==================== block 1
Fig. 1: block 1, clock distribution
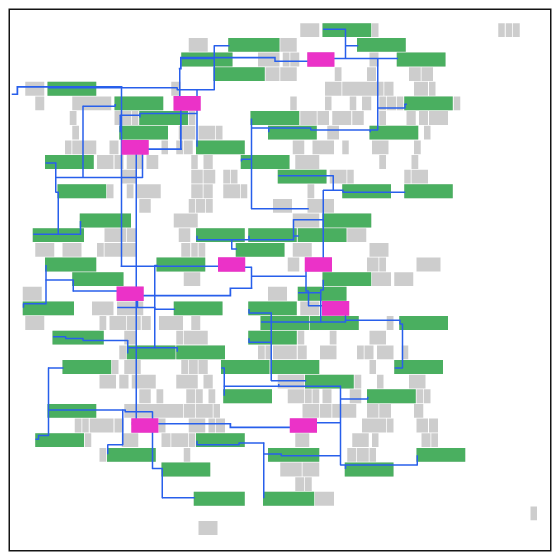
**src/rtl/debounce_pkg.sv**
```systemverilog
// Shared constants and the counter-width helper for the debouncer block.
package debounce_pkg;

    localparam int DEFAULT_CHANNELS        = 4;
    localparam int DEFAULT_DEBOUNCE_CYCLES = 1000;
    localparam int DEFAULT_HOLD_CYCLES     = 0;

    // Bits needed to hold values 0..n inclusive, never less than one bit.
    function automatic int cnt_width(input int n);
        int w;
        w = $clog2(n + 1);
        return (w < 1) ? 1 : w;
    endfunction

endpackage

```
**src/rtl/debounce_channel.sv**
```systemverilog
// One debounced input: 2-flop synchroniser, stable level with acceptance
// counter, press/release pulses and an optional long-press (hold) pulse.
module debounce_channel
    import debounce_pkg::*;
#(
    parameter int   DEBOUNCE_CYCLES = DEFAULT_DEBOUNCE_CYCLES,
    parameter int   HOLD_CYCLES     = DEFAULT_HOLD_CYCLES,
    parameter logic IDLE_LEVEL      = 1'b1
) (
    input  logic clk,
    input  logic rst_n,
    input  logic in,
    output logic pressed,
    output logic press,
    output logic release_pulse,
    output logic hold
);

    localparam int            CW     = cnt_width(DEBOUNCE_CYCLES);
    localparam logic [CW-1:0] C_LAST = CW'(DEBOUNCE_CYCLES - 1);

    logic          sync_a;
    logic          sync_b;
    logic          stable;
    logic [CW-1:0] cnt;
    logic          accept;

    // A change is accepted on the edge that sees the DEBOUNCE_CYCLES-th
    // consecutive sample differing from the stable level.
    assign accept  = (sync_b != stable) && (cnt == C_LAST);
    assign pressed = stable ^ IDLE_LEVEL;

    always_ff @(posedge clk or negedge rst_n) begin
        if (!rst_n) begin
            sync_a        <= IDLE_LEVEL;
            sync_b        <= IDLE_LEVEL;
            stable        <= IDLE_LEVEL;
            cnt           <= '0;
            press         <= 1'b0;
            release_pulse <= 1'b0;
        end else begin
            sync_a        <= in;
            sync_b        <= sync_a;
            press         <= accept && (sync_b != IDLE_LEVEL);
            release_pulse <= accept && (sync_b == IDLE_LEVEL);
            if (sync_b == stable) begin
                cnt <= '0;
            end else if (accept) begin
                stable <= sync_b;
                cnt    <= '0;
            end else begin
                cnt <= cnt + CW'(1);
            end
        end
    end

    generate
        if (HOLD_CYCLES > 0) begin : g_hold
            localparam int            HW     = cnt_width(HOLD_CYCLES);
            localparam logic [HW-1:0] H_MAX  = HW'(HOLD_CYCLES);
            localparam logic [HW-1:0] H_LAST = HW'(HOLD_CYCLES - 1);

            logic [HW-1:0] hcnt;
            logic          hold_q;

            // Saturating count of cycles spent pressed; the pulse fires on the
            // edge that reaches H_MAX unless a release is accepted on that edge.
            always_ff @(posedge clk or negedge rst_n) begin
                if (!rst_n) begin
                    hcnt   <= '0;
                    hold_q <= 1'b0;
                end else begin
                    hold_q <= 1'b0;
                    if (!pressed) begin
                        hcnt <= '0;
                    end else if (hcnt != H_MAX) begin
                        hcnt   <= hcnt + HW'(1);
                        hold_q <= (hcnt == H_LAST) && !accept;
                    end
                end
            end

            assign hold = hold_q;
        end else begin : g_no_hold
            assign hold = 1'b0;
        end
    endgenerate

endmodule

```
**src/rtl/multi_debouncer.sv**
```systemverilog
// CHANNELS independent debouncers plus a combined event flag.
// release/event are SystemVerilog keywords, hence release_pulse/event_pulse.
module multi_debouncer
    import debounce_pkg::*;
#(
    parameter int                  CHANNELS        = DEFAULT_CHANNELS,
    parameter int                  DEBOUNCE_CYCLES = DEFAULT_DEBOUNCE_CYCLES,
    parameter int                  HOLD_CYCLES     = DEFAULT_HOLD_CYCLES,
    parameter logic [CHANNELS-1:0] IDLE_LEVEL      = '1
) (
    input  logic                clk,
    input  logic                rst_n,
    input  logic [CHANNELS-1:0] in,
    output logic [CHANNELS-1:0] pressed,
    output logic [CHANNELS-1:0] press,
    output logic [CHANNELS-1:0] release_pulse,
    output logic [CHANNELS-1:0] hold,
    output logic                event_pulse
);

    generate
        for (genvar i = 0; i < CHANNELS; i++) begin : g_ch
            debounce_channel #(
                .DEBOUNCE_CYCLES (DEBOUNCE_CYCLES),
                .HOLD_CYCLES     (HOLD_CYCLES),
                .IDLE_LEVEL      (IDLE_LEVEL[i])
            ) u_ch (
                .clk           (clk),
                .rst_n         (rst_n),
                .in            (in[i]),
                .pressed       (pressed[i]),
                .press         (press[i]),
                .release_pulse (release_pulse[i]),
                .hold          (hold[i])
            );
        end
    endgenerate

    assign event_pulse = (|press) | (|release_pulse);

endmodule

```
**config.mk**
```make
export PLATFORM = sky130hd
export DESIGN_NAME = multi_debouncer
export DESIGN_NICKNAME = d
export VERILOG_FILES = /design/src/rtl/debounce_pkg.sv /design/src/rtl/debounce_channel.sv /design/src/rtl/multi_debouncer.sv
export SDC_FILE = /design/constraint.sdc
export NUM_CORES = 1
export LEC_CHECK = 0
export ABC_CLOCK_PERIOD_IN_PS = 2100
export CORE_MARGIN = 2
export CORE_UTILIZATION = 30
export DETAILED_ROUTE_END_ITERATION = 8
export MAX_ROUTING_LAYER = met4
export PLACE_DENSITY = 0.5
export SKIP_CTS_REPAIR_TIMING = 1
export SYNTH_ARGS = -nofsm -noshare
export SYNTH_HDL_FRONTEND = slang
export SYNTH_SLANG_ARGS = --single-unit
```
**constraint.sdc**
```tcl
create_clock -name clk -period 2.1 [get_ports clk]
set_clock_uncertainty 0.05 [all_clocks]
set_input_delay 0.42 -clock clk [delete_from_list [all_inputs] [get_ports clk]]
set_output_delay 0.42 -clock clk [all_outputs]
set_load 0.03 [all_outputs]
```
==> impl_metrics.py <==
# Physical implementation metrics
metrics = {
    "layout": {
        "layout_top_cell": "dfrtp_1",
        "nets": 292,
        "syn2layout_area_growth_pct": 16.5,
        "comb.multi_input.count": 179,
        "clkbuf_count": 13,
    },
    "floorplanning": {
        "chipArea_sq_um": 10100,
        "io-pin-count": 23,
        "tap-cell-count": 111,
    },
    "flow_run": {
        "cap_viol_max_count": 0,
    },
    "critical_path": {
        "endpoint": "pressed[3]",
        "reg2reg_from": "g_ch[1].u_ch.cnt[0]$_DFF_PN0_",
        "cp_slowest_cell": "clkdlybuf4s50_1",
    },
    "pwr": {
        "power.density_nw_per_um2": 754,
    },
    "status": {
        "status": "completed",
    },
    "synth": {
        "postSynthAreaPerCell_sq_um": 10.5,
        "edf_count": 0,
    },
    "timing": {
        "min_period_ns": 2.02,
        "finalCritPeriodShare": 0.963,
    },
    "route": {
        "highest_layer": "met4",
        "wl_met1_microns": 2570,
        "drc": 0,
    },
    "placement": {
        "finalWeightedCongestion": 0.758,
    },
    "global_routing": {
        "grt_pass1_wl_microns": 8630,
        "grtUsageMet2": 0.163,
        "use_met3": 0.0355,
        "grt_pass1_vias": 1737,
    },
    "min_path": {
        "hold_start": "g_ch[1].u_ch.sync_a$_DFF_PN1_",
        "holdPathStages": 0,
    },
}
Notes on Fig. 1 above:
[clock drivers] magenta | count: 9
[flip-flops] green | count: 60
[clock wires] blue | length: 927 microns
routed clock nets: 10

[flip-flops by register name, summed over array words and instances (netlist names)]
register,count
g_ch.u_ch.cnt,40
g_ch.u_ch.stable,4
g_ch.u_ch.sync_b,4
g_ch.u_ch.release_pulse,4
g_ch.u_ch.sync_a,4
g_ch.u_ch.press,4
[Yosys cell counts, types with 2 or more instances]
cell type and n:
dfrtp_1 48, nor2_1 42, nand2_1 21, xnor2_1 20, buf_4 16, dfstp_2 12
inv_1 12, nand3_1 12, nor3_1 11, a21oi_1 9, xor2_1 8, nand4_1 6
and3_1 5, nand2b_1 5, ha_1 4, nor3b_1 4, a31oi_1 3, mux2_2 3
nand4_2 3, a2bb2oi_1 2, and4bb_2 2, nor4_1 2, o21ai_0 2
[power breakdown]
group	internal (W)	switching [W]	leakage [nW]
Clock	0.000676	0.000462	0.112
Combinational	0.0000355	0.0000625	0.481
Sequential	0.00119	0.0000208	0.786
[worst register-to-register path: cells and delay by family (launching register included)]
| family | cells | cell delay, ns |
|---|---|---|
| adders and majority gates | 1 | 0.23 |
| and+or+nand+nor | 4 | 0.77 |
| DFF | 1 | 0.36 |

==================== block 2
Fig. 2: block 2, routed metal per tile
Scale bar: 20 microns. 16 x 16 tiles, from dark purple (low) to yellow (high), scaled to the fullest tile. Values are wire area over tile area, all layers added.
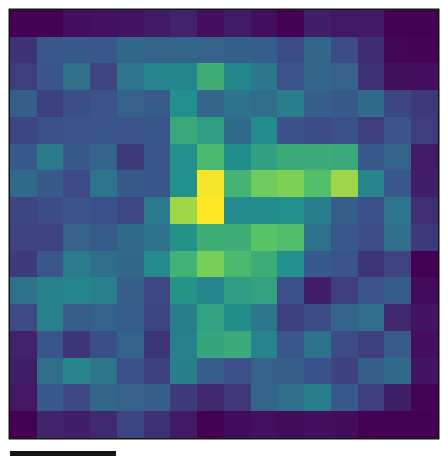
[config.mk]
export PLATFORM = sky130hd
export DESIGN_NAME = i2cmb_wb_seq
export DESIGN_NICKNAME = d
export VERILOG_FILES = /design/src/rtl/i2cmb_wb_seq.sv
export SDC_FILE = /design/constraint.sdc
export NUM_CORES = 1
export LEC_CHECK = 0
export CORE_MARGIN = 2
export CORE_UTILIZATION = 63
export CTS_CLUSTER_DIAMETER = 30
export DETAILED_ROUTE_END_ITERATION = 12
export DONT_BUFFER_PORTS = 1
export PLACE_DENSITY_LB_ADDON = 0.05
export SYNTH_ARGS = -nofsm -noshare
export SYNTH_HDL_FRONTEND = slang
export SYNTH_SLANG_ARGS = --single-unit
[constraint.sdc]
create_clock -name clk_i -period 3.3 [get_ports clk_i]
set_input_delay 0.99 -clock clk_i [delete_from_list [all_inputs] [get_ports clk_i]]
set_output_delay 0.99 -clock clk_i [all_outputs]
set_load 0.01 [all_outputs]
[src/rtl/i2cmb_wb_seq.sv]
// Wishbone-master sequencer for the I2CMB controller: turns one-byte I2C
// read/write requests into the CSR/DPR/CMDR access and CMDR-polling sequence.
module i2cmb_wb_seq #(
  parameter int unsigned POLL_LIMIT = 4096
) (
  input  logic       clk_i,
  input  logic       rst_n_i,
  input  logic       req_valid_i,
  output logic       req_ready_o,
  input  logic       req_rw_i,
  input  logic [6:0] req_addr_i,
  input  logic [7:0] req_data_i,
  input  logic [3:0] req_bus_i,
  output logic       rsp_valid_o,
  output logic [7:0] rsp_data_o,
  output logic [1:0] rsp_status_o,
  output logic       cyc_o,
  output logic       stb_o,
  output logic       we_o,
  output logic [1:0] adr_o,
  output logic [7:0] dat_o,
  input  logic [7:0] dat_i,
  input  logic       ack_i
);

  localparam int unsigned PW = $clog2(POLL_LIMIT + 1);

  localparam logic [1:0] ADR_CSR  = 2'd0;
  localparam logic [1:0] ADR_DPR  = 2'd1;
  localparam logic [1:0] ADR_CMDR = 2'd2;

  localparam logic [7:0] CMD_WRITE    = 8'h01;
  localparam logic [7:0] CMD_READ_NAK = 8'h03;
  localparam logic [7:0] CMD_START    = 8'h04;
  localparam logic [7:0] CMD_STOP     = 8'h05;
  localparam logic [7:0] CMD_SET_BUS  = 8'h06;
  localparam logic [7:0] CSR_ENABLE   = 8'h80;

  localparam logic [1:0] ST_OK  = 2'b00;
  localparam logic [1:0] ST_NAK = 2'b01;
  localparam logic [1:0] ST_AL  = 2'b10;
  localparam logic [1:0] ST_ERR = 2'b11;

  typedef enum logic [4:0] {
    IDLE, CSR_W,
    BUS_DPR, BUS_CMD, BUS_WAIT,
    START_CMD, START_WAIT,
    ADDR_DPR, ADDR_CMD, ADDR_WAIT,
    DATA_DPR, DATA_CMD, DATA_WAIT,
    READ_CMD, READ_WAIT, READ_DPR,
    STOP_CMD, STOP_WAIT,
    RESP
  } state_t;

  state_t         state, state_n;
  logic           en, en_n;
  logic           rw, rw_n;
  logic [6:0]     addr, addr_n;
  logic [7:0]     data, data_n;
  logic [3:0]     bus, bus_n;
  logic [1:0]     stat, stat_n;
  logic [7:0]     rd, rd_n;
  logic [PW-1:0]  poll, poll_n;

  logic           cyc_n, stb_n, we_n;
  logic [1:0]     adr_n;
  logic [7:0]     dat_n;
  logic           ready_n, rsp_valid_n;
  logic [7:0]     rsp_data_n;
  logic [1:0]     rsp_status_n;

  logic           acc_we;
  logic [1:0]     acc_adr;
  logic [7:0]     acc_dat;
  logic           is_wait;
  state_t         step_next;

  logic           f_don, f_nak, f_al, f_err, poll_last;
  logic [1:0]     fail_code;

  assign f_don     = dat_i[7];
  assign f_nak     = dat_i[6];
  assign f_al      = dat_i[5];
  assign f_err     = dat_i[4];
  assign fail_code = f_al ? ST_AL : (f_err ? ST_ERR : ST_NAK);
  assign poll_last = (poll == PW'(POLL_LIMIT - 1));

  // Per-state Wishbone access and the state that follows a successful access
  always_comb begin
    acc_we    = 1'b1;
    acc_adr   = ADR_CMDR;
    acc_dat   = 8'h00;
    is_wait   = 1'b0;
    step_next = IDLE;
    case (state)
      CSR_W:      begin acc_adr = ADR_CSR; acc_dat = CSR_ENABLE; step_next = BUS_DPR; end
      BUS_DPR:    begin acc_adr = ADR_DPR; acc_dat = {4'h0, bus}; step_next = BUS_CMD; end
      BUS_CMD:    begin acc_dat = CMD_SET_BUS;  step_next = BUS_WAIT; end
      BUS_WAIT:   begin acc_we = 1'b0; is_wait = 1'b1; step_next = START_CMD; end
      START_CMD:  begin acc_dat = CMD_START;    step_next = START_WAIT; end
      START_WAIT: begin acc_we = 1'b0; is_wait = 1'b1; step_next = ADDR_DPR; end
      ADDR_DPR:   begin acc_adr = ADR_DPR; acc_dat = {addr, rw}; step_next = ADDR_CMD; end
      ADDR_CMD:   begin acc_dat = CMD_WRITE;    step_next = ADDR_WAIT; end
      ADDR_WAIT:  begin acc_we = 1'b0; is_wait = 1'b1; step_next = rw ? READ_CMD : DATA_DPR; end
      DATA_DPR:   begin acc_adr = ADR_DPR; acc_dat = data; step_next = DATA_CMD; end
      DATA_CMD:   begin acc_dat = CMD_WRITE;    step_next = DATA_WAIT; end
      DATA_WAIT:  begin acc_we = 1'b0; is_wait = 1'b1; step_next = STOP_CMD; end
      READ_CMD:   begin acc_dat = CMD_READ_NAK; step_next = READ_WAIT; end
      READ_WAIT:  begin acc_we = 1'b0; is_wait = 1'b1; step_next = READ_DPR; end
      READ_DPR:   begin acc_we = 1'b0; acc_adr = ADR_DPR; step_next = STOP_CMD; end
      STOP_CMD:   begin acc_dat = CMD_STOP;     step_next = STOP_WAIT; end
      STOP_WAIT:  begin acc_we = 1'b0; is_wait = 1'b1; step_next = RESP; end
      default:    ;
    endcase
  end

  // Next state, Wishbone handshake and response capture
  always_comb begin
    state_n      = state;
    en_n         = en;
    rw_n         = rw;
    addr_n       = addr;
    data_n       = data;
    bus_n        = bus;
    stat_n       = stat;
    rd_n         = rd;
    poll_n       = '0;
    cyc_n        = cyc_o;
    stb_n        = stb_o;
    we_n         = we_o;
    adr_n        = adr_o;
    dat_n        = dat_o;
    rsp_data_n   = rsp_data_o;
    rsp_status_n = rsp_status_o;

    // An access starts only from cyc low, so a dropped cycle always idles one clock
    if (state != IDLE && state != RESP) begin
      if (!cyc_o) begin
        cyc_n = 1'b1;
        stb_n = 1'b1;
        we_n  = acc_we;
        adr_n = acc_adr;
        dat_n = acc_dat;
      end else if (ack_i) begin
        cyc_n = 1'b0;
        stb_n = 1'b0;
      end
    end

    if (is_wait) poll_n = poll;

    case (state)
      IDLE: begin
        if (req_valid_i && req_ready_o) begin
          rw_n    = req_rw_i;
          addr_n  = req_addr_i;
          data_n  = req_data_i;
          bus_n   = req_bus_i;
          stat_n  = ST_OK;
          rd_n    = 8'h00;
          state_n = en ? BUS_DPR : CSR_W;
        end
      end
      RESP: state_n = IDLE;
      default: begin
        if (cyc_o && ack_i) begin
          if (is_wait) begin
            poll_n = poll + PW'(1);
            if (state == STOP_WAIT) begin
              if (f_al || f_err || f_nak) begin
                stat_n  = (stat != ST_OK) ? stat : fail_code;
                state_n = RESP;
              end else if (f_don) begin
                state_n = RESP;
              end else if (poll_last) begin
                stat_n  = ST_ERR;
                state_n = RESP;
              end
            end else if (f_al || f_err) begin
              stat_n  = fail_code;
              state_n = RESP;
            end else if (f_nak && (state == ADDR_WAIT || state == DATA_WAIT)) begin
              stat_n  = ST_NAK;
              state_n = STOP_CMD;
            end else if (f_don || f_nak) begin
              state_n = step_next;
            end else if (poll_last) begin
              stat_n  = ST_ERR;
              state_n = RESP;
            end
          end else begin
            if (state == CSR_W) en_n = 1'b1;
            if (state == READ_DPR) rd_n = dat_i;
            state_n = step_next;
          end
        end
      end
    endcase

    ready_n     = (state_n == IDLE);
    rsp_valid_n = (state_n == RESP);
    if (state_n == RESP) begin
      rsp_data_n   = rd_n;
      rsp_status_n = stat_n;
    end
  end

  always_ff @(posedge clk_i) begin
    if (!rst_n_i) begin
      state        <= IDLE;
      en           <= 1'b0;
      rw           <= 1'b0;
      addr         <= 7'h00;
      data         <= 8'h00;
      bus          <= 4'h0;
      stat         <= ST_OK;
      rd           <= 8'h00;
      poll         <= '0;
      cyc_o        <= 1'b0;
      stb_o        <= 1'b0;
      we_o         <= 1'b0;
      adr_o        <= 2'd0;
      dat_o        <= 8'h00;
      req_ready_o  <= 1'b0;
      rsp_valid_o  <= 1'b0;
      rsp_data_o   <= 8'h00;
      rsp_status_o <= ST_OK;
    end else begin
      state        <= state_n;
      en           <= en_n;
      rw           <= rw_n;
      addr         <= addr_n;
      data         <= data_n;
      bus          <= bus_n;
      stat         <= stat_n;
      rd           <= rd_n;
      poll         <= poll_n;
      cyc_o        <= cyc_n;
      stb_o        <= stb_n;
      we_o         <= we_n;
      adr_o        <= adr_n;
      dat_o        <= dat_n;
      req_ready_o  <= ready_n;
      rsp_valid_o  <= rsp_valid_n;
      rsp_data_o   <= rsp_data_n;
      rsp_status_o <= rsp_status_n;
    end
  end

endmodule

==> impl_metrics.py <==
# Physical implementation metrics
metrics = {
    "status": {
        "status": "completed",
    },
    "critical_path": {
        "path_buffers": 0,
        "endpoint": "rsp_data_o[3]$_SDFFE_PN0N_",
        "crit_path_max_incr_delay_ns": 0.93,
        "r2r_slack_ns": 0.26,
        "critPathLaunch": "state[1]$_SDFF_PN0_",
        "crit_type": "reg -> reg",
    },
    "floorplanning": {
        "io-pin-count": 57,
        "core_sq_um": 5570,
        "chipArea_sq_um": 6500,
    },
    "clocking": {
        "clk_pin_slew_ns": 0.08,
        "root_buffer": "clkbuf_8",
    },
    "layout": {
        "fin_area_sq_um": 3970,
        "clkbuf_count": 10,
    },
    "timing": {
        "setup_viol_count_final": 0,
        "rsz0062_at_grt": "no",
    },
    "synth": {
        "top_area_frac": 0.400,
        "top_area_cell": "dfxtp_1",
        "synth_flops": 74,
        "ys.flop_type": "dfxtp_1",
    },
    "min_path": {
        "holdPathStages": 2,
    },
    "pwr": {
        "seqPwrFrac": 0.491,
    },
    "placement": {
        "finalWeightedCongestion": 0.881,
        "placed_cells": 507,
    },
    "route": {
        "drtIter0Drc": 347,
    },
    "global_routing": {
        "grt-ovfl-total": 0,
    },
}
About Fig. 2:
densest ninth of the die: centre
fullest tile: 0.69
tiles over half the peak: 13%
nearly empty tiles: 5.5%
mean over tiles: 0.21
Global Route Usage Sum: 0.273
Via Count: 3,249
WL final: 8300 microns

[sequential cells by signal, summed over array words and instances, names as in the netlist, 2 cells and up]
register and cells:
adr_o 2, state 5, dat_o 8, stat 2
addr 7, bus 4, rd 8, poll 13
rsp_data_o 8, data 8, rsp_status_o 2
[layer usage]
layer	global-route usage	vias up	wire length [microns]
met5	0	-	0
met4	0.0712	0	97
met3	0.0742	9	603
met2	0.377	122	3520
met1	0.414	1529	4070
li1	-	1589	-
[logic make-up (layout without fill, tap and decap cells)]
| group | count (synthesis) | count (layout) | share of synthesized area |
|---|---|---|---|
| buffers and inverters | 35 | 28 | 0.0362 |
| multiplexers | 10 | 10 | 0.0304 |
| AND-OR/OR-AND | 124 | 124 | 0.231 |
| flip-flops | 74 | 74 | 0.400 |
| adder cells (fa/ha/maj) | 1 | 1 | 0.00338 |
| AND/OR/NAND/NOR | 202 | 202 | 0.272 |
| XOR/XNOR | 11 | 11 | 0.0260 |
[power groups by stage]
stage                     Combinational, W  Clock (W)  Sequential [W]
after floorplan                   0.000114          0        0.000948
after detailed placement          0.000127          0        0.000958
after global routing              0.000145   0.000896        0.000940
after global placement            0.000125          0        0.000957
final                             0.000128   0.000843        0.000937
after CTS                         0.000128   0.000850        0.000937

==================== block 3
Fig. 3: block 3, clock distribution
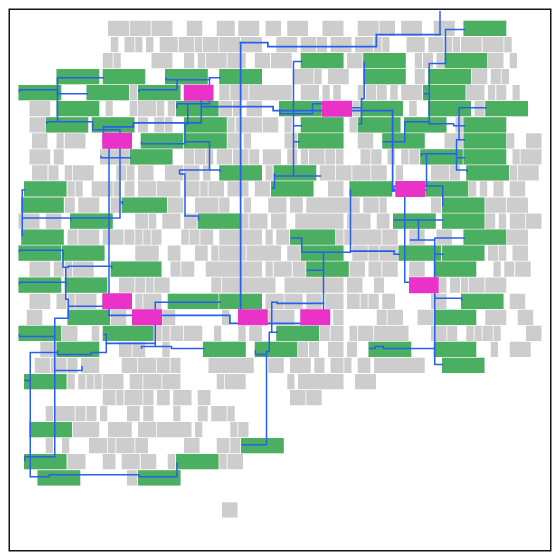
Fig. 4: block 3, routed metal per tile
Scale bar: 20 microns. 18 x 18 tiles, from dark purple (low) to yellow (high), scaled to the fullest tile. Values are wire area over tile area, all layers added.
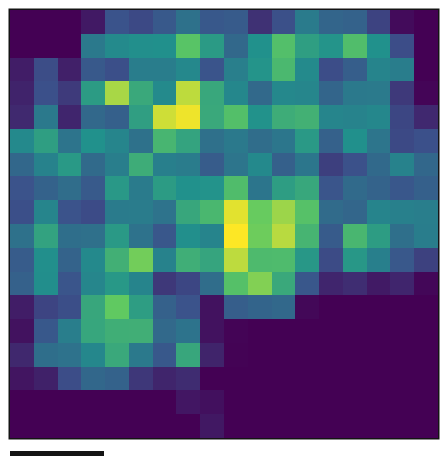
**config.mk**
```make
export PLATFORM = sky130hd
export DESIGN_NAME = ddr5_cmd_sequencer_flat
export DESIGN_NICKNAME = d
export VERILOG_FILES = /design/src/rtl/ddr5_cmd_sequencer_if.sv /design/src/rtl/ddr5_cmd_sequencer.sv /design/src/flat_wrapper.sv
export SDC_FILE = /design/constraint.sdc
export NUM_CORES = 1
export LEC_CHECK = 0
export CAP_MARGIN = 20
export CORE_UTILIZATION = 44
export CTS_CLUSTER_DIAMETER = 30
export DETAILED_ROUTE_END_ITERATION = 10
export MAX_ROUTING_LAYER = met4
export PLACE_DENSITY = 0.81
export SLEW_MARGIN = 15
export SYNTH_ARGS = -nofsm -noshare
export SYNTH_HDL_FRONTEND = slang
export SYNTH_SLANG_ARGS = --single-unit
```
**constraint.sdc**
```tcl
create_clock -name clk -period 2.71 [get_ports clk]
set_clock_uncertainty 0.05 [all_clocks]
set_input_delay 0.542 -clock clk [delete_from_list [all_inputs] [get_ports clk]]
set_output_delay 0.542 -clock clk [all_outputs]
set_load 0.1 [all_outputs]
```
**src/rtl/ddr5_cmd_sequencer_if.sv**
```systemverilog
// Request and DRAM command bus bundle for the closed-page DDR5 command sequencer.
// The scheduler side is the master. The sequencer side is the slave.
interface ddr5_cmd_sequencer_if;
  // Request handshake: a request transfers on a cycle where req_valid && req_ready.
  // The master holds req_* stable while req_valid is high and req_ready is low.
  // req_ready is a registered output and does not depend on req_valid.
  logic        req_valid;
  logic        req_ready;
  logic [1:0]  req_opn;
  logic [2:0]  req_core;
  logic [2:0]  req_bg;
  logic [1:0]  req_ba;
  logic [15:0] req_row;
  logic [9:0]  req_col;

  logic [2:0]  cmd;
  logic [2:0]  cmd_bg;
  logic [1:0]  cmd_ba;
  logic [15:0] cmd_addr;
  logic [2:0]  cmd_core;
  logic        busy;
  logic        err;

  modport master (
    output req_valid, req_opn, req_core, req_bg, req_ba, req_row, req_col,
    input  req_ready, cmd, cmd_bg, cmd_ba, cmd_addr, cmd_core, busy, err
  );

  modport slave (
    input  req_valid, req_opn, req_core, req_bg, req_ba, req_row, req_col,
    output req_ready, cmd, cmd_bg, cmd_ba, cmd_addr, cmd_core, busy, err
  );
endinterface

```
**src/rtl/ddr5_cmd_sequencer.sv**
```systemverilog
// Closed-page DDR5 command sequencer: ACT0/ACT1, RD or WR pair, then PRE, all timed in DRAM clocks.
// Every output is a flop computed from the next state. A command therefore appears one cycle after the decision that produces it.
module ddr5_cmd_sequencer #(
  parameter int T_RCD = 39,
  parameter int T_RAS = 76,
  parameter int T_RTP = 18,
  parameter int T_WTP = 48,
  parameter int T_RP  = 39,
  parameter int CNT_W = 8
) (
  input  logic                 clk,
  input  logic                 rst,
  ddr5_cmd_sequencer_if.slave  bus,
  output logic [3:0]           dbg_state
);

  typedef enum logic [3:0] {
    S_IDLE, S_ACT0, S_ACT1, S_WAIT_RCD, S_CAS0, S_CAS1, S_WAIT_PRE, S_PRE, S_WAIT_RP
  } state_e;

  localparam logic [2:0] CMD_NOP = 3'd0, CMD_ACT0 = 3'd1, CMD_ACT1 = 3'd2, CMD_RD0 = 3'd3,
                         CMD_RD1 = 3'd4, CMD_WR0 = 3'd5, CMD_WR1 = 3'd6, CMD_PRE = 3'd7;

  state_e             state_q, state_d;
  logic [CNT_W-1:0]   act_cnt_q, act_cnt_d, cas_cnt_q, cas_cnt_d;
  logic [CNT_W-1:0]   act_inc, cas_inc;
  logic [1:0]         opn_q, opn_d;
  logic [2:0]         core_q, core_d, bg_q, bg_d;
  logic [1:0]         ba_q, ba_d;
  logic [15:0]        row_q, row_d;
  logic [9:0]         col_q, col_d;
  logic [2:0]         cmd_q, cmd_d, cmd_bg_q, cmd_bg_d;
  logic [1:0]         cmd_ba_q, cmd_ba_d;
  logic [15:0]        cmd_addr_q, cmd_addr_d;
  logic               busy_q, busy_d, err_q, err_d, ready_q, ready_d;
  logic               hs, fld_load, is_wr, pre_ok;

  always_comb begin
    state_d    = state_q;
    err_d      = 1'b0;
    hs         = bus.req_valid && (state_q == S_IDLE);
    fld_load   = hs && (bus.req_opn != 2'd3);

    // Fields pass straight through on the handshake so ACT0 can carry the row without an extra cycle.
    opn_d  = fld_load ? bus.req_opn  : opn_q;
    core_d = fld_load ? bus.req_core : core_q;
    bg_d   = fld_load ? bus.req_bg   : bg_q;
    ba_d   = fld_load ? bus.req_ba   : ba_q;
    row_d  = fld_load ? bus.req_row  : row_q;
    col_d  = fld_load ? bus.req_col  : col_q;
    is_wr  = (opn_d == 2'd1);

    // act_inc and cas_inc are the counter values in the next cycle, before any reload.
    act_inc = (act_cnt_q == '1) ? act_cnt_q : act_cnt_q + CNT_W'(1);
    cas_inc = (cas_cnt_q == '1) ? cas_cnt_q : cas_cnt_q + CNT_W'(1);
    pre_ok  = (act_inc >= CNT_W'(T_RAS)) &&
              (cas_inc >= (is_wr ? CNT_W'(T_WTP) : CNT_W'(T_RTP)));

    case (state_q)
      S_IDLE: begin
        if (hs) begin
          if (bus.req_opn == 2'd3) err_d   = 1'b1;
          else                     state_d = S_ACT0;
        end
      end
      S_ACT0:                state_d = S_ACT1;
      S_ACT1, S_WAIT_RCD:    state_d = (act_inc >= CNT_W'(T_RCD)) ? S_CAS0 : S_WAIT_RCD;
      S_CAS0:                state_d = S_CAS1;
      S_CAS1, S_WAIT_PRE:    state_d = pre_ok ? S_PRE : S_WAIT_PRE;
      S_PRE, S_WAIT_RP:      state_d = (cas_inc >= CNT_W'(T_RP)) ? S_IDLE : S_WAIT_RP;
      default:               state_d = S_IDLE;
    endcase

    act_cnt_d = (state_d == S_ACT0) ? '0 : act_inc;
    cas_cnt_d = (state_d == S_CAS0 || state_d == S_PRE) ? '0 : cas_inc;

    cmd_d      = CMD_NOP;
    cmd_addr_d = 16'd0;
    case (state_d)
      S_ACT0: begin cmd_d = CMD_ACT0; cmd_addr_d = row_d; end
      S_ACT1: begin cmd_d = CMD_ACT1; cmd_addr_d = row_d; end
      S_CAS0: begin cmd_d = is_wr ? CMD_WR0 : CMD_RD0; cmd_addr_d = {6'b0, col_d}; end
      S_CAS1: begin cmd_d = is_wr ? CMD_WR1 : CMD_RD1; cmd_addr_d = {6'b0, col_d}; end
      S_PRE:        cmd_d = CMD_PRE;
      default:      cmd_d = CMD_NOP;
    endcase
    cmd_bg_d = (cmd_d != CMD_NOP) ? bg_d : 3'd0;
    cmd_ba_d = (cmd_d != CMD_NOP) ? ba_d : 2'd0;
    busy_d   = (state_d != S_IDLE);
    ready_d  = (state_d == S_IDLE);
  end

  // Reset abandons any open sequence without a PRE; the init flow closes the banks.
  always_ff @(posedge clk) begin
    if (rst) begin
      state_q    <= S_IDLE;
      act_cnt_q  <= '0;
      cas_cnt_q  <= '0;
      opn_q      <= 2'd0;
      core_q     <= 3'd0;
      bg_q       <= 3'd0;
      ba_q       <= 2'd0;
      row_q      <= 16'd0;
      col_q      <= 10'd0;
      cmd_q      <= CMD_NOP;
      cmd_bg_q   <= 3'd0;
      cmd_ba_q   <= 2'd0;
      cmd_addr_q <= 16'd0;
      busy_q     <= 1'b0;
      err_q      <= 1'b0;
      ready_q    <= 1'b1;
    end else begin
      state_q    <= state_d;
      act_cnt_q  <= act_cnt_d;
      cas_cnt_q  <= cas_cnt_d;
      opn_q      <= opn_d;
      core_q     <= core_d;
      bg_q       <= bg_d;
      ba_q       <= ba_d;
      row_q      <= row_d;
      col_q      <= col_d;
      cmd_q      <= cmd_d;
      cmd_bg_q   <= cmd_bg_d;
      cmd_ba_q   <= cmd_ba_d;
      cmd_addr_q <= cmd_addr_d;
      busy_q     <= busy_d;
      err_q      <= err_d;
      ready_q    <= ready_d;
    end
  end

  assign bus.req_ready = ready_q;
  assign bus.cmd       = cmd_q;
  assign bus.cmd_bg    = cmd_bg_q;
  assign bus.cmd_ba    = cmd_ba_q;
  assign bus.cmd_addr  = cmd_addr_q;
  assign bus.cmd_core  = core_q;
  assign bus.busy      = busy_q;
  assign bus.err       = err_q;
  assign dbg_state     = state_q;

endmodule

```
**src/flat_wrapper.sv**
```systemverilog
// flat-port wrapper written by rule: the top's interface ports become plain ports
module ddr5_cmd_sequencer_flat 
#(
  parameter int T_RCD = 39,
  parameter int T_RAS = 76,
  parameter int T_RTP = 18,
  parameter int T_WTP = 48,
  parameter int T_RP  = 39,
  parameter int CNT_W = 8
)
  (clk, rst, dbg_state, bus_req_valid, bus_req_opn, bus_req_core, bus_req_bg, bus_req_ba, bus_req_row, bus_req_col, bus_req_ready, bus_cmd, bus_cmd_bg, bus_cmd_ba, bus_cmd_addr, bus_cmd_core, bus_busy, bus_err);
  ddr5_cmd_sequencer_if bus_i ();
  input  logic clk;
  input  logic rst;
  output logic [3:0] dbg_state;
  input wire logic [$bits(bus_i.req_valid)-1:0] bus_req_valid;
  input wire logic [$bits(bus_i.req_opn)-1:0] bus_req_opn;
  input wire logic [$bits(bus_i.req_core)-1:0] bus_req_core;
  input wire logic [$bits(bus_i.req_bg)-1:0] bus_req_bg;
  input wire logic [$bits(bus_i.req_ba)-1:0] bus_req_ba;
  input wire logic [$bits(bus_i.req_row)-1:0] bus_req_row;
  input wire logic [$bits(bus_i.req_col)-1:0] bus_req_col;
  output wire logic [$bits(bus_i.req_ready)-1:0] bus_req_ready;
  output wire logic [$bits(bus_i.cmd)-1:0] bus_cmd;
  output wire logic [$bits(bus_i.cmd_bg)-1:0] bus_cmd_bg;
  output wire logic [$bits(bus_i.cmd_ba)-1:0] bus_cmd_ba;
  output wire logic [$bits(bus_i.cmd_addr)-1:0] bus_cmd_addr;
  output wire logic [$bits(bus_i.cmd_core)-1:0] bus_cmd_core;
  output wire logic [$bits(bus_i.busy)-1:0] bus_busy;
  output wire logic [$bits(bus_i.err)-1:0] bus_err;
  assign bus_i.req_valid = bus_req_valid;
  assign bus_i.req_opn = bus_req_opn;
  assign bus_i.req_core = bus_req_core;
  assign bus_i.req_bg = bus_req_bg;
  assign bus_i.req_ba = bus_req_ba;
  assign bus_i.req_row = bus_req_row;
  assign bus_i.req_col = bus_req_col;
  assign bus_req_ready = bus_i.req_ready;
  assign bus_cmd = bus_i.cmd;
  assign bus_cmd_bg = bus_i.cmd_bg;
  assign bus_cmd_ba = bus_i.cmd_ba;
  assign bus_cmd_addr = bus_i.cmd_addr;
  assign bus_cmd_core = bus_i.cmd_core;
  assign bus_busy = bus_i.busy;
  assign bus_err = bus_i.err;
  ddr5_cmd_sequencer #(.T_RCD(T_RCD), .T_RAS(T_RAS), .T_RTP(T_RTP), .T_WTP(T_WTP), .T_RP(T_RP), .CNT_W(CNT_W)) u_core (.clk(clk), .rst(rst), .bus(bus_i), .dbg_state(dbg_state));
endmodule
```
==> impl_metrics.py <==
# Physical implementation metrics
metrics = {
    "floorplanning": {
        "fp_util": 0.456,
        "fp.dieH_microns": 91.5,
        "fp-row-count": 32,
        "io-pin-count": 73,
        "chipArea_sq_um": 8380,
    },
    "layout": {
        "final-comb-area_sq_um": 1790,
        "syn2layout_area_growth_pct": 32.1,
        "instances_no_fill": 586,
        "register_area_sq_um": 1680,
        "fin_area_sq_um": 4660,
    },
    "timing": {
        "tightest_slew_ns": 0.561,
        "relSlewSlack": 0.626,
        "rsz0062_at_grt": "yes",
        "slew_viol_final": 0,
    },
    "flow_run": {
        "cap_viol_max_count": 0,
    },
    "clocking": {
        "clk_pin_slew_ns": 0.08,
        "root_buffer": "clkbuf_8",
        "cts_hold_buffers": 0,
    },
    "global_routing": {
        "grt_pass1_vias": 3014,
        "grt_antenna_before_repair": 0,
    },
    "placement": {
        "pre_cts_ws_ns": -0.503,
        "finalWeightedCongestion": 0.923,
    },
    "critical_path": {
        "path_buffers": 0,
        "reg2reg_from": "u_core.cas_cnt_q[0]$_SDFF_PP0_",
        "r2r_slack_ns": 0.04,
        "cpMostUsedCell": "ha_4",
    },
    "pwr": {
        "seqPwrFrac": 0.473,
        "fin_total_pwr_w": 0.00281,
        "max-vdd-ir-drop_v": 0.000458,
        "pg_seq_w": 0.00133,
        "power_frac_comb": 0.234,
        "netSwitchingFraction": 0.330,
    },
    "synth": {
        "synthMuxAreaShare": 0.0284,
        "adder_share": 0.0142,
        "ys_cells": 391,
        "edf_count": 0,
        "yosysWarnings": 0,
        "area_leaders": "dfxtp_1 (47%), nand2_1 (7.7%), a21oi_1 (4.8%)",
        "postSynthAreaPerCell_sq_um": 9.02,
        "xor_area_frac": 0.0124,
    },
    "status": {
        "status": "completed",
    },
    "route": {
        "drc": 0,
    },
}
About Fig. 3:
[clock drivers] magenta | count: 9
[clock wires] blue | length: 904 microns
[flip-flops] green | count: 83
routed clock nets: 10
Clk power: 0.000823 W
Clock Power Share: 0.293

About Fig. 4:
densest ninth of the die: centre
fullest tile: 0.53
tiles over half the peak: 21%
Global Route Usage Sum: 0.217
WL final: 8720 microns
WL per Instance: 14.9 microns
Via Count: 3,127

==> final cells by class <==
cell class,count,area share
flip-flops and latches,83,0.360
inverters,11,0.00886
repair buffers,98,0.179
clock inverters,6,0.0102
multi-input cells,276,0.385
well taps,102,0.0274
clock buffers,10,0.0295
==> worst min-delay path, stage by stage (launching register included) <==
cell     delay (ns)
dfxtp_1        0.30
nand2_1        0.05
a21oi_1        0.06
==> cells in the final DEF, fill, tap and decap left out, drive strengths merged, types with 4 or more instances in the layout <==
cell type | synthesis | routed
clkbuf | 8 | 10
a31oi | 9 | 9
inv | 11 | 14
mux2i | 10 | 10
o311ai | 4 | 4
clkdlybuf4s50 | 0 | 35
a21boi | 5 | 5
dfxtp | 83 | 83
o21ai | 9 | 9
nand2 | 73 | 73
buf | 14 | 61
and3 | 10 | 10
xnor2 | 4 | 4
nand4 | 4 | 4
a22o | 10 | 10
nand3 | 12 | 12
nor4 | 4 | 4
ha | 4 | 4
nor2 | 28 | 28
a21oi | 36 | 37
nor3 | 14 | 14
==> layer usage <==
metal  global-route usage  share of wire  wire length (microns)
met5                    -              0                      0
met3               0.0519          0.062                    539
met2                0.346           0.48                   4150
met1                0.266           0.45                   3930
met4               0.0833          0.011                     97

==================== block 4
`src/rtl/nibble_serial_adder.sv`:
```
// Sequencer that streams WIDTH-bit operands nibble by nibble through an external
// 4-bit adder. It chains the carry through a register and collects the sum nibbles.
module nibble_serial_adder #(
  parameter int WIDTH = 16
) (
  input  logic             clk,
  input  logic             rst_n,
  input  logic             in_valid,
  output logic             in_ready,
  input  logic [WIDTH-1:0] op_a,
  input  logic [WIDTH-1:0] op_b,
  input  logic             op_cin,
  output logic [3:0]       add_a,
  output logic [3:0]       add_b,
  output logic             add_cin,
  input  logic [3:0]       add_sum,
  input  logic             add_cout,
  output logic             out_valid,
  input  logic             out_ready,
  output logic [WIDTH-1:0] result,
  output logic             result_cout,
  output logic             busy
);

  localparam int NIB  = WIDTH / 4;
  localparam int IDXW = (NIB > 1) ? $clog2(NIB) : 1;
  localparam logic [IDXW-1:0] LAST_IDX = IDXW'(NIB - 1);

  if ((WIDTH % 4) != 0 || WIDTH < 4) begin : g_width_check
    $error("nibble_serial_adder: WIDTH must be a positive multiple of 4");
  end

  typedef enum logic [1:0] {IDLE, RUN, DONE} state_t;

  state_t            state, state_next;
  logic [IDXW-1:0]   idx;
  logic              carry;
  logic [WIDTH-1:0]  a_reg, b_reg;
  logic [IDXW+1:0]   shamt;
  logic [WIDTH-1:0]  a_shift, b_shift, nib_mask, sum_ins;
  logic              last;

  assign shamt = {idx, 2'b00};
  assign last  = (idx == LAST_IDX);

  // Nibble selection and result-insert masks are shifts by 4*idx.
  always_comb begin
    a_shift  = a_reg >> shamt;
    b_shift  = b_reg >> shamt;
    nib_mask = WIDTH'(4'hF) << shamt;
    sum_ins  = WIDTH'(add_sum) << shamt;
  end

  always_ff @(posedge clk or negedge rst_n) begin
    if (!rst_n) state <= IDLE;
    else        state <= state_next;
  end

  always_comb begin
    state_next = state;
    in_ready   = 1'b0;
    out_valid  = 1'b0;
    busy       = 1'b0;
    add_a      = 4'h0;
    add_b      = 4'h0;
    add_cin    = 1'b0;
    case (state)
      IDLE: begin
        in_ready = 1'b1;
        if (in_valid) state_next = RUN;
      end
      RUN: begin
        busy    = 1'b1;
        add_a   = a_shift[3:0];
        add_b   = b_shift[3:0];
        add_cin = carry;
        if (last) state_next = DONE;
      end
      DONE: begin
        busy      = 1'b1;
        out_valid = 1'b1;
        if (out_ready) state_next = IDLE;
      end
      default: state_next = IDLE;
    endcase
  end

  // The adder output is registered into the current nibble slot each RUN cycle.
  always_ff @(posedge clk or negedge rst_n) begin
    if (!rst_n) begin
      idx         <= '0;
      carry       <= 1'b0;
      a_reg       <= '0;
      b_reg       <= '0;
      result      <= '0;
      result_cout <= 1'b0;
    end else begin
      case (state)
        IDLE: begin
          if (in_valid) begin
            a_reg  <= op_a;
            b_reg  <= op_b;
            carry  <= op_cin;
            idx    <= '0;
            result <= '0;
          end
        end
        RUN: begin
          result <= (result & ~nib_mask) | sum_ins;
          carry  <= add_cout;
          idx    <= idx + 1'b1;
          if (last) result_cout <= add_cout;
        end
        default: ;
      endcase
    end
  end

endmodule
```
`config.mk`:
```
export PLATFORM = sky130hd
export DESIGN_NAME = nibble_serial_adder
export DESIGN_NICKNAME = d
export VERILOG_FILES = /design/src/rtl/nibble_serial_adder.sv
export SDC_FILE = /design/constraint.sdc
export NUM_CORES = 1
export LEC_CHECK = 0
export CAP_MARGIN = 20
export CORE_MARGIN = 5
export CORE_UTILIZATION = 40
export DETAILED_ROUTE_END_ITERATION = 12
export HOLD_SLACK_MARGIN = 0.12
export PLACE_DENSITY = 0.79
export SLEW_MARGIN = 20
export SYNTH_ARGS = -nofsm -noshare
export SYNTH_HDL_FRONTEND = slang
export SYNTH_SLANG_ARGS = --single-unit
```
`constraint.sdc`:
```
create_clock -name clk -period 3.75 [get_ports clk]
set_input_delay 0.75 -clock clk [delete_from_list [all_inputs] [get_ports clk]]
set_output_delay 0.75 -clock clk [all_outputs]
set_load 0.1 [all_outputs]
```
Fig. 5: block 4, drive-strength map
Scale bar: 20 microns.
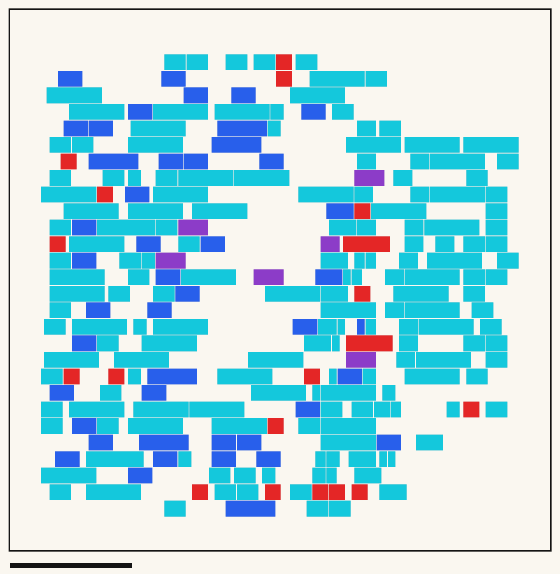
| size | colour | cells | share | most used |
|---|---|---|---|---|
| _3 and _4 cells | red | 19 | 8.0% | buf_4 |
| _0 and _1 cells | cyan | 168 | 71% | clkdlybuf4s50_1 |
| _2 cells | blue | 45 | 19% | mux2_2 |
| _6 and larger | purple | 6 | 2.5% | clkbuf_8 |
final instance area: 3300 sq um
Final Worst Setup Slack: 0.754 ns
Non-CTS buffers: 72
area delta synth->final: 32.9%

Fig. 6: block 4, cell placement
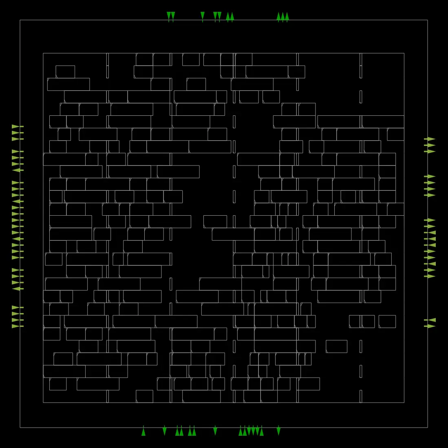
Finished Core Util: 0.552
row count: 28

==> impl_metrics.py <==
# Physical implementation metrics
metrics = {
    "placement": {
        "place_hpwl_microns": 3960,
        "finalWeightedCongestion": 0.659,
    },
    "layout": {
        "fillers": 504,
        "clkbuf_count": 5,
        "comb.multi_input.count": 99,
        "flops": 54,
        "register_area_sq_um": 1350,
    },
    "global_routing": {
        "grt_max_degree": 49,
        "grt_antenna_before_repair": 0,
        "grt-ovfl-total": 0,
    },
    "clocking": {
        "numCtsBuffers": 5,
        "cts_setup_buffers": 0,
        "cts_resized": 0,
    },
    "critical_path": {
        "reg2reg_to": "carry$_DFFE_PN0P_",
        "r2r.worst_path.cells": 5,
        "critical-path-top-delay-family": "flip-flops",
        "reg2reg_from": "state[0]$_DFFE_PN0P_",
        "crit_type": "reg -> out",
    },
    "status": {
        "status": "completed",
    },
    "synth": {
        "synthMuxAreaShare": 0.239,
        "syn-cell-area_sq_um": 2490,
        "top_area_frac": 0.544,
        "synth_nets": 216,
        "async_flop_share": 1.00,
    },
    "timing": {
        "setup_viol_count_final": 0,
    },
    "route": {
        "via_per_inst": 5.10,
        "dr.pass1.iters": 4,
        "drc": 0,
    },
}
placed cells by master (no fill, tap or decap):
| cell | n |
|---|---|
| a21oi_1 | 1 |
| a221o_1 | 1 |
| a22o_1 | 17 |
| and2_1 | 9 |
| buf_4 | 15 |
| clkbuf_8 | 5 |
| clkdlybuf4s50_1 | 57 |
| clkinvlp_4 | 2 |
| dfrtp_1 | 54 |
| ha_1 | 8 |
| inv_1 | 4 |
| inv_2 | 1 |
| inv_6 | 1 |
| mux2_2 | 36 |
| mux4_1 | 2 |
| mux4_2 | 6 |
| nand2_1 | 2 |
| nand2b_1 | 1 |
| nand3_1 | 1 |
| nor2_1 | 1 |
| nor2b_1 | 3 |
| nor3_1 | 1 |
| nor3b_1 | 1 |
| nor4_2 | 2 |
| nor4_4 | 2 |
| o21ai_0 | 4 |
| o32a_1 | 1 |
per-layer routing:
layer / track usage / share of wire
met1: 0.178 / 0.41
met2: 0.233 / 0.48
met3: 0.0577 / 0.099
met5: 0 / 0
met4: 0.0330 / 0.0093
metrics by stage:
stage,area (sq um),std cells
global placement,3220,306
CTS,3300,313
floorplan,2490,166
finish,3300,313
detailed placement,3220,306
global route,3300,313

==================== block 5
<file path="src/rtl/imem_pkg.sv">
`default_nettype none
// ============================================================================
// Module : imem_pkg
// Brief  : Shared constants for the instruction memory and its boot loader:
//          loader state encodings, the NOP word, the default memory depth and
//          a word-index to byte-address helper.
// Rev    : 1.0  initial release
// ============================================================================
package imem_pkg;

  // Default instruction memory depth in 32-bit words
  localparam int DEF_SIZE = 128;

  // Cleared memory content: all-zero word executes as NOP
  localparam logic [31:0] NOP = 32'h0000_0000;

  // Loader FSM state encodings
  localparam logic [2:0] ST_IDLE  = 3'd0;
  localparam logic [2:0] ST_CLEAR = 3'd1;
  localparam logic [2:0] ST_LOAD  = 3'd2;
  localparam logic [2:0] ST_DONE  = 3'd3;
  localparam logic [2:0] ST_ERROR = 3'd4;

  // Word index to word-aligned byte address
  function automatic logic [31:0] word_addr(input logic [31:0] idx);
    return {idx[29:0], 2'b00};
  endfunction

endpackage : imem_pkg
`default_nettype wire

</file>
<file path="src/rtl/imem_boot_loader_packer.sv">
`default_nettype none
// ============================================================================
// Module : byte_word_packer
// Brief  : Little-endian byte-to-word assembler. Tracks the byte position,
//          keeps the first three bytes of the word, presents the completed
//          word alongside the fourth byte and pulses o_word_ready for one
//          cycle after the fourth byte is taken.
// Rev    : 1.0  initial release
// ============================================================================
module byte_word_packer (
  input  logic        clk,
  input  logic        rst_n,
  input  logic        i_clr,
  input  logic        i_take,
  input  logic [7:0]  i_byte,
  output logic        o_last,
  output logic [31:0] o_word_next,
  output logic        o_word_ready
);

  logic [1:0]  r_cnt;
  logic [23:0] r_asm;
  logic        r_word_ready;

  // Byte position counter, partial-word assembly and completion pulse
  always_ff @(posedge clk) begin
    if (!rst_n || i_clr) begin
      r_cnt        <= 2'd0;
      r_asm        <= 24'd0;
      r_word_ready <= 1'b0;
    end else begin
      r_word_ready <= i_take && (r_cnt == 2'd3);
      if (i_take) begin
        case (r_cnt)
          2'd0:    r_asm[7:0]   <= i_byte;
          2'd1:    r_asm[15:8]  <= i_byte;
          2'd2:    r_asm[23:16] <= i_byte;
          default: r_asm        <= r_asm;
        endcase
        r_cnt <= r_cnt + 2'd1;
      end
    end
  end

  // The fourth byte completes the word directly from the input
  assign o_last       = (r_cnt == 2'd3);
  assign o_word_next  = {i_byte, r_asm};
  assign o_word_ready = r_word_ready;

endmodule : byte_word_packer
`default_nettype wire

</file>
<file path="src/rtl/imem_boot_loader.sv">
`default_nettype none
// ============================================================================
// Module : imem_boot_loader
// Brief  : Boot-time owner of the instruction memory write port. Clears the
//          memory to NOP, streams a little-endian byte image into words 0..N-1
//          and then releases the CPU via o_cpu_run.
// Rev    : 1.0  initial release
// ============================================================================
module imem_boot_loader
  import imem_pkg::*;
#(
  parameter int SIZE = DEF_SIZE,
  parameter int AW   = $clog2(SIZE)
) (
  input  logic        clk,
  input  logic        rst_n,
  input  logic        i_start,
  input  logic [AW:0] i_n_words,
  input  logic        i_byte_valid,
  input  logic [7:0]  i_byte_data,
  output logic        o_byte_ready,
  output logic        o_mem_we,
  output logic [31:0] o_mem_waddr,
  output logic [31:0] o_mem_wdata,
  output logic        o_busy,
  output logic        o_done,
  output logic        o_err,
  output logic        o_cpu_run
);

  localparam logic [AW:0] c_max_words = (AW+1)'(SIZE);
  localparam logic [AW:0] c_last_idx  = (AW+1)'(SIZE - 1);

  logic [2:0]  r_state;
  logic [AW:0] r_idx;
  logic [AW:0] r_n_words;
  logic        r_byte_ready;
  logic        r_mem_we;
  logic [31:0] r_mem_waddr;
  logic [31:0] r_mem_wdata;
  logic        r_busy;
  logic        r_done;
  logic        r_err;
  logic        r_cpu_run;

  logic        w_accept;
  logic        w_bad_len;
  logic        w_take;
  logic        w_last;
  logic [31:0] w_word_next;
  logic        w_word_ready;
  logic [AW:0] w_idx_inc;

  // Start is honoured only while no clear/load is running
  assign w_accept  = i_start && ((r_state == ST_IDLE) || (r_state == ST_DONE) ||
                                 (r_state == ST_ERROR));
  assign w_bad_len = (i_n_words == '0) || (i_n_words > c_max_words);
  assign w_take    = i_byte_valid && r_byte_ready;
  assign w_idx_inc = r_idx + 1'b1;

  byte_word_packer u_packer (
    .clk          (clk),
    .rst_n        (rst_n),
    .i_clr        (w_accept),
    .i_take       (w_take),
    .i_byte       (i_byte_data),
    .o_last       (w_last),
    .o_word_next  (w_word_next),
    .o_word_ready (w_word_ready)
  );

  // Loader FSM: registered outputs are computed for the cycle being entered
  always_ff @(posedge clk) begin
    if (!rst_n) begin
      r_state      <= ST_IDLE;
      r_idx        <= '0;
      r_n_words    <= '0;
      r_byte_ready <= 1'b0;
      r_mem_we     <= 1'b0;
      r_mem_waddr  <= 32'd0;
      r_mem_wdata  <= 32'd0;
      r_busy       <= 1'b0;
      r_done       <= 1'b0;
      r_err        <= 1'b0;
      r_cpu_run    <= 1'b0;
    end else begin
      r_mem_we <= 1'b0;
      case (r_state)
        ST_CLEAR: begin
          if (r_idx == c_last_idx) begin
            r_state      <= ST_LOAD;
            r_idx        <= '0;
            r_byte_ready <= 1'b1;
          end else begin
            r_idx       <= w_idx_inc;
            r_mem_we    <= 1'b1;
            r_mem_waddr <= word_addr(32'(w_idx_inc));
          end
        end
        ST_LOAD: begin
          if (w_take && w_last) begin
            r_mem_we    <= 1'b1;
            r_mem_waddr <= word_addr(32'(r_idx));
            r_mem_wdata <= w_word_next;
            r_idx       <= w_idx_inc;
            // Stop accepting bytes once the final word is complete
            if (w_idx_inc == r_n_words) begin
              r_byte_ready <= 1'b0;
            end
          end else if (w_word_ready && (r_idx == r_n_words)) begin
            r_state   <= ST_DONE;
            r_busy    <= 1'b0;
            r_done    <= 1'b1;
            r_cpu_run <= 1'b1;
          end
        end
        default: begin
          if (w_accept) begin
            r_done    <= 1'b0;
            r_cpu_run <= 1'b0;
            if (w_bad_len) begin
              r_state <= ST_ERROR;
              r_err   <= 1'b1;
            end else begin
              r_state     <= ST_CLEAR;
              r_err       <= 1'b0;
              r_n_words   <= i_n_words;
              r_idx       <= '0;
              r_busy      <= 1'b1;
              r_mem_we    <= 1'b1;
              r_mem_waddr <= 32'd0;
              r_mem_wdata <= NOP;
            end
          end
        end
      endcase
    end
  end

  assign o_byte_ready = r_byte_ready;
  assign o_mem_we     = r_mem_we;
  assign o_mem_waddr  = r_mem_waddr;
  assign o_mem_wdata  = r_mem_wdata;
  assign o_busy       = r_busy;
  assign o_done       = r_done;
  assign o_err        = r_err;
  assign o_cpu_run    = r_cpu_run;

endmodule : imem_boot_loader
`default_nettype wire

</file>
<file path="config.mk">
export PLATFORM = sky130hd
export DESIGN_NAME = imem_boot_loader
export DESIGN_NICKNAME = d
export VERILOG_FILES = /design/src/rtl/imem_pkg.sv /design/src/rtl/imem_boot_loader_packer.sv /design/src/rtl/imem_boot_loader.sv
export SDC_FILE = /design/constraint.sdc
export NUM_CORES = 1
export LEC_CHECK = 0
export CAP_MARGIN = 20
export CORE_ASPECT_RATIO = 0.6
export CORE_MARGIN = 8
export CORE_UTILIZATION = 46
export CTS_CLUSTER_DIAMETER = 150
export DETAILED_ROUTE_END_ITERATION = 6
export PLACE_DENSITY = 0.76
export SKIP_CTS_REPAIR_TIMING = 1
export SLEW_MARGIN = 30
export SYNTH_ARGS = -nofsm -noshare
export SYNTH_HDL_FRONTEND = slang
export SYNTH_SLANG_ARGS = --single-unit
</file>
<file path="constraint.sdc">
create_clock -name clk -period 2.3 [get_ports clk]
set_input_delay 0.575 -clock clk [delete_from_list [all_inputs] [get_ports clk]]
set_output_delay 0.575 -clock clk [all_outputs]
set_load 0.01 [all_outputs]
</file>
Fig. 7: block 5, cell placement
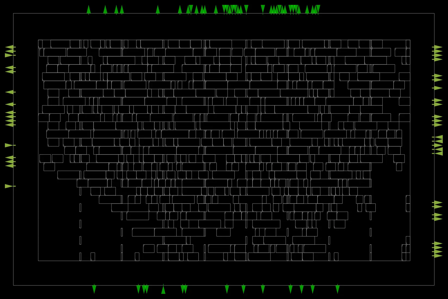
# Taps: 116
# fillers: 697
Core Box Area: 9090 sq um
Seq/total area: 0.306
non-filler instance count after layout: 705

==> sequential cells by signal (all words and copies together), names as in the netlist, 2 cells and up <==
signal / flops
o_mem_wdata: 32
u_packer.r_asm: 24
o_mem_waddr: 8
r_idx: 8
r_n_words: 8
r_state: 3
u_packer.r_cnt: 2
==> stage by stage <==
step | setup TNS, ns | power [W]
final | -1.08 | 0.00457
after global routing | -1.53 | 0.00473
after CTS | -13.67 | 0.00429
after detailed placement | -34.96 | 0.00282
after global placement | -33.16 | 0.00282
after floorplan | -1.41 | 0.00246
==> worst max-delay path by stage <==
| stage | from | to | cells after the start |
|---|---|---|---|
| floorplan | i_n_words[3] | o_mem_wdata[12]$_SDFFE_PN0P_ | 7 |
| global placement | i_n_words[3] | r_idx[4]$_SDFFE_PN0P_ | 6 |
| detailed placement | i_n_words[3] | o_mem_waddr[2]$_SDFFE_PN0P_ | 6 |
| CTS | i_n_words[3] | o_mem_waddr[4]$_SDFFE_PN0P_ | 6 |
| global route | i_n_words[6] | o_mem_wdata[20]$_SDFFE_PN0P_ | 8 |
| finish | i_n_words[6] | o_mem_wdata[20]$_SDFFE_PN0P_ | 8 |
==> impl_metrics.py <==
# Physical implementation metrics
metrics = {
    "synth": {
        "top_cells_by_count": "dfxtp_1 (91), nand2_1 (78), a21oi_1 (51)",
        "xor_area_frac": 0.0330,
    },
    "status": {
        "violations": "negative setup slack",
        "status": "finished, violations left",
    },
    "timing": {
        "setup_viol_count_final": 40,
        "timing.fmax_ghz": 0.424,
        "fin_ws_ns": -0.0603,
        "hold_viol": 0,
    },
    "clocking": {
        "cts_buffer_depth": 2,
        "clk_pin_slew_ns": 0.07,
        "clkLatencyLatePin_ns": 0.35,
    },
    "critical_path": {
        "r2r.worst_path.cells": 5,
        "reg2reg_from": "r_state[1]$_SDFFE_PN0P_",
    },
    "pwr": {
        "power_frac_comb": 0.300,
        "intPower_w": 0.00308,
        "pg_seq_w": 0.00171,
        "power-top-group": "sequential cells",
    },
    "route": {
        "wl_met2_microns": 5900,
        "drtIter0Drc": 407,
    },
    "layout": {
        "clk_share": 0.0491,
        "final_layout_top_logic_cells": "dfxtp_1 (91), nand2_1 (76), clkdlybuf4s50_1 (61)",
    },
    "floorplanning": {
        "die_x_microns": 140,
        "fp-row-count": 27,
    },
}

==================== block 6
<file path="src/rtl/noc_out_pkg.sv">
// Shared types and constants for the router output-port controller.
// The flit type sits in the two MSBs of every flit.
package noc_out_pkg;

    typedef enum logic [1:0] {
        HEAD      = 2'b00,
        BODY      = 2'b01,
        TAIL      = 2'b10,
        HEAD_TAIL = 2'b11
    } flit_type_t;

    typedef enum logic [0:0] {
        IDLE   = 1'b0,
        LOCKED = 1'b1
    } state_t;

    // Default flit geometry: 32-bit payload plus 2-bit type field on top.
    localparam int DEF_FLIT_W    = 34;
    localparam int FLIT_TYPE_MSB = DEF_FLIT_W - 1;
    localparam int FLIT_TYPE_LSB = DEF_FLIT_W - 2;

    // True for the flit types that close a packet.
    function automatic logic is_tail(input flit_type_t t);
        return (t == TAIL) || (t == HEAD_TAIL);
    endfunction

endpackage

</file>
<file path="src/rtl/noc_out_port_ctrl_chk.sv">
// Protocol checker for the output-port controller: the arbiter grant must
// be one-hot (or empty) whenever the controller selects from it.
module noc_out_port_ctrl_chk #(
    parameter int N_INPUTS    = 2,
    parameter int TIMEOUT_CYC = 255
) (
    input logic                clk,
    input logic                arst,
    input logic                idle,
    input logic [N_INPUTS-1:0] grant
);

    // The lock timeout counter is 8 bits wide.
    if ((TIMEOUT_CYC < 1) || (TIMEOUT_CYC > 255)) begin : g_bad_timeout
        $error("noc_out_port_ctrl: TIMEOUT_CYC must be within 1..255");
    end

    a_grant_onehot: assert property (@(posedge clk) disable iff (arst)
        idle |-> $onehot0(grant))
        else $error("noc_out_port_ctrl: multi-hot grant_i in IDLE, lowest index used");

endmodule

</file>
<file path="src/rtl/noc_out_reg.sv">
// One-stage valid/ready output register. The stage accepts a new flit
// whenever it is empty or its current flit is being taken downstream.
module noc_out_reg #(
    parameter int WIDTH = 34
) (
    input  logic             clk,
    input  logic             arst,
    input  logic             load,
    input  logic [WIDTH-1:0] din,
    input  logic             out_ready,
    output logic             acc,
    output logic             out_valid,
    output logic [WIDTH-1:0] dout
);

    logic             valid_r;
    logic [WIDTH-1:0] data_r;

    assign acc       = !valid_r || out_ready;
    assign out_valid = valid_r;
    assign dout      = data_r;

    // Advance the stage when it can accept; otherwise hold data stable.
    always_ff @(posedge clk or posedge arst) begin
        if (arst) begin
            valid_r <= 1'b0;
            data_r  <= '0;
        end else if (acc) begin
            valid_r <= load;
            if (load) begin
                data_r <= din;
            end
        end
    end

endmodule

</file>
<file path="src/rtl/noc_out_port_ctrl.sv">
// Router output-port controller behind the 2-input round-robin arbiter.
// Locks the winning input from HEAD to TAIL, forwards its flits through a
// one-stage output register and pulses update_o when a packet completes.
// Optional: define LOCK_TIMEOUT_EN to force release of a lock that has
// seen no flit for TIMEOUT_CYC cycles.
module noc_out_port_ctrl
    import noc_out_pkg::*;
#(
    parameter int N_INPUTS    = 2,
    parameter int FLIT_W      = DEF_FLIT_W,
    parameter int TIMEOUT_CYC = 255
) (
    input  logic                         clk,
    input  logic                         arst,
    input  logic [N_INPUTS-1:0]          in_valid_i,
    input  logic [N_INPUTS*FLIT_W-1:0]   in_flit_i,
    output logic [N_INPUTS-1:0]          in_ready_o,
    output logic [N_INPUTS-1:0]          req_o,
    input  logic [N_INPUTS-1:0]          grant_i,
    output logic                         update_o,
    output logic                         out_valid_o,
    output logic [FLIT_W-1:0]            out_flit_o,
    input  logic                         out_ready_i,
    output logic                         proto_err_o,
    output logic                         timeout_o
);

    localparam int SEL_W = (N_INPUTS > 1) ? $clog2(N_INPUTS) : 1;

    state_t               state_r;
    logic [SEL_W-1:0]     sel_r;
    logic [SEL_W-1:0]     idx_s;
    logic                 have_s;
    logic [N_INPUTS-1:0]  req_s;
    logic [N_INPUTS-1:0]  rdy_s;
    logic [FLIT_W-1:0]    flit_s;
    flit_type_t           type_s;
    logic                 bad_s;
    logic                 hs_s;
    logic                 fwd_s;
    logic                 drop_s;
    logic                 end_s;
    logic                 acc_s;
    logic                 timeout_s;

    // Lowest set bit wins when the grant is not one-hot.
    function automatic logic [SEL_W-1:0] first_set(input logic [N_INPUTS-1:0] v);
        logic [SEL_W-1:0] r;
        r = '0;
        for (int k = N_INPUTS - 1; k >= 0; k--) begin
            r = v[k] ? SEL_W'(k) : r;
        end
        return r;
    endfunction

    // Pick the source input, derive handshake, drop and packet-end events.
    always_comb begin
        idx_s  = '0;
        have_s = 1'b0;
        req_s  = '0;
        rdy_s  = '0;
        if (state_r == LOCKED) begin
            idx_s  = sel_r;
            have_s = 1'b1;
            req_s  = in_valid_i & (N_INPUTS'(1) << sel_r);
        end else begin
            idx_s  = first_set(grant_i);
            have_s = |grant_i;
            req_s  = in_valid_i;
        end
        flit_s = in_flit_i[int'(idx_s)*FLIT_W +: FLIT_W];
        type_s = flit_type_t'(flit_s[FLIT_W-1 -: 2]);
        // A packet may only open with HEAD or HEAD_TAIL; anything else is
        // swallowed so a stray flit cannot wedge its input.
        bad_s  = (state_r == IDLE) && ((type_s == BODY) || (type_s == TAIL));
        if (have_s) begin
            if (bad_s) begin
                rdy_s[idx_s] = 1'b1;
            end else begin
                rdy_s[idx_s] = acc_s;
            end
        end else begin
            rdy_s = '0;
        end
        hs_s   = have_s && in_valid_i[idx_s] && rdy_s[idx_s];
        fwd_s  = hs_s && !bad_s;
        drop_s = hs_s && bad_s;
        end_s  = fwd_s && is_tail(type_s);
    end

    // Packet lock state and the locked input index.
    always_ff @(posedge clk or posedge arst) begin
        if (arst) begin
            state_r <= IDLE;
            sel_r   <= '0;
        end else begin
            case (state_r)
                IDLE: begin
                    if (fwd_s && (type_s == HEAD)) begin
                        sel_r   <= idx_s;
                        state_r <= LOCKED;
                    end
                end
                LOCKED: begin
                    if (end_s || timeout_s) begin
                        state_r <= IDLE;
                    end
                end
                default: begin
                    state_r <= IDLE;
                end
            endcase
        end
    end

`ifdef LOCK_TIMEOUT_EN
    logic [7:0] idle_cnt_r;

    // A lock that sees no flit handshake for TIMEOUT_CYC cycles is released.
    assign timeout_s = (state_r == LOCKED) && !hs_s && (idle_cnt_r == 8'(TIMEOUT_CYC));

    // Count locked cycles without a handshake; cleared whenever not locked.
    always_ff @(posedge clk or posedge arst) begin
        if (arst) begin
            idle_cnt_r <= 8'd0;
        end else if ((state_r != LOCKED) || hs_s || timeout_s) begin
            idle_cnt_r <= 8'd0;
        end else begin
            idle_cnt_r <= idle_cnt_r + 8'd1;
        end
    end
`else
    assign timeout_s = 1'b0;
`endif

    noc_out_reg #(
        .WIDTH (FLIT_W)
    ) u_out_reg (
        .clk       (clk),
        .arst      (arst),
        .load      (fwd_s),
        .din       (flit_s),
        .out_ready (out_ready_i),
        .acc       (acc_s),
        .out_valid (out_valid_o),
        .dout      (out_flit_o)
    );

    noc_out_port_ctrl_chk #(
        .N_INPUTS    (N_INPUTS),
        .TIMEOUT_CYC (TIMEOUT_CYC)
    ) u_chk (
        .clk   (clk),
        .arst  (arst),
        .idle  (state_r == IDLE),
        .grant (grant_i)
    );

    // Handshake-side outputs are forced quiet while reset is applied.
    assign req_o       = arst ? '0 : req_s;
    assign in_ready_o  = arst ? '0 : rdy_s;
    assign update_o    = !arst && (end_s || timeout_s);
    assign proto_err_o = !arst && drop_s;
    assign timeout_o   = !arst && timeout_s;

endmodule

</file>
<file path="config.mk">
export PLATFORM = sky130hd
export DESIGN_NAME = noc_out_port_ctrl
export DESIGN_NICKNAME = d
export VERILOG_FILES = /design/src/rtl/noc_out_pkg.sv /design/src/rtl/noc_out_port_ctrl_chk.sv /design/src/rtl/noc_out_reg.sv /design/src/rtl/noc_out_port_ctrl.sv
export SDC_FILE = /design/constraint.sdc
export NUM_CORES = 1
export LEC_CHECK = 0
export ABC_CLOCK_PERIOD_IN_PS = 9900
export CAP_MARGIN = 0
export CORE_MARGIN = 3
export CORE_UTILIZATION = 40
export DETAILED_ROUTE_END_ITERATION = 10
export GPL_TIMING_DRIVEN = 0
export PLACE_DENSITY = 0.83
export SYNTH_ARGS = -nofsm -noshare
export SYNTH_HDL_FRONTEND = slang
export SYNTH_HIERARCHICAL = 1
export SYNTH_SLANG_ARGS = --single-unit
</file>
<file path="constraint.sdc">
create_clock -name clk -period 9.9 [get_ports clk]
set_clock_uncertainty 0.05 [all_clocks]
set_input_delay 2.97 -clock clk [delete_from_list [all_inputs] [get_ports clk]]
set_output_delay 2.97 -clock clk [all_outputs]
set_load 0.1 [all_outputs]
</file>
Fig. 8: block 6, met1 routing
Scale bar: 20 microns. Supply wires on this layer in grey.
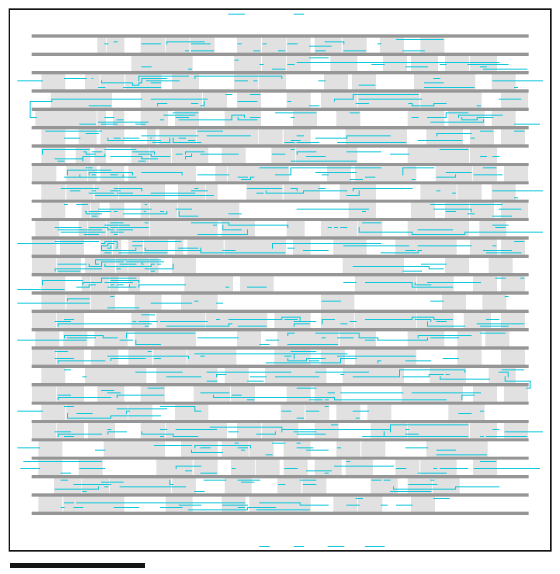
share of all routed wire: 39%
longest straight run: 29.9 microns
wire length on this layer: 2,110 microns
nets with wire on the layer: 302
Via Count: 1,652
met1 usage: 0.192

Fig. 9: block 6, clock distribution
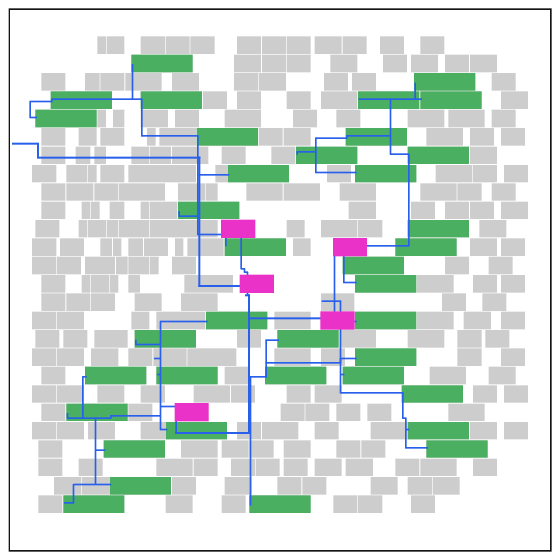
[flip-flops] green | count: 37
[clock drivers] magenta | count: 5
[clock wires] blue | length: 442 microns
flops lie: spread over the die
routed clock nets: 6

==> impl_metrics.py <==
# Physical implementation metrics
metrics = {
    "timing": {
        "whs_ns": 0.455,
        "finalCritPeriodShare": 0.962,
    },
    "flow_run": {
        "warnings": 26,
    },
    "layout": {
        "syn2layout_area_growth_pct": 62.7,
    },
    "critical_path": {
        "crit_type": "in -> out",
        "cp_max_fo": 5,
        "reg2reg_to": "u_out_reg/dout[31]$_DFFE_PP0P_",
        "crit_chain": "clkdlybuf4s50_1 -> or3b_1 -> and3_1 -> nor2_1 -> ha_1 -> o21ba_2 -> o21ai_1 -> nor4_2 -> clkdlybuf4s50_1",
        "cp-start-kind": "input port",
    },
    "synth": {
        "synth_seq_share": 0.423,
        "synth_cell_types": 36,
        "ys_chip_area_sq_um": 2190,
        "synth_cells": 153,
        "edf_count": 0,
        "async_flop_share": 1.00,
        "top_area_frac": 0.423,
        "top_cells_by_count": "dfrtp_1 (37), mux2_4 (30), mux2_1 (28)",
        "synth_nets": 229,
        "synth_flops": 37,
    },
    "route": {
        "wl_microns": 5360,
        "drtIter0Drc": 27,
        "wl_met3_microns": 469,
        "wl_per_cell_microns": 15.4,
        "drc": 0,
    },
    "floorplanning": {
        "chipArea_sq_um": 6400,
        "die_x_microns": 80.0,
        "io-pin-count": 117,
    },
    "status": {
        "status": "completed",
    },
    "placement": {
        "place_hpwl_microns": 4290,
        "dpl_cell_area_sq_um": 3460,
        "finalWeightedCongestion": 0.866,
        "pre_cts_ws_ns": 0.368,
    },
    "clocking": {
        "numCtsBuffers": 5,
        "cts_max_level": 2,
        "cts_setup_buffers": 0,
    },
    "min_path": {
        "hold_end": "u_out_reg/dout[11]$_DFFE_PP0P_",
        "hold_start": "u_out_reg/dout[11]$_DFFE_PP0P_",
    },
    "global_routing": {
        "grt_max_degree": 19,
        "use_met3": 0.0564,
    },
}
## cells in the final DEF, fill, tap and decap left out, types with 2 or more instances in the layout
cell type        count
a211oi_1             2
mux2_2               9
and3_1               2
buf_12               3
mux2_4              30
o21ai_1              2
mux2_1              28
dfrtp_1             37
nor3_1               2
clkbuf_8             7
nor2_1               4
inv_1                7
clkdlybuf4s50_1    115
buf_4                3
## cells by family after synthesis
group | count (synthesis) | share of synthesized area
AOI/OAI and AO/OA | 10 | 0.0428
adders and majority gates | 1 | 0.00571
buffers and inverters | 15 | 0.0571
DFF | 37 | 0.423
muxes | 68 | 0.400
other | 1 | 0.00171
and+or+nand+nor | 21 | 0.0697
## registers in the layout, indices dropped and copies added, names as in the netlist
name / cells
sel_r: 1
state_r: 1
u_out_reg/dout: 34
u_out_reg/out_valid: 1
## layout make-up
cell class	instances	area [sq um]
fill	404	1640
buffer	8	98.8
clock inverter	1	5.00
inverter	7	26.3
multi-input combinational	101	1150
timing repair buffer	116	1180
sequential	37	926
clock buffer	7	96.3
tap	70	87.6

==================== block 7
--- config.mk ---
export PLATFORM = sky130hd
export DESIGN_NAME = serial_subtractor
export DESIGN_NICKNAME = d
export VERILOG_FILES = /design/src/rtl/serial_subtractor.sv
export SDC_FILE = /design/constraint.sdc
export NUM_CORES = 1
export LEC_CHECK = 0
export CORE_MARGIN = 2
export CORE_UTILIZATION = 45
export CTS_CLUSTER_DIAMETER = 100
export DETAILED_ROUTE_END_ITERATION = 7
export GPL_TIMING_DRIVEN = 0
export PLACE_DENSITY = 0.7
export SETUP_SLACK_MARGIN = 0.4
export SYNTH_ARGS = -nofsm -noshare
export SYNTH_HDL_FRONTEND = slang
export SYNTH_SLANG_ARGS = --single-unit
export TNS_END_PERCENT = 20
--- constraint.sdc ---
create_clock -name clk -period 1.55 [get_ports clk]
set_clock_uncertainty 0.1 [all_clocks]
set_input_delay 0.31 -clock clk [delete_from_list [all_inputs] [get_ports clk]]
set_output_delay 0.31 -clock clk [all_outputs]
set_load 0.01 [all_outputs]
--- src/rtl/serial_subtractor.sv ---
// serial_subtractor
//   Bit-serial two's-complement subtractor: diff = a - b - bin, LSB first,
//   one bit per clock through a single full-subtractor cell and a borrow flop.
//   Build option: define SUB_OVF_EN to add the signed-overflow output 'ovf'.
// Ports
//   clk    in   1      clock, rising edge
//   rst    in   1      synchronous active-high reset
//   start  in   1      request, sampled only in IDLE
//   a      in   WIDTH  minuend, captured on accepted start
//   b      in   WIDTH  subtrahend, captured on accepted start
//   bin    in   1      borrow-in, captured on accepted start
//   busy   out  1      high in RUN and DONE (registered)
//   done   out  1      one-cycle result-valid pulse
//   diff   out  WIDTH  registered difference
//   bout   out  1      final borrow-out (unsigned a < b+bin)
//   ovf    out  1      signed overflow (SUB_OVF_EN only)
module serial_subtractor #(
  parameter int WIDTH = 8
) (
  input  logic             clk,
  input  logic             rst,
  input  logic             start,
  input  logic [WIDTH-1:0] a,
  input  logic [WIDTH-1:0] b,
  input  logic             bin,
  output logic             busy,
  output logic             done,
  output logic [WIDTH-1:0] diff,
  output logic             bout
`ifdef SUB_OVF_EN
  ,
  output logic             ovf
`endif
);

  localparam int CW = $clog2(WIDTH);

  typedef enum logic [1:0] {IDLE, RUN, DONE} state_t;

  state_t           state, state_nxt;
  logic [WIDTH-1:0] sa, sb, res;
  logic [CW-1:0]    count;
  logic             brw;
  logic             d, brw_nxt, last;

  // full-subtractor cell on the current LSBs
  always_comb begin
    d       = sa[0] ^ sb[0] ^ brw;
    brw_nxt = (~sa[0] & sb[0]) | (~(sa[0] ^ sb[0]) & brw);
    last    = (count == CW'(WIDTH - 1));
  end

  always_comb begin
    state_nxt = state;
    case (state)
      IDLE:    if (start) state_nxt = RUN;
      RUN:     if (last)  state_nxt = DONE;
      DONE:    state_nxt = IDLE;
      default: state_nxt = IDLE;
    endcase
  end

  assign done = (state == DONE);

`ifdef SUB_OVF_EN
  // operand signs are captured at start since sa/sb are consumed by shifting
  logic a_msb, b_msb;
`endif

  always_ff @(posedge clk) begin
    if (rst) begin
      state <= IDLE;
      busy  <= 1'b0;
      sa    <= '0;
      sb    <= '0;
      res   <= '0;
      count <= '0;
      brw   <= 1'b0;
      diff  <= '0;
      bout  <= 1'b0;
`ifdef SUB_OVF_EN
      a_msb <= 1'b0;
      b_msb <= 1'b0;
      ovf   <= 1'b0;
`endif
    end else begin
      state <= state_nxt;
      busy  <= (state_nxt == RUN) || (state_nxt == DONE);
      case (state)
        IDLE: if (start) begin
          sa    <= a;
          sb    <= b;
          brw   <= bin;
          count <= '0;
`ifdef SUB_OVF_EN
          a_msb <= a[WIDTH-1];
          b_msb <= b[WIDTH-1];
`endif
        end
        RUN: begin
          sa    <= sa >> 1;
          sb    <= sb >> 1;
          brw   <= brw_nxt;
          res   <= {d, res[WIDTH-1:1]};
          count <= count + 1'b1;
          if (last) begin
            diff <= {d, res[WIDTH-1:1]};
            bout <= brw_nxt;
`ifdef SUB_OVF_EN
            // d is the result MSB on the final bit; bin does not enter the sign test
            ovf  <= (a_msb != b_msb) && (d != a_msb);
`endif
          end
        end
        default: ;
      endcase
    end
  end

endmodule

==> impl_metrics.py <==
# Physical implementation metrics
metrics = {
    "layout": {
        "sh_seq_area": 0.342,
        "comb_share": 0.393,
        "drive_gt1_frac": 0.385,
        "layout_top_cell": "dfxtp_1",
        "nets": 235,
        "n_antenna_cell": 0,
    },
    "critical_path": {
        "reg2reg_from": "count[0]$_SDFFE_PP0P_",
        "reg2reg_to": "diff[0]$_SDFFE_PP0P_",
        "r2r.worst_path.cells": 6,
        "cp_max_fo": 2,
        "critPathCaptureType": "primary output",
        "cp-start-kind": "register",
    },
    "floorplanning": {
        "tap-cell-count": 48,
    },
    "synth": {
        "synth_flops": 39,
        "synth_nets": 194,
        "edf_count": 0,
        "ys_cells": 171,
    },
    "placement": {
        "placed_cells": 248,
    },
    "route": {
        "wl_microns": 3360,
    },
    "min_path": {
        "hold_end": "diff[7]$_SDFFE_PP0P_",
    },
    "pwr": {
        "seqPwrFrac": 0.530,
    },
    "timing": {
        "setup_viol_count_final": 0,
    },
    "status": {
        "status": "completed",
    },
    "clocking": {
        "cts_tree": "built",
    },
}
routing by layer:
| layer | share of wire | GRT usage | up-vias |
|---|---|---|---|
| met3 | 0.041 | 0.0462 | 6 |
| met4 | 0.017 | 0.0781 | 0 |
| met1 | 0.46 | 0.214 | 609 |
| met5 | 0 | 0 | - |
| met2 | 0.48 | 0.293 | 25 |
| li1 | - | - | 669 |
logic make-up (layout without fill, tap and decap cells):
logic type / count (synthesis) / count (layout) / synth area share
flip-flops: 39 / 39 / 0.464
buffers and inverters: 15 / 57 / 0.0631
AND-OR/OR-AND: 38 / 38 / 0.198
adder cells (fa/ha/maj): 3 / 3 / 0.0267
AND/OR/NAND/NOR: 60 / 60 / 0.153
multiplexers: 16 / 16 / 0.0951
power by group through the flow:
| stage | registers, W | logic, W | clock network [W] |
|---|---|---|---|
| final | 0.00109 | 0.000314 | 0.000647 |
| after global routing | 0.00109 | 0.000344 | 0.000710 |
| after CTS | 0.00108 | 0.000296 | 0.000673 |
| after detailed placement | 0.00111 | 0.000286 | 0 |
| after global placement | 0.00110 | 0.000279 | 0 |
| after floorplan | 0.00110 | 0.000200 | 0 |
Fig. 10: block 7, cell placement
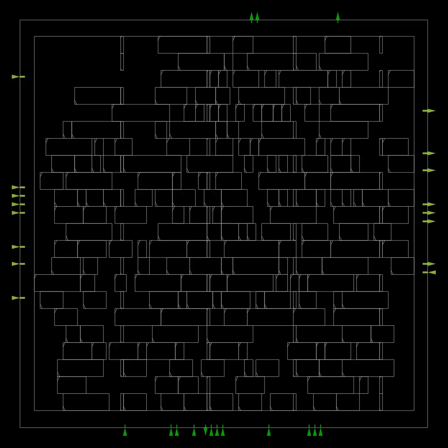
non-filler instance count after layout: 261
Core Box Area: 3630 sq um

Fig. 11: block 7, drive-strength map
Scale bar: 20 microns.
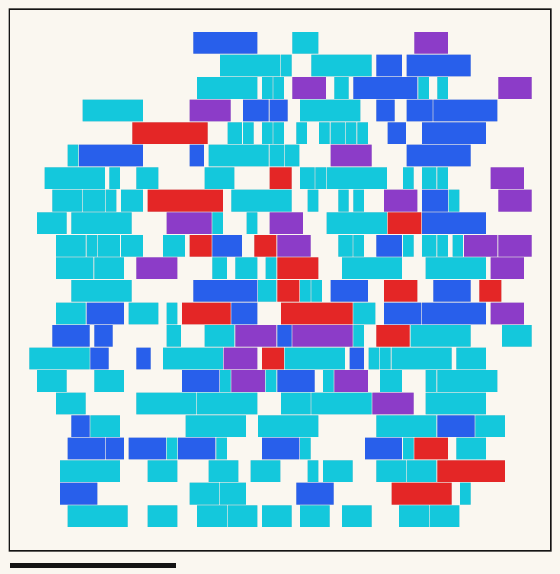
| size | colour | cells | share | most used |
|---|---|---|---|---|
| _6 and larger | purple | 22 | 10% | buf_6 |
| _0 and _1 cells | cyan | 131 | 62% | dfxtp_1 |
| _2 cells | blue | 43 | 20% | a211oi_2 |
| _3 and _4 cells | red | 17 | 8.0% | buf_4 |
area delta synth->final: 38.3%
final instance area: 2330 sq um
Final Worst Setup Slack: 0.0926 ns
Non-CTS buffers: 47

Fig. 12: block 7, sequential cells grouped by signal name
Other sequential cells in the stronger grey, the rest of the logic in the fainter grey.
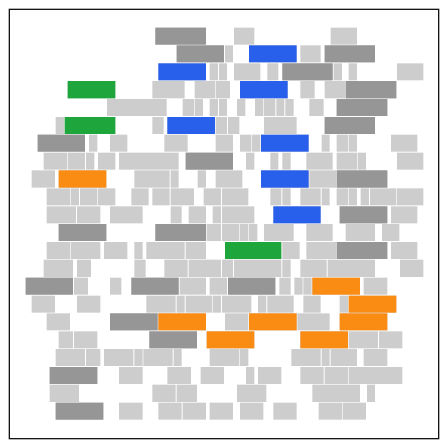
| netlist name | colour | placed flops |
|---|---|---|
| `sb` | orange | 8 |
| `res` | blue | 7 |
| `count` | green | 3 |


==================== block 8
`src/rtl/ccx_mem_pkg.sv`:
```
// Shared types, constants and helpers for the interconnect-to-SRAM bridge.
// Response payload is the unit buffered between the SRAM and the bus.
package ccx_mem_pkg;

  localparam int CCX_MEM_AW      = 39;
  localparam int CCX_MEM_DW      = 64;
  localparam int CCX_MEM_SW      = CCX_MEM_DW / 8;
  localparam int CCX_MEM_DEPTH_W = 13;

  localparam logic [CCX_MEM_AW-1:0] CCX_MEM_BASE = 39'h00010000;
  localparam logic [CCX_MEM_AW-1:0] CCX_MEM_SIZE = 39'h0000FFFF;

  localparam int CCX_MEM_MAX_OUTSTANDING = 2;

  typedef struct packed {
    logic                  error;
    logic [CCX_MEM_DW-1:0] rdata;
  } ccx_mem_rsp_t;

  // The lower-bound check comes first so the subtraction never wraps into range.
  function automatic logic ccx_mem_in_range(input logic [CCX_MEM_AW-1:0] addr,
                                            input logic [CCX_MEM_AW-1:0] base,
                                            input logic [CCX_MEM_AW-1:0] size);
    logic [CCX_MEM_AW-1:0] offset;
    offset = addr - base;
    return (addr >= base) && (offset <= size);
  endfunction

endpackage

```
`src/rtl/ccx_mem_rsp_fifo.sv`:
```
// Two-entry response FIFO holding responses the bus has not yet accepted.
// Push and pop may occur in the same cycle.
module ccx_mem_rsp_fifo
  import ccx_mem_pkg::*;
(
  input  logic         g_clk,
  input  logic         g_resetn,
  input  logic         push,
  input  ccx_mem_rsp_t push_data,
  input  logic         pop,
  output ccx_mem_rsp_t head,
  output logic         full,
  output logic         empty
);

  ccx_mem_rsp_t entries [2];
  logic         wr_ptr;
  logic         rd_ptr;
  logic [1:0]   count;
  logic         push_ok;
  logic         pop_ok;

  assign full    = (count == 2'd2);
  assign empty   = (count == 2'd0);
  assign push_ok = push && !full;
  assign pop_ok  = pop && !empty;
  assign head    = entries[rd_ptr];

  always_ff @(posedge g_clk or negedge g_resetn) begin
    if (!g_resetn) begin
      wr_ptr <= 1'b0;
      rd_ptr <= 1'b0;
      count  <= 2'd0;
    end else begin
      if (push_ok) wr_ptr <= ~wr_ptr;
      if (pop_ok)  rd_ptr <= ~rd_ptr;
      count <= count + {1'b0, push_ok} - {1'b0, pop_ok};
    end
  end

  // Payload storage needs no reset: it is only visible through a non-empty FIFO.
  always_ff @(posedge g_clk) begin
    if (push_ok) entries[wr_ptr] <= push_data;
  end

endmodule

```
`src/rtl/ccx_mem_sram.sv`:
```
// Bridges the core memory request/response bus onto a single-port SRAM with
// 1-cycle read latency, with range checking and up to two outstanding responses.
module ccx_mem_sram
  import ccx_mem_pkg::*;
#(
  parameter int                AW      = CCX_MEM_AW,
  parameter int                DW      = CCX_MEM_DW,
  parameter int                SW      = DW / 8,
  parameter int                DEPTH_W = CCX_MEM_DEPTH_W,
  parameter logic [AW-1:0]     BASE    = CCX_MEM_BASE,
  parameter logic [AW-1:0]     SIZE    = CCX_MEM_SIZE
) (
  input  logic               g_clk,
  input  logic               g_resetn,
  input  logic               mem_req,
  output logic               mem_gnt,
  input  logic               mem_wen,
  input  logic [SW-1:0]      mem_strb,
  input  logic [DW-1:0]      mem_wdata,
  input  logic [AW-1:0]      mem_addr,
  output logic               mem_recv,
  input  logic               mem_ack,
  output logic               mem_error,
  output logic [DW-1:0]      mem_rdata,
  output logic               sram_cen,
  output logic               sram_wen,
  output logic [SW-1:0]      sram_strb,
  output logic [DEPTH_W-1:0] sram_addr,
  output logic [DW-1:0]      sram_wdata,
  input  logic [DW-1:0]      sram_rdata
);

  localparam int BW = $clog2(SW);

  logic [AW-1:0] offset;
  logic          in_range;
  logic          accept;
  logic          pop;
  logic [1:0]    outstanding;

  logic          pend_valid;
  logic          pend_read;
  logic          pend_error;
  ccx_mem_rsp_t  pend_rsp;

  logic          fifo_push;
  logic          fifo_pop;
  logic          fifo_full;
  logic          fifo_empty;
  ccx_mem_rsp_t  fifo_head;
  ccx_mem_rsp_t  rsp_out;

  assign offset   = mem_addr - BASE;
  assign in_range = ccx_mem_in_range(mem_addr, BASE, SIZE);

  // Grant is a pure function of state so the bus never sees a req->gnt loop.
  assign mem_gnt = g_resetn && (outstanding < 2'(CCX_MEM_MAX_OUTSTANDING));
  assign accept  = mem_req && mem_gnt;

  assign sram_cen   = accept && in_range;
  assign sram_wen   = mem_wen;
  assign sram_strb  = mem_strb;
  assign sram_addr  = offset[DEPTH_W+BW-1:BW];
  assign sram_wdata = mem_wdata;

  always_ff @(posedge g_clk or negedge g_resetn) begin
    if (!g_resetn) begin
      pend_valid <= 1'b0;
      pend_read  <= 1'b0;
      pend_error <= 1'b0;
    end else begin
      pend_valid <= accept;
      pend_read  <= !mem_wen;
      pend_error <= !in_range;
    end
  end

  // SRAM read data is only meaningful in the cycle right after the access.
  assign pend_rsp.error = pend_valid && pend_error;
  assign pend_rsp.rdata = (pend_valid && pend_read && !pend_error) ? sram_rdata : '0;

  assign mem_recv  = !fifo_empty || pend_valid;
  assign pop       = mem_recv && mem_ack;
  assign fifo_pop  = pop && !fifo_empty;
  assign fifo_push = pend_valid && !(pop && fifo_empty);

  ccx_mem_rsp_fifo u_rsp_fifo (
    .g_clk     (g_clk),
    .g_resetn  (g_resetn),
    .push      (fifo_push),
    .push_data (pend_rsp),
    .pop       (fifo_pop),
    .head      (fifo_head),
    .full      (fifo_full),
    .empty     (fifo_empty)
  );

  always_comb begin
    rsp_out = pend_rsp;
    if (!fifo_empty) rsp_out = fifo_head;
  end

  assign mem_error = rsp_out.error;
  assign mem_rdata = rsp_out.rdata;

  always_ff @(posedge g_clk or negedge g_resetn) begin
    if (!g_resetn) begin
      outstanding <= 2'd0;
    end else begin
      case ({accept, pop})
        2'b10:   outstanding <= outstanding + 2'd1;
        2'b01:   outstanding <= outstanding - 2'd1;
        default: outstanding <= outstanding;
      endcase
    end
  end

  // FIFO occupancy is bounded by the grant logic, so full is never consulted.
  logic unused_ok;
  assign unused_ok = ^{offset[AW-1:DEPTH_W+BW], offset[BW-1:0], fifo_full};

endmodule
```
`config.mk`:
```
export PLATFORM = sky130hd
export DESIGN_NAME = ccx_mem_sram
export DESIGN_NICKNAME = d
export VERILOG_FILES = /design/src/rtl/ccx_mem_pkg.sv /design/src/rtl/ccx_mem_rsp_fifo.sv /design/src/rtl/ccx_mem_sram.sv
export SDC_FILE = /design/constraint.sdc
export NUM_CORES = 1
export LEC_CHECK = 0
export ABC_AREA = 0
export CAP_MARGIN = 20
export CORE_MARGIN = 2
export CORE_UTILIZATION = 39
export CTS_BUF_LIST = sky130_fd_sc_hd__clkbuf_2
export CTS_CLUSTER_SIZE = 40
export DETAILED_ROUTE_END_ITERATION = 12
export GPL_ROUTABILITY_DRIVEN = 0
export GPL_TIMING_DRIVEN = 0
export PLACE_DENSITY = 0.87
export SETUP_SLACK_MARGIN = 0.15
export SYNTH_ARGS = -nofsm -noshare
export SYNTH_HDL_FRONTEND = slang
export SYNTH_SLANG_ARGS = --single-unit
```
`constraint.sdc`:
```
create_clock -name g_clk -period 3.8 [get_ports g_clk]
set_input_delay 0.76 -clock g_clk [delete_from_list [all_inputs] [get_ports g_clk]]
set_output_delay 0.76 -clock g_clk [all_outputs]
set_load 0.005 [all_outputs]
```
Fig. 13: block 8, clock distribution
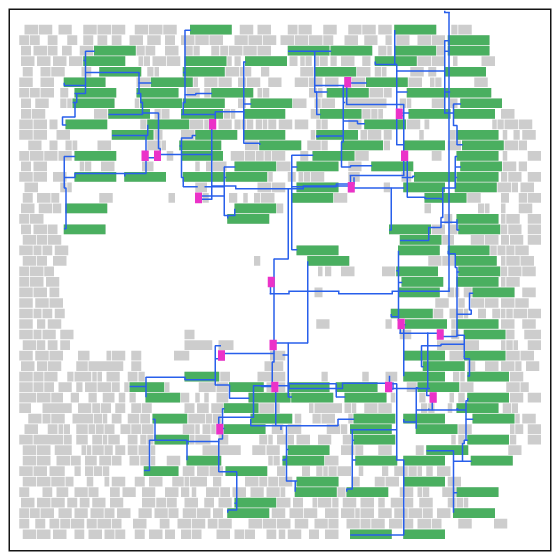
[flip-flops] green | count: 139
[clock wires] blue | length: 1,580 microns
[clock drivers] magenta | count: 17
flops lie: spread over the die
routed clock nets: 18

Fig. 14: block 8, met4 routing
Scale bar: 50 microns. Supply wires on this layer in grey.
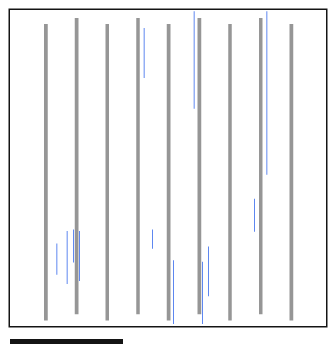
share of all routed wire: 1.6%
longest straight run: 72.1 microns
main direction: vertical
wire length on this layer: 309 microns
nets with wire on the layer: 11
Via Count: 5,630
WL final: 18,900 microns

==> impl_metrics.py <==
# Physical implementation metrics
metrics = {
    "floorplanning": {
        "fp.dieH_microns": 140,
        "io-pin-count": 334,
        "core_sq_um": 18000,
    },
    "layout": {
        "nets": 1094,
        "fillers": 1471,
    },
    "timing": {
        "whs_ns": 0.366,
        "timing.fmax_ghz": 0.280,
        "finalCritPeriodShare": 0.941,
        "slew_viol_final": 0,
        "rsz0062_at_grt": "yes",
        "tightest_slew_ns": 0.551,
    },
    "clocking": {
        "cts_tree": "built",
        "cts_max_level": 4,
        "root_buffer": "clkbuf_2",
        "numCtsBuffers": 17,
        "clkLatencyLatePin_ns": 0.66,
        "cts_sinks": 139,
    },
    "placement": {
        "pre_cts_ws_ns": -0.549,
        "io_buffer_count": 261,
    },
    "route": {
        "wl_per_cell_microns": 16.4,
        "drtIter0Drc": 274,
        "drc": 0,
    },
    "synth": {
        "top_area_frac": 0.543,
        "yosysWarnings": 0,
        "synth_seq_share": 0.575,
        "postSynthAreaPerCell_sq_um": 11.7,
        "synth_flops": 139,
        "synthAoiAreaFrac": 0.0644,
    },
    "critical_path": {
        "cp.required_ns": 3.04,
        "endpoint": "sram_cen",
        "crit_path_max_incr_delay_ns": 0.43,
    },
    "global_routing": {
        "grt_max_degree": 66,
        "grt_pass1_vias": 5737,
        "grt_antenna_before_repair": 1,
    },
    "status": {
        "status": "completed",
    },
    "pwr": {
        "fin_total_pwr_w": 0.00511,
    },
}
[timing repair]
action / in CTS / in global routing
resized: 37 / 11
pin swaps: 2 / 6
setup endpoints to repair: 66 / 64
hold buffers: 0 / 0
buffers inserted: 8 / 6
[worst max-delay path: cells and delay by family]
| kind | cells | cell delay (ns) |
|---|---|---|
| buffers and inverters | 4 | 0.73 |
| adders and majority gates | 1 | 0.17 |
| AOI/OAI and AO/OA | 2 | 0.21 |
| and+or+nand+nor | 3 | 0.94 |
[per-layer routing]
metal / up-vias / routed length [microns] / GRT usage
met5: - / 0 / 0
met4: 0 / 308 / 0.0605
met3: 24 / 1090 / 0.0454
met2: 215 / 10200 / 0.341
met1: 2687 / 7340 / 0.218
li1: 2704 / - / -
[final cells by class]
cell class              count  area, sq um  share of cell area
diodes                      1         2.50            0.000236
plain buffers             115          803              0.0756
clock buffers              17         85.1             0.00801
clock inverters            15          165              0.0155
inverters                  10         37.5             0.00353
multi-input cells         348         2320               0.218
flip-flops and latches    139         4130               0.389
well taps                 229          287              0.0270
repair buffers            278         2800               0.263
[report_power, final]
| group | switching [W] | internal, W |
|---|---|---|
| clock network | 0.000565 | 0.000316 |
| registers | 0.0000602 | 0.00182 |
| logic | 0.00106 | 0.00129 |

==================== block 9
Fig. 15: block 9, cell placement
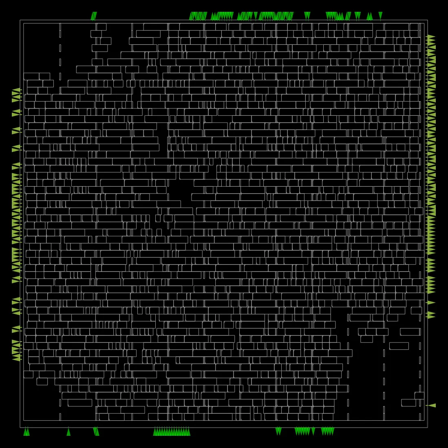
===== config.mk =====
export PLATFORM = sky130hd
export DESIGN_NAME = exception_unit
export DESIGN_NICKNAME = d
export VERILOG_FILES = /design/src/rtl/exception_unit.sv
export SDC_FILE = /design/constraint.sdc
export NUM_CORES = 1
export LEC_CHECK = 0
export CORE_UTILIZATION = 47
export DETAILED_ROUTE_END_ITERATION = 7
export GPL_ROUTABILITY_DRIVEN = 0
export PLACE_DENSITY = 0.76
export SLEW_MARGIN = 40
export SYNTH_ARGS = -nofsm -noshare
export SYNTH_HDL_FRONTEND = slang
export SYNTH_SLANG_ARGS = --single-unit

===== constraint.sdc =====
create_clock -name clk -period 2 [get_ports clk]
set_input_delay 0.2 -clock clk [delete_from_list [all_inputs] [get_ports clk]]
set_output_delay 0.2 -clock clk [all_outputs]
set_load 0.03 [all_outputs]

===== src/rtl/exception_unit.sv =====
// exception_unit: precise-exception tracker for a 5-stage pipeline.
// Carries one exception record per stage (ID, EX, MEM), resolves the oldest
// cause at MEM, pulses the CP0 exception/return strobes, flushes the pipe and
// holds a redirect request until fetch accepts it.
// Optional feature: define EXCEPTION_UNIT_INT_EN to let the external interrupt
// commit (code 0) at a valid MEM record; without it the interrupt is ignored.
// The eret strobe is named return_o because "return" is a reserved word.
module exception_unit (
  input  logic        clk,
  input  logic        rstn,
  // pipeline side
  input  logic        pipe_adv,
  input  logic        if_valid,
  input  logic [31:0] if_pc,
  input  logic        id_ri,
  input  logic        id_sys,
  input  logic        id_bp,
  input  logic        id_eret,
  input  logic        id_in_ds,
  input  logic        ex_ov,
  input  logic        mem_ade_l,
  input  logic        mem_ade_s,
  input  logic [31:0] mem_vaddr,
  // CP0 side
  input  logic        interupt,
  input  logic        cp0_status_exl,
  input  logic [31:0] return_addr,
  output logic        execption,
  output logic        return_o,
  output logic [4:0]  exc_code,
  output logic [31:0] cp0_epc,
  output logic        cp0_status_bd,
  output logic [31:0] cp0_badvaddr,
  // control
  output logic        flush,
  output logic        redirect_valid,
  output logic [31:0] redirect_pc,
  input  logic        redirect_ready
);

  localparam logic [4:0]  EXC_INT  = 5'd0;
  localparam logic [4:0]  EXC_ADEL = 5'd4;
  localparam logic [4:0]  EXC_ADES = 5'd5;
  localparam logic [4:0]  EXC_SYS  = 5'd8;
  localparam logic [4:0]  EXC_BP   = 5'd9;
  localparam logic [4:0]  EXC_RI   = 5'd10;
  localparam logic [4:0]  EXC_OV   = 5'd12;
  localparam logic [31:0] EXC_VEC  = 32'hBFC00380;

  typedef struct packed {
    logic        valid;
    logic [31:0] pc;
    logic        bd;
    logic        has_exc;
    logic [4:0]  code;
    logic [31:0] badvaddr;
    logic        eret;
  } rec_t;

  typedef enum logic {IDLE, REDIRECT} state_t;

  rec_t   id_q, ex_q, mem_q;
  rec_t   id_d, ex_d, mem_d;
  rec_t   mem_c;          // MEM record with MEM-stage causes folded in
  state_t state_q, state_d;
  logic [31:0] redir_q, redir_d;
  logic   irq_req;
  logic   take_exc, take_eret, kill;

`ifdef EXCEPTION_UNIT_INT_EN
  assign irq_req = interupt & ~cp0_status_exl;
`else
  logic unused_irq;
  assign irq_req    = 1'b0;
  assign unused_irq = interupt ^ cp0_status_exl;
`endif

  // ID record built from fetch: misaligned fetch PC is the earliest cause
  always_comb begin
    id_d       = '0;
    id_d.valid = if_valid;
    id_d.pc    = if_pc;
    if (if_valid && (if_pc[1:0] != 2'b00)) begin
      id_d.has_exc  = 1'b1;
      id_d.code     = EXC_ADEL;
      id_d.badvaddr = if_pc;
    end
  end

  // ID -> EX: attach decode info; decode causes only if nothing older exists
  always_comb begin
    ex_d = id_q;
    if (id_q.valid) begin
      ex_d.bd   = id_in_ds;
      ex_d.eret = id_eret;
      if (!id_q.has_exc) begin
        if (id_ri) begin
          ex_d.has_exc = 1'b1;
          ex_d.code    = EXC_RI;
        end else if (id_sys) begin
          ex_d.has_exc = 1'b1;
          ex_d.code    = EXC_SYS;
        end else if (id_bp) begin
          ex_d.has_exc = 1'b1;
          ex_d.code    = EXC_BP;
        end
      end
    end
  end

  // EX -> MEM: overflow only if no older cause
  always_comb begin
    mem_d = ex_q;
    if (ex_q.valid && !ex_q.has_exc && ex_ov) begin
      mem_d.has_exc = 1'b1;
      mem_d.code    = EXC_OV;
    end
  end

  // MEM-stage address errors resolved in the commit cycle itself
  always_comb begin
    mem_c = mem_q;
    if (mem_q.valid && !mem_q.has_exc) begin
      if (mem_ade_l) begin
        mem_c.has_exc  = 1'b1;
        mem_c.code     = EXC_ADEL;
        mem_c.badvaddr = mem_vaddr;
      end else if (mem_ade_s) begin
        mem_c.has_exc  = 1'b1;
        mem_c.code     = EXC_ADES;
        mem_c.badvaddr = mem_vaddr;
      end
    end
  end

  assign take_exc  = (state_q == IDLE) && mem_q.valid && (mem_c.has_exc || irq_req);
  assign take_eret = (state_q == IDLE) && mem_q.valid && mem_q.eret && !take_exc;
  assign kill      = (state_q == REDIRECT) || take_exc || take_eret;

  // Stage records: wiped on any flush, shifted on pipe_adv, held otherwise
  always_ff @(posedge clk or negedge rstn) begin
    if (!rstn) begin
      id_q  <= '0;
      ex_q  <= '0;
      mem_q <= '0;
    end else if (kill) begin
      id_q  <= '0;
      ex_q  <= '0;
      mem_q <= '0;
    end else if (pipe_adv) begin
      id_q  <= id_d;
      ex_q  <= ex_d;
      mem_q <= mem_d;
    end
  end

  // FSM state and latched redirect target
  always_ff @(posedge clk or negedge rstn) begin
    if (!rstn) begin
      state_q <= IDLE;
      redir_q <= '0;
    end else begin
      state_q <= state_d;
      redir_q <= redir_d;
    end
  end

  // Next state and outputs; commit strobes are Mealy so they last one cycle
  always_comb begin
    state_d        = state_q;
    redir_d        = redir_q;
    execption      = 1'b0;
    return_o       = 1'b0;
    exc_code       = '0;
    cp0_epc        = '0;
    cp0_status_bd  = 1'b0;
    cp0_badvaddr   = '0;
    flush          = 1'b0;
    redirect_valid = 1'b0;
    redirect_pc    = '0;
    case (state_q)
      IDLE: begin
        if (take_exc) begin
          execption     = 1'b1;
          flush         = 1'b1;
          exc_code      = irq_req ? EXC_INT : mem_c.code;
          cp0_epc       = mem_q.bd ? (mem_q.pc - 32'd4) : mem_q.pc;
          cp0_status_bd = mem_q.bd;
          cp0_badvaddr  = mem_c.badvaddr;
          redir_d       = EXC_VEC;
          state_d       = REDIRECT;
        end else if (take_eret) begin
          return_o = 1'b1;
          flush    = 1'b1;
          redir_d  = return_addr;
          state_d  = REDIRECT;
        end
      end
      REDIRECT: begin
        flush          = 1'b1;
        redirect_valid = 1'b1;
        redirect_pc    = redir_q;
        if (redirect_ready) state_d = IDLE;
      end
      default: state_d = IDLE;
    endcase
  end

endmodule


==> impl_metrics.py <==
# Physical implementation metrics
metrics = {
    "synth": {
        "synth_flops": 243,
        "most_common_cell": "dfrtp_1",
        "yosys.area_share.simple": 0.181,
        "top_area_cell": "dfrtp_1",
        "ys.flop_type": "dfrtp_1",
        "syn-cell-area_sq_um": 11200,
        "async_flop_share": 1.00,
    },
    "pwr": {
        "seqPwrFrac": 0.309,
        "p_clk_w": 0.00481,
        "fin_total_pwr_w": 0.0244,
    },
    "min_path": {
        "hold_class": "in -> reg",
    },
    "layout": {
        "final_layout_top_logic_cells": "dfrtp_1 (242), nor2_1 (182), mux2i_1 (167)",
        "syn2layout_area_growth_pct": 57.1,
    },
    "timing": {
        "fin_ws_ns": -0.909,
        "hold_viol": 0,
        "finalCritPeriodShare": 1.45,
        "setup_viol_count_final": 69,
        "final.setup.tns_ns": -27.77,
        "timing.fmax_ghz": 0.344,
        "relSlewSlack": 0.640,
    },
    "route": {
        "wl_per_cell_microns": 20.0,
        "drc": 0,
        "drtIter0Drc": 680,
    },
    "floorplanning": {
        "chipArea_sq_um": 24400,
    },
    "status": {
        "violations": "negative setup slack",
        "status": "finished, violations left",
    },
    "critical_path": {
        "cp.depth": 5,
        "cp.arrival_ns": 2.71,
        "critPathCaptureType": "primary output",
        "r2r_slack_ns": 0.14,
    },
}
## Picture notes: Fig. 15
non-filler instance count after layout: 1,760
Seq/total area: 0.346
flop count: 243
# Taps: 319

==> through the flow <==
stage	area (sq um)	utilization
2_1_floorplan	11800	-
3_3_place_gp	14900	0.635
3_5_place_dp	14900	0.635
4_1_cts	17200	0.736
5_1_grt	17600	0.752
6_report	17600	0.752
==> sequential cells by signal, indices dropped and copies added, names as in the netlist <==
signal   cells
ex_d        65
ex_q        72
id_q         1
mem_c       35
mem_q       37
redir_q     32
state_q      1
==> logic make-up (layout without fill, tap and decap cells) <==
group,after synthesis,count (layout)
DFF,243,243
other,1,2
buffers and inverters,90,424
xor gates and xnor gates,11,11
muxes,174,174
and+or+nand+nor,447,447
AOI/OAI and AO/OA,139,139
adders and majority gates,1,1
==> metal layers <==
layer,track usage,vias to the layer above,share of wire
li1,-,4422,-
met1,0.369,4852,0.41
met2,0.464,389,0.49
met3,0.0485,81,0.065
met4,0.113,2,0.038
met5,0,-,0.00031
==> final cells by class <==
cell class | count | area, sq um
Clock buffer | 31 | 698
Tap cell | 319 | 399
Fill cell | 1527 | 5810
Antenna cell | 1 | 2.50
Inverter | 6 | 30.0
Timing Repair Buffer | 373 | 4070
Clock inverter | 14 | 161
Multi-Input combinational cell | 773 | 6140
Sequential cell | 243 | 6080

==================== block 10
--- config.mk ---
export PLATFORM = sky130hd
export DESIGN_NAME = seq_lut_detector_flat
export DESIGN_NICKNAME = d
export VERILOG_FILES = /design/src/rtl/seq_lut_if.sv /design/src/rtl/seq_lut_detector.sv /design/src/flat_wrapper.sv
export SDC_FILE = /design/constraint.sdc
export NUM_CORES = 1
export LEC_CHECK = 0
export CORE_UTILIZATION = 46
export DETAILED_ROUTE_END_ITERATION = 8
export PLACE_DENSITY_LB_ADDON = 0.12
export SYNTH_ARGS = -nofsm -noshare
export SYNTH_HDL_FRONTEND = slang
export SYNTH_SLANG_ARGS = --single-unit
--- constraint.sdc ---
create_clock -name clk -period 2.5 [get_ports clk]
set_clock_uncertainty 0.2 [all_clocks]
set_input_delay 0.5 -clock clk [delete_from_list [all_inputs] [get_ports clk]]
set_output_delay 0.5 -clock clk [all_outputs]
set_load 0.05 [all_outputs]
--- src/rtl/seq_lut_if.sv ---
// Bundles the operand/table/result signals of seq_lut_detector.
// The master drives the operands and the table. The slave is the detector.
interface seq_lut_if #(
    parameter int N    = 4,
    parameter int CNTW = 8
);
    logic                mode;
    logic                in_valid;
    logic [N-1:0]        x;
    logic                din;
    logic                tt_load;
    logic [(1<<N)-1:0]   tt_data;
    logic                cnt_clr;
    logic                y;
    logic                y_valid;
    logic [N-1:0]        window;
    logic [CNTW-1:0]     match_cnt;

    modport master (
        output mode, in_valid, x, din, tt_load, tt_data, cnt_clr,
        input  y, y_valid, window, match_cnt
    );

    modport slave (
        input  mode, in_valid, x, din, tt_load, tt_data, cnt_clr,
        output y, y_valid, window, match_cnt
    );
endinterface

--- src/rtl/seq_lut_detector.sv ---
// Loadable truth-table evaluator. It takes either a parallel operand or a sliding
// window of serial bits, and it counts how many evaluations returned 1, saturating at the top.
module seq_lut_detector #(
    parameter int                N       = 4,
    parameter int                CNTW    = 8,
    parameter logic [(1<<N)-1:0] TT_INIT = 16'h0EC8
) (
    input  logic     clk,
    input  logic     rst,
    seq_lut_if.slave bus
);
    localparam int FW = $clog2(N + 1);
    localparam logic [FW-1:0] FILL_LAST = FW'(N - 1);
    localparam logic [FW-1:0] FILL_FULL = FW'(N);

    typedef enum logic {FILL, RUN} state_t;

    state_t              state_q, state_d;
    logic [FW-1:0]       fill_q, fill_d;
    logic [N-1:0]        window_q, window_d;
    logic                y_q, y_d;
    logic                y_valid_q, y_valid_d;
    logic [(1<<N)-1:0]   tt_q, tt_d;
    logic [CNTW-1:0]     cnt_q, cnt_d;
    logic                mode_q;

    logic                mode_chg;
    state_t              state_base;
    logic [FW-1:0]       fill_base;
    logic [N-1:0]        window_base;
    logic [N-1:0]        shifted;

    // NOTE: every combinational output receives a default before any branch, so that no latch is inferred.
    always_comb begin
        // A mode switch restarts serial fill. Any beat accepted in this cycle sees the cleared state.
        mode_chg    = (bus.mode != mode_q);
        state_base  = mode_chg ? FILL : state_q;
        fill_base   = mode_chg ? '0 : fill_q;
        window_base = mode_chg ? '0 : window_q;
        shifted     = {window_base[N-2:0], bus.din};

        state_d   = state_base;
        fill_d    = fill_base;
        window_d  = window_base;
        y_d       = y_q;
        y_valid_d = 1'b0;

        if (bus.in_valid) begin
            if (!bus.mode) begin
                window_d  = bus.x;
                y_d       = tt_q[bus.x];
                y_valid_d = 1'b1;
            end else begin
                window_d = shifted;
                case (state_base)
                    FILL: begin
                        if (fill_base >= FILL_LAST) begin
                            state_d   = RUN;
                            fill_d    = FILL_FULL;
                            y_d       = tt_q[shifted];
                            y_valid_d = 1'b1;
                        end else begin
                            fill_d = fill_base + 1'b1;
                        end
                    end
                    RUN: begin
                        y_d       = tt_q[shifted];
                        y_valid_d = 1'b1;
                    end
                    default: state_d = FILL;
                endcase
            end
        end

        // An evaluation in this cycle uses the old table. The loaded table takes effect from the next cycle.
        tt_d = bus.tt_load ? bus.tt_data : tt_q;

        if (bus.cnt_clr)
            cnt_d = '0;
        else if (y_valid_d && y_d && !(&cnt_q))
            cnt_d = cnt_q + 1'b1;
        else
            cnt_d = cnt_q;
    end

    // NOTE: state registers use non-blocking assignments, so that every flop updates from pre-edge values.
    always_ff @(posedge clk) begin
        if (rst) begin
            state_q   <= FILL;
            fill_q    <= '0;
            window_q  <= '0;
            y_q       <= 1'b0;
            y_valid_q <= 1'b0;
            tt_q      <= TT_INIT;
            cnt_q     <= '0;
            mode_q    <= 1'b0;
        end else begin
            state_q   <= state_d;
            fill_q    <= fill_d;
            window_q  <= window_d;
            y_q       <= y_d;
            y_valid_q <= y_valid_d;
            tt_q      <= tt_d;
            cnt_q     <= cnt_d;
            mode_q    <= bus.mode;
        end
    end

    assign bus.y         = y_q;
    assign bus.y_valid   = y_valid_q;
    assign bus.window    = window_q;
    assign bus.match_cnt = cnt_q;
endmodule
--- src/flat_wrapper.sv ---
// flat-port wrapper written by rule: the top's interface ports become plain ports
module seq_lut_detector_flat 
#(
    parameter int                N       = 4,
    parameter int                CNTW    = 8,
    parameter logic [(1<<N)-1:0] TT_INIT = 16'h0EC8
)
  (clk, rst, bus_mode, bus_in_valid, bus_x, bus_din, bus_tt_load, bus_tt_data, bus_cnt_clr, bus_y, bus_y_valid, bus_window, bus_match_cnt);
  seq_lut_if #(.N(N), .CNTW(CNTW)) bus_i ();
  input  logic clk;
  input  logic rst;
  input wire logic [$bits(bus_i.mode)-1:0] bus_mode;
  input wire logic [$bits(bus_i.in_valid)-1:0] bus_in_valid;
  input wire logic [$bits(bus_i.x)-1:0] bus_x;
  input wire logic [$bits(bus_i.din)-1:0] bus_din;
  input wire logic [$bits(bus_i.tt_load)-1:0] bus_tt_load;
  input wire logic [$bits(bus_i.tt_data)-1:0] bus_tt_data;
  input wire logic [$bits(bus_i.cnt_clr)-1:0] bus_cnt_clr;
  output wire logic [$bits(bus_i.y)-1:0] bus_y;
  output wire logic [$bits(bus_i.y_valid)-1:0] bus_y_valid;
  output wire logic [$bits(bus_i.window)-1:0] bus_window;
  output wire logic [$bits(bus_i.match_cnt)-1:0] bus_match_cnt;
  assign bus_i.mode = bus_mode;
  assign bus_i.in_valid = bus_in_valid;
  assign bus_i.x = bus_x;
  assign bus_i.din = bus_din;
  assign bus_i.tt_load = bus_tt_load;
  assign bus_i.tt_data = bus_tt_data;
  assign bus_i.cnt_clr = bus_cnt_clr;
  assign bus_y = bus_i.y;
  assign bus_y_valid = bus_i.y_valid;
  assign bus_window = bus_i.window;
  assign bus_match_cnt = bus_i.match_cnt;
  seq_lut_detector #(.N(N), .CNTW(CNTW), .TT_INIT(TT_INIT)) u_core (.clk(clk), .rst(rst), .bus(bus_i));
endmodule
Fig. 16: block 10, cell placement
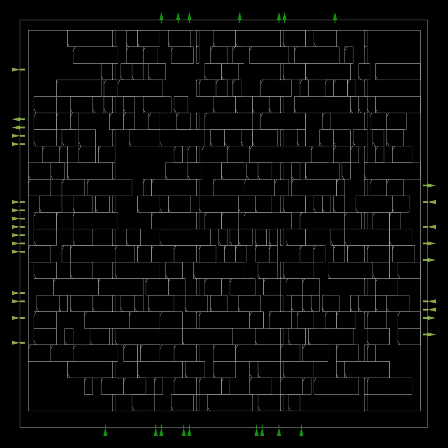
Core Box Area: 4030 sq um
Seq/total area: 0.256
flop count: 35
# fillers: 356

## layout by cell type, fill, tap and decap left out, drive strengths merged, types with 3 or more instances in the layout
| cell type | count |
|---|---|
| a211o | 6 |
| a21oi | 13 |
| and3 | 5 |
| buf | 32 |
| clkbuf | 9 |
| clkdlybuf4s50 | 36 |
| dfxtp | 35 |
| ha | 4 |
| mux2 | 3 |
| mux2i | 22 |
| mux4 | 4 |
| nand2 | 18 |
| nand3 | 7 |
| nand4 | 3 |
| nor2 | 23 |
| nor2b | 9 |
| nor3b | 4 |
| o21ai | 5 |
| o31ai | 4 |
| or3 | 4 |
## worst max-delay path: cells and delay by family
family	cells	cell delay, ns
AOI/OAI and AO/OA	4	0.57
buffers and inverters	3	0.59
muxes	1	0.54
and+or+nand+nor	1	0.19
## state kept, by name (all words and copies together) (netlist names)
signal                flops
u_core.fill_q             3
u_core.bus.y              1
u_core.tt_q              16
u_core.mode_q             1
u_core.bus.window         4
u_core.bus.y_valid        1
u_core.bus.match_cnt      8
u_core.state_q            1
## per-layer routing
metal  GRT usage  vias up  wire length (microns)
li1            -      891                      -
met1       0.297      778                   2170
met2       0.335       39                   1860
met3      0.0582        7                    176
met4      0.0771        0                     57
met5           0        -                      0
==> impl_metrics.py <==
# Physical implementation metrics
metrics = {
    "synth": {
        "adder_share": 0.0258,
        "yosys.area_share.simple": 0.216,
        "area_leaders": "dfxtp_1 (36%), mux2i_1 (11%), mux4_2 (4.6%)",
        "top_logic_kind": "simple AND/OR/NAND/NOR gates",
    },
    "layout": {
        "syn2layout_area_growth_pct": 40.8,
        "n_all_buffers": 71,
    },
    "route": {
        "via_per_inst": 5.28,
    },
    "min_path": {
        "hold_end": "u_core.bus.match_cnt[5]$_SDFFE_PP0P_",
    },
    "timing": {
        "tightest_slew_ns": 0.502,
        "setup_viol_count_final": 0,
    },
    "pwr": {
        "power-top-group": "sequential cells",
        "p_clk_w": 0.000443,
    },
    "global_routing": {
        "track_usage": 0.220,
    },
    "status": {
        "status": "completed",
    },
    "clocking": {
        "clkLatencyLatePin_ns": 0.28,
    },
    "placement": {
        "dpl_cell_area_sq_um": 2550,
        "io_buffer_count": 40,
    },
    "critical_path": {
        "crit_chain": "dlygate4sd2_1 -> mux4_2 -> nor2b_1 -> o311a_4 -> o31a_4 -> buf_4 -> buf_4 -> o211ai_1 -> o31ai_1",
        "cpMostUsedCell": "buf_4",
    },
    "floorplanning": {
        "die_x_microns": 67.0,
    },
}

==================== block 11
Fig. 17: block 11, drive-strength map
Scale bar: 20 microns.
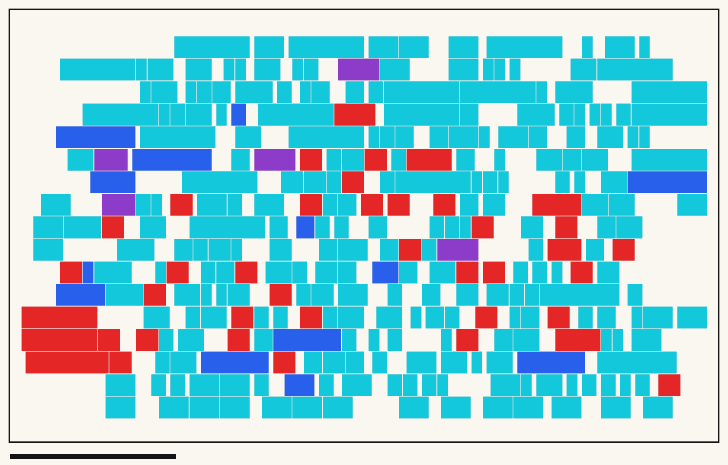
Fig. 18: block 11, sequential cells grouped by signal name
Other sequential cells in the stronger grey, the rest of the logic in the fainter grey.
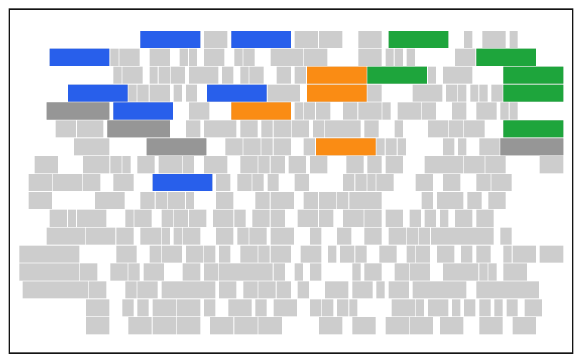
`src/rtl/elevator_scheduler.sv`:
```
// Collective (SCAN) car controller for an N-floor elevator.
// Reads latched hall/car requests; drives floor, status and direction.
module elevator_scheduler #(
   parameter int NUM_FLOORS  = 8,
   parameter int FLOOR_W     = 3,
   parameter int MOVE_CYCLES = 50,
   parameter int DOOR_CYCLES = 100
) (
   input  logic                  clk,
   input  logic                  rst,
   input  logic [NUM_FLOORS-1:0] upcall,
   input  logic [NUM_FLOORS-1:0] downcall,
   input  logic [NUM_FLOORS-1:0] floor_btn,
   input  logic                  door_hold,
   output logic [FLOOR_W-1:0]    floor,
   output logic [3:0]            status,
   output logic                  dir_up
);

   localparam int MCW = $clog2(MOVE_CYCLES);
   localparam int DCW = $clog2(DOOR_CYCLES);

   typedef enum logic [3:0] {
      S_IDLE  = 4'd0,
      S_UP    = 4'd1,
      S_DOWN  = 4'd2,
      S_OPEN  = 4'd7,
      S_CLOSE = 4'd8
   } state_t;

   state_t           state, state_n;
   logic [FLOOR_W-1:0] floor_n;
   logic             dir_n;
   logic [MCW-1:0]   move_cnt, move_n;
   logic [DCW-1:0]   door_cnt, door_n;

   logic [NUM_FLOORS-1:0] req_all;
   logic [FLOOR_W-1:0]    nf_up, nf_dn;
   logic                  ab, bl, ab_nf, bl_nf;
   state_t                dec_st;
   logic                  dec_dir;

   function automatic logic any_above(
      input logic [NUM_FLOORS-1:0] r,
      input int                    f
   );
      logic a;
      a = 1'b0;
      for (int i = 0; i < NUM_FLOORS; i++)
         if (i > f) a = a | r[i];
      return a;
   endfunction

   function automatic logic any_below(
      input logic [NUM_FLOORS-1:0] r,
      input int                    f
   );
      logic b;
      b = 1'b0;
      for (int i = 0; i < NUM_FLOORS; i++)
         if (i < f) b = b | r[i];
      return b;
   endfunction

   assign req_all = upcall | downcall | floor_btn;
   assign nf_up   = floor + 1'b1;
   assign nf_dn   = floor - 1'b1;
   assign ab      = any_above(req_all, int'(floor));
   assign bl      = any_below(req_all, int'(floor));
   assign ab_nf   = any_above(req_all, int'(nf_up));
   assign bl_nf   = any_below(req_all, int'(nf_dn));
   assign status  = state;

   // Keep the current sweep while work lies ahead, otherwise reverse.
   always_comb begin
      dec_st  = S_IDLE;
      dec_dir = dir_up;
      if (dir_up && ab) begin
         dec_st = S_UP;
      end else if (!dir_up && bl) begin
         dec_st = S_DOWN;
      end else if (ab) begin
         dec_st  = S_UP;
         dec_dir = 1'b1;
      end else if (bl) begin
         dec_st  = S_DOWN;
         dec_dir = 1'b0;
      end else if (req_all[floor]) begin
         dec_st = S_OPEN;
      end
   end

   always_comb begin
      state_n = state;
      floor_n = floor;
      dir_n   = dir_up;
      move_n  = '0;
      door_n  = '0;
      unique case (state)
         S_IDLE: begin
            if (req_all[floor]) begin
               state_n = S_OPEN;
            end else begin
               state_n = dec_st;
               dir_n   = dec_dir;
            end
         end
         S_UP: begin
            if (move_cnt != MCW'(MOVE_CYCLES - 1)) begin
               move_n = move_cnt + 1'b1;
            end else begin
               floor_n = nf_up;
               if (floor_btn[nf_up] | upcall[nf_up] |
                   (downcall[nf_up] & ~ab_nf)) begin
                  state_n = S_OPEN;
                  dir_n   = ab_nf;
               end else if (!ab_nf) begin
                  state_n = S_IDLE;
               end
            end
         end
         S_DOWN: begin
            if (move_cnt != MCW'(MOVE_CYCLES - 1)) begin
               move_n = move_cnt + 1'b1;
            end else begin
               floor_n = nf_dn;
               if (floor_btn[nf_dn] | downcall[nf_dn] |
                   (upcall[nf_dn] & ~bl_nf)) begin
                  state_n = S_OPEN;
                  dir_n   = ~bl_nf;
               end else if (!bl_nf) begin
                  state_n = S_IDLE;
               end
            end
         end
         S_OPEN: begin
            if (door_hold) begin
               door_n = '0;
            end else if (door_cnt == DCW'(DOOR_CYCLES - 1)) begin
               state_n = S_CLOSE;
            end else begin
               door_n = door_cnt + 1'b1;
            end
         end
         S_CLOSE: begin
            state_n = dec_st;
            dir_n   = dec_dir;
         end
         default: state_n = S_IDLE;
      endcase
   end

   always_ff @(posedge clk or negedge rst) begin
      if (!rst) begin
         state    <= S_IDLE;
         floor    <= '0;
         dir_up   <= 1'b1;
         move_cnt <= '0;
         door_cnt <= '0;
      end else begin
         state    <= state_n;
         floor    <= floor_n;
         dir_up   <= dir_n;
         move_cnt <= move_n;
         door_cnt <= door_n;
      end
   end

endmodule

```
`config.mk`:
```
export PLATFORM = sky130hd
export DESIGN_NAME = elevator_scheduler
export DESIGN_NICKNAME = d
export VERILOG_FILES = /design/src/rtl/elevator_scheduler.sv
export SDC_FILE = /design/constraint.sdc
export NUM_CORES = 1
export LEC_CHECK = 0
export CAP_MARGIN = 10
export CORE_ASPECT_RATIO = 0.6
export CORE_MARGIN = 1
export CORE_UTILIZATION = 47
export DETAILED_ROUTE_END_ITERATION = 10
export HOLD_SLACK_MARGIN = 0.1
export PLACE_DENSITY = 0.78
export SYNTH_ARGS = -nofsm -noshare
export SYNTH_HDL_FRONTEND = slang
export SYNTH_SLANG_ARGS = --single-unit
```
`constraint.sdc`:
```
create_clock -name clk -period 3 [get_ports clk]
set_input_delay 0.45 -clock clk [delete_from_list [all_inputs] [get_ports clk]]
set_output_delay 0.45 -clock clk [all_outputs]
set_load 0.02 [all_outputs]
```
==> impl_metrics.py <==
# Physical implementation metrics
metrics = {
    "pwr": {
        "intPower_w": 0.000719,
        "p_sw_w": 0.000460,
        "comb_power_w": 0.000612,
        "seqPwrFrac": 0.320,
        "power_frac_comb": 0.518,
    },
    "timing": {
        "whs_ns": 0.477,
        "rsz0062_at_grt": "yes",
        "finalCritPeriodShare": 0.985,
        "fin_skew_ns": 0.00976,
        "tightest_slew_ns": 0.909,
    },
    "critical_path": {
        "cp.required_ns": 3.16,
        "crit_path_max_incr_delay_ns": 0.55,
    },
    "synth": {
        "ys_cells": 236,
        "synth_nets": 273,
        "top_area_cell": "dfrtp_1",
        "top_area_frac": 0.255,
        "syn-cell-area_sq_um": 1960,
        "synthAoiAreaFrac": 0.220,
        "top_cells_by_count": "nor2_1 (31), dfrtp_1 (20), nor3_1 (18)",
        "ys_chip_area_sq_um": 1960,
    },
    "floorplanning": {
        "fp_util": 0.513,
        "fp-row-count": 17,
        "tap-cell-count": 47,
        "core_sq_um": 3830,
    },
    "clocking": {
        "cts_tree": "built",
        "clkLatencyLatePin_ns": 0.27,
        "cts_max_level": 1,
        "cts_resized": 0,
    },
    "route": {
        "antenna_left": 0,
        "highest_layer": "met4",
        "wl_microns": 6060,
    },
    "status": {
        "status": "completed",
    },
    "layout": {
        "register_area_sq_um": 529,
        "drive_gt1_frac": 0.195,
        "n_antenna_cell": 0,
        "buf_share": 0.215,
    },
    "flow_run": {
        "warnings": 34,
    },
    "global_routing": {
        "grt-ovfl-total": 0,
    },
    "placement": {
        "place_hpwl_microns": 4780,
        "io_buffer_count": 34,
    },
}
About Fig. 17:
| size | colour | cells | share | most used |
|---|---|---|---|---|
| _6 and larger | purple | 5 | 1.7% | clkbuf_8 |
| _0 and _1 cells | cyan | 240 | 81% | clkdlybuf4s50_1 |
| _3 and _4 cells | red | 40 | 13% | buf_4 |
| _2 cells | blue | 13 | 4.4% | mux4_2 |
area delta synth->final: 37.8%
final instance area: 2710 sq um
Final Worst Setup Slack: 0.0454 ns
Non-CTS buffers: 66

About Fig. 18:
| netlist name | colour | placed flops |
|---|---|---|
| `status` | orange | 4 |
| `move_cnt` | green | 6 |
| `door_cnt` | blue | 7 |
Seq/total area: 0.196
Finished Core Util: 0.707

[worst reg2reg max path, stage by stage (launching register included)]
cell	delay (ns)
dfrtp_2	0.46
inv_8	0.09
ha_4	0.17
xor2_4	0.17
mux4_2	0.55
mux2_4	0.28
and4_4	0.20
o21ba_4	0.20
or4b_4	0.47
mux2_4	0.26
[worst min-delay path by stage]
stage	to	from	slack, ns	cells after the start
finish	door_cnt[0]$_DFF_PN0_	door_cnt[0]$_DFF_PN0_	0.48	1
global route	door_cnt[0]$_DFF_PN0_	door_cnt[0]$_DFF_PN0_	0.51	1
CTS	door_cnt[0]$_DFF_PN0_	door_cnt[0]$_DFF_PN0_	0.49	1
detailed placement	door_cnt[0]$_DFF_PN0_	door_cnt[0]$_DFF_PN0_	0.48	1
global placement	door_cnt[0]$_DFF_PN0_	door_cnt[0]$_DFF_PN0_	0.45	1
floorplan	door_cnt[0]$_DFF_PN0_	rst	0.15	0
[metrics by stage]
stage                     TNS, ns   util  instances  instance area, sq um
after floorplan           -0.0467      -        236                  2050
after global placement    -0.0143  0.684        338                  2620
after detailed placement  -0.0568  0.684        338                  2620
after CTS                       0  0.696        342                  2670
after global routing      -0.0184  0.707        345                  2710
final                           0  0.707        345                  2710

==================== block 12
Fig. 19: block 12, clock distribution
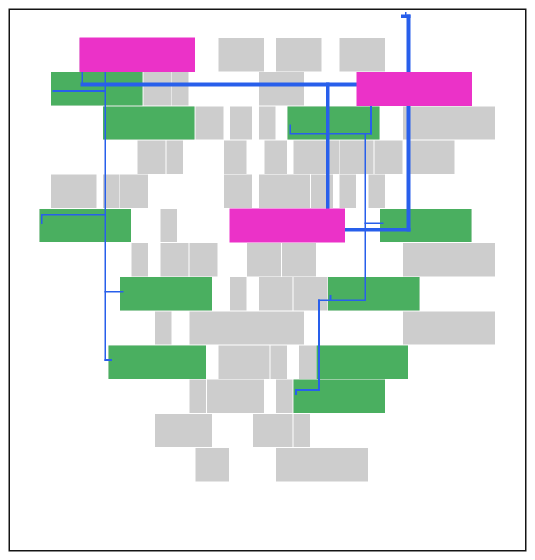
`config.mk`:
```
export PLATFORM = sky130hd
export DESIGN_NAME = piso_tx
export DESIGN_NICKNAME = d
export VERILOG_FILES = /design/src/rtl/serial_link_pkg.sv /design/src/rtl/piso_tx.sv
export SDC_FILE = /design/constraint.sdc
export NUM_CORES = 1
export LEC_CHECK = 0
export ABC_AREA = 1
export CORE_AREA = 2 2 39 41
export CTS_BUF_LIST = sky130_fd_sc_hd__clkbuf_16
export DETAILED_ROUTE_END_ITERATION = 12
export DIE_AREA = 0 0 41 43
export PLACE_DENSITY = 0.55
export SYNTH_ARGS = -nofsm -noshare
export SYNTH_HDL_FRONTEND = slang
export SYNTH_SLANG_ARGS = --single-unit
```
`constraint.sdc`:
```
create_clock -name clk -period 1.25 [get_ports clk]
set_input_delay 0.1875 -clock clk [delete_from_list [all_inputs] [get_ports clk]]
set_output_delay 0.1875 -clock clk [all_outputs]
set_load 0.05 [all_outputs]
```
`src/rtl/serial_link_pkg.sv`:
```
// Shared definitions for the serial link (piso_tx transmit end, sipo receive end).
// frame_len() gives the bits per frame, including the optional parity bit.
package serial_link_pkg;

    typedef enum logic {
        IDLE  = 1'b0,
        SHIFT = 1'b1
    } state_t;

    localparam int unsigned DEFAULT_WIDTH = 4;

    function automatic int unsigned frame_len(input int unsigned width, input bit parity_en);
        return parity_en ? width + 1 : width;
    endfunction

endpackage

```
`src/rtl/piso_tx.sv`:
```
// Parallel-in serial-out transmitter: valid/ready word load, one bit per clk on dout.
// Define PISO_TX_PARITY_EN to append an even-parity bit after the data bits.
module piso_tx
    import serial_link_pkg::*;
#(
    parameter int unsigned WIDTH     = DEFAULT_WIDTH,
    parameter int unsigned MSB_FIRST = 1
) (
    input  logic             clk,
    input  logic             rst,
    input  logic [WIDTH-1:0] din,
    input  logic             load_valid,
    output logic             load_ready,
    output logic             dout,
    output logic             dout_valid,
    output logic             done
);

`ifdef PISO_TX_PARITY_EN
    localparam bit PARITY_EN = 1'b1;
`else
    localparam bit PARITY_EN = 1'b0;
`endif
    localparam int unsigned FRAME_LEN = frame_len(WIDTH, PARITY_EN);
    localparam int unsigned CNT_W     = $clog2(FRAME_LEN + 1);

    state_t               state;
    logic [FRAME_LEN-1:0] sreg;
    logic [FRAME_LEN-1:0] frame;
    logic [FRAME_LEN-1:0] sreg_next;
    logic [CNT_W-1:0]     cnt;
    logic                 frame_head;
    logic                 next_head;
    logic                 accept;

    // cnt is zero throughout IDLE, so this is ready in IDLE or on the final frame bit.
    assign load_ready = (state == IDLE) || (cnt == '0);
    assign accept     = load_valid && load_ready;

    // The shift register always holds the bit currently on dout at its outgoing end.
    always_comb begin
`ifdef PISO_TX_PARITY_EN
        frame = (MSB_FIRST != 0) ? {din, ^din} : {^din, din};
`else
        frame = din;
`endif
        sreg_next  = (MSB_FIRST != 0) ? (sreg << 1) : (sreg >> 1);
        frame_head = (MSB_FIRST != 0) ? frame[FRAME_LEN-1] : frame[0];
        next_head  = (MSB_FIRST != 0) ? sreg_next[FRAME_LEN-1] : sreg_next[0];
    end

    always_ff @(posedge clk) begin
        if (!rst) begin
            state      <= IDLE;
            sreg       <= '0;
            cnt        <= '0;
            dout       <= 1'b0;
            dout_valid <= 1'b0;
            done       <= 1'b0;
        end else if (accept) begin
            state      <= SHIFT;
            sreg       <= frame;
            cnt        <= CNT_W'(FRAME_LEN - 1);
            dout       <= frame_head;
            dout_valid <= 1'b1;
            done       <= (FRAME_LEN == 1);
        end else if (state == SHIFT && cnt != '0) begin
            sreg       <= sreg_next;
            cnt        <= cnt - 1'b1;
            dout       <= next_head;
            dout_valid <= 1'b1;
            done       <= (cnt == CNT_W'(1));
        end else begin
            // Idle, or final bit sent with no follow-on word.
            state      <= IDLE;
            sreg       <= '0;
            cnt        <= '0;
            dout       <= 1'b0;
            dout_valid <= 1'b0;
            done       <= 1'b0;
        end
    end

endmodule

```
==> impl_metrics.py <==
# Physical implementation metrics
metrics = {
    "floorplanning": {
        "chipArea_sq_um": 1760,
    },
    "placement": {
        "placed_cells": 73,
        "io_buffer_count": 10,
    },
    "route": {
        "wl_met1_microns": 319,
        "vias": 334,
        "drtIter0Drc": 0,
        "wl_microns": 784,
    },
    "pwr": {
        "power-top-group": "the clock network",
        "fin_total_pwr_w": 0.00111,
        "power_frac_comb": 0.190,
        "max-vdd-ir-drop_v": 0.00110,
        "p_sw_w": 0.000248,
    },
    "timing": {
        "finalCritPeriodShare": 0.981,
        "slew_viol_final": 0,
    },
    "synth": {
        "synthAoiAreaFrac": 0,
        "top_area_cell": "dfxtp_1",
        "adder_share": 0.0949,
        "top_logic_kind": "simple AND/OR/NAND/NOR gates",
    },
    "status": {
        "status": "completed",
    },
    "critical_path": {
        "crit_chain": "inv_2 -> ha_4 -> nand2_4 -> nand2_4 -> buf_12",
    },
    "clocking": {
        "cts_tree": "built",
        "cts_hold_buffers": 0,
    },
    "flow_run": {
        "cap_viol_max_count": 0,
    },
    "global_routing": {
        "use_met3": 0.0942,
        "grt_antenna_before_repair": 0,
    },
    "layout": {
        "layout_top_cell": "dfxtp_1",
        "nets": 75,
        "syn2layout_area_growth_pct": 76.9,
        "instances_no_fill": 79,
    },
    "min_path": {
        "hold_class": "reg -> reg",
    },
}
Notes on Fig. 19 above:
[flip-flops] green | count: 10
[clock drivers] magenta | count: 3
[clock wires] blue | length: 152 microns
routed clock nets: 4
Clk power: 0.000545 W
Clock Power Share: 0.490
Insertion Delay late pin: 0.23 ns

==> path summary, 6_finish.rpt <==
kind         slack [ns]                 end  cells after the start          startpoint
min                0.45     dout$_SDFF_PN0_                      2  sreg[2]$_SDFF_PN0_
max reg2reg        0.15  state$_SDFFE_PN0P_                      7   cnt[1]$_SDFF_PN0_
min reg2reg        0.45     dout$_SDFF_PN0_                      2  sreg[2]$_SDFF_PN0_
max                0.02          load_ready                      5   cnt[1]$_SDFF_PN0_
==> metrics by stage <==
step	setup slack, ns	setup TNS [ns]	util
6_report	0.0242	0	0.505
5_1_grt	-0.0230	-0.0230	0.505
4_1_cts	0.00184	0	0.495
3_5_place_dp	0.116	0	0.418
3_3_place_gp	0.121	0	0.418
2_1_floorplan	0.0232	0	-
==> area by class of cell <==
class	count	area [sq um]
Timing Repair Buffer	16	185
Tap cell	16	20.0
Multi-Input combinational cell	28	194
Sequential cell	10	201
Clock buffer	3	75.1
Fill cell	133	684
Inverter	6	23.8
==> cell usage after synthesis <==
master / instances
nand4_1: 5
nor2_1: 2
ha_1: 3
clkinv_2: 1
nor2_2: 1
inv_2: 1
inv_1: 4
nand2_2: 4
dfxtp_1: 10
xnor2_1: 1
nand3_2: 1
nand3_1: 3
nand2_1: 8

==================== block 13
File: config.mk
export PLATFORM = sky130hd
export DESIGN_NAME = req_ack_rr_arbiter
export DESIGN_NICKNAME = d
export VERILOG_FILES = /design/src/rtl/req_ack_rr_arbiter.sv
export SDC_FILE = /design/constraint.sdc
export NUM_CORES = 1
export LEC_CHECK = 0
export CAP_MARGIN = 10
export CORE_ASPECT_RATIO = 1.1
export CORE_MARGIN = 4
export CORE_UTILIZATION = 39
export DETAILED_ROUTE_END_ITERATION = 8
export PLACE_DENSITY = 0.88
export SLEW_MARGIN = 15
export SYNTH_ARGS = -nofsm -noshare
export SYNTH_HDL_FRONTEND = slang
export SYNTH_SLANG_ARGS = --single-unit
File: constraint.sdc
create_clock -name clk -period 2 [get_ports clk]
set_input_delay 0.4 -clock clk [delete_from_list [all_inputs] [get_ports clk]]
set_output_delay 0.4 -clock clk [all_outputs]
set_load 0.02 [all_outputs]
File: src/rtl/req_ack_rr_arbiter.sv
`default_nettype none
// ============================================================================
//  Module   : req_ack_rr_arbiter
//  Purpose  : Round-robin arbiter that shares one start/done-pulse resource
//             among N_REQ requesters using a level req / pulse ack handshake.
//             One transaction is in flight at a time:
//             IDLE -> START -> WAIT -> ACK -> IDLE.
//  Ports    : clk          - single clock, all logic on posedge
//             rst_n        - asynchronous active-low reset
//             req_i        - level request, one bit per requester
//             req_data_i   - request payloads, slice i belongs to req_i[i]
//             ack_o        - one-cycle completion pulse (one-hot or zero)
//             ack_data_o   - response data, valid while ack_o != 0
//             ack_err_o    - timeout flag, valid while ack_o != 0
//             res_start_o  - one-cycle start pulse to the shared resource
//             res_data_o   - payload to the resource, valid with res_start_o
//             res_done_i   - one-cycle completion pulse from the resource
//             res_rdata_i  - resource result, valid with res_done_i
//  Options  : ARB_TIMEOUT_EN - when defined, WAIT is bounded to TIMEOUT
//             cycles; an expired wait completes with ack_err_o=1 and zero
//             data. When undefined, WAIT holds until res_done_i.
//  Revision : 1.0 - initial release
// ============================================================================
module req_ack_rr_arbiter #(
    parameter int N_REQ   = 4,
    parameter int DATA_W  = 8,
    parameter int TIMEOUT = 255
) (
    input  logic                    clk,
    input  logic                    rst_n,
    input  logic [N_REQ-1:0]        req_i,
    input  logic [N_REQ*DATA_W-1:0] req_data_i,
    output logic [N_REQ-1:0]        ack_o,
    output logic [DATA_W-1:0]       ack_data_o,
    output logic                    ack_err_o,
    output logic                    res_start_o,
    output logic [DATA_W-1:0]       res_data_o,
    input  logic                    res_done_i,
    input  logic [DATA_W-1:0]       res_rdata_i
);

    localparam int IDX_W = $clog2(N_REQ);

    localparam logic [1:0] S_IDLE  = 2'd0;
    localparam logic [1:0] S_START = 2'd1;
    localparam logic [1:0] S_WAIT  = 2'd2;
    localparam logic [1:0] S_ACK   = 2'd3;

    // Pointer resets to the last index so requester 0 is scanned first.
    localparam logic [IDX_W-1:0] C_PTR_RST = IDX_W'(N_REQ - 1);
    localparam logic [IDX_W:0]   C_NREQ    = (IDX_W + 1)'(N_REQ);
    localparam logic [N_REQ-1:0] C_ONE     = N_REQ'(1);

    logic [1:0]        state_q, state_d;
    logic [IDX_W-1:0]  ptr_q, ptr_d;
    logic [IDX_W-1:0]  win_q, win_d;
    logic [N_REQ-1:0]  ack_q, ack_d;
    logic [DATA_W-1:0] ack_data_q, ack_data_d;
    logic              res_start_q, res_start_d;
    logic [DATA_W-1:0] res_data_q, res_data_d;

    logic              w_found;
    logic [IDX_W-1:0]  w_win;
    logic [IDX_W:0]    w_sum;
    logic [IDX_W-1:0]  w_idx;
    logic              w_tmo;

    // Payload slices as an array so the winner can select one directly.
    logic [DATA_W-1:0] w_slice [N_REQ];

    for (genvar gi = 0; gi < N_REQ; gi++) begin : g_slice
        assign w_slice[gi] = req_data_i[gi*DATA_W +: DATA_W];
    end

    // Round-robin scan: ptr+1, ptr+2, ... wrapping modulo N_REQ. The one-bit
    // wider sum keeps the wrap correct for non power-of-two N_REQ.
    always_comb begin
        w_found = 1'b0;
        w_win   = ptr_q;
        w_sum   = '0;
        w_idx   = '0;
        for (int k = 1; k <= N_REQ; k++) begin
            w_sum = {1'b0, ptr_q} + (IDX_W + 1)'(k);
            if (w_sum >= C_NREQ) begin
                w_sum = w_sum - C_NREQ;
            end
            w_idx = w_sum[IDX_W-1:0];
            if (!w_found && req_i[w_idx]) begin
                w_found = 1'b1;
                w_win   = w_idx;
            end
        end
    end

`ifdef ARB_TIMEOUT_EN
    localparam int CNT_W = ($clog2(TIMEOUT + 1) > 8) ? $clog2(TIMEOUT + 1) : 8;
    // The counter reads 0 in the first WAIT cycle, so WAIT lasts TIMEOUT
    // cycles when the count equals TIMEOUT-1.
    localparam logic [CNT_W-1:0] C_TMO_LAST = CNT_W'(TIMEOUT - 1);

    logic [CNT_W-1:0] cnt_q, cnt_d;
    logic             ack_err_q, ack_err_d;

    assign cnt_d = (state_q == S_WAIT) ? cnt_q + 1'b1 : '0;
    assign w_tmo = (state_q == S_WAIT) && (cnt_q == C_TMO_LAST);

    always_ff @(posedge clk or negedge rst_n) begin
        if (!rst_n) begin
            cnt_q     <= '0;
            ack_err_q <= 1'b0;
        end else begin
            cnt_q     <= cnt_d;
            ack_err_q <= ack_err_d;
        end
    end

    assign ack_err_o = ack_err_q;
`else
    logic w_unused_timeout;
    assign w_unused_timeout = (TIMEOUT > 0);
    assign w_tmo            = 1'b0;
    assign ack_err_o        = 1'b0;
`endif

    always_comb begin
        state_d     = state_q;
        ptr_d       = ptr_q;
        win_d       = win_q;
        ack_d       = '0;
        ack_data_d  = '0;
        res_start_d = 1'b0;
        res_data_d  = res_data_q;
`ifdef ARB_TIMEOUT_EN
        ack_err_d   = 1'b0;
`endif
        case (state_q)
            S_IDLE: begin
                if (w_found) begin
                    win_d       = w_win;
                    res_data_d  = w_slice[w_win];
                    res_start_d = 1'b1;
                    state_d     = S_START;
                end
            end
            S_START: begin
                // res_done_i here belongs to no transaction and is dropped.
                state_d = S_WAIT;
            end
            S_WAIT: begin
                // A done arriving with the timeout takes precedence.
                if (res_done_i) begin
                    ack_d      = C_ONE << win_q;
                    ack_data_d = res_rdata_i;
                    state_d    = S_ACK;
                end else if (w_tmo) begin
                    ack_d      = C_ONE << win_q;
`ifdef ARB_TIMEOUT_EN
                    ack_err_d  = 1'b1;
`endif
                    state_d    = S_ACK;
                end
            end
            S_ACK: begin
                ptr_d   = win_q;
                state_d = S_IDLE;
            end
            default: begin
                state_d = S_IDLE;
            end
        endcase
    end

    always_ff @(posedge clk or negedge rst_n) begin
        if (!rst_n) begin
            state_q     <= S_IDLE;
            ptr_q       <= C_PTR_RST;
            win_q       <= '0;
            ack_q       <= '0;
            ack_data_q  <= '0;
            res_start_q <= 1'b0;
            res_data_q  <= '0;
        end else begin
            state_q     <= state_d;
            ptr_q       <= ptr_d;
            win_q       <= win_d;
            ack_q       <= ack_d;
            ack_data_q  <= ack_data_d;
            res_start_q <= res_start_d;
            res_data_q  <= res_data_d;
        end
    end

    assign ack_o       = ack_q;
    assign ack_data_o  = ack_data_q;
    assign res_start_o = res_start_q;
    assign res_data_o  = res_data_q;

endmodule
`default_nettype wire

Fig. 20: block 13, cell placement
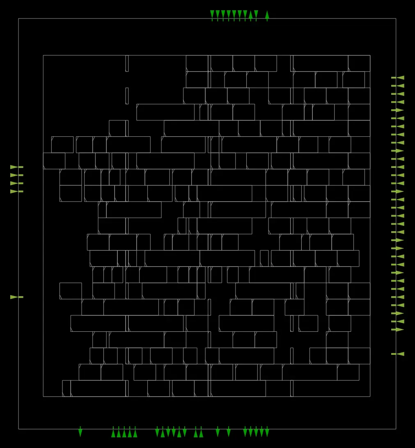
# fillers: 222
Seq/total area: 0.328
Core Box Area: 3130 sq um
flop count: 27
# Taps: 34

Fig. 21: block 13, routed metal per tile
Scale bar: 20 microns. 13 x 14 tiles, from dark purple (low) to yellow (high), scaled to the fullest tile. Values are wire area over tile area, all layers added.
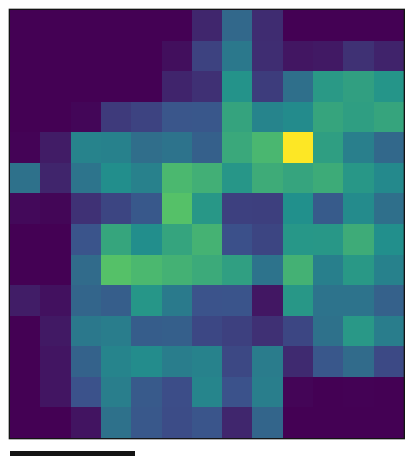
nearly empty tiles: 23%
tiles over half the peak: 20%
fullest tile: 0.47
emptiest ninth of the die: upper left
WL per Instance: 16.2 microns
Via Count: 1,171
WL final: 3560 microns
Global Route Usage Sum: 0.174

Fig. 22: block 13, sequential cells grouped by signal name
Other sequential cells in the stronger grey, the rest of the logic in the fainter grey.
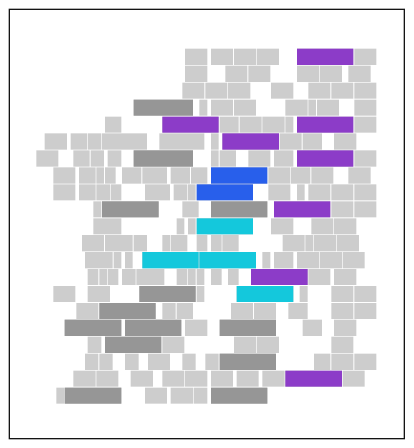
| netlist name | colour | placed flops |
|---|---|---|
| `win_q` | blue | 2 |
| `ack_o` | cyan | 4 |
| `res_data_o` | purple | 8 |
not coloured: 13
storage element area: 678 sq um
sequential power: 0.000874 W
Finished Core Util: 0.660

==> impl_metrics.py <==
# Physical implementation metrics
metrics = {
    "status": {
        "status": "completed",
    },
    "floorplanning": {
        "fp_util": 0.418,
        "io-pin-count": 69,
    },
    "global_routing": {
        "grt-ovfl-total": 0,
        "busiest_layer": "met2",
        "grt_pass1_vias": 1205,
        "use_met3": 0.0357,
        "use_met1": 0.199,
    },
    "synth": {
        "yosys.area_share.simple": 0.129,
        "yosysWarnings": 0,
        "top_logic_kind": "multiplexers",
        "ys_cells": 115,
        "async_flop_share": 1.00,
        "ys.flop_type": "dfrtp_1",
        "synth_seq_share": 0.519,
        "top_area_cell": "dfrtp_1",
        "synth_flops": 27,
        "top_cells_by_count": "dfrtp_1 (25), mux2i_1 (16), nand2_1 (12)",
    },
    "layout": {
        "final-comb-area_sq_um": 559,
        "clkbuf_count": 4,
    },
    "flow_run": {
        "cap_viol_max_count": 0,
    },
    "critical_path": {
        "crit_type": "reg -> reg",
        "critPathCaptureType": "register",
    },
    "pwr": {
        "power_frac_comb": 0.553,
        "comb_power_w": 0.00137,
    },
    "clocking": {
        "cts_hold_buffers": 0,
        "clk_pin_slew_ns": 0.14,
        "cts_tree": "built",
        "cts_setup_buffers": 0,
        "cts_resized": 0,
        "numCtsBuffers": 3,
    },
    "min_path": {
        "hold_class": "in -> async",
    },
    "route": {
        "drc": 0,
        "wl_met3_microns": 240,
        "highest_layer": "met4",
        "wl_met2_microns": 1790,
    },
    "timing": {
        "finalCritPeriodShare": 0.894,
        "timing.fmax_ghz": 0.559,
        "fin_ws_ns": 0.211,
    },
    "placement": {
        "pre_cts_ws_ns": -0.127,
    },
}
metrics by stage:
| stage | instances | utilization | area, sq um |
|---|---|---|---|
| 2_1_floorplan | 115 | - | 1310 |
| 3_3_place_gp | 216 | 0.652 | 2040 |
| 3_5_place_dp | 216 | 0.652 | 2040 |
| 4_1_cts | 220 | 0.660 | 2060 |
| 5_1_grt | 220 | 0.660 | 2060 |
| 6_report | 220 | 0.660 | 2060 |
placed cells by master, fill, tap and decap left out, types with 3 or more instances in the layout:
cell type,synthesis,final
ha_1,4,4
clkdlybuf4s50_1,0,67
and3_1,8,8
buf_4,1,6
o21ai_0,3,3
dfrtp_1,25,25
o221ai_1,8,8
inv_1,5,5
nand2_1,12,12
mux2i_1,16,16
clkbuf_4,0,3
nand2b_1,5,5
sequential cells by signal, summed over array words and instances, names as in the netlist:
| signal | flops |
|---|---|
| res_start_o | 1 |
| state_q | 2 |
| ptr_q | 2 |
| ack_data_o | 8 |
| res_data_o | 8 |
| win_q | 2 |
| ack_o | 4 |
critical path, cell delays in order, from the launching register on:
cell and delay [ns]:
dfstp_2 0.57, nand2b_1 0.12, o21ai_1 0.11, a211oi_4 0.28
buf_12 0.21, mux2i_1 0.21, o221ai_1 0.16

==================== block 14
===== config.mk =====
export PLATFORM = sky130hd
export DESIGN_NAME = lsu_axim_bridge
export DESIGN_NICKNAME = d
export VERILOG_FILES = /design/src/rtl/lsu_axim_bridge_pkg.sv /design/src/rtl/lsu_axim_bridge.sv
export SDC_FILE = /design/constraint.sdc
export NUM_CORES = 1
export LEC_CHECK = 0
export CAP_MARGIN = 40
export CORE_MARGIN = 5
export CORE_UTILIZATION = 43
export DETAILED_ROUTE_END_ITERATION = 8
export HOLD_SLACK_MARGIN = 0.12
export MAX_ROUTING_LAYER = met4
export PLACE_DENSITY = 0.87
export SYNTH_ARGS = -nofsm -noshare
export SYNTH_HDL_FRONTEND = slang
export SYNTH_SLANG_ARGS = --single-unit

===== constraint.sdc =====
create_clock -name clk -period 10.2 [get_ports clk]
set_input_delay 1.53 -clock clk [delete_from_list [all_inputs] [get_ports clk]]
set_output_delay 1.53 -clock clk [all_outputs]
set_load 0.1 [all_outputs]

===== src/rtl/lsu_axim_bridge_pkg.sv =====
// Shared definitions for the LSU-to-AXI4-Lite master bridge:
// AXI response codes, bridge state encoding and a response helper.
package lsu_axim_bridge_pkg;

    localparam logic [1:0] AXI_RESP_OKAY   = 2'b00;
    localparam logic [1:0] AXI_RESP_EXOKAY = 2'b01;
    localparam logic [1:0] AXI_RESP_SLVERR = 2'b10;
    localparam logic [1:0] AXI_RESP_DECERR = 2'b11;

    typedef enum logic [2:0] {
        S_IDLE  = 3'd0,
        S_WADDR = 3'd1,
        S_WRESP = 3'd2,
        S_RADDR = 3'd3,
        S_RDATA = 3'd4,
        S_DONE  = 3'd5
    } bridge_state_e;

    // Only OKAY counts as success; EXOKAY is meaningless on AXI4-Lite.
    function automatic logic resp_is_err(input logic [1:0] resp);
        return resp != AXI_RESP_OKAY;
    endfunction

endpackage


===== src/rtl/lsu_axim_bridge.sv =====
// LSU request port to AXI4-Lite master bridge, one outstanding transaction.
// Ports: LSU handshake (hs_ls4axim_val / hs_axim4ls_rdy), request payload
// (i_axim_wen, i_axim_ren, i_adr, i_wdat), response (o_rdat, o_axim_err),
// and the five AXI4-Lite channels AW, W, B, AR, R. All outputs registered.
module lsu_axim_bridge
    import lsu_axim_bridge_pkg::*;
#(
    parameter logic [2:0] AXI_PROT = 3'b000
) (
    input  logic        clk,
    input  logic        rst,
    input  logic        hs_ls4axim_val,
    output logic        hs_axim4ls_rdy,
    input  logic [3:0]  i_axim_wen,
    input  logic        i_axim_ren,
    input  logic [31:0] i_adr,
    input  logic [31:0] i_wdat,
    output logic [31:0] o_rdat,
    output logic        o_axim_err,
    output logic        o_awvalid,
    input  logic        i_awready,
    output logic [31:0] o_awaddr,
    output logic [2:0]  o_awprot,
    output logic        o_wvalid,
    input  logic        i_wready,
    output logic [31:0] o_wdata,
    output logic [3:0]  o_wstrb,
    input  logic        i_bvalid,
    output logic        o_bready,
    input  logic [1:0]  i_bresp,
    output logic        o_arvalid,
    input  logic        i_arready,
    output logic [31:0] o_araddr,
    output logic [2:0]  o_arprot,
    input  logic        i_rvalid,
    output logic        o_rready,
    input  logic [31:0] i_rdata,
    input  logic [1:0]  i_rresp
);

    bridge_state_e state_q, state_d;

    logic [31:0] adr_q,  adr_d;
    logic [31:0] wdat_q, wdat_d;
    logic [3:0]  wen_q,  wen_d;

    logic        awvalid_q, awvalid_d;
    logic        wvalid_q,  wvalid_d;
    logic        bready_q,  bready_d;
    logic        arvalid_q, arvalid_d;
    logic        rready_q,  rready_d;
    logic        aw_done_q, aw_done_d;
    logic        w_done_q,  w_done_d;

    logic        rdy_q,  rdy_d;
    logic [31:0] rdat_q, rdat_d;
    logic        err_q,  err_d;

    // Handshakes for this cycle; valids are registered, so these
    // only look at our own flop outputs plus the slave's readies.
    logic aw_hs;
    logic w_hs;
    logic aw_fin;
    logic w_fin;

    assign aw_hs  = awvalid_q & i_awready;
    assign w_hs   = wvalid_q  & i_wready;
    assign aw_fin = aw_done_q | aw_hs;
    assign w_fin  = w_done_q  | w_hs;

    always_comb begin
        state_d   = state_q;
        adr_d     = adr_q;
        wdat_d    = wdat_q;
        wen_d     = wen_q;
        awvalid_d = awvalid_q;
        wvalid_d  = wvalid_q;
        bready_d  = bready_q;
        arvalid_d = arvalid_q;
        rready_d  = rready_q;
        aw_done_d = aw_done_q;
        w_done_d  = w_done_q;
        rdy_d     = 1'b0;
        rdat_d    = rdat_q;
        err_d     = err_q;

        unique case (state_q)
            S_IDLE: begin
                if (hs_ls4axim_val) begin
                    adr_d  = i_adr;
                    wdat_d = i_wdat;
                    wen_d  = i_axim_wen;
                    if (i_axim_wen != 4'b0000) begin
                        state_d   = S_WADDR;
                        awvalid_d = 1'b1;
                        wvalid_d  = 1'b1;
                        aw_done_d = 1'b0;
                        w_done_d  = 1'b0;
                    end else if (i_axim_ren) begin
                        state_d   = S_RADDR;
                        arvalid_d = 1'b1;
                    end else begin
                        // Empty request: acknowledge without bus traffic.
                        state_d = S_DONE;
                        rdy_d   = 1'b1;
                        rdat_d  = 32'h0;
                        err_d   = 1'b0;
                    end
                end
            end
            S_WADDR: begin
                if (aw_hs) begin
                    awvalid_d = 1'b0;
                    aw_done_d = 1'b1;
                end
                if (w_hs) begin
                    wvalid_d = 1'b0;
                    w_done_d = 1'b1;
                end
                if (aw_fin && w_fin) begin
                    state_d  = S_WRESP;
                    bready_d = 1'b1;
                end
            end
            S_WRESP: begin
                if (i_bvalid) begin
                    state_d  = S_DONE;
                    bready_d = 1'b0;
                    rdy_d    = 1'b1;
                    rdat_d   = 32'h0;
                    err_d    = resp_is_err(i_bresp);
                end
            end
            S_RADDR: begin
                if (i_arready) begin
                    state_d   = S_RDATA;
                    arvalid_d = 1'b0;
                    rready_d  = 1'b1;
                end
            end
            S_RDATA: begin
                if (i_rvalid) begin
                    state_d  = S_DONE;
                    rready_d = 1'b0;
                    rdy_d    = 1'b1;
                    rdat_d   = i_rdata;
                    err_d    = resp_is_err(i_rresp);
                end
            end
            S_DONE: begin
                state_d = S_IDLE;
            end
            default: begin
                state_d = S_IDLE;
            end
        endcase
    end

    always_ff @(posedge clk or posedge rst) begin
        if (rst) begin
            state_q   <= S_IDLE;
            adr_q     <= 32'h0;
            wdat_q    <= 32'h0;
            wen_q     <= 4'h0;
            awvalid_q <= 1'b0;
            wvalid_q  <= 1'b0;
            bready_q  <= 1'b0;
            arvalid_q <= 1'b0;
            rready_q  <= 1'b0;
            aw_done_q <= 1'b0;
            w_done_q  <= 1'b0;
            rdy_q     <= 1'b0;
            rdat_q    <= 32'h0;
            err_q     <= 1'b0;
        end else begin
            state_q   <= state_d;
            adr_q     <= adr_d;
            wdat_q    <= wdat_d;
            wen_q     <= wen_d;
            awvalid_q <= awvalid_d;
            wvalid_q  <= wvalid_d;
            bready_q  <= bready_d;
            arvalid_q <= arvalid_d;
            rready_q  <= rready_d;
            aw_done_q <= aw_done_d;
            w_done_q  <= w_done_d;
            rdy_q     <= rdy_d;
            rdat_q    <= rdat_d;
            err_q     <= err_d;
        end
    end

    assign hs_axim4ls_rdy = rdy_q;
    assign o_rdat         = rdat_q;
    assign o_axim_err     = err_q;

    assign o_awvalid = awvalid_q;
    assign o_awaddr  = adr_q;
    assign o_awprot  = AXI_PROT;
    assign o_wvalid  = wvalid_q;
    assign o_wdata   = wdat_q;
    assign o_wstrb   = wen_q;
    assign o_bready  = bready_q;
    assign o_arvalid = arvalid_q;
    assign o_araddr  = adr_q;
    assign o_arprot  = AXI_PROT;
    assign o_rready  = rready_q;

endmodule


Fig. 23: block 14, cell placement
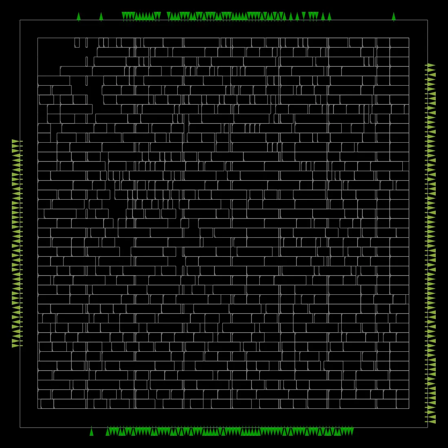
# fillers: 405
Finished Core Util: 0.893

Fig. 24: block 14, met4 routing
Scale bar: 20 microns. Supply wires on this layer in grey.
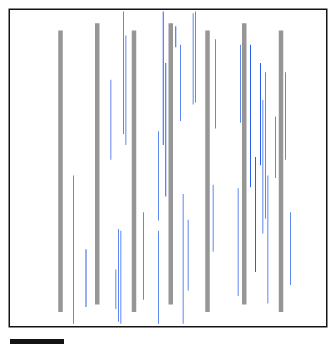
nets with wire on the layer: 29
share of all routed wire: 5.4%
main direction: vertical
wire length on this layer: 1,130 microns

Fig. 25: block 14, sequential cells grouped by signal name
Other sequential cells in the stronger grey, the rest of the logic in the fainter grey.
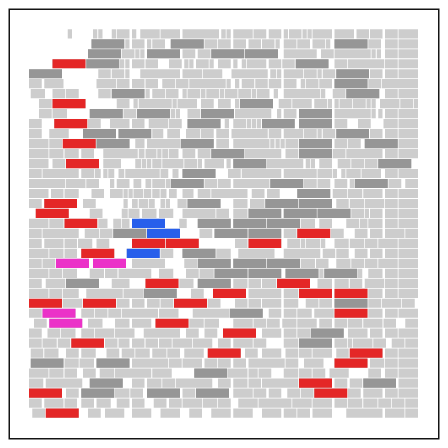
| netlist name | colour | placed flops |
|---|---|---|
| `state_q` | blue | 3 |
| `o_wstrb` | magenta | 4 |
| `o_wdata` | red | 32 |
not coloured: 73

-- path summary, 6_finish.rpt --
check,startpoint,to,slack [ns],cells after the start
min in group asynchronous,rst,o_araddr[21]$_DFFE_PP0P_,1.63,2
worst min register to register,o_wdata[25]$_DFFE_PP0P_,o_wdata[25]$_DFFE_PP0P_,0.50,1
max in group asynchronous,rst,o_rdat[26]$_DFFE_PP0P_,7.27,3
worst max-delay path,hs_ls4axim_val,o_wdata[13]$_DFFE_PP0P_,6.92,5
worst min-delay path,o_wdata[25]$_DFFE_PP0P_,o_wdata[25]$_DFFE_PP0P_,0.50,1
worst max register to register,state_q[2]$_DFFE_PP0P_,o_wdata[13]$_DFFE_PP0P_,7.87,4
-- layout by cell type (no fill, tap or decap), types with 2 or more instances in the layout --
cell,count
a21o_1,2
a21oi_1,8
a31oi_1,3
a41oi_1,2
buf_16,32
buf_4,3
buf_8,108
bufinv_16,2
clkbuf_16,9
clkdlybuf4s50_1,251
conb_1,6
dfrtp_1,112
diode_2,2
inv_1,33
inv_6,2
mux2_1,9
mux2_2,61
mux2i_1,33
nand2_1,37
nand3_1,3
nor2_1,7
==> impl_metrics.py <==
# Physical implementation metrics
metrics = {
    "status": {
        "status": "completed",
    },
    "synth": {
        "synth_seq_share": 0.573,
        "synth_cells": 383,
        "ys_cells": 383,
    },
    "global_routing": {
        "grt-ovfl-total": 0,
        "grtUsageMet2": 0.577,
    },
    "layout": {
        "comb_share": 0.157,
        "n_antenna_cell": 2,
        "comb.multi_input.count": 186,
    },
    "clocking": {
        "cts_buffer_depth": 2,
        "cts_setup_buffers": 0,
        "cts_hold_buffers": 0,
    },
    "floorplanning": {
        "fp-row-count": 39,
    },
    "critical_path": {
        "cp_slowest_cell": "buf_4",
        "crit_type": "in -> reg",
        "critical-path-top-delay-family": "buffers and inverters",
    },
    "route": {
        "wl_met2_microns": 11900,
        "via_per_inst": 4.94,
    },
    "timing": {
        "tightest_slew_ns": 0.916,
        "rsz0062_at_grt": "no",
        "finalCritPeriodShare": 0.322,
    },
    "flow_run": {
        "warnings": 27,
    },
}

==================== block 15
Fig. 26: block 15, met4 routing
Scale bar: 10 microns. Supply wires on this layer in grey.
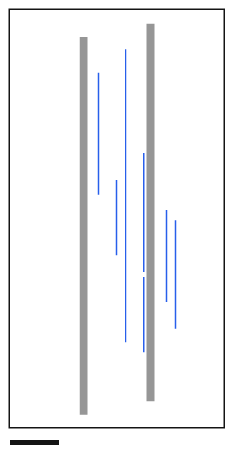
### src/rtl/seq_timing_gen.sv
// Sequence counter and one-hot timing generator feeding the control unit; run/halt/step control.
// Latency: one cycle from START/HALT/STEP_REQ/CLRSEQ/INCSEQ to registered T/SC/STEP_ACK/INSTR_CNT.
// No backpressure: CLRSEQ/INCSEQ are honoured only in RUN; optional watchdog via SEQ_WATCHDOG_EN.
module seq_timing_gen #(
    parameter int CNT_W    = 16,
    parameter int WD_LIMIT = 16
) (
    input  logic             CLK,
    input  logic             RST_N,
    input  logic             START,
    input  logic             HALT,
    input  logic             STEP_MODE,
    input  logic             STEP_REQ,
    input  logic             CLRSEQ,
    input  logic             INCSEQ,
    output logic [7:0]       T,
    output logic [2:0]       SC,
    output logic             RUNNING,
    output logic             STEP_ACK,
    output logic [CNT_W-1:0] INSTR_CNT,
    output logic             SEQ_ERR
);

    typedef enum logic [1:0] {
        IDLE      = 2'd0,
        RUN       = 2'd1,
        STEP_WAIT = 2'd2,
        HALTED    = 2'd3
    } state_t;

    state_t     state;
    logic       halt_pend;
    // Set when a step is acknowledged; a new request needs STEP_REQ to drop first.
    logic       req_block;
    logic [2:0] sc_inc;

    assign sc_inc  = SC + 3'd1;
    assign RUNNING = (state == RUN);

`ifdef SEQ_WATCHDOG_EN
    localparam int WD_W = $clog2(WD_LIMIT + 1);
    logic [WD_W-1:0] wd_cnt;
`else
    // Watchdog limit has no effect in this build.
    logic [31:0] unused_wd_limit;
    assign unused_wd_limit = 32'(WD_LIMIT);
`endif

    // Control FSM with all outputs registered; T always tracks 1<<SC while in RUN.
    always_ff @(posedge CLK or negedge RST_N) begin
        if (!RST_N) begin
            state     <= IDLE;
            SC        <= 3'd0;
            T         <= 8'h00;
            STEP_ACK  <= 1'b0;
            INSTR_CNT <= '0;
            SEQ_ERR   <= 1'b0;
            halt_pend <= 1'b0;
            req_block <= 1'b0;
`ifdef SEQ_WATCHDOG_EN
            wd_cnt    <= '0;
`endif
        end else begin
            STEP_ACK <= 1'b0;
            if (!STEP_REQ) begin
                req_block <= 1'b0;
            end
`ifdef SEQ_WATCHDOG_EN
            wd_cnt <= '0;
`endif
            case (state)
                IDLE, HALTED: begin
                    SC <= 3'd0;
                    T  <= 8'h00;
                    if (START) begin
                        state <= RUN;
                        T     <= 8'h01;
                    end
                end
                RUN: begin
                    if (CLRSEQ) begin
                        // Instruction boundary: retire, then decide where to go next.
                        SC <= 3'd0;
                        T  <= 8'h01;
                        if (INSTR_CNT != '1) begin
                            INSTR_CNT <= INSTR_CNT + CNT_W'(1);
                        end
                        if (halt_pend || HALT) begin
                            state     <= HALTED;
                            halt_pend <= 1'b0;
                            T         <= 8'h00;
                        end else if (STEP_MODE) begin
                            state <= STEP_WAIT;
                            T     <= 8'h00;
                        end
                    end else begin
                        if (HALT) begin
                            halt_pend <= 1'b1;
                        end
                        if (INCSEQ) begin
                            SC <= sc_inc;
                            T  <= 8'h01 << sc_inc;
                            if (SC == 3'd7) begin
                                SEQ_ERR <= 1'b1;
                            end
                        end else begin
`ifdef SEQ_WATCHDOG_EN
                            // Stalled sequence: restart at T0 once the idle limit is hit.
                            if (wd_cnt == WD_W'(WD_LIMIT - 1)) begin
                                SC      <= 3'd0;
                                T       <= 8'h01;
                                SEQ_ERR <= 1'b1;
                            end else begin
                                wd_cnt <= wd_cnt + WD_W'(1);
                            end
`endif
                        end
                    end
                end
                STEP_WAIT: begin
                    SC <= 3'd0;
                    T  <= 8'h00;
                    if (HALT) begin
                        halt_pend <= 1'b1;
                    end
                    if (!STEP_MODE) begin
                        state <= RUN;
                        T     <= 8'h01;
                    end else if (STEP_REQ && !req_block) begin
                        state     <= RUN;
                        T         <= 8'h01;
                        STEP_ACK  <= 1'b1;
                        req_block <= 1'b1;
                    end
                end
                default: begin
                    state <= IDLE;
                end
            endcase
        end
    end

endmodule
### config.mk
export PLATFORM = sky130hd
export DESIGN_NAME = seq_timing_gen
export DESIGN_NICKNAME = d
export VERILOG_FILES = /design/src/rtl/seq_timing_gen.sv
export SDC_FILE = /design/constraint.sdc
export NUM_CORES = 1
export LEC_CHECK = 0
export ABC_AREA = 1
export CAP_MARGIN = 20
export CORE_ASPECT_RATIO = 2
export CORE_UTILIZATION = 55
export CTS_CLUSTER_DIAMETER = 50
export DETAILED_ROUTE_END_ITERATION = 8
export PLACE_DENSITY = 0.91
export SLEW_MARGIN = 5
export SYNTH_ARGS = -nofsm -noshare
export SYNTH_HDL_FRONTEND = slang
export SYNTH_SLANG_ARGS = --single-unit
### constraint.sdc
create_clock -name CLK -period 3.7 [get_ports CLK]
set_input_delay 0.925 -clock CLK [delete_from_list [all_inputs] [get_ports CLK]]
set_output_delay 0.925 -clock CLK [all_outputs]
set_load 0.05 [all_outputs]
==> impl_metrics.py <==
# Physical implementation metrics
metrics = {
    "pwr": {
        "intPower_w": 0.000864,
        "p_sw_w": 0.000777,
        "fin_total_pwr_w": 0.00164,
        "netSwitchingFraction": 0.473,
    },
    "synth": {
        "top_area_frac": 0.440,
        "area_leaders": "dfrtp_1 (44%), nand2_1 (19%), ha_1 (6.0%)",
        "syn-cell-area_sq_um": 1880,
        "most_common_cell": "nand2_1",
    },
    "layout": {
        "n_antenna_cell": 0,
        "drive_gt1_frac": 0.0915,
        "comb_share": 0.392,
        "fillers": 232,
        "comb.multi_input.count": 179,
        "top_area_cell_class": "logic gates",
        "register_area_sq_um": 826,
        "nets": 300,
    },
    "clocking": {
        "cts_hold_buffers": 0,
    },
    "critical_path": {
        "reg2reg_from": "INSTR_CNT[0]$_DFFE_PN0P_",
        "reg2reg_to": "INSTR_CNT[15]$_DFFE_PN0P_",
        "crit_chain": "inv_1 -> ha_1 -> clkdlybuf4s50_1",
        "path_buffers": 2,
        "endpoint": "RUNNING",
        "crit_type": "reg -> out",
        "cp.required_ns": 2.77,
    },
    "timing": {
        "relSlewSlack": 0.660,
        "timing.fmax_ghz": 0.367,
        "final.setup.tns_ns": 0,
    },
    "min_path": {
        "holdPathStages": 1,
    },
    "route": {
        "wl_per_cell_microns": 13.5,
        "dr.pass1.iters": 4,
        "wl_met3_microns": 172,
    },
    "global_routing": {
        "grtUsageMet2": 0.476,
    },
    "floorplanning": {
        "fp.dieH_microns": 84.6,
        "fp-row-count": 29,
    },
    "status": {
        "status": "completed",
    },
}
## Picture notes: Fig. 26
share of all routed wire: 4.2%
longest straight run: 59.2 microns
main direction: vertical
nets with wire on the layer: 7

-- kinds of logic (layout without fill, tap and decap cells) --
group                      count (synthesis)  count (layout)  synth area share
and+or+nand+nor                          142             142             0.334
DFF                                       33              33             0.440
buffers and inverters                     28              72            0.0640
AOI/OAI and AO/OA                         20              20            0.0647
adders and majority gates                  9               9            0.0600
xor gates and xnor gates                   8               8            0.0373
-- per-stage QoR --
stage / instances / hold WS (ns) / area (sq um) / setup slack (ns)
detailed placement: 307 / 0.465 / 2270 / 1.30
floorplan: 240 / 0.478 / 1880 / 1.85
global route: 315 / 0.507 / 2370 / 0.933
global placement: 307 / 0.459 / 2270 / 1.30
finish: 315 / 0.485 / 2370 / 0.978
CTS: 315 / 0.485 / 2370 / 0.970
-- power by group through the flow --
stage | clock [W] | combinational [W] | sequential [W]
final | 0.000307 | 0.000794 | 0.000539
after global routing | 0.000327 | 0.000864 | 0.000551
after global placement | 0 | 0.000775 | 0.000539
after CTS | 0.000311 | 0.000795 | 0.000541
after detailed placement | 0 | 0.000789 | 0.000545
after floorplan | 0 | 0.000393 | 0.000718

==================== block 16
<file path="config.mk">
export PLATFORM = sky130hd
export DESIGN_NAME = hdr_parse_engine
export DESIGN_NICKNAME = d
export VERILOG_FILES = /design/src/rtl/hdr_parse_engine.sv
export SDC_FILE = /design/constraint.sdc
export NUM_CORES = 2
export LEC_CHECK = 0
export CAP_MARGIN = 20
export CORE_ASPECT_RATIO = 1.4
export CORE_UTILIZATION = 42
export DETAILED_ROUTE_END_ITERATION = 8
export GPL_TIMING_DRIVEN = 0
export SYNTH_ARGS = -nofsm -noshare
export SYNTH_HDL_FRONTEND = slang
export SYNTH_SLANG_ARGS = --single-unit
</file>
<file path="constraint.sdc">
create_clock -name clk -period 37.6 [get_ports clk]
set_input_delay 3.76 -clock clk [delete_from_list [all_inputs] [get_ports clk]]
set_output_delay 3.76 -clock clk [all_outputs]
set_load 0.005 [all_outputs]
</file>
<file path="src/rtl/hdr_parse_engine.sv">
// Header parse engine: walks a configured header chain from ROOT_ID, one tag fetch per header.
// Optional packet/error counters are built in when PARSER_STATS_EN is defined.
module hdr_parse_engine #(
  parameter int HDR_NUM  = 8,
  parameter int NEXT_NUM = 2,
  parameter int ROOT_ID  = 0
) (
  input  logic                   clk,
  input  logic                   rst,
  input  logic                   start_i,
  input  logic [31:0]            pkt_addr_i,
  input  logic                   cfg_we_i,
  input  logic [15:0]            cfg_hdr_id_i,
  input  logic [15:0]            cfg_hdr_len_i,
  input  logic [15:0]            cfg_tag_start_i,
  input  logic [15:0]            cfg_tag_len_i,
  input  logic [32*NEXT_NUM-1:0] cfg_next_table_i,
  output logic                   mem_ce_o,
  output logic                   mem_we_o,
  output logic [31:0]            mem_addr_o,
  output logic [3:0]             mem_width_o,
  input  logic [31:0]            mem_data_i,
  output logic                   ready_o,
  output logic                   done_o,
  output logic                   err_o,
  output logic [HDR_NUM-1:0]     hdr_vld_o,
  input  logic [15:0]            res_id_i,
  output logic [15:0]            res_off_o,
  output logic [15:0]            parse_len_o
`ifdef PARSER_STATS_EN
  ,
  output logic [31:0]            pkt_cnt_o,
  output logic [31:0]            err_cnt_o
`endif
);

  localparam int          IW      = (HDR_NUM > 1) ? $clog2(HDR_NUM) : 1;
  localparam logic [15:0] HDR_LIM = 16'(HDR_NUM);

  // state  | meaning
  // IDLE   | ready, accepts config writes and start
  // LOOKUP | validate cur_id, record its offset
  // FETCH  | issue tag read
  // WAIT   | capture tag from memory
  // MATCH  | search next-header slots
  // DONE   | one-cycle done pulse
  typedef enum logic [2:0] {S_IDLE, S_LOOKUP, S_FETCH, S_WAIT, S_MATCH, S_DONE} state_t;

  state_t                state_q, state_d;
  logic [15:0]           cur_id_q, cur_id_d;
  logic [15:0]           cur_off_q, cur_off_d;
  logic [31:0]           pkt_addr_q, pkt_addr_d;
  logic [HDR_NUM-1:0]    hdr_vld_q, hdr_vld_d;
  logic                  err_q, err_d;
  logic [15:0]           parse_len_q, parse_len_d;
  logic [15:0]           tag_q, tag_d;
  logic                  res_we;

  logic [15:0]           len_q    [HDR_NUM];
  logic [15:0]           tstart_q [HDR_NUM];
  logic [15:0]           tlen_q   [HDR_NUM];
  logic [32*NEXT_NUM-1:0] next_q  [HDR_NUM];
  logic [HDR_NUM-1:0]    cfg_vld_q;
  logic [15:0]           res_off_q [HDR_NUM];

  logic                  cfg_wr;
  logic [IW-1:0]         cfg_idx, cur_idx;
  logic                  id_ok;
  logic [15:0]           cur_len, cur_tstart, cur_tlen, tag_off;
  logic [32*NEXT_NUM-1:0] cur_next;
  logic [31:0]           slot;
  logic                  hit;
  logic [15:0]           hit_id;
  logic                  unused_mem;

  assign cfg_wr     = cfg_we_i && (state_q == S_IDLE) && (cfg_hdr_id_i < HDR_LIM);
  assign cfg_idx    = cfg_hdr_id_i[IW-1:0];
  assign cur_idx    = cur_id_q[IW-1:0];
  assign id_ok      = cur_id_q < HDR_LIM;
  assign cur_len    = len_q[cur_idx];
  assign cur_tstart = tstart_q[cur_idx];
  assign cur_tlen   = tlen_q[cur_idx];
  assign cur_next   = next_q[cur_idx];
  assign tag_off    = cur_off_q + cur_tstart;
  assign unused_mem = ^mem_data_i[31:16];

  always_ff @(posedge clk or posedge rst) begin
    if (rst) begin
      cfg_vld_q <= '0;
      for (int i = 0; i < HDR_NUM; i++) begin
        len_q[i]    <= '0;
        tstart_q[i] <= '0;
        tlen_q[i]   <= '0;
        next_q[i]   <= '0;
      end
    end else if (cfg_wr) begin
      cfg_vld_q[cfg_idx] <= 1'b1;
      len_q[cfg_idx]     <= cfg_hdr_len_i;
      tstart_q[cfg_idx]  <= cfg_tag_start_i;
      tlen_q[cfg_idx]    <= cfg_tag_len_i;
      next_q[cfg_idx]    <= cfg_next_table_i;
    end
  end

  always_ff @(posedge clk or posedge rst) begin
    if (rst) begin
      for (int i = 0; i < HDR_NUM; i++) res_off_q[i] <= '0;
    end else if (res_we) begin
      res_off_q[cur_idx] <= cur_off_q;
    end
  end

  always_ff @(posedge clk or posedge rst) begin
    if (rst) begin
      state_q     <= S_IDLE;
      cur_id_q    <= '0;
      cur_off_q   <= '0;
      pkt_addr_q  <= '0;
      hdr_vld_q   <= '0;
      err_q       <= 1'b0;
      parse_len_q <= '0;
      tag_q       <= '0;
    end else begin
      state_q     <= state_d;
      cur_id_q    <= cur_id_d;
      cur_off_q   <= cur_off_d;
      pkt_addr_q  <= pkt_addr_d;
      hdr_vld_q   <= hdr_vld_d;
      err_q       <= err_d;
      parse_len_q <= parse_len_d;
      tag_q       <= tag_d;
    end
  end

  // Descending scan so the lowest matching slot is the one left standing.
  always_comb begin
    hit    = 1'b0;
    hit_id = '0;
    slot   = '0;
    for (int s = NEXT_NUM - 1; s >= 0; s--) begin
      slot = cur_next[32*(NEXT_NUM-1-s) +: 32];
      if (slot[15:0] != 16'hFFFF && slot[31:16] == tag_q) begin
        hit    = 1'b1;
        hit_id = slot[15:0];
      end
    end
  end

  always_comb begin
    state_d     = state_q;
    cur_id_d    = cur_id_q;
    cur_off_d   = cur_off_q;
    pkt_addr_d  = pkt_addr_q;
    hdr_vld_d   = hdr_vld_q;
    err_d       = err_q;
    parse_len_d = parse_len_q;
    tag_d       = tag_q;
    res_we      = 1'b0;
    unique case (state_q)
      S_IDLE: begin
        if (start_i) begin
          state_d     = S_LOOKUP;
          cur_id_d    = 16'(ROOT_ID);
          cur_off_d   = '0;
          pkt_addr_d  = pkt_addr_i;
          hdr_vld_d   = '0;
          err_d       = 1'b0;
          parse_len_d = '0;
        end
      end
      S_LOOKUP: begin
        if (!id_ok || !cfg_vld_q[cur_idx] || hdr_vld_q[cur_idx]) begin
          err_d   = 1'b1;
          state_d = S_DONE;
        end else begin
          hdr_vld_d[cur_idx] = 1'b1;
          res_we             = 1'b1;
          if (cur_tlen == 16'd0) begin
            parse_len_d = cur_off_q + cur_len;
            state_d     = S_DONE;
          end else begin
            state_d = S_FETCH;
          end
        end
      end
      S_FETCH: state_d = S_WAIT;
      S_WAIT: begin
        tag_d   = (cur_tlen == 16'd1) ? {8'h00, mem_data_i[7:0]} : mem_data_i[15:0];
        state_d = S_MATCH;
      end
      S_MATCH: begin
        if (hit) begin
          cur_off_d = cur_off_q + cur_len;
          cur_id_d  = hit_id;
          state_d   = S_LOOKUP;
        end else begin
          parse_len_d = cur_off_q + cur_len;
          state_d     = S_DONE;
        end
      end
      S_DONE:  state_d = S_IDLE;
      default: state_d = S_IDLE;
    endcase
  end

  assign mem_ce_o    = (state_q == S_FETCH);
  assign mem_we_o    = 1'b0;
  assign mem_addr_o  = mem_ce_o ? (pkt_addr_q + {16'h0000, tag_off}) : '0;
  assign mem_width_o = mem_ce_o ? cur_tlen[3:0] : '0;
  assign ready_o     = (state_q == S_IDLE);
  assign done_o      = (state_q == S_DONE);
  assign err_o       = err_q;
  assign hdr_vld_o   = hdr_vld_q;
  assign parse_len_o = parse_len_q;
  assign res_off_o   = (res_id_i < HDR_LIM) ? res_off_q[res_id_i[IW-1:0]] : '0;

`ifdef PARSER_STATS_EN
  logic [31:0] pkt_cnt_q, err_cnt_q;

  always_ff @(posedge clk or posedge rst) begin
    if (rst) begin
      pkt_cnt_q <= '0;
      err_cnt_q <= '0;
    end else if (state_q == S_DONE) begin
      pkt_cnt_q <= pkt_cnt_q + 32'd1;
      if (err_q) err_cnt_q <= err_cnt_q + 32'd1;
    end
  end

  assign pkt_cnt_o = pkt_cnt_q;
  assign err_cnt_o = err_cnt_q;
`endif

endmodule

</file>
==> impl_metrics.py <==
# Physical implementation metrics
metrics = {
    "status": {
        "status": "completed",
    },
    "global_routing": {
        "busiest_layer": "met2",
        "use_met1": 0.338,
        "grt_pass1_wl_microns": 254000,
        "grt-ovfl-total": 0,
    },
    "synth": {
        "top_logic_kind": "multiplexers",
        "synth_seq_share": 0.537,
        "adder_share": 0.0127,
        "ys_cells": 3881,
        "top_area_frac": 0.537,
        "xor_area_frac": 0.0137,
    },
    "layout": {
        "comb_share": 0.373,
        "n_all_buffers": 547,
        "drive_gt1_frac": 0.351,
        "fillers": 11100,
        "n_antenna_cell": 11,
    },
    "pwr": {
        "p_clk_frac": 0.457,
        "leakagePower_nw": 30.2,
        "fin_total_pwr_w": 0.00265,
        "netSwitchingFraction": 0.243,
    },
    "critical_path": {
        "critPathLaunch": "cur_id_q[1]$_DFFE_PP0P_",
        "cp-start-kind": "register",
        "crit_path_max_incr_delay_ns": 0.90,
        "r2r.worst_path.cells": 20,
        "reg2reg_to": "cur_off_q[15]$_DFFE_PP0P_",
        "cp.depth": 26,
    },
    "route": {
        "dr.pass1.iters": 6,
        "drc": 0,
        "highest_layer": "met5",
        "vias": 35200,
    },
    "floorplanning": {
        "fp_util": 0.423,
        "core_sq_um": 126000,
        "die_x_microns": 303,
        "fp.dieH_microns": 423,
    },
    "placement": {
        "io_buffer_count": 271,
        "place_hpwl_microns": 121000,
        "dpl_cell_area_sq_um": 58400,
    },
    "timing": {
        "whs_ns": 0.470,
        "hold_viol": 0,
    },
}
-- power by group through the flow --
| stage | Sequential [W] | Clock [W] | Combinational, W |
|---|---|---|---|
| after floorplan | 0.00128 | 0 | 0.000100 |
| after global placement | 0.00129 | 0 | 0.000171 |
| after detailed placement | 0.00129 | 0 | 0.000177 |
| after CTS | 0.00126 | 0.00123 | 0.000178 |
| after global routing | 0.00127 | 0.00128 | 0.000197 |
| final | 0.00126 | 0.00121 | 0.000177 |
-- cell usage after synthesis (all sizes together), types with 29 or more instances --
| library cell | count |
|---|---|
| ha | 49 |
| xor2 | 43 |
| a22oi | 78 |
| nor3 | 44 |
| mux2 | 1099 |
| nand3 | 42 |
| nor2 | 120 |
| a22o | 29 |
| and3 | 29 |
| dfrtp | 1140 |
| clkbuf | 123 |
| mux2i | 107 |
| mux4 | 84 |
| a21oi | 52 |
| buf | 128 |
| a221o | 34 |
| nor4 | 43 |
| xnor2 | 40 |
| a221oi | 69 |
| o21ai | 54 |
| nand2 | 186 |
Fig. 27: block 16, sequential cells grouped by signal name
Other sequential cells in the stronger grey, the rest of the logic in the fainter grey.
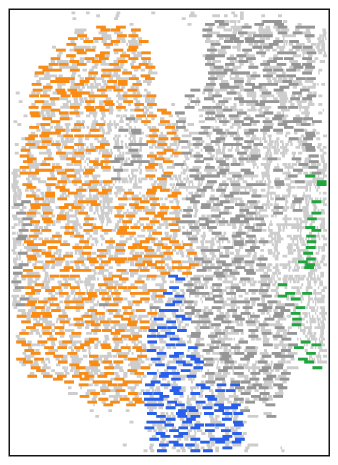
| netlist name | colour | placed flops |
|---|---|---|
| `tlen_q` | blue | 128 |
| `next_q` | orange | 512 |
| `pkt_addr_q` | green | 32 |
sequential power: 0.00126 W
Seq/total area: 0.457
storage element area: 28,500 sq um
Finished Core Util: 0.497

Fig. 28: block 16, met4 routing
Scale bar: 100 microns. Supply wires on this layer in grey.
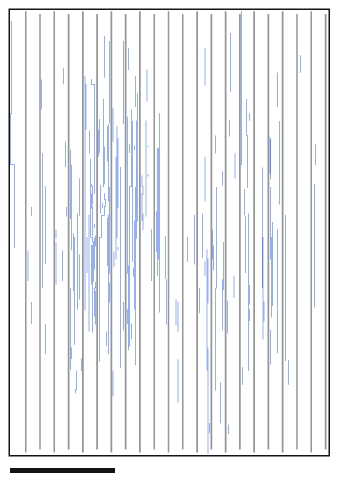
nets with wire on the layer: 96
wire length on this layer: 8,450 microns
longest straight run: 191 microns
share of all routed wire: 4.9%

Fig. 29: block 16, routed metal per tile
Scale bar: 100 microns. 15 x 21 tiles, from dark purple (low) to yellow (high), scaled to the fullest tile. Values are wire area over tile area, all layers added.
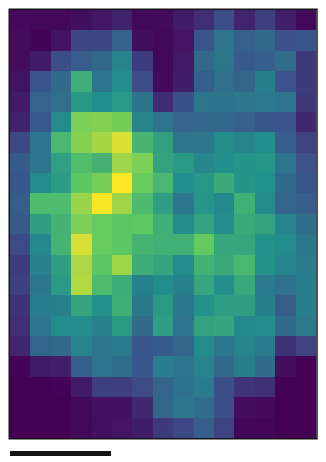
mean over tiles: 0.22
tiles over half the peak: 28%
emptiest ninth of the die: lower left
fullest tile: 0.59
nearly empty tiles: 6.3%


==================== block 17
Fig. 30: block 17, cell placement
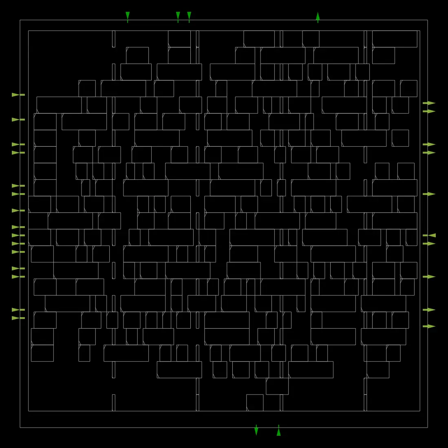
Fig. 31: block 17, routed metal per tile
Scale bar: 20 microns. 13 x 13 tiles, from dark purple (low) to yellow (high), scaled to the fullest tile. Values are wire area over tile area, all layers added.
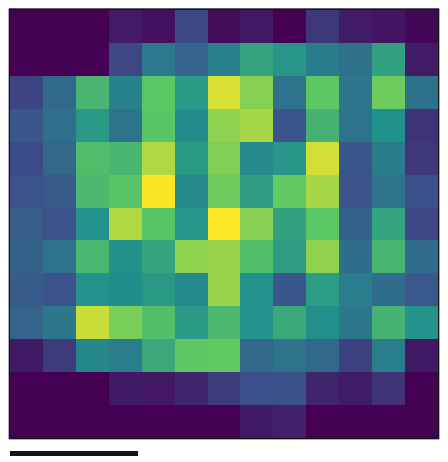
Fig. 32: block 17, drive-strength map
Scale bar: 20 microns.
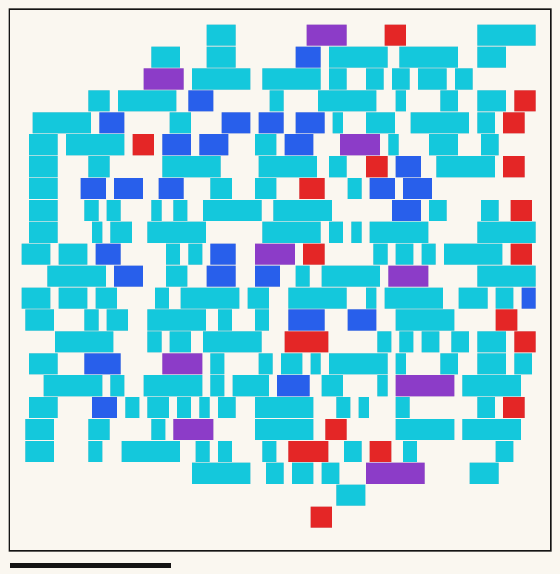
$ cat src/rtl/serial_adder.sv
// Bit-serial adder: one full-adder cell, LSB first, WIDTH+1 cycles per result with start/done.
// Define SERIAL_ADDER_SUB_EN to add a 'sub' input selecting x - y.
module serial_adder #(
    parameter int unsigned WIDTH = 8
) (
    input  logic             clk,
    input  logic             rst,
    input  logic             start,
`ifdef SERIAL_ADDER_SUB_EN
    input  logic             sub,
`endif
    input  logic [WIDTH-1:0] x,
    input  logic [WIDTH-1:0] y,
    input  logic             z,
    output logic             busy,
    output logic             done,
    output logic [WIDTH-1:0] s,
    output logic             c
);

    localparam int unsigned CntW = $clog2(WIDTH + 1);
    localparam logic [CntW-1:0] LastCnt = CntW'(WIDTH - 1);

    typedef enum logic [1:0] {StIdle, StRun, StDone} state_e;

    state_e            state_q, state_d;
    logic [WIDTH-1:0]  xr_q, xr_d;
    logic [WIDTH-1:0]  yr_q, yr_d;
    logic [WIDTH-1:0]  acc_q, acc_d;
    logic [WIDTH-1:0]  s_q, s_d;
    logic              cr_q, cr_d;
    logic              c_q, c_d;
    logic [CntW-1:0]   cnt_q, cnt_d;

    logic              sum_bit;
    logic              carry_nxt;
    logic [WIDTH-1:0]  sum_shift;
    logic [WIDTH-1:0]  y_load;
    logic              c_load;

    always_comb begin
        state_d   = state_q;
        xr_d      = xr_q;
        yr_d      = yr_q;
        acc_d     = acc_q;
        s_d       = s_q;
        cr_d      = cr_q;
        c_d       = c_q;
        cnt_d     = cnt_q;

        sum_bit   = xr_q[0] ^ yr_q[0] ^ cr_q;
        carry_nxt = (xr_q[0] & yr_q[0]) | (xr_q[0] & cr_q) | (yr_q[0] & cr_q);
        // Shift right with the new bit entering the MSB; works for WIDTH=1 too.
        sum_shift = acc_q >> 1;
        sum_shift[WIDTH-1] = sum_bit;

        y_load = y;
        c_load = z;
`ifdef SERIAL_ADDER_SUB_EN
        // Two's-complement subtract: x + ~y + 1.
        if (sub) begin
            y_load = ~y;
            c_load = 1'b1;
        end
`endif

        unique case (state_q)
            StIdle, StDone: begin
                if (start) begin
                    xr_d    = x;
                    yr_d    = y_load;
                    cr_d    = c_load;
                    acc_d   = '0;
                    cnt_d   = '0;
                    state_d = StRun;
                end else begin
                    state_d = StIdle;
                end
            end
            StRun: begin
                xr_d  = xr_q >> 1;
                yr_d  = yr_q >> 1;
                cr_d  = carry_nxt;
                acc_d = sum_shift;
                cnt_d = cnt_q + CntW'(1);
                if (cnt_q == LastCnt) begin
                    s_d     = sum_shift;
                    c_d     = carry_nxt;
                    state_d = StDone;
                end
            end
            default: state_d = StIdle;
        endcase
    end

    always_ff @(posedge clk) begin
        if (rst) begin
            state_q <= StIdle;
            xr_q    <= '0;
            yr_q    <= '0;
            acc_q   <= '0;
            s_q     <= '0;
            cr_q    <= 1'b0;
            c_q     <= 1'b0;
            cnt_q   <= '0;
        end else begin
            state_q <= state_d;
            xr_q    <= xr_d;
            yr_q    <= yr_d;
            acc_q   <= acc_d;
            s_q     <= s_d;
            cr_q    <= cr_d;
            c_q     <= c_d;
            cnt_q   <= cnt_d;
        end
    end

    assign busy = (state_q == StRun);
    assign done = (state_q == StDone);
    assign s    = s_q;
    assign c    = c_q;

endmodule

$ cat config.mk
export PLATFORM = sky130hd
export DESIGN_NAME = serial_adder
export DESIGN_NICKNAME = d
export VERILOG_FILES = /design/src/rtl/serial_adder.sv
export SDC_FILE = /design/constraint.sdc
export NUM_CORES = 1
export LEC_CHECK = 0
export CAP_MARGIN = 20
export CELL_PAD_IN_SITES_DETAIL_PLACEMENT = 1
export CELL_PAD_IN_SITES_GLOBAL_PLACEMENT = 1
export CORE_MARGIN = 1
export CORE_UTILIZATION = 43
export DETAILED_ROUTE_END_ITERATION = 12
export GPL_ROUTABILITY_DRIVEN = 0
export PLACE_DENSITY = 0.93
export SLEW_MARGIN = 20
export SYNTH_ARGS = -nofsm -noshare
export SYNTH_HDL_FRONTEND = slang
export SYNTH_SLANG_ARGS = --single-unit
$ cat constraint.sdc
create_clock -name clk -period 2.3 [get_ports clk]
set_input_delay 0.23 -clock clk [delete_from_list [all_inputs] [get_ports clk]]
set_output_delay 0.23 -clock clk [all_outputs]
set_load 0.1 [all_outputs]
==> impl_metrics.py <==
# Physical implementation metrics
metrics = {
    "synth": {
        "ys_chip_area_sq_um": 1820,
        "yosysWarnings": 0,
        "synth_seq_share": 0.429,
        "top_logic_kind": "simple AND/OR/NAND/NOR gates",
        "synthAoiAreaFrac": 0.173,
        "syn-cell-area_sq_um": 1820,
        "synth_cells": 178,
        "postSynthAreaPerCell_sq_um": 10.2,
    },
    "clocking": {
        "clkLatencyLatePin_ns": 0.30,
        "root_buffer": "clkbuf_8",
        "cts_hold_buffers": 0,
        "cts_tree": "built",
        "cts_sinks": 39,
    },
    "critical_path": {
        "cp.depth": 3,
        "cp.arrival_ns": 1.41,
        "critPathCaptureType": "primary output",
        "cp-start-kind": "register",
        "r2r_slack_ns": 0.80,
    },
    "layout": {
        "final-comb-area_sq_um": 893,
        "layout_top_cell": "dfxtp_1",
        "fillers": 459,
        "comb_share": 0.414,
    },
    "floorplanning": {
        "fp.dieH_microns": 67.0,
        "fp-row-count": 23,
        "chipArea_sq_um": 4500,
        "die_x_microns": 67.0,
    },
    "pwr": {
        "power_frac_comb": 0.135,
        "comb_power_w": 0.000193,
        "power.density_nw_per_um2": 660,
        "p_clk_frac": 0.361,
        "intPower_w": 0.00105,
        "leakagePower_nw": 0.744,
    },
    "global_routing": {
        "grtUsageMet2": 0.326,
        "grt_pass1_wl_microns": 6450,
    },
    "min_path": {
        "holdPathStages": 2,
        "hold_class": "in -> reg",
    },
    "route": {
        "via_per_inst": 5.44,
        "dr.pass1.iters": 4,
    },
    "placement": {
        "io_buffer_count": 30,
    },
    "timing": {
        "setup_viol_count_final": 0,
    },
    "status": {
        "status": "completed",
    },
}
About Fig. 30:
Finished Core Util: 0.536
Seq/total area: 0.362
flop count: 39
non-filler instance count after layout: 255
# Taps: 50

About Fig. 31:
densest ninth of the die: centre
mean over tiles: 0.13
tiles over half the peak: 37%
WL per Instance: 14.9 microns
Global Route Usage Sum: 0.194
WL final: 3800 microns
Via Count: 1,386

About Fig. 32:
| size | colour | cells | share | most used |
|---|---|---|---|---|
| _6 and larger | purple | 9 | 4.4% | clkbuf_8 |
| _2 cells | blue | 27 | 13% | a21oi_2 |
| _3 and _4 cells | red | 18 | 8.8% | buf_4 |
| _0 and _1 cells | cyan | 151 | 74% | dfxtp_1 |
area delta synth->final: 18.7%
Non-CTS buffers: 34
final instance area: 2160 sq um
Final Worst Setup Slack: 0.656 ns

## synthesized netlist by cell type (all sizes together)
library cell | number | share of area
buf | 13 | 0.071
clkbuf | 2 | 0.0041
dfxtp | 39 | 0.43
mux2i | 9 | 0.050
clkinv | 1 | 0.0048
and2b | 1 | 0.0041
nor2 | 3 | 0.015
nand3b | 1 | 0.0041
ha | 1 | 0.0069
a21oi | 28 | 0.10
nor3b | 1 | 0.0041
a22oi | 15 | 0.065
nand3 | 26 | 0.10
a211oi | 1 | 0.0069
nand2b | 21 | 0.076
nor3 | 1 | 0.0027
nand2 | 10 | 0.021
nand4 | 1 | 0.0034
fa | 1 | 0.011
nor2b | 1 | 0.0034
mux2 | 2 | 0.014
## stage by stage
| step | cell area, sq um | hold slack [ns] | cells | utilization | total power [W] |
|---|---|---|---|---|---|
| CTS | 2160 | 0.445 | 255 | 0.536 | 0.00144 |
| global placement | 2060 | 0.454 | 247 | 0.510 | 0.000922 |
| detailed placement | 2060 | 0.460 | 247 | 0.510 | 0.000928 |
| finish | 2160 | 0.441 | 255 | 0.536 | 0.00143 |
| floorplan | 1820 | 0.375 | 178 | - | 0.000883 |
| global route | 2160 | 0.472 | 255 | 0.536 | 0.00149 |

==================== block 18
[src/rtl/output_scheduler.sv]
// Output scheduler: round-robin arbiter that moves whole packets from three FWFT channel FIFOs to one byte output.
// Latency: 1 pick cycle, then 2 cycles per byte (request + gap) when the downstream acks at once.
// Backpressure: data_out_req is held until data_out_ack; a drained granted FIFO parks the packet with req low.
//
// Ports:
//   clk, rst_n                 - clock (rising edge) and asynchronous active-low reset
//   fifo_empty[2:0]            - per-channel empty flags
//   fifo_data0/1/2             - first-word-fall-through heads of the channel FIFOs
//   fifo_pop[2:0]              - one-cycle pop pulse to the granted channel on a handshake
//   crc_en                     - packet carries a trailing CRC byte (sampled at header ack)
//   data_out / data_out_req    - output byte and its request
//   data_out_ack               - downstream accepts the byte
//   grant[2:0] / busy          - one-hot owner of the output / packet in flight
module output_scheduler #(
    parameter int DATA_WIDTH = 8,
    parameter int DATA_SIZE  = 6
) (
    input  logic                  clk,
    input  logic                  rst_n,
    input  logic [2:0]            fifo_empty,
    input  logic [DATA_WIDTH-1:0] fifo_data0,
    input  logic [DATA_WIDTH-1:0] fifo_data1,
    input  logic [DATA_WIDTH-1:0] fifo_data2,
    output logic [2:0]            fifo_pop,
    input  logic                  crc_en,
    output logic [DATA_WIDTH-1:0] data_out,
    output logic                  data_out_req,
    input  logic                  data_out_ack,
    output logic [2:0]            grant,
    output logic                  busy
);

    typedef enum logic [1:0] {IDLE, HEADER, DATA, GAP} state_t;

    state_t               state;
    logic [DATA_SIZE:0]   rem_r;
    logic [1:0]           last_grant;
    logic                 end_pkt;

    logic                 pick_vld;
    logic [1:0]           pick_idx;
    logic                 gnt_avail;
    logic                 xfer;
    logic [DATA_SIZE:0]   hdr_rem;

    // Round-robin search: last_grant+1 has highest priority, so walk the
    // candidates from lowest to highest priority and let the last hit win.
    always_comb begin
        pick_vld = 1'b0;
        pick_idx = 2'd0;
        for (int k = 3; k >= 1; k--) begin
            int c;
            c = (int'(last_grant) + k) % 3;
            if (!fifo_empty[c]) begin
                pick_vld = 1'b1;
                pick_idx = 2'(c);
            end
        end
    end

    always_comb begin
        case (grant)
            3'b001:  data_out = fifo_data0;
            3'b010:  data_out = fifo_data1;
            3'b100:  data_out = fifo_data2;
            default: data_out = '0;
        endcase
    end

    assign gnt_avail = |(grant & ~fifo_empty);
    // Req is only ever raised while the granted FIFO holds data, so a pop
    // can never hit an empty FIFO and at most one bit is set.
    assign xfer      = data_out_req & data_out_ack;
    assign fifo_pop  = xfer ? grant : 3'b000;
    // Header size plus optional CRC byte; one extra bit so 2^DATA_SIZE-1+1 fits.
    assign hdr_rem   = {1'b0, data_out[DATA_SIZE-1:0]} + {{DATA_SIZE{1'b0}}, crc_en};

    always_ff @(posedge clk or negedge rst_n) begin
        if (!rst_n) begin
            state        <= IDLE;
            grant        <= 3'b000;
            busy         <= 1'b0;
            data_out_req <= 1'b0;
            rem_r        <= '0;
            last_grant   <= 2'd2;
            end_pkt      <= 1'b0;
        end else begin
            case (state)
                IDLE: begin
                    if (pick_vld) begin
                        // Picked FIFO is non-empty, so the header request can go out at once.
                        grant        <= 3'b001 << pick_idx;
                        last_grant   <= pick_idx;
                        busy         <= 1'b1;
                        data_out_req <= 1'b1;
                        state        <= HEADER;
                    end
                end
                HEADER: begin
                    if (xfer) begin
                        data_out_req <= 1'b0;
                        rem_r        <= hdr_rem;
                        end_pkt      <= (hdr_rem == '0);
                        state        <= GAP;
                    end else if (!data_out_req) begin
                        data_out_req <= gnt_avail;
                    end
                end
                DATA: begin
                    if (xfer) begin
                        data_out_req <= 1'b0;
                        rem_r        <= rem_r - (DATA_SIZE+1)'(1);
                        end_pkt      <= (rem_r == (DATA_SIZE+1)'(1));
                        state        <= GAP;
                    end else if (!data_out_req) begin
                        data_out_req <= gnt_avail;
                    end
                end
                GAP: begin
                    // The FIFO flags already reflect the pop of the previous cycle here.
                    if (end_pkt) begin
                        state   <= IDLE;
                        grant   <= 3'b000;
                        busy    <= 1'b0;
                        end_pkt <= 1'b0;
                    end else begin
                        state        <= DATA;
                        data_out_req <= gnt_avail;
                    end
                end
                default: state <= IDLE;
            endcase
        end
    end

endmodule

[config.mk]
export PLATFORM = sky130hd
export DESIGN_NAME = output_scheduler
export DESIGN_NICKNAME = d
export VERILOG_FILES = /design/src/rtl/output_scheduler.sv
export SDC_FILE = /design/constraint.sdc
export NUM_CORES = 1
export LEC_CHECK = 0
export CORE_UTILIZATION = 45
export CTS_CLUSTER_SIZE = 8
export DETAILED_ROUTE_END_ITERATION = 7
export PLACE_DENSITY_LB_ADDON = 0.25
export SYNTH_ARGS = -nofsm -noshare
export SYNTH_HDL_FRONTEND = slang
export SYNTH_SLANG_ARGS = --single-unit
[constraint.sdc]
create_clock -name clk -period 2.6 [get_ports clk]
set_clock_uncertainty 0.15 [all_clocks]
set_input_delay 0.52 -clock clk [delete_from_list [all_inputs] [get_ports clk]]
set_output_delay 0.52 -clock clk [all_outputs]
set_load 0.01 [all_outputs]
Fig. 33: block 18, drive-strength map
Scale bar: 20 microns.
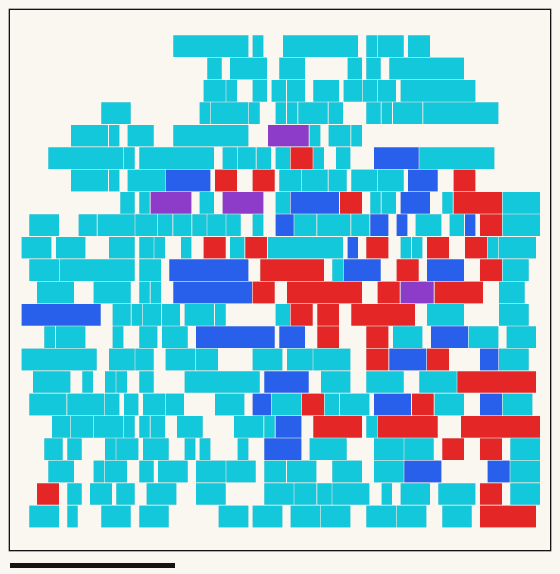
| size | colour | cells | share | most used |
|---|---|---|---|---|
| _3 and _4 cells | red | 37 | 13% | buf_4 |
| _2 cells | blue | 28 | 10% | and4bb_2 |
| _6 and larger | purple | 4 | 1.4% | clkbuf_8 |
| _0 and _1 cells | cyan | 210 | 75% | clkdlybuf4s50_1 |
Non-CTS buffers: 73
Final Worst Setup Slack: 0.0312 ns
final instance area: 2660 sq um

Fig. 34: block 18, routed metal per tile
Scale bar: 20 microns. 13 x 13 tiles, from dark purple (low) to yellow (high), scaled to the fullest tile. Values are wire area over tile area, all layers added.
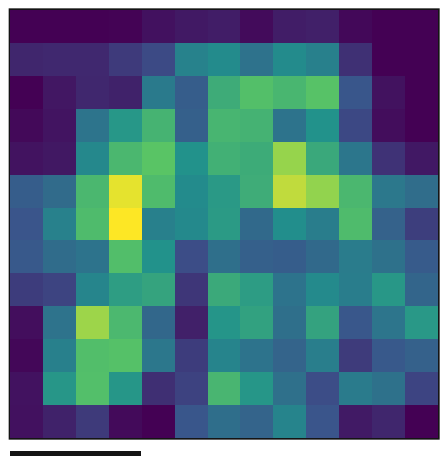
mean over tiles: 0.17
tiles over half the peak: 28%
nearly empty tiles: 8.3%
WL per Instance: 14.6 microns
Global Route Usage Sum: 0.235
WL final: 4790 microns

## cells by family (layout without fill, tap and decap cells)
kind of cell / after synthesis / after routing
AND-OR/OR-AND: 60 / 60
AND/OR/NAND/NOR: 84 / 84
adder cells (fa/ha/maj): 14 / 14
XOR/XNOR: 4 / 4
multiplexers: 7 / 7
flip-flops: 17 / 17
buffers and inverters: 21 / 93
## cell type report
| class | instances | share of cell area |
|---|---|---|
| clock inverters | 1 | 0.00283 |
| inverters | 16 | 0.0226 |
| well taps | 48 | 0.0226 |
| multi-input cells | 169 | 0.519 |
| clock buffers | 3 | 0.0156 |
| repair buffers | 73 | 0.255 |
| flip-flops and latches | 17 | 0.162 |
## stage by stage
| step | TNS, ns | hold slack (ns) |
|---|---|---|
| 2_1_floorplan | 0 | 0.0744 |
| 3_3_place_gp | -0.441 | 0.315 |
| 3_5_place_dp | -0.547 | 0.320 |
| 4_1_cts | 0 | 0.337 |
| 5_1_grt | -0.135 | 0.365 |
| 6_report | 0 | 0.331 |
## critical path, delay by kind of cell
family        cells  cell delay, ns
buf+inv           4            0.88
simple gates      2            0.50
## sequential cells by signal (all words and copies together) (netlist names)
name,count
last_grant,2
end_pkt,1
busy,1
rem_r,7
grant,3
data_out_req,1
state,2
==> impl_metrics.py <==
# Physical implementation metrics
metrics = {
    "status": {
        "status": "completed",
    },
    "timing": {
        "slew_viol_final": 0,
        "hold_viol": 0,
        "timing.fmax_ghz": 0.389,
        "rsz0062_at_grt": "yes",
        "relSlewSlack": 0.671,
        "setup_viol_count_final": 0,
    },
    "pwr": {
        "p_clk_frac": 0.075,
        "fin_total_pwr_w": 0.00272,
        "pg_seq_w": 0.000534,
        "max-vdd-ir-drop_v": 0.000675,
        "p_clk_w": 0.000205,
    },
    "synth": {
        "synth_cells": 207,
        "synth_seq_share": 0.235,
        "ys_chip_area_sq_um": 1820,
        "most_common_cell": "nand2_1",
        "syn-cell-area_sq_um": 1820,
        "synth_flops": 17,
        "top_area_frac": 0.220,
        "ys.flop_type": "dfrtp_1",
        "synth_cell_types": 57,
        "synthAoiAreaFrac": 0.269,
        "postSynthAreaPerCell_sq_um": 8.79,
        "yosys.area_share.simple": 0.294,
        "area_leaders": "dfrtp_1 (22%), ha_1 (9.6%), mux2i_1 (3.9%)",
        "async_flop_share": 1.00,
        "top_area_cell": "dfrtp_1",
    },
    "clocking": {
        "clk_pin_slew_ns": 0.07,
        "cts_hold_buffers": 0,
        "cts_setup_buffers": 3,
        "clkLatencyLatePin_ns": 0.25,
    },
    "critical_path": {
        "critPathCaptureType": "primary output",
        "cp.required_ns": 1.93,
        "crit_chain": "clkdlybuf4s50_1 -> and4bb_1 -> nor3_4 -> inv_2 -> buf_4 -> dlygate4sd2_1",
        "cp_slowest_cell": "clkdlybuf4s50_1",
    },
    "min_path": {
        "hold_start": "busy$_DFFE_PN0P_",
    },
    "floorplanning": {
        "io-pin-count": 47,
        "fp_util": 0.482,
    },
    "placement": {
        "place_hpwl_microns": 3620,
    },
    "route": {
        "via_per_inst": 5.74,
        "wl_met1_microns": 2080,
        "wl_met3_microns": 204,
    },
    "global_routing": {
        "busiest_layer": "met2",
    },
    "layout": {
        "instances_no_fill": 327,
    },
}

==================== block 19
Fig. 35: block 19, drive-strength map
Scale bar: 20 microns.
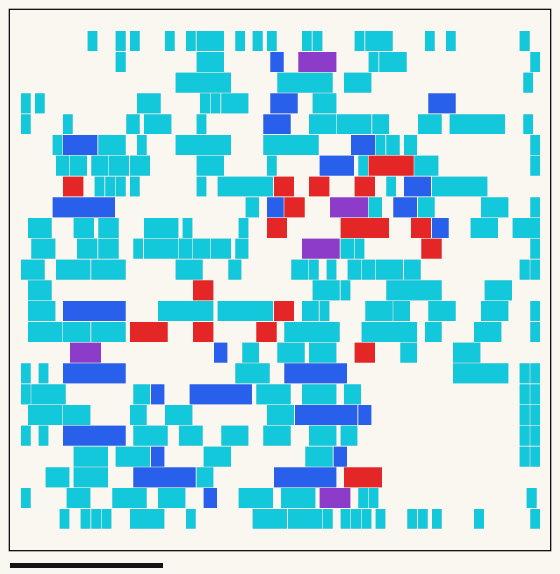
Fig. 36: block 19, sequential cells grouped by signal name
Other sequential cells in the stronger grey, the rest of the logic in the fainter grey.
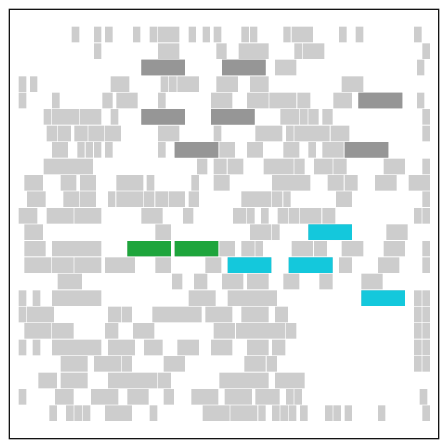
[config.mk]
export PLATFORM = sky130hd
export DESIGN_NAME = w_port_arbiter_flat
export DESIGN_NICKNAME = d
export VERILOG_FILES = /design/src/rtl/w_arb_pkg.sv /design/src/rtl/w_port_arbiter_if.sv /design/src/rtl/w_port_arbiter_rr_pick.sv /design/src/rtl/w_port_arbiter.sv /design/src/flat_wrapper.sv
export SDC_FILE = /design/constraint.sdc
export NUM_CORES = 1
export LEC_CHECK = 0
export CORE_UTILIZATION = 34
export CTS_CLUSTER_DIAMETER = 50
export CTS_CLUSTER_SIZE = 14
export DETAILED_ROUTE_END_ITERATION = 10
export PLACE_DENSITY_LB_ADDON = 0.08
export SLEW_MARGIN = 30
export SYNTH_ARGS = -nofsm -noshare
export SYNTH_HDL_FRONTEND = slang
export SYNTH_HIERARCHICAL = 1
export SYNTH_SLANG_ARGS = --single-unit
[constraint.sdc]
create_clock -name w_clk -period 2.8 [get_ports w_clk]
set_input_delay 0.84 -clock w_clk [delete_from_list [all_inputs] [get_ports w_clk]]
set_output_delay 0.84 -clock w_clk [all_outputs]
set_load 0.01 [all_outputs]
[src/rtl/w_arb_pkg.sv]
// Shared types and defaults for the FIFO write-port arbiter.
// Holds the arbiter FSM state type, the default parameter values and
// the index-width helper used by the interface, the top and rr_pick.
package w_arb_pkg;

  typedef enum logic [0:0] {
    IDLE  = 1'b0,
    BURST = 1'b1
  } arb_state_e;

  localparam int DEF_NUM_REQ   = 4;
  localparam int DEF_DATA_SIZE = 8;
  localparam int DEF_MAX_BURST = 4;

  // Width of each per-requester transfer counter slice.
  localparam int XFER_CNT_W = 16;

  // Burst counter width; covers 0..15, enough for MAX_BURST up to 16.
  localparam int BURST_CNT_W = 4;

  // Bits needed to hold a requester index (at least one bit).
  function automatic int idx_w(input int n);
    return (n > 1) ? $clog2(n) : 1;
  endfunction

endpackage

[src/rtl/w_port_arbiter_if.sv]
// Bus bundle between the requesters/FIFO and the write-port arbiter.
//
// Handshake: req[i] acts as requester i's valid and must stay high until
// the requester has been served. A beat from requester i is taken in
// any cycle where gnt[i]=1 and w_en=1. w_en is (owner request & !w_full),
// so w_full acts as the FIFO's inverted ready. w_full never revokes a
// grant by itself.
// The dbg_* signals expose arbiter FSM state for observation only.
interface w_port_arbiter_if #(
  parameter int NUM_REQ   = w_arb_pkg::DEF_NUM_REQ,
  parameter int DATA_SIZE = w_arb_pkg::DEF_DATA_SIZE
);
  import w_arb_pkg::*;

  localparam int IDX_W = idx_w(NUM_REQ);

  logic [NUM_REQ-1:0]            req;
  logic [NUM_REQ*DATA_SIZE-1:0]  req_data;
  logic                          w_full;
  logic [NUM_REQ-1:0]            gnt;
  logic                          w_en;
  logic [DATA_SIZE-1:0]          w_data;
  logic [NUM_REQ*XFER_CNT_W-1:0] xfer_cnt;

  arb_state_e                    dbg_state;
  logic [BURST_CNT_W-1:0]        dbg_burst_cnt;
  logic [IDX_W-1:0]              dbg_last_owner;

  // Arbiter side.
  modport master (
    input  req, req_data, w_full,
    output gnt, w_en, w_data, xfer_cnt,
    output dbg_state, dbg_burst_cnt, dbg_last_owner
  );

  // Requester / FIFO side.
  modport slave (
    output req, req_data, w_full,
    input  gnt, w_en, w_data, xfer_cnt,
    input  dbg_state, dbg_burst_cnt, dbg_last_owner
  );

endinterface

[src/rtl/w_port_arbiter_rr_pick.sv]
// Round-robin search: returns the first set bit of req_i found when
// scanning upward from start_i and wrapping modulo NUM_REQ.
module rr_pick #(
  parameter int NUM_REQ = w_arb_pkg::DEF_NUM_REQ,
  parameter int IDX_W   = w_arb_pkg::idx_w(NUM_REQ)
) (
  input  logic [NUM_REQ-1:0] req_i,
  input  logic [IDX_W-1:0]   start_i,
  output logic               valid_o,
  output logic [IDX_W-1:0]   idx_o
);

  // Scan from the farthest offset down so the nearest candidate wins.
  always_comb begin
    valid_o = 1'b0;
    idx_o   = '0;
    for (int k = NUM_REQ - 1; k >= 0; k--) begin
      logic [IDX_W-1:0] cand;
      cand = IDX_W'((int'(start_i) + k) % NUM_REQ);
      if (req_i[cand]) begin
        valid_o = 1'b1;
        idx_o   = cand;
      end
    end
  end

endmodule

[src/rtl/w_port_arbiter.sv]
// FIFO write-port arbiter: NUM_REQ requesters share one FIFO write side.
// Grants are round-robin, each grant lasts up to MAX_BURST transfers,
// and w_full stalls a burst without ending it.
// Optional feature: define W_PORT_ARBITER_STATS_EN to build saturating
// 16-bit per-requester transfer counters on xfer_cnt; otherwise xfer_cnt
// is tied to zero and no counter registers exist.
module w_port_arbiter
  import w_arb_pkg::*;
#(
  parameter int NUM_REQ   = DEF_NUM_REQ,
  parameter int DATA_SIZE = DEF_DATA_SIZE,
  parameter int MAX_BURST = DEF_MAX_BURST
) (
  input logic              w_clk,
  input logic              wrst,
  w_port_arbiter_if.master bus
);

  localparam int IDX_W = idx_w(NUM_REQ);
  localparam logic [BURST_CNT_W-1:0] LAST_BEAT = BURST_CNT_W'(MAX_BURST - 1);
  localparam logic [IDX_W-1:0]       LAST_IDX  = IDX_W'(NUM_REQ - 1);

  arb_state_e             state_q, state_d;
  logic [NUM_REQ-1:0]     gnt_q, gnt_d;
  logic [IDX_W-1:0]       owner_q, owner_d;
  logic [IDX_W-1:0]       last_owner_q, last_owner_d;
  logic [BURST_CNT_W-1:0] burst_cnt_q, burst_cnt_d;

  logic [DATA_SIZE-1:0]   slot_data [NUM_REQ];
  logic                   owner_req;
  logic                   xfer;
  logic                   burst_end;
  logic [NUM_REQ-1:0]     owner_mask;
  logic [NUM_REQ-1:0]     pick_req;
  logic [IDX_W-1:0]       pick_start;
  logic                   pick_valid;
  logic [IDX_W-1:0]       pick_idx;

  // Next index after i, wrapping at NUM_REQ.
  function automatic logic [IDX_W-1:0] wrap_inc(input logic [IDX_W-1:0] i);
    return (i == LAST_IDX) ? '0 : i + 1'b1;
  endfunction

  for (genvar g = 0; g < NUM_REQ; g++) begin : g_slot
    assign slot_data[g] = bus.req_data[g*DATA_SIZE +: DATA_SIZE];
  end

  // A transfer needs a live owner request and FIFO room; reset blocks it.
  assign owner_req  = bus.req[owner_q];
  assign owner_mask = NUM_REQ'(1) << owner_q;
  assign xfer       = (state_q == BURST) & owner_req & ~bus.w_full & ~wrst;
  assign burst_end  = (state_q == BURST) &
                      ((xfer & (burst_cnt_q == LAST_BEAT)) | ~owner_req);

  // One search serves both cases: from IDLE it scans every request after
  // last_owner; at burst end it scans the other requesters after owner.
  assign pick_req   = (state_q == IDLE) ? bus.req : (bus.req & ~owner_mask);
  assign pick_start = (state_q == IDLE) ? wrap_inc(last_owner_q) : wrap_inc(owner_q);

  rr_pick #(
    .NUM_REQ (NUM_REQ),
    .IDX_W   (IDX_W)
  ) u_rr_pick (
    .req_i   (pick_req),
    .start_i (pick_start),
    .valid_o (pick_valid),
    .idx_o   (pick_idx)
  );

  assign bus.gnt            = gnt_q;
  assign bus.w_en           = xfer;
  assign bus.w_data         = (|gnt_q) ? slot_data[owner_q] : '0;
  assign bus.dbg_state      = state_q;
  assign bus.dbg_burst_cnt  = burst_cnt_q;
  assign bus.dbg_last_owner = last_owner_q;

  // Next-state logic: grant selection, burst counting and burst hand-off.
  always_comb begin
    state_d      = state_q;
    gnt_d        = gnt_q;
    owner_d      = owner_q;
    burst_cnt_d  = burst_cnt_q;
    last_owner_d = last_owner_q;
    unique case (state_q)
      IDLE: begin
        if (pick_valid) begin
          state_d = BURST;
          owner_d = pick_idx;
          gnt_d   = NUM_REQ'(1) << pick_idx;
        end
      end
      BURST: begin
        if (burst_end) begin
          burst_cnt_d  = '0;
          last_owner_d = owner_q;
          if (pick_valid) begin
            owner_d = pick_idx;
            gnt_d   = NUM_REQ'(1) << pick_idx;
          end else if (!owner_req) begin
            state_d = IDLE;
            gnt_d   = '0;
          end
        end else if (xfer && (burst_cnt_q != LAST_BEAT)) begin
          burst_cnt_d = burst_cnt_q + 1'b1;
        end
      end
      default: begin
        state_d = IDLE;
        gnt_d   = '0;
      end
    endcase
  end

  // FSM and grant registers with synchronous reset.
  always_ff @(posedge w_clk) begin
    if (wrst) begin
      state_q      <= IDLE;
      gnt_q        <= '0;
      owner_q      <= '0;
      burst_cnt_q  <= '0;
      last_owner_q <= LAST_IDX;
    end else begin
      state_q      <= state_d;
      gnt_q        <= gnt_d;
      owner_q      <= owner_d;
      burst_cnt_q  <= burst_cnt_d;
      last_owner_q <= last_owner_d;
    end
  end

`ifdef W_PORT_ARBITER_STATS_EN
  logic [XFER_CNT_W-1:0] xfer_cnt_q [NUM_REQ];

  // Saturating per-requester count of transfers.
  always_ff @(posedge w_clk) begin
    if (wrst) begin
      for (int i = 0; i < NUM_REQ; i++) begin
        xfer_cnt_q[i] <= '0;
      end
    end else if (xfer && (xfer_cnt_q[owner_q] != '1)) begin
      xfer_cnt_q[owner_q] <= xfer_cnt_q[owner_q] + 1'b1;
    end
  end

  for (genvar g = 0; g < NUM_REQ; g++) begin : g_cnt
    assign bus.xfer_cnt[g*XFER_CNT_W +: XFER_CNT_W] = xfer_cnt_q[g];
  end
`else
  assign bus.xfer_cnt = '0;
`endif

endmodule

[src/flat_wrapper.sv]
// flat-port wrapper written by rule: the top's interface ports become plain ports
module w_port_arbiter_flat import w_arb_pkg::*;
#(
  parameter int NUM_REQ   = DEF_NUM_REQ,
  parameter int DATA_SIZE = DEF_DATA_SIZE,
  parameter int MAX_BURST = DEF_MAX_BURST
)
  (w_clk, wrst, bus_req, bus_req_data, bus_w_full, bus_gnt, bus_w_en, bus_w_data, bus_xfer_cnt, bus_dbg_state, bus_dbg_burst_cnt, bus_dbg_last_owner);
  w_port_arbiter_if #(.NUM_REQ(NUM_REQ), .DATA_SIZE(DATA_SIZE)) bus_i ();
  input logic w_clk;
  input logic wrst;
  input wire logic [$bits(bus_i.req)-1:0] bus_req;
  input wire logic [$bits(bus_i.req_data)-1:0] bus_req_data;
  input wire logic [$bits(bus_i.w_full)-1:0] bus_w_full;
  output wire logic [$bits(bus_i.gnt)-1:0] bus_gnt;
  output wire logic [$bits(bus_i.w_en)-1:0] bus_w_en;
  output wire logic [$bits(bus_i.w_data)-1:0] bus_w_data;
  output wire logic [$bits(bus_i.xfer_cnt)-1:0] bus_xfer_cnt;
  output wire logic [$bits(bus_i.dbg_state)-1:0] bus_dbg_state;
  output wire logic [$bits(bus_i.dbg_burst_cnt)-1:0] bus_dbg_burst_cnt;
  output wire logic [$bits(bus_i.dbg_last_owner)-1:0] bus_dbg_last_owner;
  assign bus_i.req = bus_req;
  assign bus_i.req_data = bus_req_data;
  assign bus_i.w_full = bus_w_full;
  assign bus_gnt = bus_i.gnt;
  assign bus_w_en = bus_i.w_en;
  assign bus_w_data = bus_i.w_data;
  assign bus_xfer_cnt = bus_i.xfer_cnt;
  assign bus_dbg_state = bus_i.dbg_state;
  assign bus_dbg_burst_cnt = bus_i.dbg_burst_cnt;
  assign bus_dbg_last_owner = bus_i.dbg_last_owner;
  w_port_arbiter #(.NUM_REQ(NUM_REQ), .DATA_SIZE(DATA_SIZE), .MAX_BURST(MAX_BURST)) u_core (.w_clk(w_clk), .wrst(wrst), .bus(bus_i));
endmodule
==> impl_metrics.py <==
# Physical implementation metrics
metrics = {
    "status": {
        "violations": "design-rule violations, negative setup slack",
        "status": "finished, violations left",
    },
    "floorplanning": {
        "io-pin-count": 123,
        "core_sq_um": 4440,
    },
    "timing": {
        "whs_ns": 0.498,
        "fin_ws_ns": -0.00117,
        "setup_viol_count_final": 1,
        "rsz0062_at_grt": "yes",
    },
    "min_path": {
        "holdPathStages": 2,
    },
    "synth": {
        "most_common_cell": "buf_4",
        "edf_count": 0,
        "ys.flop_type": "dfxtp_1",
        "syn-cell-area_sq_um": 1610,
    },
    "global_routing": {
        "grt-ovfl-total": 0,
        "grt_pass1_wl_microns": 5140,
    },
    "layout": {
        "n_antenna_cell": 0,
        "drive_gt1_frac": 0.190,
    },
    "pwr": {
        "p_clk_w": 0.000171,
        "netSwitchingFraction": 0.379,
    },
    "route": {
        "drc": 13,
    },
    "placement": {
        "io_buffer_count": 58,
    },
    "flow_run": {
        "cap_viol_max_count": 0,
    },
}
Notes on Fig. 35 above:
| size | colour | cells | share | most used |
|---|---|---|---|---|
| _2 cells | blue | 26 | 10% | mux4_2 |
| _3 and _4 cells | red | 17 | 6.7% | buf_4 |
| _6 and larger | purple | 5 | 2.0% | clkbuf_8 |
| _0 and _1 cells | cyan | 204 | 81% | conb_1 |
area delta synth->final: 33.8%
Non-CTS buffers: 71

Notes on Fig. 36 above:
| netlist name | colour | placed flops |
|---|---|---|
| `u_core/bus.gnt` | cyan | 4 |
| `u_core/owner_q` | green | 2 |
not coloured: 7
Finished Core Util: 0.483
storage element area: 260 sq um
Seq/total area: 0.121
sequential power: 0.000228 W

-- stage by stage --
| stage | setup WS [ns] | std cells | power (W) |
|---|---|---|---|
| after CTS | 0.000956 | 304 | 0.000943 |
| after detailed placement | -0.440 | 298 | 0.000798 |
| after global routing | -0.0249 | 304 | 0.00102 |
| final | -0.00117 | 304 | 0.000955 |
| after floorplan | 0.374 | 246 | 0.000620 |
| after global placement | -0.419 | 298 | 0.000802 |
-- final cells by class --
class                   count  share of cell area
multi-input cells         160               0.504
repair buffers             71               0.316
flip-flops and latches     13               0.121
well taps                  52              0.0303
clock buffers               4              0.0210
inverters                   4             0.00699
-- kinds of logic (layout without fill, tap and decap cells) --
| group | Yosys count | after routing | share of synthesized area |
|---|---|---|---|
| multiplexers | 18 | 18 | 0.182 |
| other | 1 | 64 | 0.00234 |
| AND/OR/NAND/NOR | 48 | 48 | 0.167 |
| buffers and inverters | 73 | 79 | 0.321 |
| adder cells (fa/ha/maj) | 5 | 5 | 0.0390 |
| flip-flops | 13 | 13 | 0.162 |
| AND-OR/OR-AND | 21 | 21 | 0.104 |
| XOR/XNOR | 4 | 4 | 0.0218 |

==================== block 20
`src/rtl/freq_meter.sv`:
```
// freq_meter
//
// Gated frequency and period meter for an asynchronous square wave.
// Rising edges of sig_in are counted over back-to-back windows of
// GATE_CYCLES clocks; each window result is handed to a consumer through a
// valid/ack handshake. Independently, the period of the most recent input
// cycle (in clk cycles) is reported continuously while en is high.
//
// Ports:
//   clk          system clock, all state updates on the rising edge
//   rst_n        asynchronous active-low reset
//   en           measurement enable (synchronous to clk)
//   sig_in       signal under measurement (asynchronous to clk)
//   ack          consumer acknowledge of freq_out
//   freq_out     rising edges counted in the last completed gate window
//   freq_valid   freq_out holds an unacknowledged result
//   freq_ovf     edge count saturated in the window reported by freq_out
//   overrun      a result was overwritten before being acknowledged (sticky)
//   period_out   clk cycles between the last two rising edges of sig_in
//   period_valid period_out holds a real measurement
//   busy         FSM is in GATE (doubles as the FSM state observation point)
//
// Handshake: freq_valid rises when a window result is latched and holds
// until the consumer pulses ack. An ack with no latch in the same cycle
// clears freq_valid and overrun. A latch while freq_valid=1 and ack=0
// overwrites freq_out and sets overrun. A latch coincident with ack loads
// the new result, keeps freq_valid=1 and clears overrun. ack while
// freq_valid=0 has no effect.

module freq_meter #(
   parameter int GATE_CYCLES = 50_000_000,
   parameter int CW          = 32
) (
   input  logic          clk,
   input  logic          rst_n,
   input  logic          en,
   input  logic          sig_in,
   input  logic          ack,
   output logic [CW-1:0] freq_out,
   output logic          freq_valid,
   output logic          freq_ovf,
   output logic          overrun,
   output logic [CW-1:0] period_out,
   output logic          period_valid,
   output logic          busy
);

   localparam int            GW        = (GATE_CYCLES > 1) ? $clog2(GATE_CYCLES) : 1;
   localparam logic [GW-1:0] GATE_LAST = GW'(GATE_CYCLES - 1);
   localparam logic [CW-1:0] CNT_MAX   = '1;

   typedef enum logic {
      IDLE = 1'b0,
      GATE = 1'b1
   } state_t;

   state_t        state;
   logic [GW-1:0] gate_cnt;
   logic [CW-1:0] edge_cnt;
   logic          sat;

   logic          s1, s2, s3;
   logic          rise;

   logic [CW-1:0] per_cnt;
   logic          armed;

   // s1 is the metastability flop; s2/s3 form the edge detector.
   always_ff @(posedge clk or negedge rst_n) begin
      if (!rst_n) begin
         s1 <= 1'b0;
         s2 <= 1'b0;
         s3 <= 1'b0;
      end else begin
         s1 <= sig_in;
         s2 <= s1;
         s3 <= s2;
      end
   end

   assign rise = s2 & ~s3;

   // Next edge count including this cycle's rise. sat marks an edge that
   // was lost because the counter was already at its maximum.
   logic          edge_at_max;
   logic [CW-1:0] edge_next;
   logic          sat_next;
   logic          gate_last;
   logic          latch;

   assign edge_at_max = (edge_cnt == CNT_MAX);
   assign edge_next   = (rise && !edge_at_max) ? edge_cnt + CW'(1) : edge_cnt;
   assign sat_next    = sat | (rise & edge_at_max);
   assign gate_last   = (gate_cnt == GATE_LAST);
   assign latch       = (state == GATE) && en && gate_last;

   // Gate FSM. The terminal cycle restarts the window in place so windows
   // abut with no dead cycle; dropping en discards the partial window.
   always_ff @(posedge clk or negedge rst_n) begin
      if (!rst_n) begin
         state    <= IDLE;
         busy     <= 1'b0;
         gate_cnt <= '0;
         edge_cnt <= '0;
         sat      <= 1'b0;
      end else begin
         case (state)
            IDLE: begin
               if (en) begin
                  state    <= GATE;
                  busy     <= 1'b1;
                  gate_cnt <= '0;
                  edge_cnt <= '0;
                  sat      <= 1'b0;
               end
            end
            GATE: begin
               if (!en) begin
                  state <= IDLE;
                  busy  <= 1'b0;
               end else if (gate_last) begin
                  gate_cnt <= '0;
                  edge_cnt <= '0;
                  sat      <= 1'b0;
               end else begin
                  gate_cnt <= gate_cnt + GW'(1);
                  edge_cnt <= edge_next;
                  sat      <= sat_next;
               end
            end
            default: begin
               state <= IDLE;
               busy  <= 1'b0;
            end
         endcase
      end
   end

   // Result register and handshake. overrun can only be set while a result
   // is still pending, so it never outlives freq_valid.
   always_ff @(posedge clk or negedge rst_n) begin
      if (!rst_n) begin
         freq_out   <= '0;
         freq_valid <= 1'b0;
         freq_ovf   <= 1'b0;
         overrun    <= 1'b0;
      end else if (latch) begin
         freq_out   <= edge_next;
         freq_ovf   <= sat_next;
         freq_valid <= 1'b1;
         overrun    <= ~ack & (freq_valid | overrun);
      end else if (ack) begin
         freq_valid <= 1'b0;
         overrun    <= 1'b0;
      end
   end

   // Period path, independent of gate boundaries. The first rise after en
   // only aligns per_cnt; a saturated period_out means a stopped/slow input.
   logic [CW-1:0] per_inc;

   assign per_inc = (per_cnt == CNT_MAX) ? per_cnt : per_cnt + CW'(1);

   always_ff @(posedge clk or negedge rst_n) begin
      if (!rst_n) begin
         per_cnt      <= '0;
         armed        <= 1'b0;
         period_out   <= '0;
         period_valid <= 1'b0;
      end else if (!en) begin
         per_cnt <= '0;
         armed   <= 1'b0;
      end else if (rise) begin
         per_cnt <= '0;
         armed   <= 1'b1;
         if (armed) begin
            period_out   <= per_inc;
            period_valid <= 1'b1;
         end
      end else begin
         per_cnt <= per_inc;
      end
   end

endmodule

```
`config.mk`:
```
export PLATFORM = sky130hd
export DESIGN_NAME = freq_meter
export DESIGN_NICKNAME = d
export VERILOG_FILES = /design/src/rtl/freq_meter.sv
export SDC_FILE = /design/constraint.sdc
export NUM_CORES = 1
export LEC_CHECK = 0
export ABC_AREA = 1
export CORE_UTILIZATION = 40
export CTS_BUF_LIST = sky130_fd_sc_hd__clkbuf_4 sky130_fd_sc_hd__clkbuf_8
export CTS_CLUSTER_SIZE = 8
export DETAILED_ROUTE_END_ITERATION = 6
export GPL_TIMING_DRIVEN = 1
export SYNTH_ARGS = -nofsm -noshare
export SYNTH_HDL_FRONTEND = slang
export SYNTH_SLANG_ARGS = --single-unit
```
`constraint.sdc`:
```
create_clock -name clk -period 2.16 [get_ports clk]
set_input_delay 0.648 -clock clk [delete_from_list [all_inputs] [get_ports clk]]
set_output_delay 0.648 -clock clk [all_outputs]
set_load 0.01 [all_outputs]
```
Fig. 37: block 20, sequential cells grouped by signal name
Other sequential cells in the stronger grey, the rest of the logic in the fainter grey.
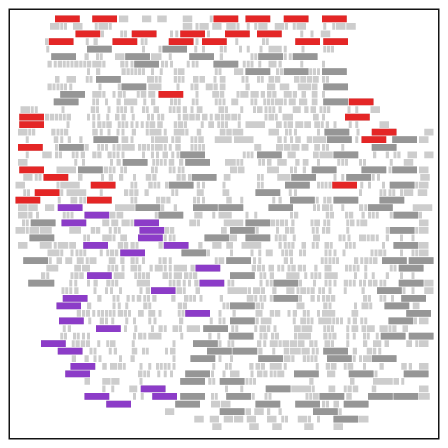
| netlist name | colour | placed flops |
|---|---|---|
| `freq_out` | red | 32 |
| `gate_cnt` | purple | 26 |
Seq/total area: 0.375
sequential power: 0.00322 W

Fig. 38: block 20, met4 routing
Scale bar: 50 microns. Supply wires on this layer in grey.
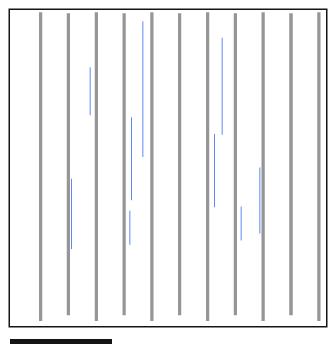
share of all routed wire: 1.3%
wire length on this layer: 310 microns
Via Count: 8,329
WL final: 23,600 microns

Fig. 39: block 20, routed metal per tile
Scale bar: 50 microns. 31 x 31 tiles, from dark purple (low) to yellow (high), scaled to the fullest tile. Values are wire area over tile area, all layers added.
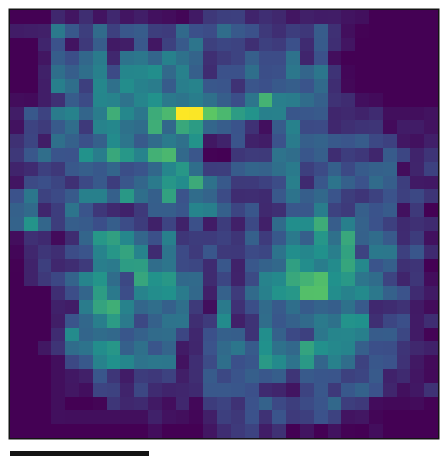
emptiest ninth of the die: upper right
fullest tile: 0.67
mean over tiles: 0.16
nearly empty tiles: 13%

==> impl_metrics.py <==
# Physical implementation metrics
metrics = {
    "layout": {
        "layout_top_cell": "nand2_1",
        "final_util": 0.487,
        "fillers": 2269,
        "nets": 1412,
        "syn2layout_area_growth_pct": 19.0,
    },
    "critical_path": {
        "reg2reg_from": "gate_cnt[0]$_DFFE_PN0P_",
        "critPathCaptureType": "primary output",
        "cp_max_fo": 2,
        "r2r.worst_path.cells": 11,
    },
    "timing": {
        "min_period_ns": 2.08,
        "timing.fmax_ghz": 0.480,
        "slew_viol_final": 0,
    },
    "placement": {
        "placed_cells": 1664,
        "io_buffer_count": 73,
    },
    "synth": {
        "synthAoiAreaFrac": 0.0307,
        "synth_nets": 1306,
        "synth_cell_types": 34,
        "top_area_cell": "dfrtp_1",
        "ys.flop_type": "dfrtp_1",
    },
    "floorplanning": {
        "chipArea_sq_um": 23800,
        "io-pin-count": 74,
        "core_sq_um": 22600,
    },
    "global_routing": {
        "use_met1": 0.303,
        "use_met3": 0.0296,
        "grt_max_degree": 57,
        "busiest_layer": "met2",
        "grt_pass1_wl_microns": 40700,
    },
    "pwr": {
        "max-vdd-ir-drop_v": 0.000322,
        "seqPwrFrac": 0.554,
        "fin_total_pwr_w": 0.00581,
        "p_clk_w": 0.00211,
        "leakagePower_nw": 5.32,
    },
    "route": {
        "wl_met2_microns": 10600,
        "drtIter0Drc": 568,
        "wl_per_cell_microns": 13.9,
    },
    "clocking": {
        "clk_pin_slew_ns": 0.10,
    },
    "status": {
        "status": "completed",
    },
}
[worst max path at each step]
| stage | start | end | slack, ns | cells after the start |
|---|---|---|---|---|
| 3_3_place_gp | en | gate_cnt[6]$_DFFE_PN0P_ | -0.34 | 9 |
| 4_1_cts | freq_ovf$_DFFE_PN0P_ | freq_ovf | 0.005 | 1 |
| 5_1_grt | gate_cnt[0]$_DFFE_PN0P_ | gate_cnt[21]$_DFFE_PN0P_ | -0.004 | 11 |
| 6_report | freq_out[27]$_DFFE_PN0P_ | freq_out[27] | 0.08 | 1 |
| 3_5_place_dp | en | gate_cnt[21]$_DFFE_PN0P_ | -0.40 | 9 |
| 2_1_floorplan | en | gate_cnt[17]$_DFFE_PN0P_ | 0.24 | 10 |
[area by class of cell]
type                            instances  area [sq um]  area share
Tap cell                              285           357      0.0324
Clock buffer                           19           262      0.0237
Timing Repair Buffer                  122          1240       0.113
Clock inverter                         13          97.6     0.00886
Inverter                              130           488      0.0443
Multi-Input combinational cell        965          4450       0.403
Sequential cell                       165          4130       0.375
[repair_timing]
action / in CTS / in global routing
buffers inserted: 0 / 3
setup endpoints to repair: 1 / 13
resized: 1 / 4
pin swaps: 0 / 1
gates cloned: 0 / 0

==================== block 21
Fig. 40: block 21, sequential cells grouped by signal name
Other sequential cells in the stronger grey, the rest of the logic in the fainter grey.
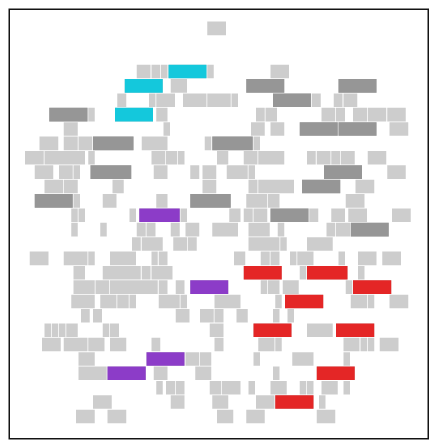
Fig. 41: block 21, drive-strength map
Scale bar: 20 microns.
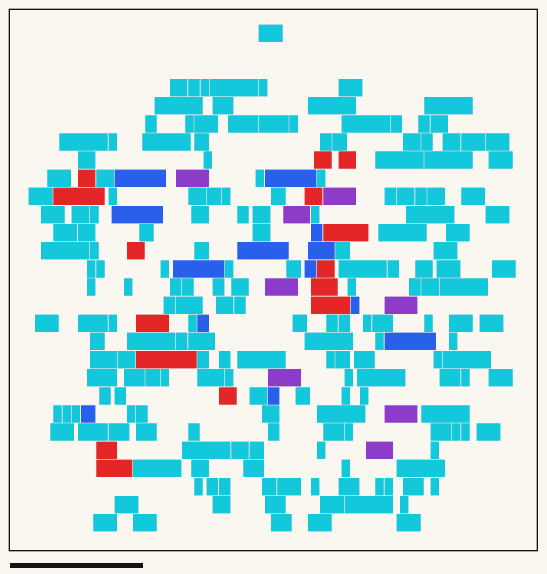
<file path="config.mk">
export PLATFORM = sky130hd
export DESIGN_NAME = div8by4_seq_flat
export DESIGN_NICKNAME = d
export VERILOG_FILES = /design/src/rtl/div8by4_seq_if.sv /design/src/rtl/div8by4_seq.sv /design/src/flat_wrapper.sv
export SDC_FILE = /design/constraint.sdc
export NUM_CORES = 1
export LEC_CHECK = 0
export CAP_MARGIN = 10
export CELL_PAD_IN_SITES_DETAIL_PLACEMENT = 0
export CELL_PAD_IN_SITES_GLOBAL_PLACEMENT = 2
export CORE_AREA = 2 2 77 79
export DETAILED_ROUTE_END_ITERATION = 10
export DIE_AREA = 0 0 79 81
export GPL_TIMING_DRIVEN = 0
export PLACE_DENSITY = 0.73
export SYNTH_ARGS = -nofsm -noshare
export SYNTH_HDL_FRONTEND = slang
export SYNTH_SLANG_ARGS = --single-unit
</file>
<file path="constraint.sdc">
create_clock -name clk -period 1.9 [get_ports clk]
set_input_delay 0.57 -clock clk [delete_from_list [all_inputs] [get_ports clk]]
set_output_delay 0.57 -clock clk [all_outputs]
set_load 0.01 [all_outputs]
</file>
<file path="src/rtl/div8by4_seq_if.sv">
// rtl/div8by4_seq_if.sv - operand/result handshake bundle for the sequential divider
interface div8by4_seq_if #(
  parameter int N = 8,
  parameter int D = 4
);
  logic         in_valid;
  logic         in_ready;
  logic [N-1:0] dividend;
  logic [D-1:0] divisor;
  logic         out_valid;
  logic         out_ready;
  logic [N-1:0] quotient;
  logic [D-1:0] remainder;
  logic         div_by_zero;

  modport master (
    output in_valid, dividend, divisor, out_ready,
    input  in_ready, out_valid, quotient, remainder, div_by_zero
  );

  modport slave (
    input  in_valid, dividend, divisor, out_ready,
    output in_ready, out_valid, quotient, remainder, div_by_zero
  );
endinterface

</file>
<file path="src/rtl/div8by4_seq.sv">
// rtl/div8by4_seq.sv - restoring divider, one quotient bit per clock, MSB first
module div8by4_seq #(
  parameter int N = 8,
  parameter int D = 4
) (
  input  logic           clk,
  input  logic           rst,
  div8by4_seq_if.slave   bus
);
  localparam int CNT_W = (N > 1) ? $clog2(N) : 1;

  localparam logic [1:0] S_IDLE = 2'd0;
  localparam logic [1:0] S_CALC = 2'd1;
  localparam logic [1:0] S_DONE = 2'd2;

  logic [1:0]       state_q, state_d;
  logic [CNT_W-1:0] cnt_q,   cnt_d;
  logic [N-1:0]     dvd_q,   dvd_d;
  logic [D-1:0]     dvs_q,   dvs_d;
  logic [D:0]       pr_q,    pr_d;
  logic [N-1:0]     quo_q,   quo_d;
  logic             dbz_q,   dbz_d;

  logic             accept;
  logic [D:0]       pr_shift;
  logic [D:0]       pr_diff;
  logic             q_bit;

  assign accept   = bus.in_valid && (state_q == S_IDLE);
  // The extra partial-remainder bit keeps the shifted value comparable without overflow.
  assign pr_shift = {pr_q[D-1:0], dvd_q[N-1]};
  assign q_bit    = (pr_shift >= {1'b0, dvs_q});
  assign pr_diff  = pr_shift - {1'b0, dvs_q};

  always_comb begin
    state_d = state_q;
    cnt_d   = cnt_q;
    dvd_d   = dvd_q;
    dvs_d   = dvs_q;
    pr_d    = pr_q;
    quo_d   = quo_q;
    dbz_d   = dbz_q;
    case (state_q)
      S_IDLE: begin
        if (accept) begin
          if (bus.divisor == '0) begin
            state_d = S_DONE;
            quo_d   = '1;
            pr_d    = {1'b0, bus.dividend[D-1:0]};
            dbz_d   = 1'b1;
          end else begin
            state_d = S_CALC;
            dvd_d   = bus.dividend;
            dvs_d   = bus.divisor;
            pr_d    = '0;
            quo_d   = '0;
            dbz_d   = 1'b0;
            cnt_d   = CNT_W'(N - 1);
          end
        end
      end
      S_CALC: begin
        dvd_d = dvd_q << 1;
        pr_d  = q_bit ? pr_diff : pr_shift;
        quo_d = {quo_q[N-2:0], q_bit};
        if (cnt_q == '0) begin
          state_d = S_DONE;
        end else begin
          cnt_d = cnt_q - 1'b1;
        end
      end
      S_DONE: begin
        if (bus.out_ready) begin
          state_d = S_IDLE;
        end
      end
      default: state_d = S_IDLE;
    endcase
  end

  always_ff @(posedge clk) begin
    if (rst) begin
      state_q <= S_IDLE;
      cnt_q   <= '0;
      dvd_q   <= '0;
      dvs_q   <= '0;
      pr_q    <= '0;
      quo_q   <= '0;
      dbz_q   <= 1'b0;
    end else begin
      state_q <= state_d;
      cnt_q   <= cnt_d;
      dvd_q   <= dvd_d;
      dvs_q   <= dvs_d;
      pr_q    <= pr_d;
      quo_q   <= quo_d;
      dbz_q   <= dbz_d;
    end
  end

  assign bus.in_ready    = (state_q == S_IDLE);
  assign bus.out_valid   = (state_q == S_DONE);
  assign bus.quotient    = quo_q;
  assign bus.remainder   = pr_q[D-1:0];
  assign bus.div_by_zero = dbz_q;
endmodule

</file>
<file path="src/flat_wrapper.sv">
// flat-port wrapper written by rule: the top's interface ports become plain ports
module div8by4_seq_flat 
#(
  parameter int N = 8,
  parameter int D = 4
)
  (clk, rst, bus_in_valid, bus_dividend, bus_divisor, bus_out_ready, bus_in_ready, bus_out_valid, bus_quotient, bus_remainder, bus_div_by_zero);
  div8by4_seq_if #(.N(N), .D(D)) bus_i ();
  input  logic clk;
  input  logic rst;
  input wire logic [$bits(bus_i.in_valid)-1:0] bus_in_valid;
  input wire logic [$bits(bus_i.dividend)-1:0] bus_dividend;
  input wire logic [$bits(bus_i.divisor)-1:0] bus_divisor;
  input wire logic [$bits(bus_i.out_ready)-1:0] bus_out_ready;
  output wire logic [$bits(bus_i.in_ready)-1:0] bus_in_ready;
  output wire logic [$bits(bus_i.out_valid)-1:0] bus_out_valid;
  output wire logic [$bits(bus_i.quotient)-1:0] bus_quotient;
  output wire logic [$bits(bus_i.remainder)-1:0] bus_remainder;
  output wire logic [$bits(bus_i.div_by_zero)-1:0] bus_div_by_zero;
  assign bus_i.in_valid = bus_in_valid;
  assign bus_i.dividend = bus_dividend;
  assign bus_i.divisor = bus_divisor;
  assign bus_i.out_ready = bus_out_ready;
  assign bus_in_ready = bus_i.in_ready;
  assign bus_out_valid = bus_i.out_valid;
  assign bus_quotient = bus_i.quotient;
  assign bus_remainder = bus_i.remainder;
  assign bus_div_by_zero = bus_i.div_by_zero;
  div8by4_seq #(.N(N), .D(D)) u_core (.clk(clk), .rst(rst), .bus(bus_i));
endmodule
</file>
==> impl_metrics.py <==
# Physical implementation metrics
metrics = {
    "synth": {
        "area_leaders": "dfxtp_1 (38%), a22oi_1 (5.2%), nand2_1 (5.2%)",
        "top_logic_kind": "AND-OR/OR-AND gates",
        "synth_seq_share": 0.375,
        "ys.flop_type": "dfxtp_1",
        "synth_cells": 188,
        "xor_area_frac": 0.00547,
        "adder_share": 0.0594,
    },
    "critical_path": {
        "critical-path-top-delay-family": "buffers and inverters",
        "cp.depth": 1,
        "r2r_slack_ns": 0.05,
    },
    "route": {
        "drc": 0,
        "highest_layer": "met4",
    },
    "min_path": {
        "hold_end": "u_core.bus.div_by_zero$_SDFFE_PP0P_",
    },
    "layout": {
        "top_area_cell_class": "logic gates",
        "register_area_sq_um": 608,
        "comb.multi_input.count": 139,
        "comb_share": 0.440,
        "n_antenna_cell": 0,
    },
    "global_routing": {
        "grt-ovfl-total": 0,
        "track_usage": 0.146,
        "grt_pass1_vias": 1443,
    },
    "pwr": {
        "p_clk_frac": 0.305,
        "comb_power_w": 0.000489,
        "seqPwrFrac": 0.416,
        "netSwitchingFraction": 0.311,
        "leakagePower_nw": 0.799,
    },
    "clocking": {
        "cts_sinks": 30,
        "cts_hold_buffers": 0,
        "cts_tree": "built",
    },
    "placement": {
        "finalWeightedCongestion": 0.714,
    },
    "timing": {
        "timing.fmax_ghz": 0.537,
        "whs_ns": 0.475,
    },
    "floorplanning": {
        "fp.dieH_microns": 81,
        "tap-cell-count": 75,
        "io-pin-count": 31,
    },
    "status": {
        "status": "completed",
    },
}
## Picture notes: Fig. 40
| netlist name | colour | placed flops |
|---|---|---|
| `u_core.dvd_q` | red | 8 |
| `u_core.pr_q` | purple | 4 |
| `u_core.cnt_q` | cyan | 3 |
not coloured: 15
Seq/total area: 0.280
Finished Core Util: 0.383
sequential power: 0.000731 W

## Picture notes: Fig. 41
| size | colour | cells | share | most used |
|---|---|---|---|---|
| _0 and _1 cells | cyan | 194 | 84% | clkdlybuf4s50_1 |
| _3 and _4 cells | red | 15 | 6.5% | buf_4 |
| _6 and larger | purple | 8 | 3.5% | clkbuf_8 |
| _2 cells | blue | 13 | 5.7% | dfxtp_2 |
Final Worst Setup Slack: 0.0390 ns
Non-CTS buffers: 45

worst reg2reg max path, delay by kind of cell (launching register included):
kind            cells  cell delay (ns)
simple gates        2             0.40
compound gates      2             0.66
fa+ha+maj           1             0.31
flops               1             0.43
cell usage in the layout, fill, tap and decap left out, types with 2 or more instances in the layout:
cell	instances
nand4_1	4
clkbuf_8	6
a21o_1	6
inv_1	7
buf_6	2
dfxtp_2	6
clkdlybuf4s50_1	27
mux2i_1	2
a311oi_1	8
nor3b_1	4
dfxtp_1	24
a22oi_1	11
clkbuf_1	5
ha_1	5
buf_4	7
nand2b_1	5
nor2_1	16
o21ai_0	3
a21oi_1	15
nand2_1	22
nor3_1	3
nor2b_1	5
buf_2	3
a2111o_1	4
dlygate4sd2_1	2
nand3_1	7
what timing repair did:
action / in CTS / in global routing
pin swaps: 3 / 3
endpoints found under the setup margin: 26 / 24
setup buffers: 2 / 3
resized: 8 / 12
gates cloned: 0 / 0
state kept, by name, indices dropped and copies added, names as in the netlist:
| name | count |
|---|---|
| u_core.bus.div_by_zero | 1 |
| u_core.cnt_q | 3 |
| u_core.bus.quotient | 8 |
| u_core.dvd_q | 8 |
| u_core.state_q | 2 |
| u_core.dvs_q | 4 |
| u_core.pr_q | 4 |

==================== block 22
### src/rtl/core_launch_controller.sv
// Host-side launch controller: starts a set of cores, watches their state buses for the
// return to idle, and reports completion mask, RUN cycle count and watchdog timeout.
module core_launch_controller #(
    parameter int unsigned N_CORES = 4,
    parameter int unsigned STATE_W = 6,
    parameter int unsigned TIMEOUT = 65535,
    parameter int unsigned CNT_W   = 32
) (
    input  logic                         clock,
    input  logic                         reset,
    input  logic                         go,
    input  logic [N_CORES-1:0]           core_mask,
    input  logic [N_CORES*STATE_W-1:0]   core_state,
    output logic [N_CORES-1:0]           start,
    output logic                         busy,
    output logic                         done,
    output logic [N_CORES-1:0]           done_mask,
    output logic                         timeout,
    output logic [CNT_W-1:0]             cycle_count
);

    typedef enum logic [1:0] {
        IDLE,
        RUN,
        DONE
    } state_t;

    state_t state, state_next;

    logic [N_CORES-1:0] run_mask;
    logic [N_CORES-1:0] started;
    logic [N_CORES-1:0] fin;
    logic [N_CORES-1:0] core_idle;
    logic [N_CORES-1:0] started_next;
    logic [N_CORES-1:0] fin_next;
    logic [CNT_W-1:0]   count_inc;
    logic               all_fin;
    logic               wd_fire;

    always_comb begin
        for (int unsigned i = 0; i < N_CORES; i++) begin
            core_idle[i] = (core_state[i*STATE_W +: STATE_W] == '0);
        end
    end

    // A core is complete only once it has been seen out of idle and then back at idle.
    always_comb begin
        started_next = started | (run_mask & ~core_idle);
        fin_next     = fin | (started & core_idle);
        all_fin      = &(fin_next | ~run_mask);
        count_inc    = (&cycle_count) ? cycle_count : cycle_count + 1'b1;
        wd_fire      = (TIMEOUT != 0) && (count_inc >= CNT_W'(TIMEOUT - 1));
    end

    // start is gated by reset and by the idle state so a finished core never refetches.
    always_comb begin
        start = '0;
        if (state == RUN && !reset) begin
            start = run_mask & ~fin & ~(started & core_idle);
        end
    end

    always_comb begin
        state_next = state;
        case (state)
            IDLE:    if (go && core_mask != '0) state_next = RUN;
            RUN:     if (all_fin || wd_fire) state_next = DONE;
            DONE:    state_next = IDLE;
            default: state_next = IDLE;
        endcase
    end

    always_ff @(posedge clock) begin
        if (reset) begin
            state       <= IDLE;
            run_mask    <= '0;
            started     <= '0;
            fin         <= '0;
            done        <= 1'b0;
            timeout     <= 1'b0;
            cycle_count <= '0;
        end else begin
            state <= state_next;
            done  <= 1'b0;
            case (state)
                IDLE: begin
                    if (go) begin
                        if (core_mask != '0) begin
                            run_mask    <= core_mask;
                            started     <= '0;
                            fin         <= '0;
                            timeout     <= 1'b0;
                            cycle_count <= '0;
                        end else begin
                            done <= 1'b1;
                            fin  <= '0;
                        end
                    end
                end
                RUN: begin
                    started     <= started_next;
                    fin         <= fin_next;
                    cycle_count <= count_inc;
                    if (all_fin) begin
                        done <= 1'b1;
                    end else if (wd_fire) begin
                        done    <= 1'b1;
                        timeout <= 1'b1;
                    end
                end
                default: ;
            endcase
        end
    end

    assign busy      = (state == RUN);
    assign done_mask = fin;

endmodule
### config.mk
export PLATFORM = sky130hd
export DESIGN_NAME = core_launch_controller
export DESIGN_NICKNAME = d
export VERILOG_FILES = /design/src/rtl/core_launch_controller.sv
export SDC_FILE = /design/constraint.sdc
export NUM_CORES = 1
export LEC_CHECK = 0
export CORE_MARGIN = 10
export CORE_UTILIZATION = 56
export CTS_BUF_LIST = sky130_fd_sc_hd__clkbuf_8
export DETAILED_ROUTE_END_ITERATION = 10
export PLACE_DENSITY = 0.89
export SETUP_SLACK_MARGIN = 0.02
export SLEW_MARGIN = 25
export SYNTH_ARGS = -nofsm -noshare
export SYNTH_HDL_FRONTEND = slang
export SYNTH_SLANG_ARGS = --single-unit
### constraint.sdc
create_clock -name clock -period 4.8 [get_ports clock]
set_input_delay 1.2 -clock clock [delete_from_list [all_inputs] [get_ports clock]]
set_output_delay 1.2 -clock clock [all_outputs]
set_load 0.01 [all_outputs]
Fig. 42: block 22, clock distribution
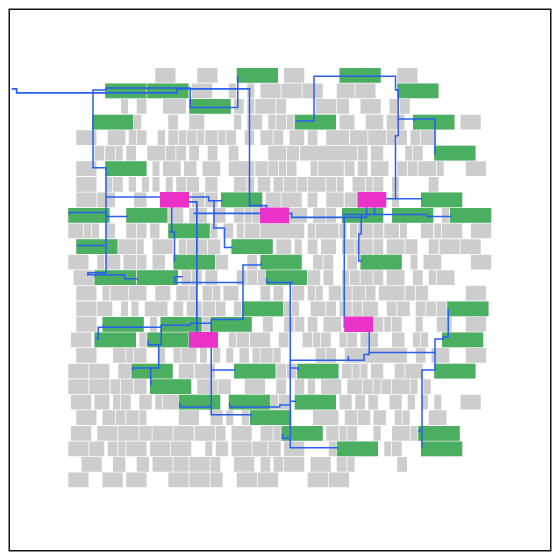
[flip-flops] green | count: 48
[clock wires] blue | length: 628 microns
[clock drivers] magenta | count: 5
routed clock nets: 6
Clk power: 0.000303 W
Insertion Delay late pin: 0.31 ns

Fig. 43: block 22, routed metal per tile
Scale bar: 20 microns. 19 x 19 tiles, from dark purple (low) to yellow (high), scaled to the fullest tile. Values are wire area over tile area, all layers added.
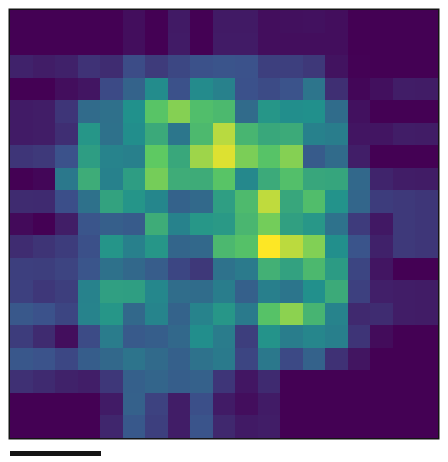
mean over tiles: 0.18
tiles over half the peak: 18%
densest ninth of the die: centre
nearly empty tiles: 21%
Global Route Usage Sum: 0.216
WL final: 9670 microns
Via Count: 3,560
WL per Instance: 17.3 microns

==> critical path, cell delays in order <==
cell and delay (ns):
clkdlybuf4s50_1 0.39, or4_1 0.51, nor3_1 0.27, a21oi_1 0.15, and2_1 0.18, clkdlybuf4s50_1 0.49
==> layer usage <==
layer | vias up | track usage | share of wire
met5 | - | 0 | 0
met3 | 22 | 0.0658 | 0.10
met4 | 0 | 0.0570 | 0.018
li1 | 1696 | - | -
met2 | 177 | 0.355 | 0.48
met1 | 1665 | 0.267 | 0.40
==> cell families after synthesis <==
kind of cell	Yosys count
AND-OR/OR-AND	120
buffers and inverters	43
AND/OR/NAND/NOR	211
adder cells (fa/ha/maj)	1
flip-flops	48
XOR/XNOR	10
==> sequential cells by signal, summed over array words and instances, names as in the netlist <==
signal,cells
run_mask,4
cycle_count,32
started,4
done_mask,4
done,1
state,2
timeout,1
==> final cells by class <==
cell class                 instances  area, sq um  share of cell area
tap                               72         90.1              0.0229
timing repair buffer              78          768               0.195
clock buffer                       5         68.8              0.0175
clock inverter                     3         42.5              0.0108
inverter                          11         41.3              0.0105
sequential                        48          961               0.244
multi-input combinational        342         1960               0.498
==> impl_metrics.py <==
# Physical implementation metrics
metrics = {
    "floorplanning": {
        "fp_util": 0.570,
        "fp.dieH_microns": 94.4,
        "chipArea_sq_um": 8910,
        "core_sq_um": 5440,
    },
    "clocking": {
        "clk_pin_slew_ns": 0.09,
    },
    "route": {
        "drc": 0,
    },
    "synth": {
        "adder_share": 0.00404,
        "area_leaders": "dfxtp_1 (31%), nor2_1 (6.3%), a21oi_1 (6.1%)",
        "top_logic_kind": "simple AND/OR/NAND/NOR gates",
        "synth_flops": 48,
    },
    "min_path": {
        "hold_start": "run_mask[2]$_SDFFE_PP0P_",
    },
    "status": {
        "status": "completed",
    },
    "pwr": {
        "max-vdd-ir-drop_v": 0.000133,
    },
    "timing": {
        "slew_viol_final": 0,
    },
    "global_routing": {
        "grt_pass1_wl_microns": 15900,
    },
    "critical_path": {
        "critPathLaunch": "core_state[3]",
    },
    "layout": {
        "syn2layout_area_growth_pct": 26.9,
    },
}

==================== block 23
### config.mk
export PLATFORM = sky130hd
export DESIGN_NAME = ring_phase_decoder
export DESIGN_NICKNAME = d
export VERILOG_FILES = /design/src/rtl/ring_phase_decoder.sv
export SDC_FILE = /design/constraint.sdc
export NUM_CORES = 1
export LEC_CHECK = 0
export CAP_MARGIN = 20
export CORE_ASPECT_RATIO = 1.1
export CORE_MARGIN = 8
export CORE_UTILIZATION = 38
export CTS_CLUSTER_DIAMETER = 120
export DETAILED_ROUTE_END_ITERATION = 16
export HOLD_SLACK_MARGIN = 0.12
export SYNTH_ARGS = -nofsm -noshare
export SYNTH_HDL_FRONTEND = slang
export SYNTH_SLANG_ARGS = --single-unit
### constraint.sdc
create_clock -name i_clk -period 4.05 [get_ports i_clk]
set_input_delay 0.6075 -clock i_clk [delete_from_list [all_inputs] [get_ports i_clk]]
set_output_delay 0.6075 -clock i_clk [all_outputs]
set_load 0.05 [all_outputs]
### src/rtl/ring_phase_decoder.sv
`default_nettype none
// ============================================================================
// Module   : ring_phase_decoder
// Purpose  : Decodes the one-hot ring state into a phase index and tracks lock.
// Revision : 1.0
// ============================================================================
module ring_phase_decoder #(
    parameter int STAGES     = 4,
    parameter int IDXW       = 2,
    parameter int REV_W      = 8,
    parameter int LOCK_CNT   = 4,
    parameter int UNLOCK_CNT = 2
) (
    input  logic              i_clk,
    input  logic              i_rstn,
    input  logic [STAGES-1:0] i_ring_in,
    input  logic              i_step,
    output logic [IDXW-1:0]   o_phase,
    output logic              o_phase_vld,
    output logic              o_locked,
    output logic              o_onehot_err,
    output logic              o_seq_err,
    output logic [REV_W-1:0]  o_rev_cnt,
    output logic              o_rev_tick
);

    typedef enum logic [1:0] {
        ST_HUNT   = 2'd0,
        ST_SYNC   = 2'd1,
        ST_LOCKED = 2'd2
    } state_t;

    localparam logic [IDXW-1:0] c_last_idx = IDXW'(STAGES - 1);
    localparam logic [3:0]      c_lock     = 4'(LOCK_CNT);
    localparam logic [3:0]      c_unlock   = 4'(UNLOCK_CNT);

    state_t            r_state, w_state_nxt;
    logic [IDXW-1:0]   r_phase, w_phase_nxt;
    logic [3:0]        r_good, w_good_nxt;
    logic [3:0]        r_bad, w_bad_nxt;
    logic [REV_W-1:0]  r_rev, w_rev_nxt;
    logic              r_phase_vld, w_phase_vld_nxt;
    logic              r_oh_err, w_oh_err_nxt;
    logic              r_seq_err, w_seq_err_nxt;
    logic              r_rev_tick, w_rev_tick_nxt;

    logic [4:0]        w_ones;
    logic [IDXW-1:0]   w_idx;
    logic [IDXW-1:0]   w_exp;
    logic              w_onehot;
    logic              w_good;
    logic [3:0]        w_good_inc;
    logic [3:0]        w_bad_inc;

    always_comb begin
        w_ones = '0;
        w_idx  = '0;
        for (int i = 0; i < STAGES; i++) begin
            if (i_ring_in[i]) begin
                w_ones = w_ones + 5'd1;
                w_idx  = IDXW'(i);
            end
        end
    end

    assign w_onehot   = (w_ones == 5'd1);
    assign w_exp      = (r_phase == c_last_idx) ? '0 : r_phase + IDXW'(1);
    assign w_good     = w_onehot && (w_idx == w_exp);
    assign w_good_inc = (r_good == 4'd15) ? 4'd15 : r_good + 4'd1;
    assign w_bad_inc  = (r_bad == 4'd15) ? 4'd15 : r_bad + 4'd1;

    always_ff @(posedge i_clk) begin
        if (!i_rstn) begin
            r_state     <= ST_HUNT;
            r_phase     <= '0;
            r_good      <= '0;
            r_bad       <= '0;
            r_rev       <= '0;
            r_phase_vld <= 1'b0;
            r_oh_err    <= 1'b0;
            r_seq_err   <= 1'b0;
            r_rev_tick  <= 1'b0;
        end else begin
            r_state     <= w_state_nxt;
            r_phase     <= w_phase_nxt;
            r_good      <= w_good_nxt;
            r_bad       <= w_bad_nxt;
            r_rev       <= w_rev_nxt;
            r_phase_vld <= w_phase_vld_nxt;
            r_oh_err    <= w_oh_err_nxt;
            r_seq_err   <= w_seq_err_nxt;
            r_rev_tick  <= w_rev_tick_nxt;
        end
    end

    always_comb begin
        w_state_nxt     = r_state;
        w_phase_nxt     = r_phase;
        w_good_nxt      = r_good;
        w_bad_nxt       = r_bad;
        w_rev_nxt       = r_rev;
        w_phase_vld_nxt = 1'b0;
        w_oh_err_nxt    = 1'b0;
        w_seq_err_nxt   = 1'b0;
        w_rev_tick_nxt  = 1'b0;

        if (i_step) begin
            // Any clean one-hot sample re-references the phase, whatever the state.
            if (w_onehot) begin
                w_phase_nxt     = w_idx;
                w_phase_vld_nxt = 1'b1;
            end else begin
                w_oh_err_nxt = 1'b1;
            end

            case (r_state)
                ST_HUNT: begin
                    if (w_onehot) begin
                        w_good_nxt = 4'd1;
                        if (c_lock == 4'd1) begin
                            w_state_nxt = ST_LOCKED;
                            w_bad_nxt   = 4'd0;
                        end else begin
                            w_state_nxt = ST_SYNC;
                        end
                    end
                end
                ST_SYNC: begin
                    if (w_good) begin
                        w_good_nxt = w_good_inc;
                        if (w_good_inc == c_lock) begin
                            w_state_nxt = ST_LOCKED;
                            w_bad_nxt   = 4'd0;
                        end
                    end else if (w_onehot) begin
                        w_seq_err_nxt = 1'b1;
                        w_good_nxt    = 4'd1;
                    end else begin
                        w_state_nxt = ST_HUNT;
                        w_good_nxt  = 4'd0;
                    end
                end
                ST_LOCKED: begin
                    if (w_good) begin
                        w_bad_nxt = 4'd0;
                        if (r_phase == c_last_idx) begin
                            w_rev_nxt      = r_rev + REV_W'(1);
                            w_rev_tick_nxt = 1'b1;
                        end
                    end else begin
                        w_seq_err_nxt = w_onehot;
                        w_bad_nxt     = w_bad_inc;
                        if (w_bad_inc == c_unlock) begin
                            w_state_nxt = ST_HUNT;
                            w_good_nxt  = 4'd0;
                            w_bad_nxt   = 4'd0;
                        end
                    end
                end
                default: begin
                    w_state_nxt = ST_HUNT;
                    w_good_nxt  = 4'd0;
                    w_bad_nxt   = 4'd0;
                end
            endcase
        end
    end

    assign o_phase      = r_phase;
    assign o_phase_vld  = r_phase_vld;
    assign o_locked     = (r_state == ST_LOCKED);
    assign o_onehot_err = r_oh_err;
    assign o_seq_err    = r_seq_err;
    assign o_rev_cnt    = r_rev;
    assign o_rev_tick   = r_rev_tick;

endmodule
`default_nettype wire

Fig. 44: block 23, sequential cells grouped by signal name
Other sequential cells in the stronger grey, the rest of the logic in the fainter grey.
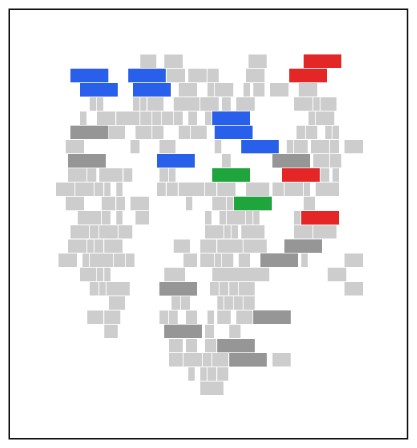
| netlist name | colour | placed flops |
|---|---|---|
| `r_state` | green | 2 |
| `r_bad` | red | 4 |
| `o_rev_cnt` | blue | 8 |

Fig. 45: block 23, clock distribution
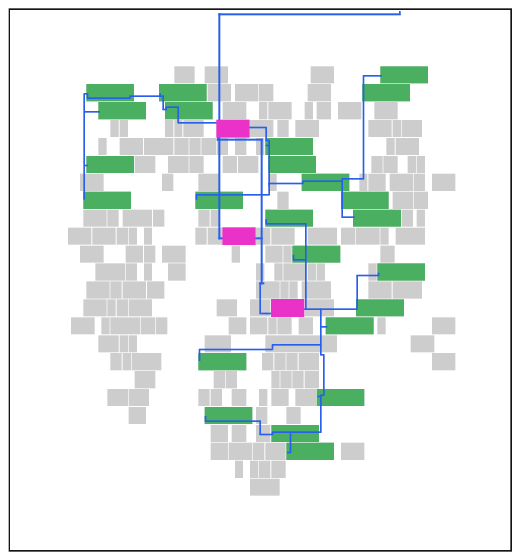
[clock wires] blue | length: 325 microns
[flip-flops] green | count: 24
[clock drivers] magenta | count: 3
routed clock nets: 4
Clock Power Share: 0.371
Clk power: 0.000212 W
Final Skew: 0.000768 ns
Insertion Delay late pin: 0.27 ns

-- final cells by class --
type / instances / area (sq um) / share of cell area
multi-input combinational: 138 / 937 / 0.518
sequential: 24 / 480 / 0.266
timing repair buffer: 22 / 218 / 0.120
tap: 52 / 65.1 / 0.0360
clock buffer: 3 / 41.3 / 0.0228
inverter: 10 / 37.5 / 0.0207
clock inverter: 1 / 30.0 / 0.0166
-- Yosys cell counts, types with 2 or more instances --
master,count
dfxtp_1,24
nand2_1,17
nand3_1,15
nor2_1,13
mux2i_1,12
ha_1,11
inv_1,10
a21oi_1,6
o21ai_0,6
xnor2_1,6
and3_1,5
nand4_1,5
nor3_1,5
clkbuf_1,4
nand2b_1,4
a31oi_1,3
nor4_1,3
a311oi_1,2
buf_6,2
nor4b_1,2
or4_1,2
-- sequential cells by signal (all words and copies together) (netlist names) --
signal,count
o_onehot_err,1
o_phase,2
o_phase_vld,1
o_rev_cnt,8
o_rev_tick,1
o_seq_err,1
r_bad,4
r_good,4
r_state,2
-- power by group --
group	switching, W	internal, W
registers	0.00000509	0.000242
logic	0.0000697	0.0000431
clock network	0.0000798	0.000132
total	0.000155	0.000417
==> impl_metrics.py <==
# Physical implementation metrics
metrics = {
    "floorplanning": {
        "fp.dieH_microns": 81.9,
        "fp-row-count": 24,
    },
    "synth": {
        "synth_nets": 197,
        "top_area_frac": 0.320,
        "ys_chip_area_sq_um": 1500,
    },
    "status": {
        "status": "completed",
    },
    "critical_path": {
        "cp.required_ns": 4.25,
        "reg2reg_from": "o_phase[0]$_SDFFE_PN0P_",
    },
    "placement": {
        "place_hpwl_microns": 2640,
        "finalWeightedCongestion": 0.777,
        "dpl_cell_area_sq_um": 1740,
    },
    "layout": {
        "final_layout_top_logic_cells": "dfxtp_1 (24), clkdlybuf4s50_1 (21), nand2_1 (17)",
        "instances_no_fill": 250,
    },
    "min_path": {
        "holdPathStages": 2,
        "hold_start": "r_state[0]$_SDFFE_PN0P_",
    },
    "global_routing": {
        "busiest_layer": "met2",
    },
    "route": {
        "vias": 1388,
        "wl_met1_microns": 1530,
    },
    "timing": {
        "timing.fmax_ghz": 0.281,
        "final.setup.tns_ns": 0,
    },
}


==> notes/layouts.md <==
Pictures saved along the way, in no particular order.

Met4 routing.
picture 1
Scale bar: 50 microns. Supply wires on this layer in grey.
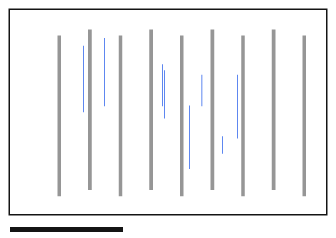
picture 2
Scale bar: 20 microns. Supply wires on this layer in grey.
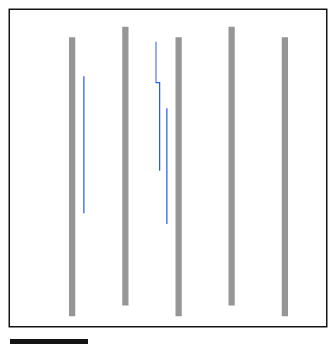
picture 3
Scale bar: 20 microns. Supply wires on this layer in grey.
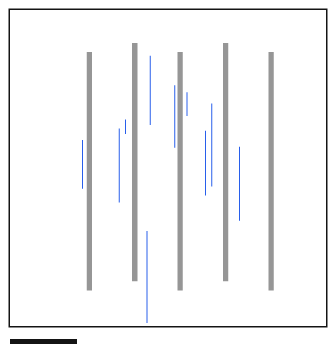
picture 4
Scale bar: 50 microns. Supply wires on this layer in grey.
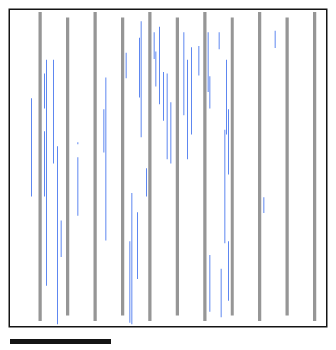
picture 1: block 5
picture 4: block 9
picture 3: block 22
picture 2: block 2
- smallest die: picture 2
- largest die: picture 4


==> screenshots <==
Cell placement.
Plate I
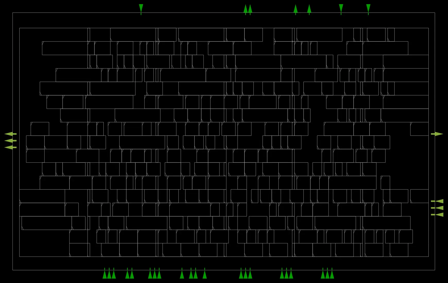
Plate II
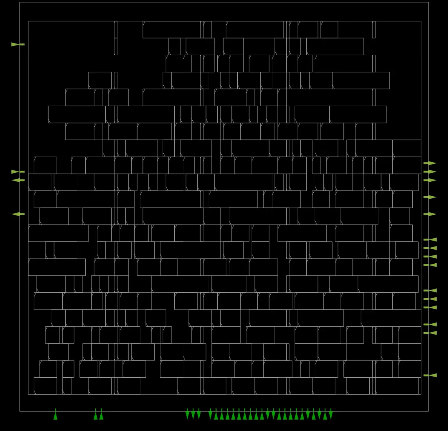
Plate III
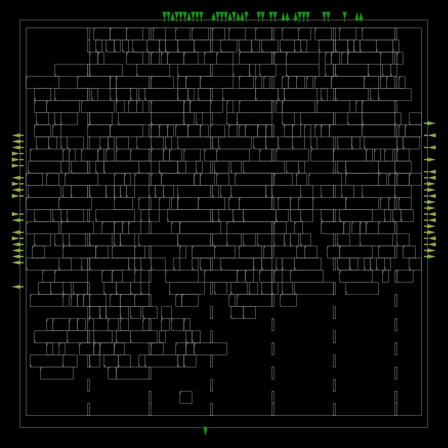
Plate IV
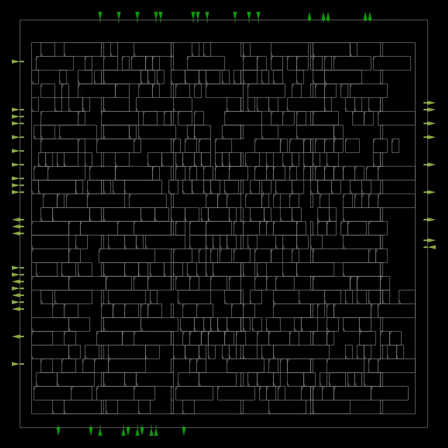
Plate V
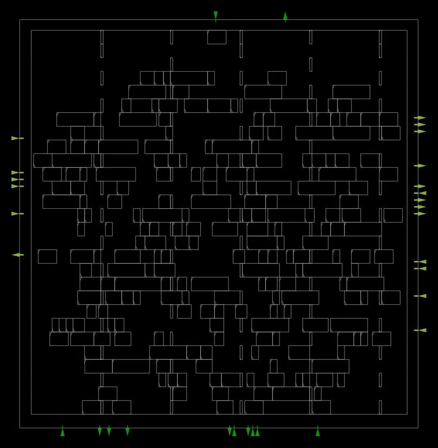
Plate VI
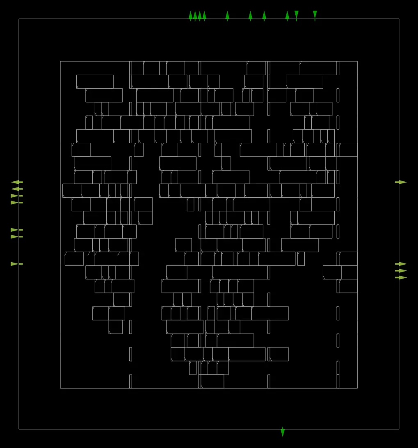
The one with the lowest utilization is Plate V.
Plate I -> block 11
Plate II -> block 18
Plate VI -> block 23
Plate IV -> block 2
Plate V -> block 21
Plate III -> block 3

Power figures rest on the tool's default switching activity, not on a simulated workload.
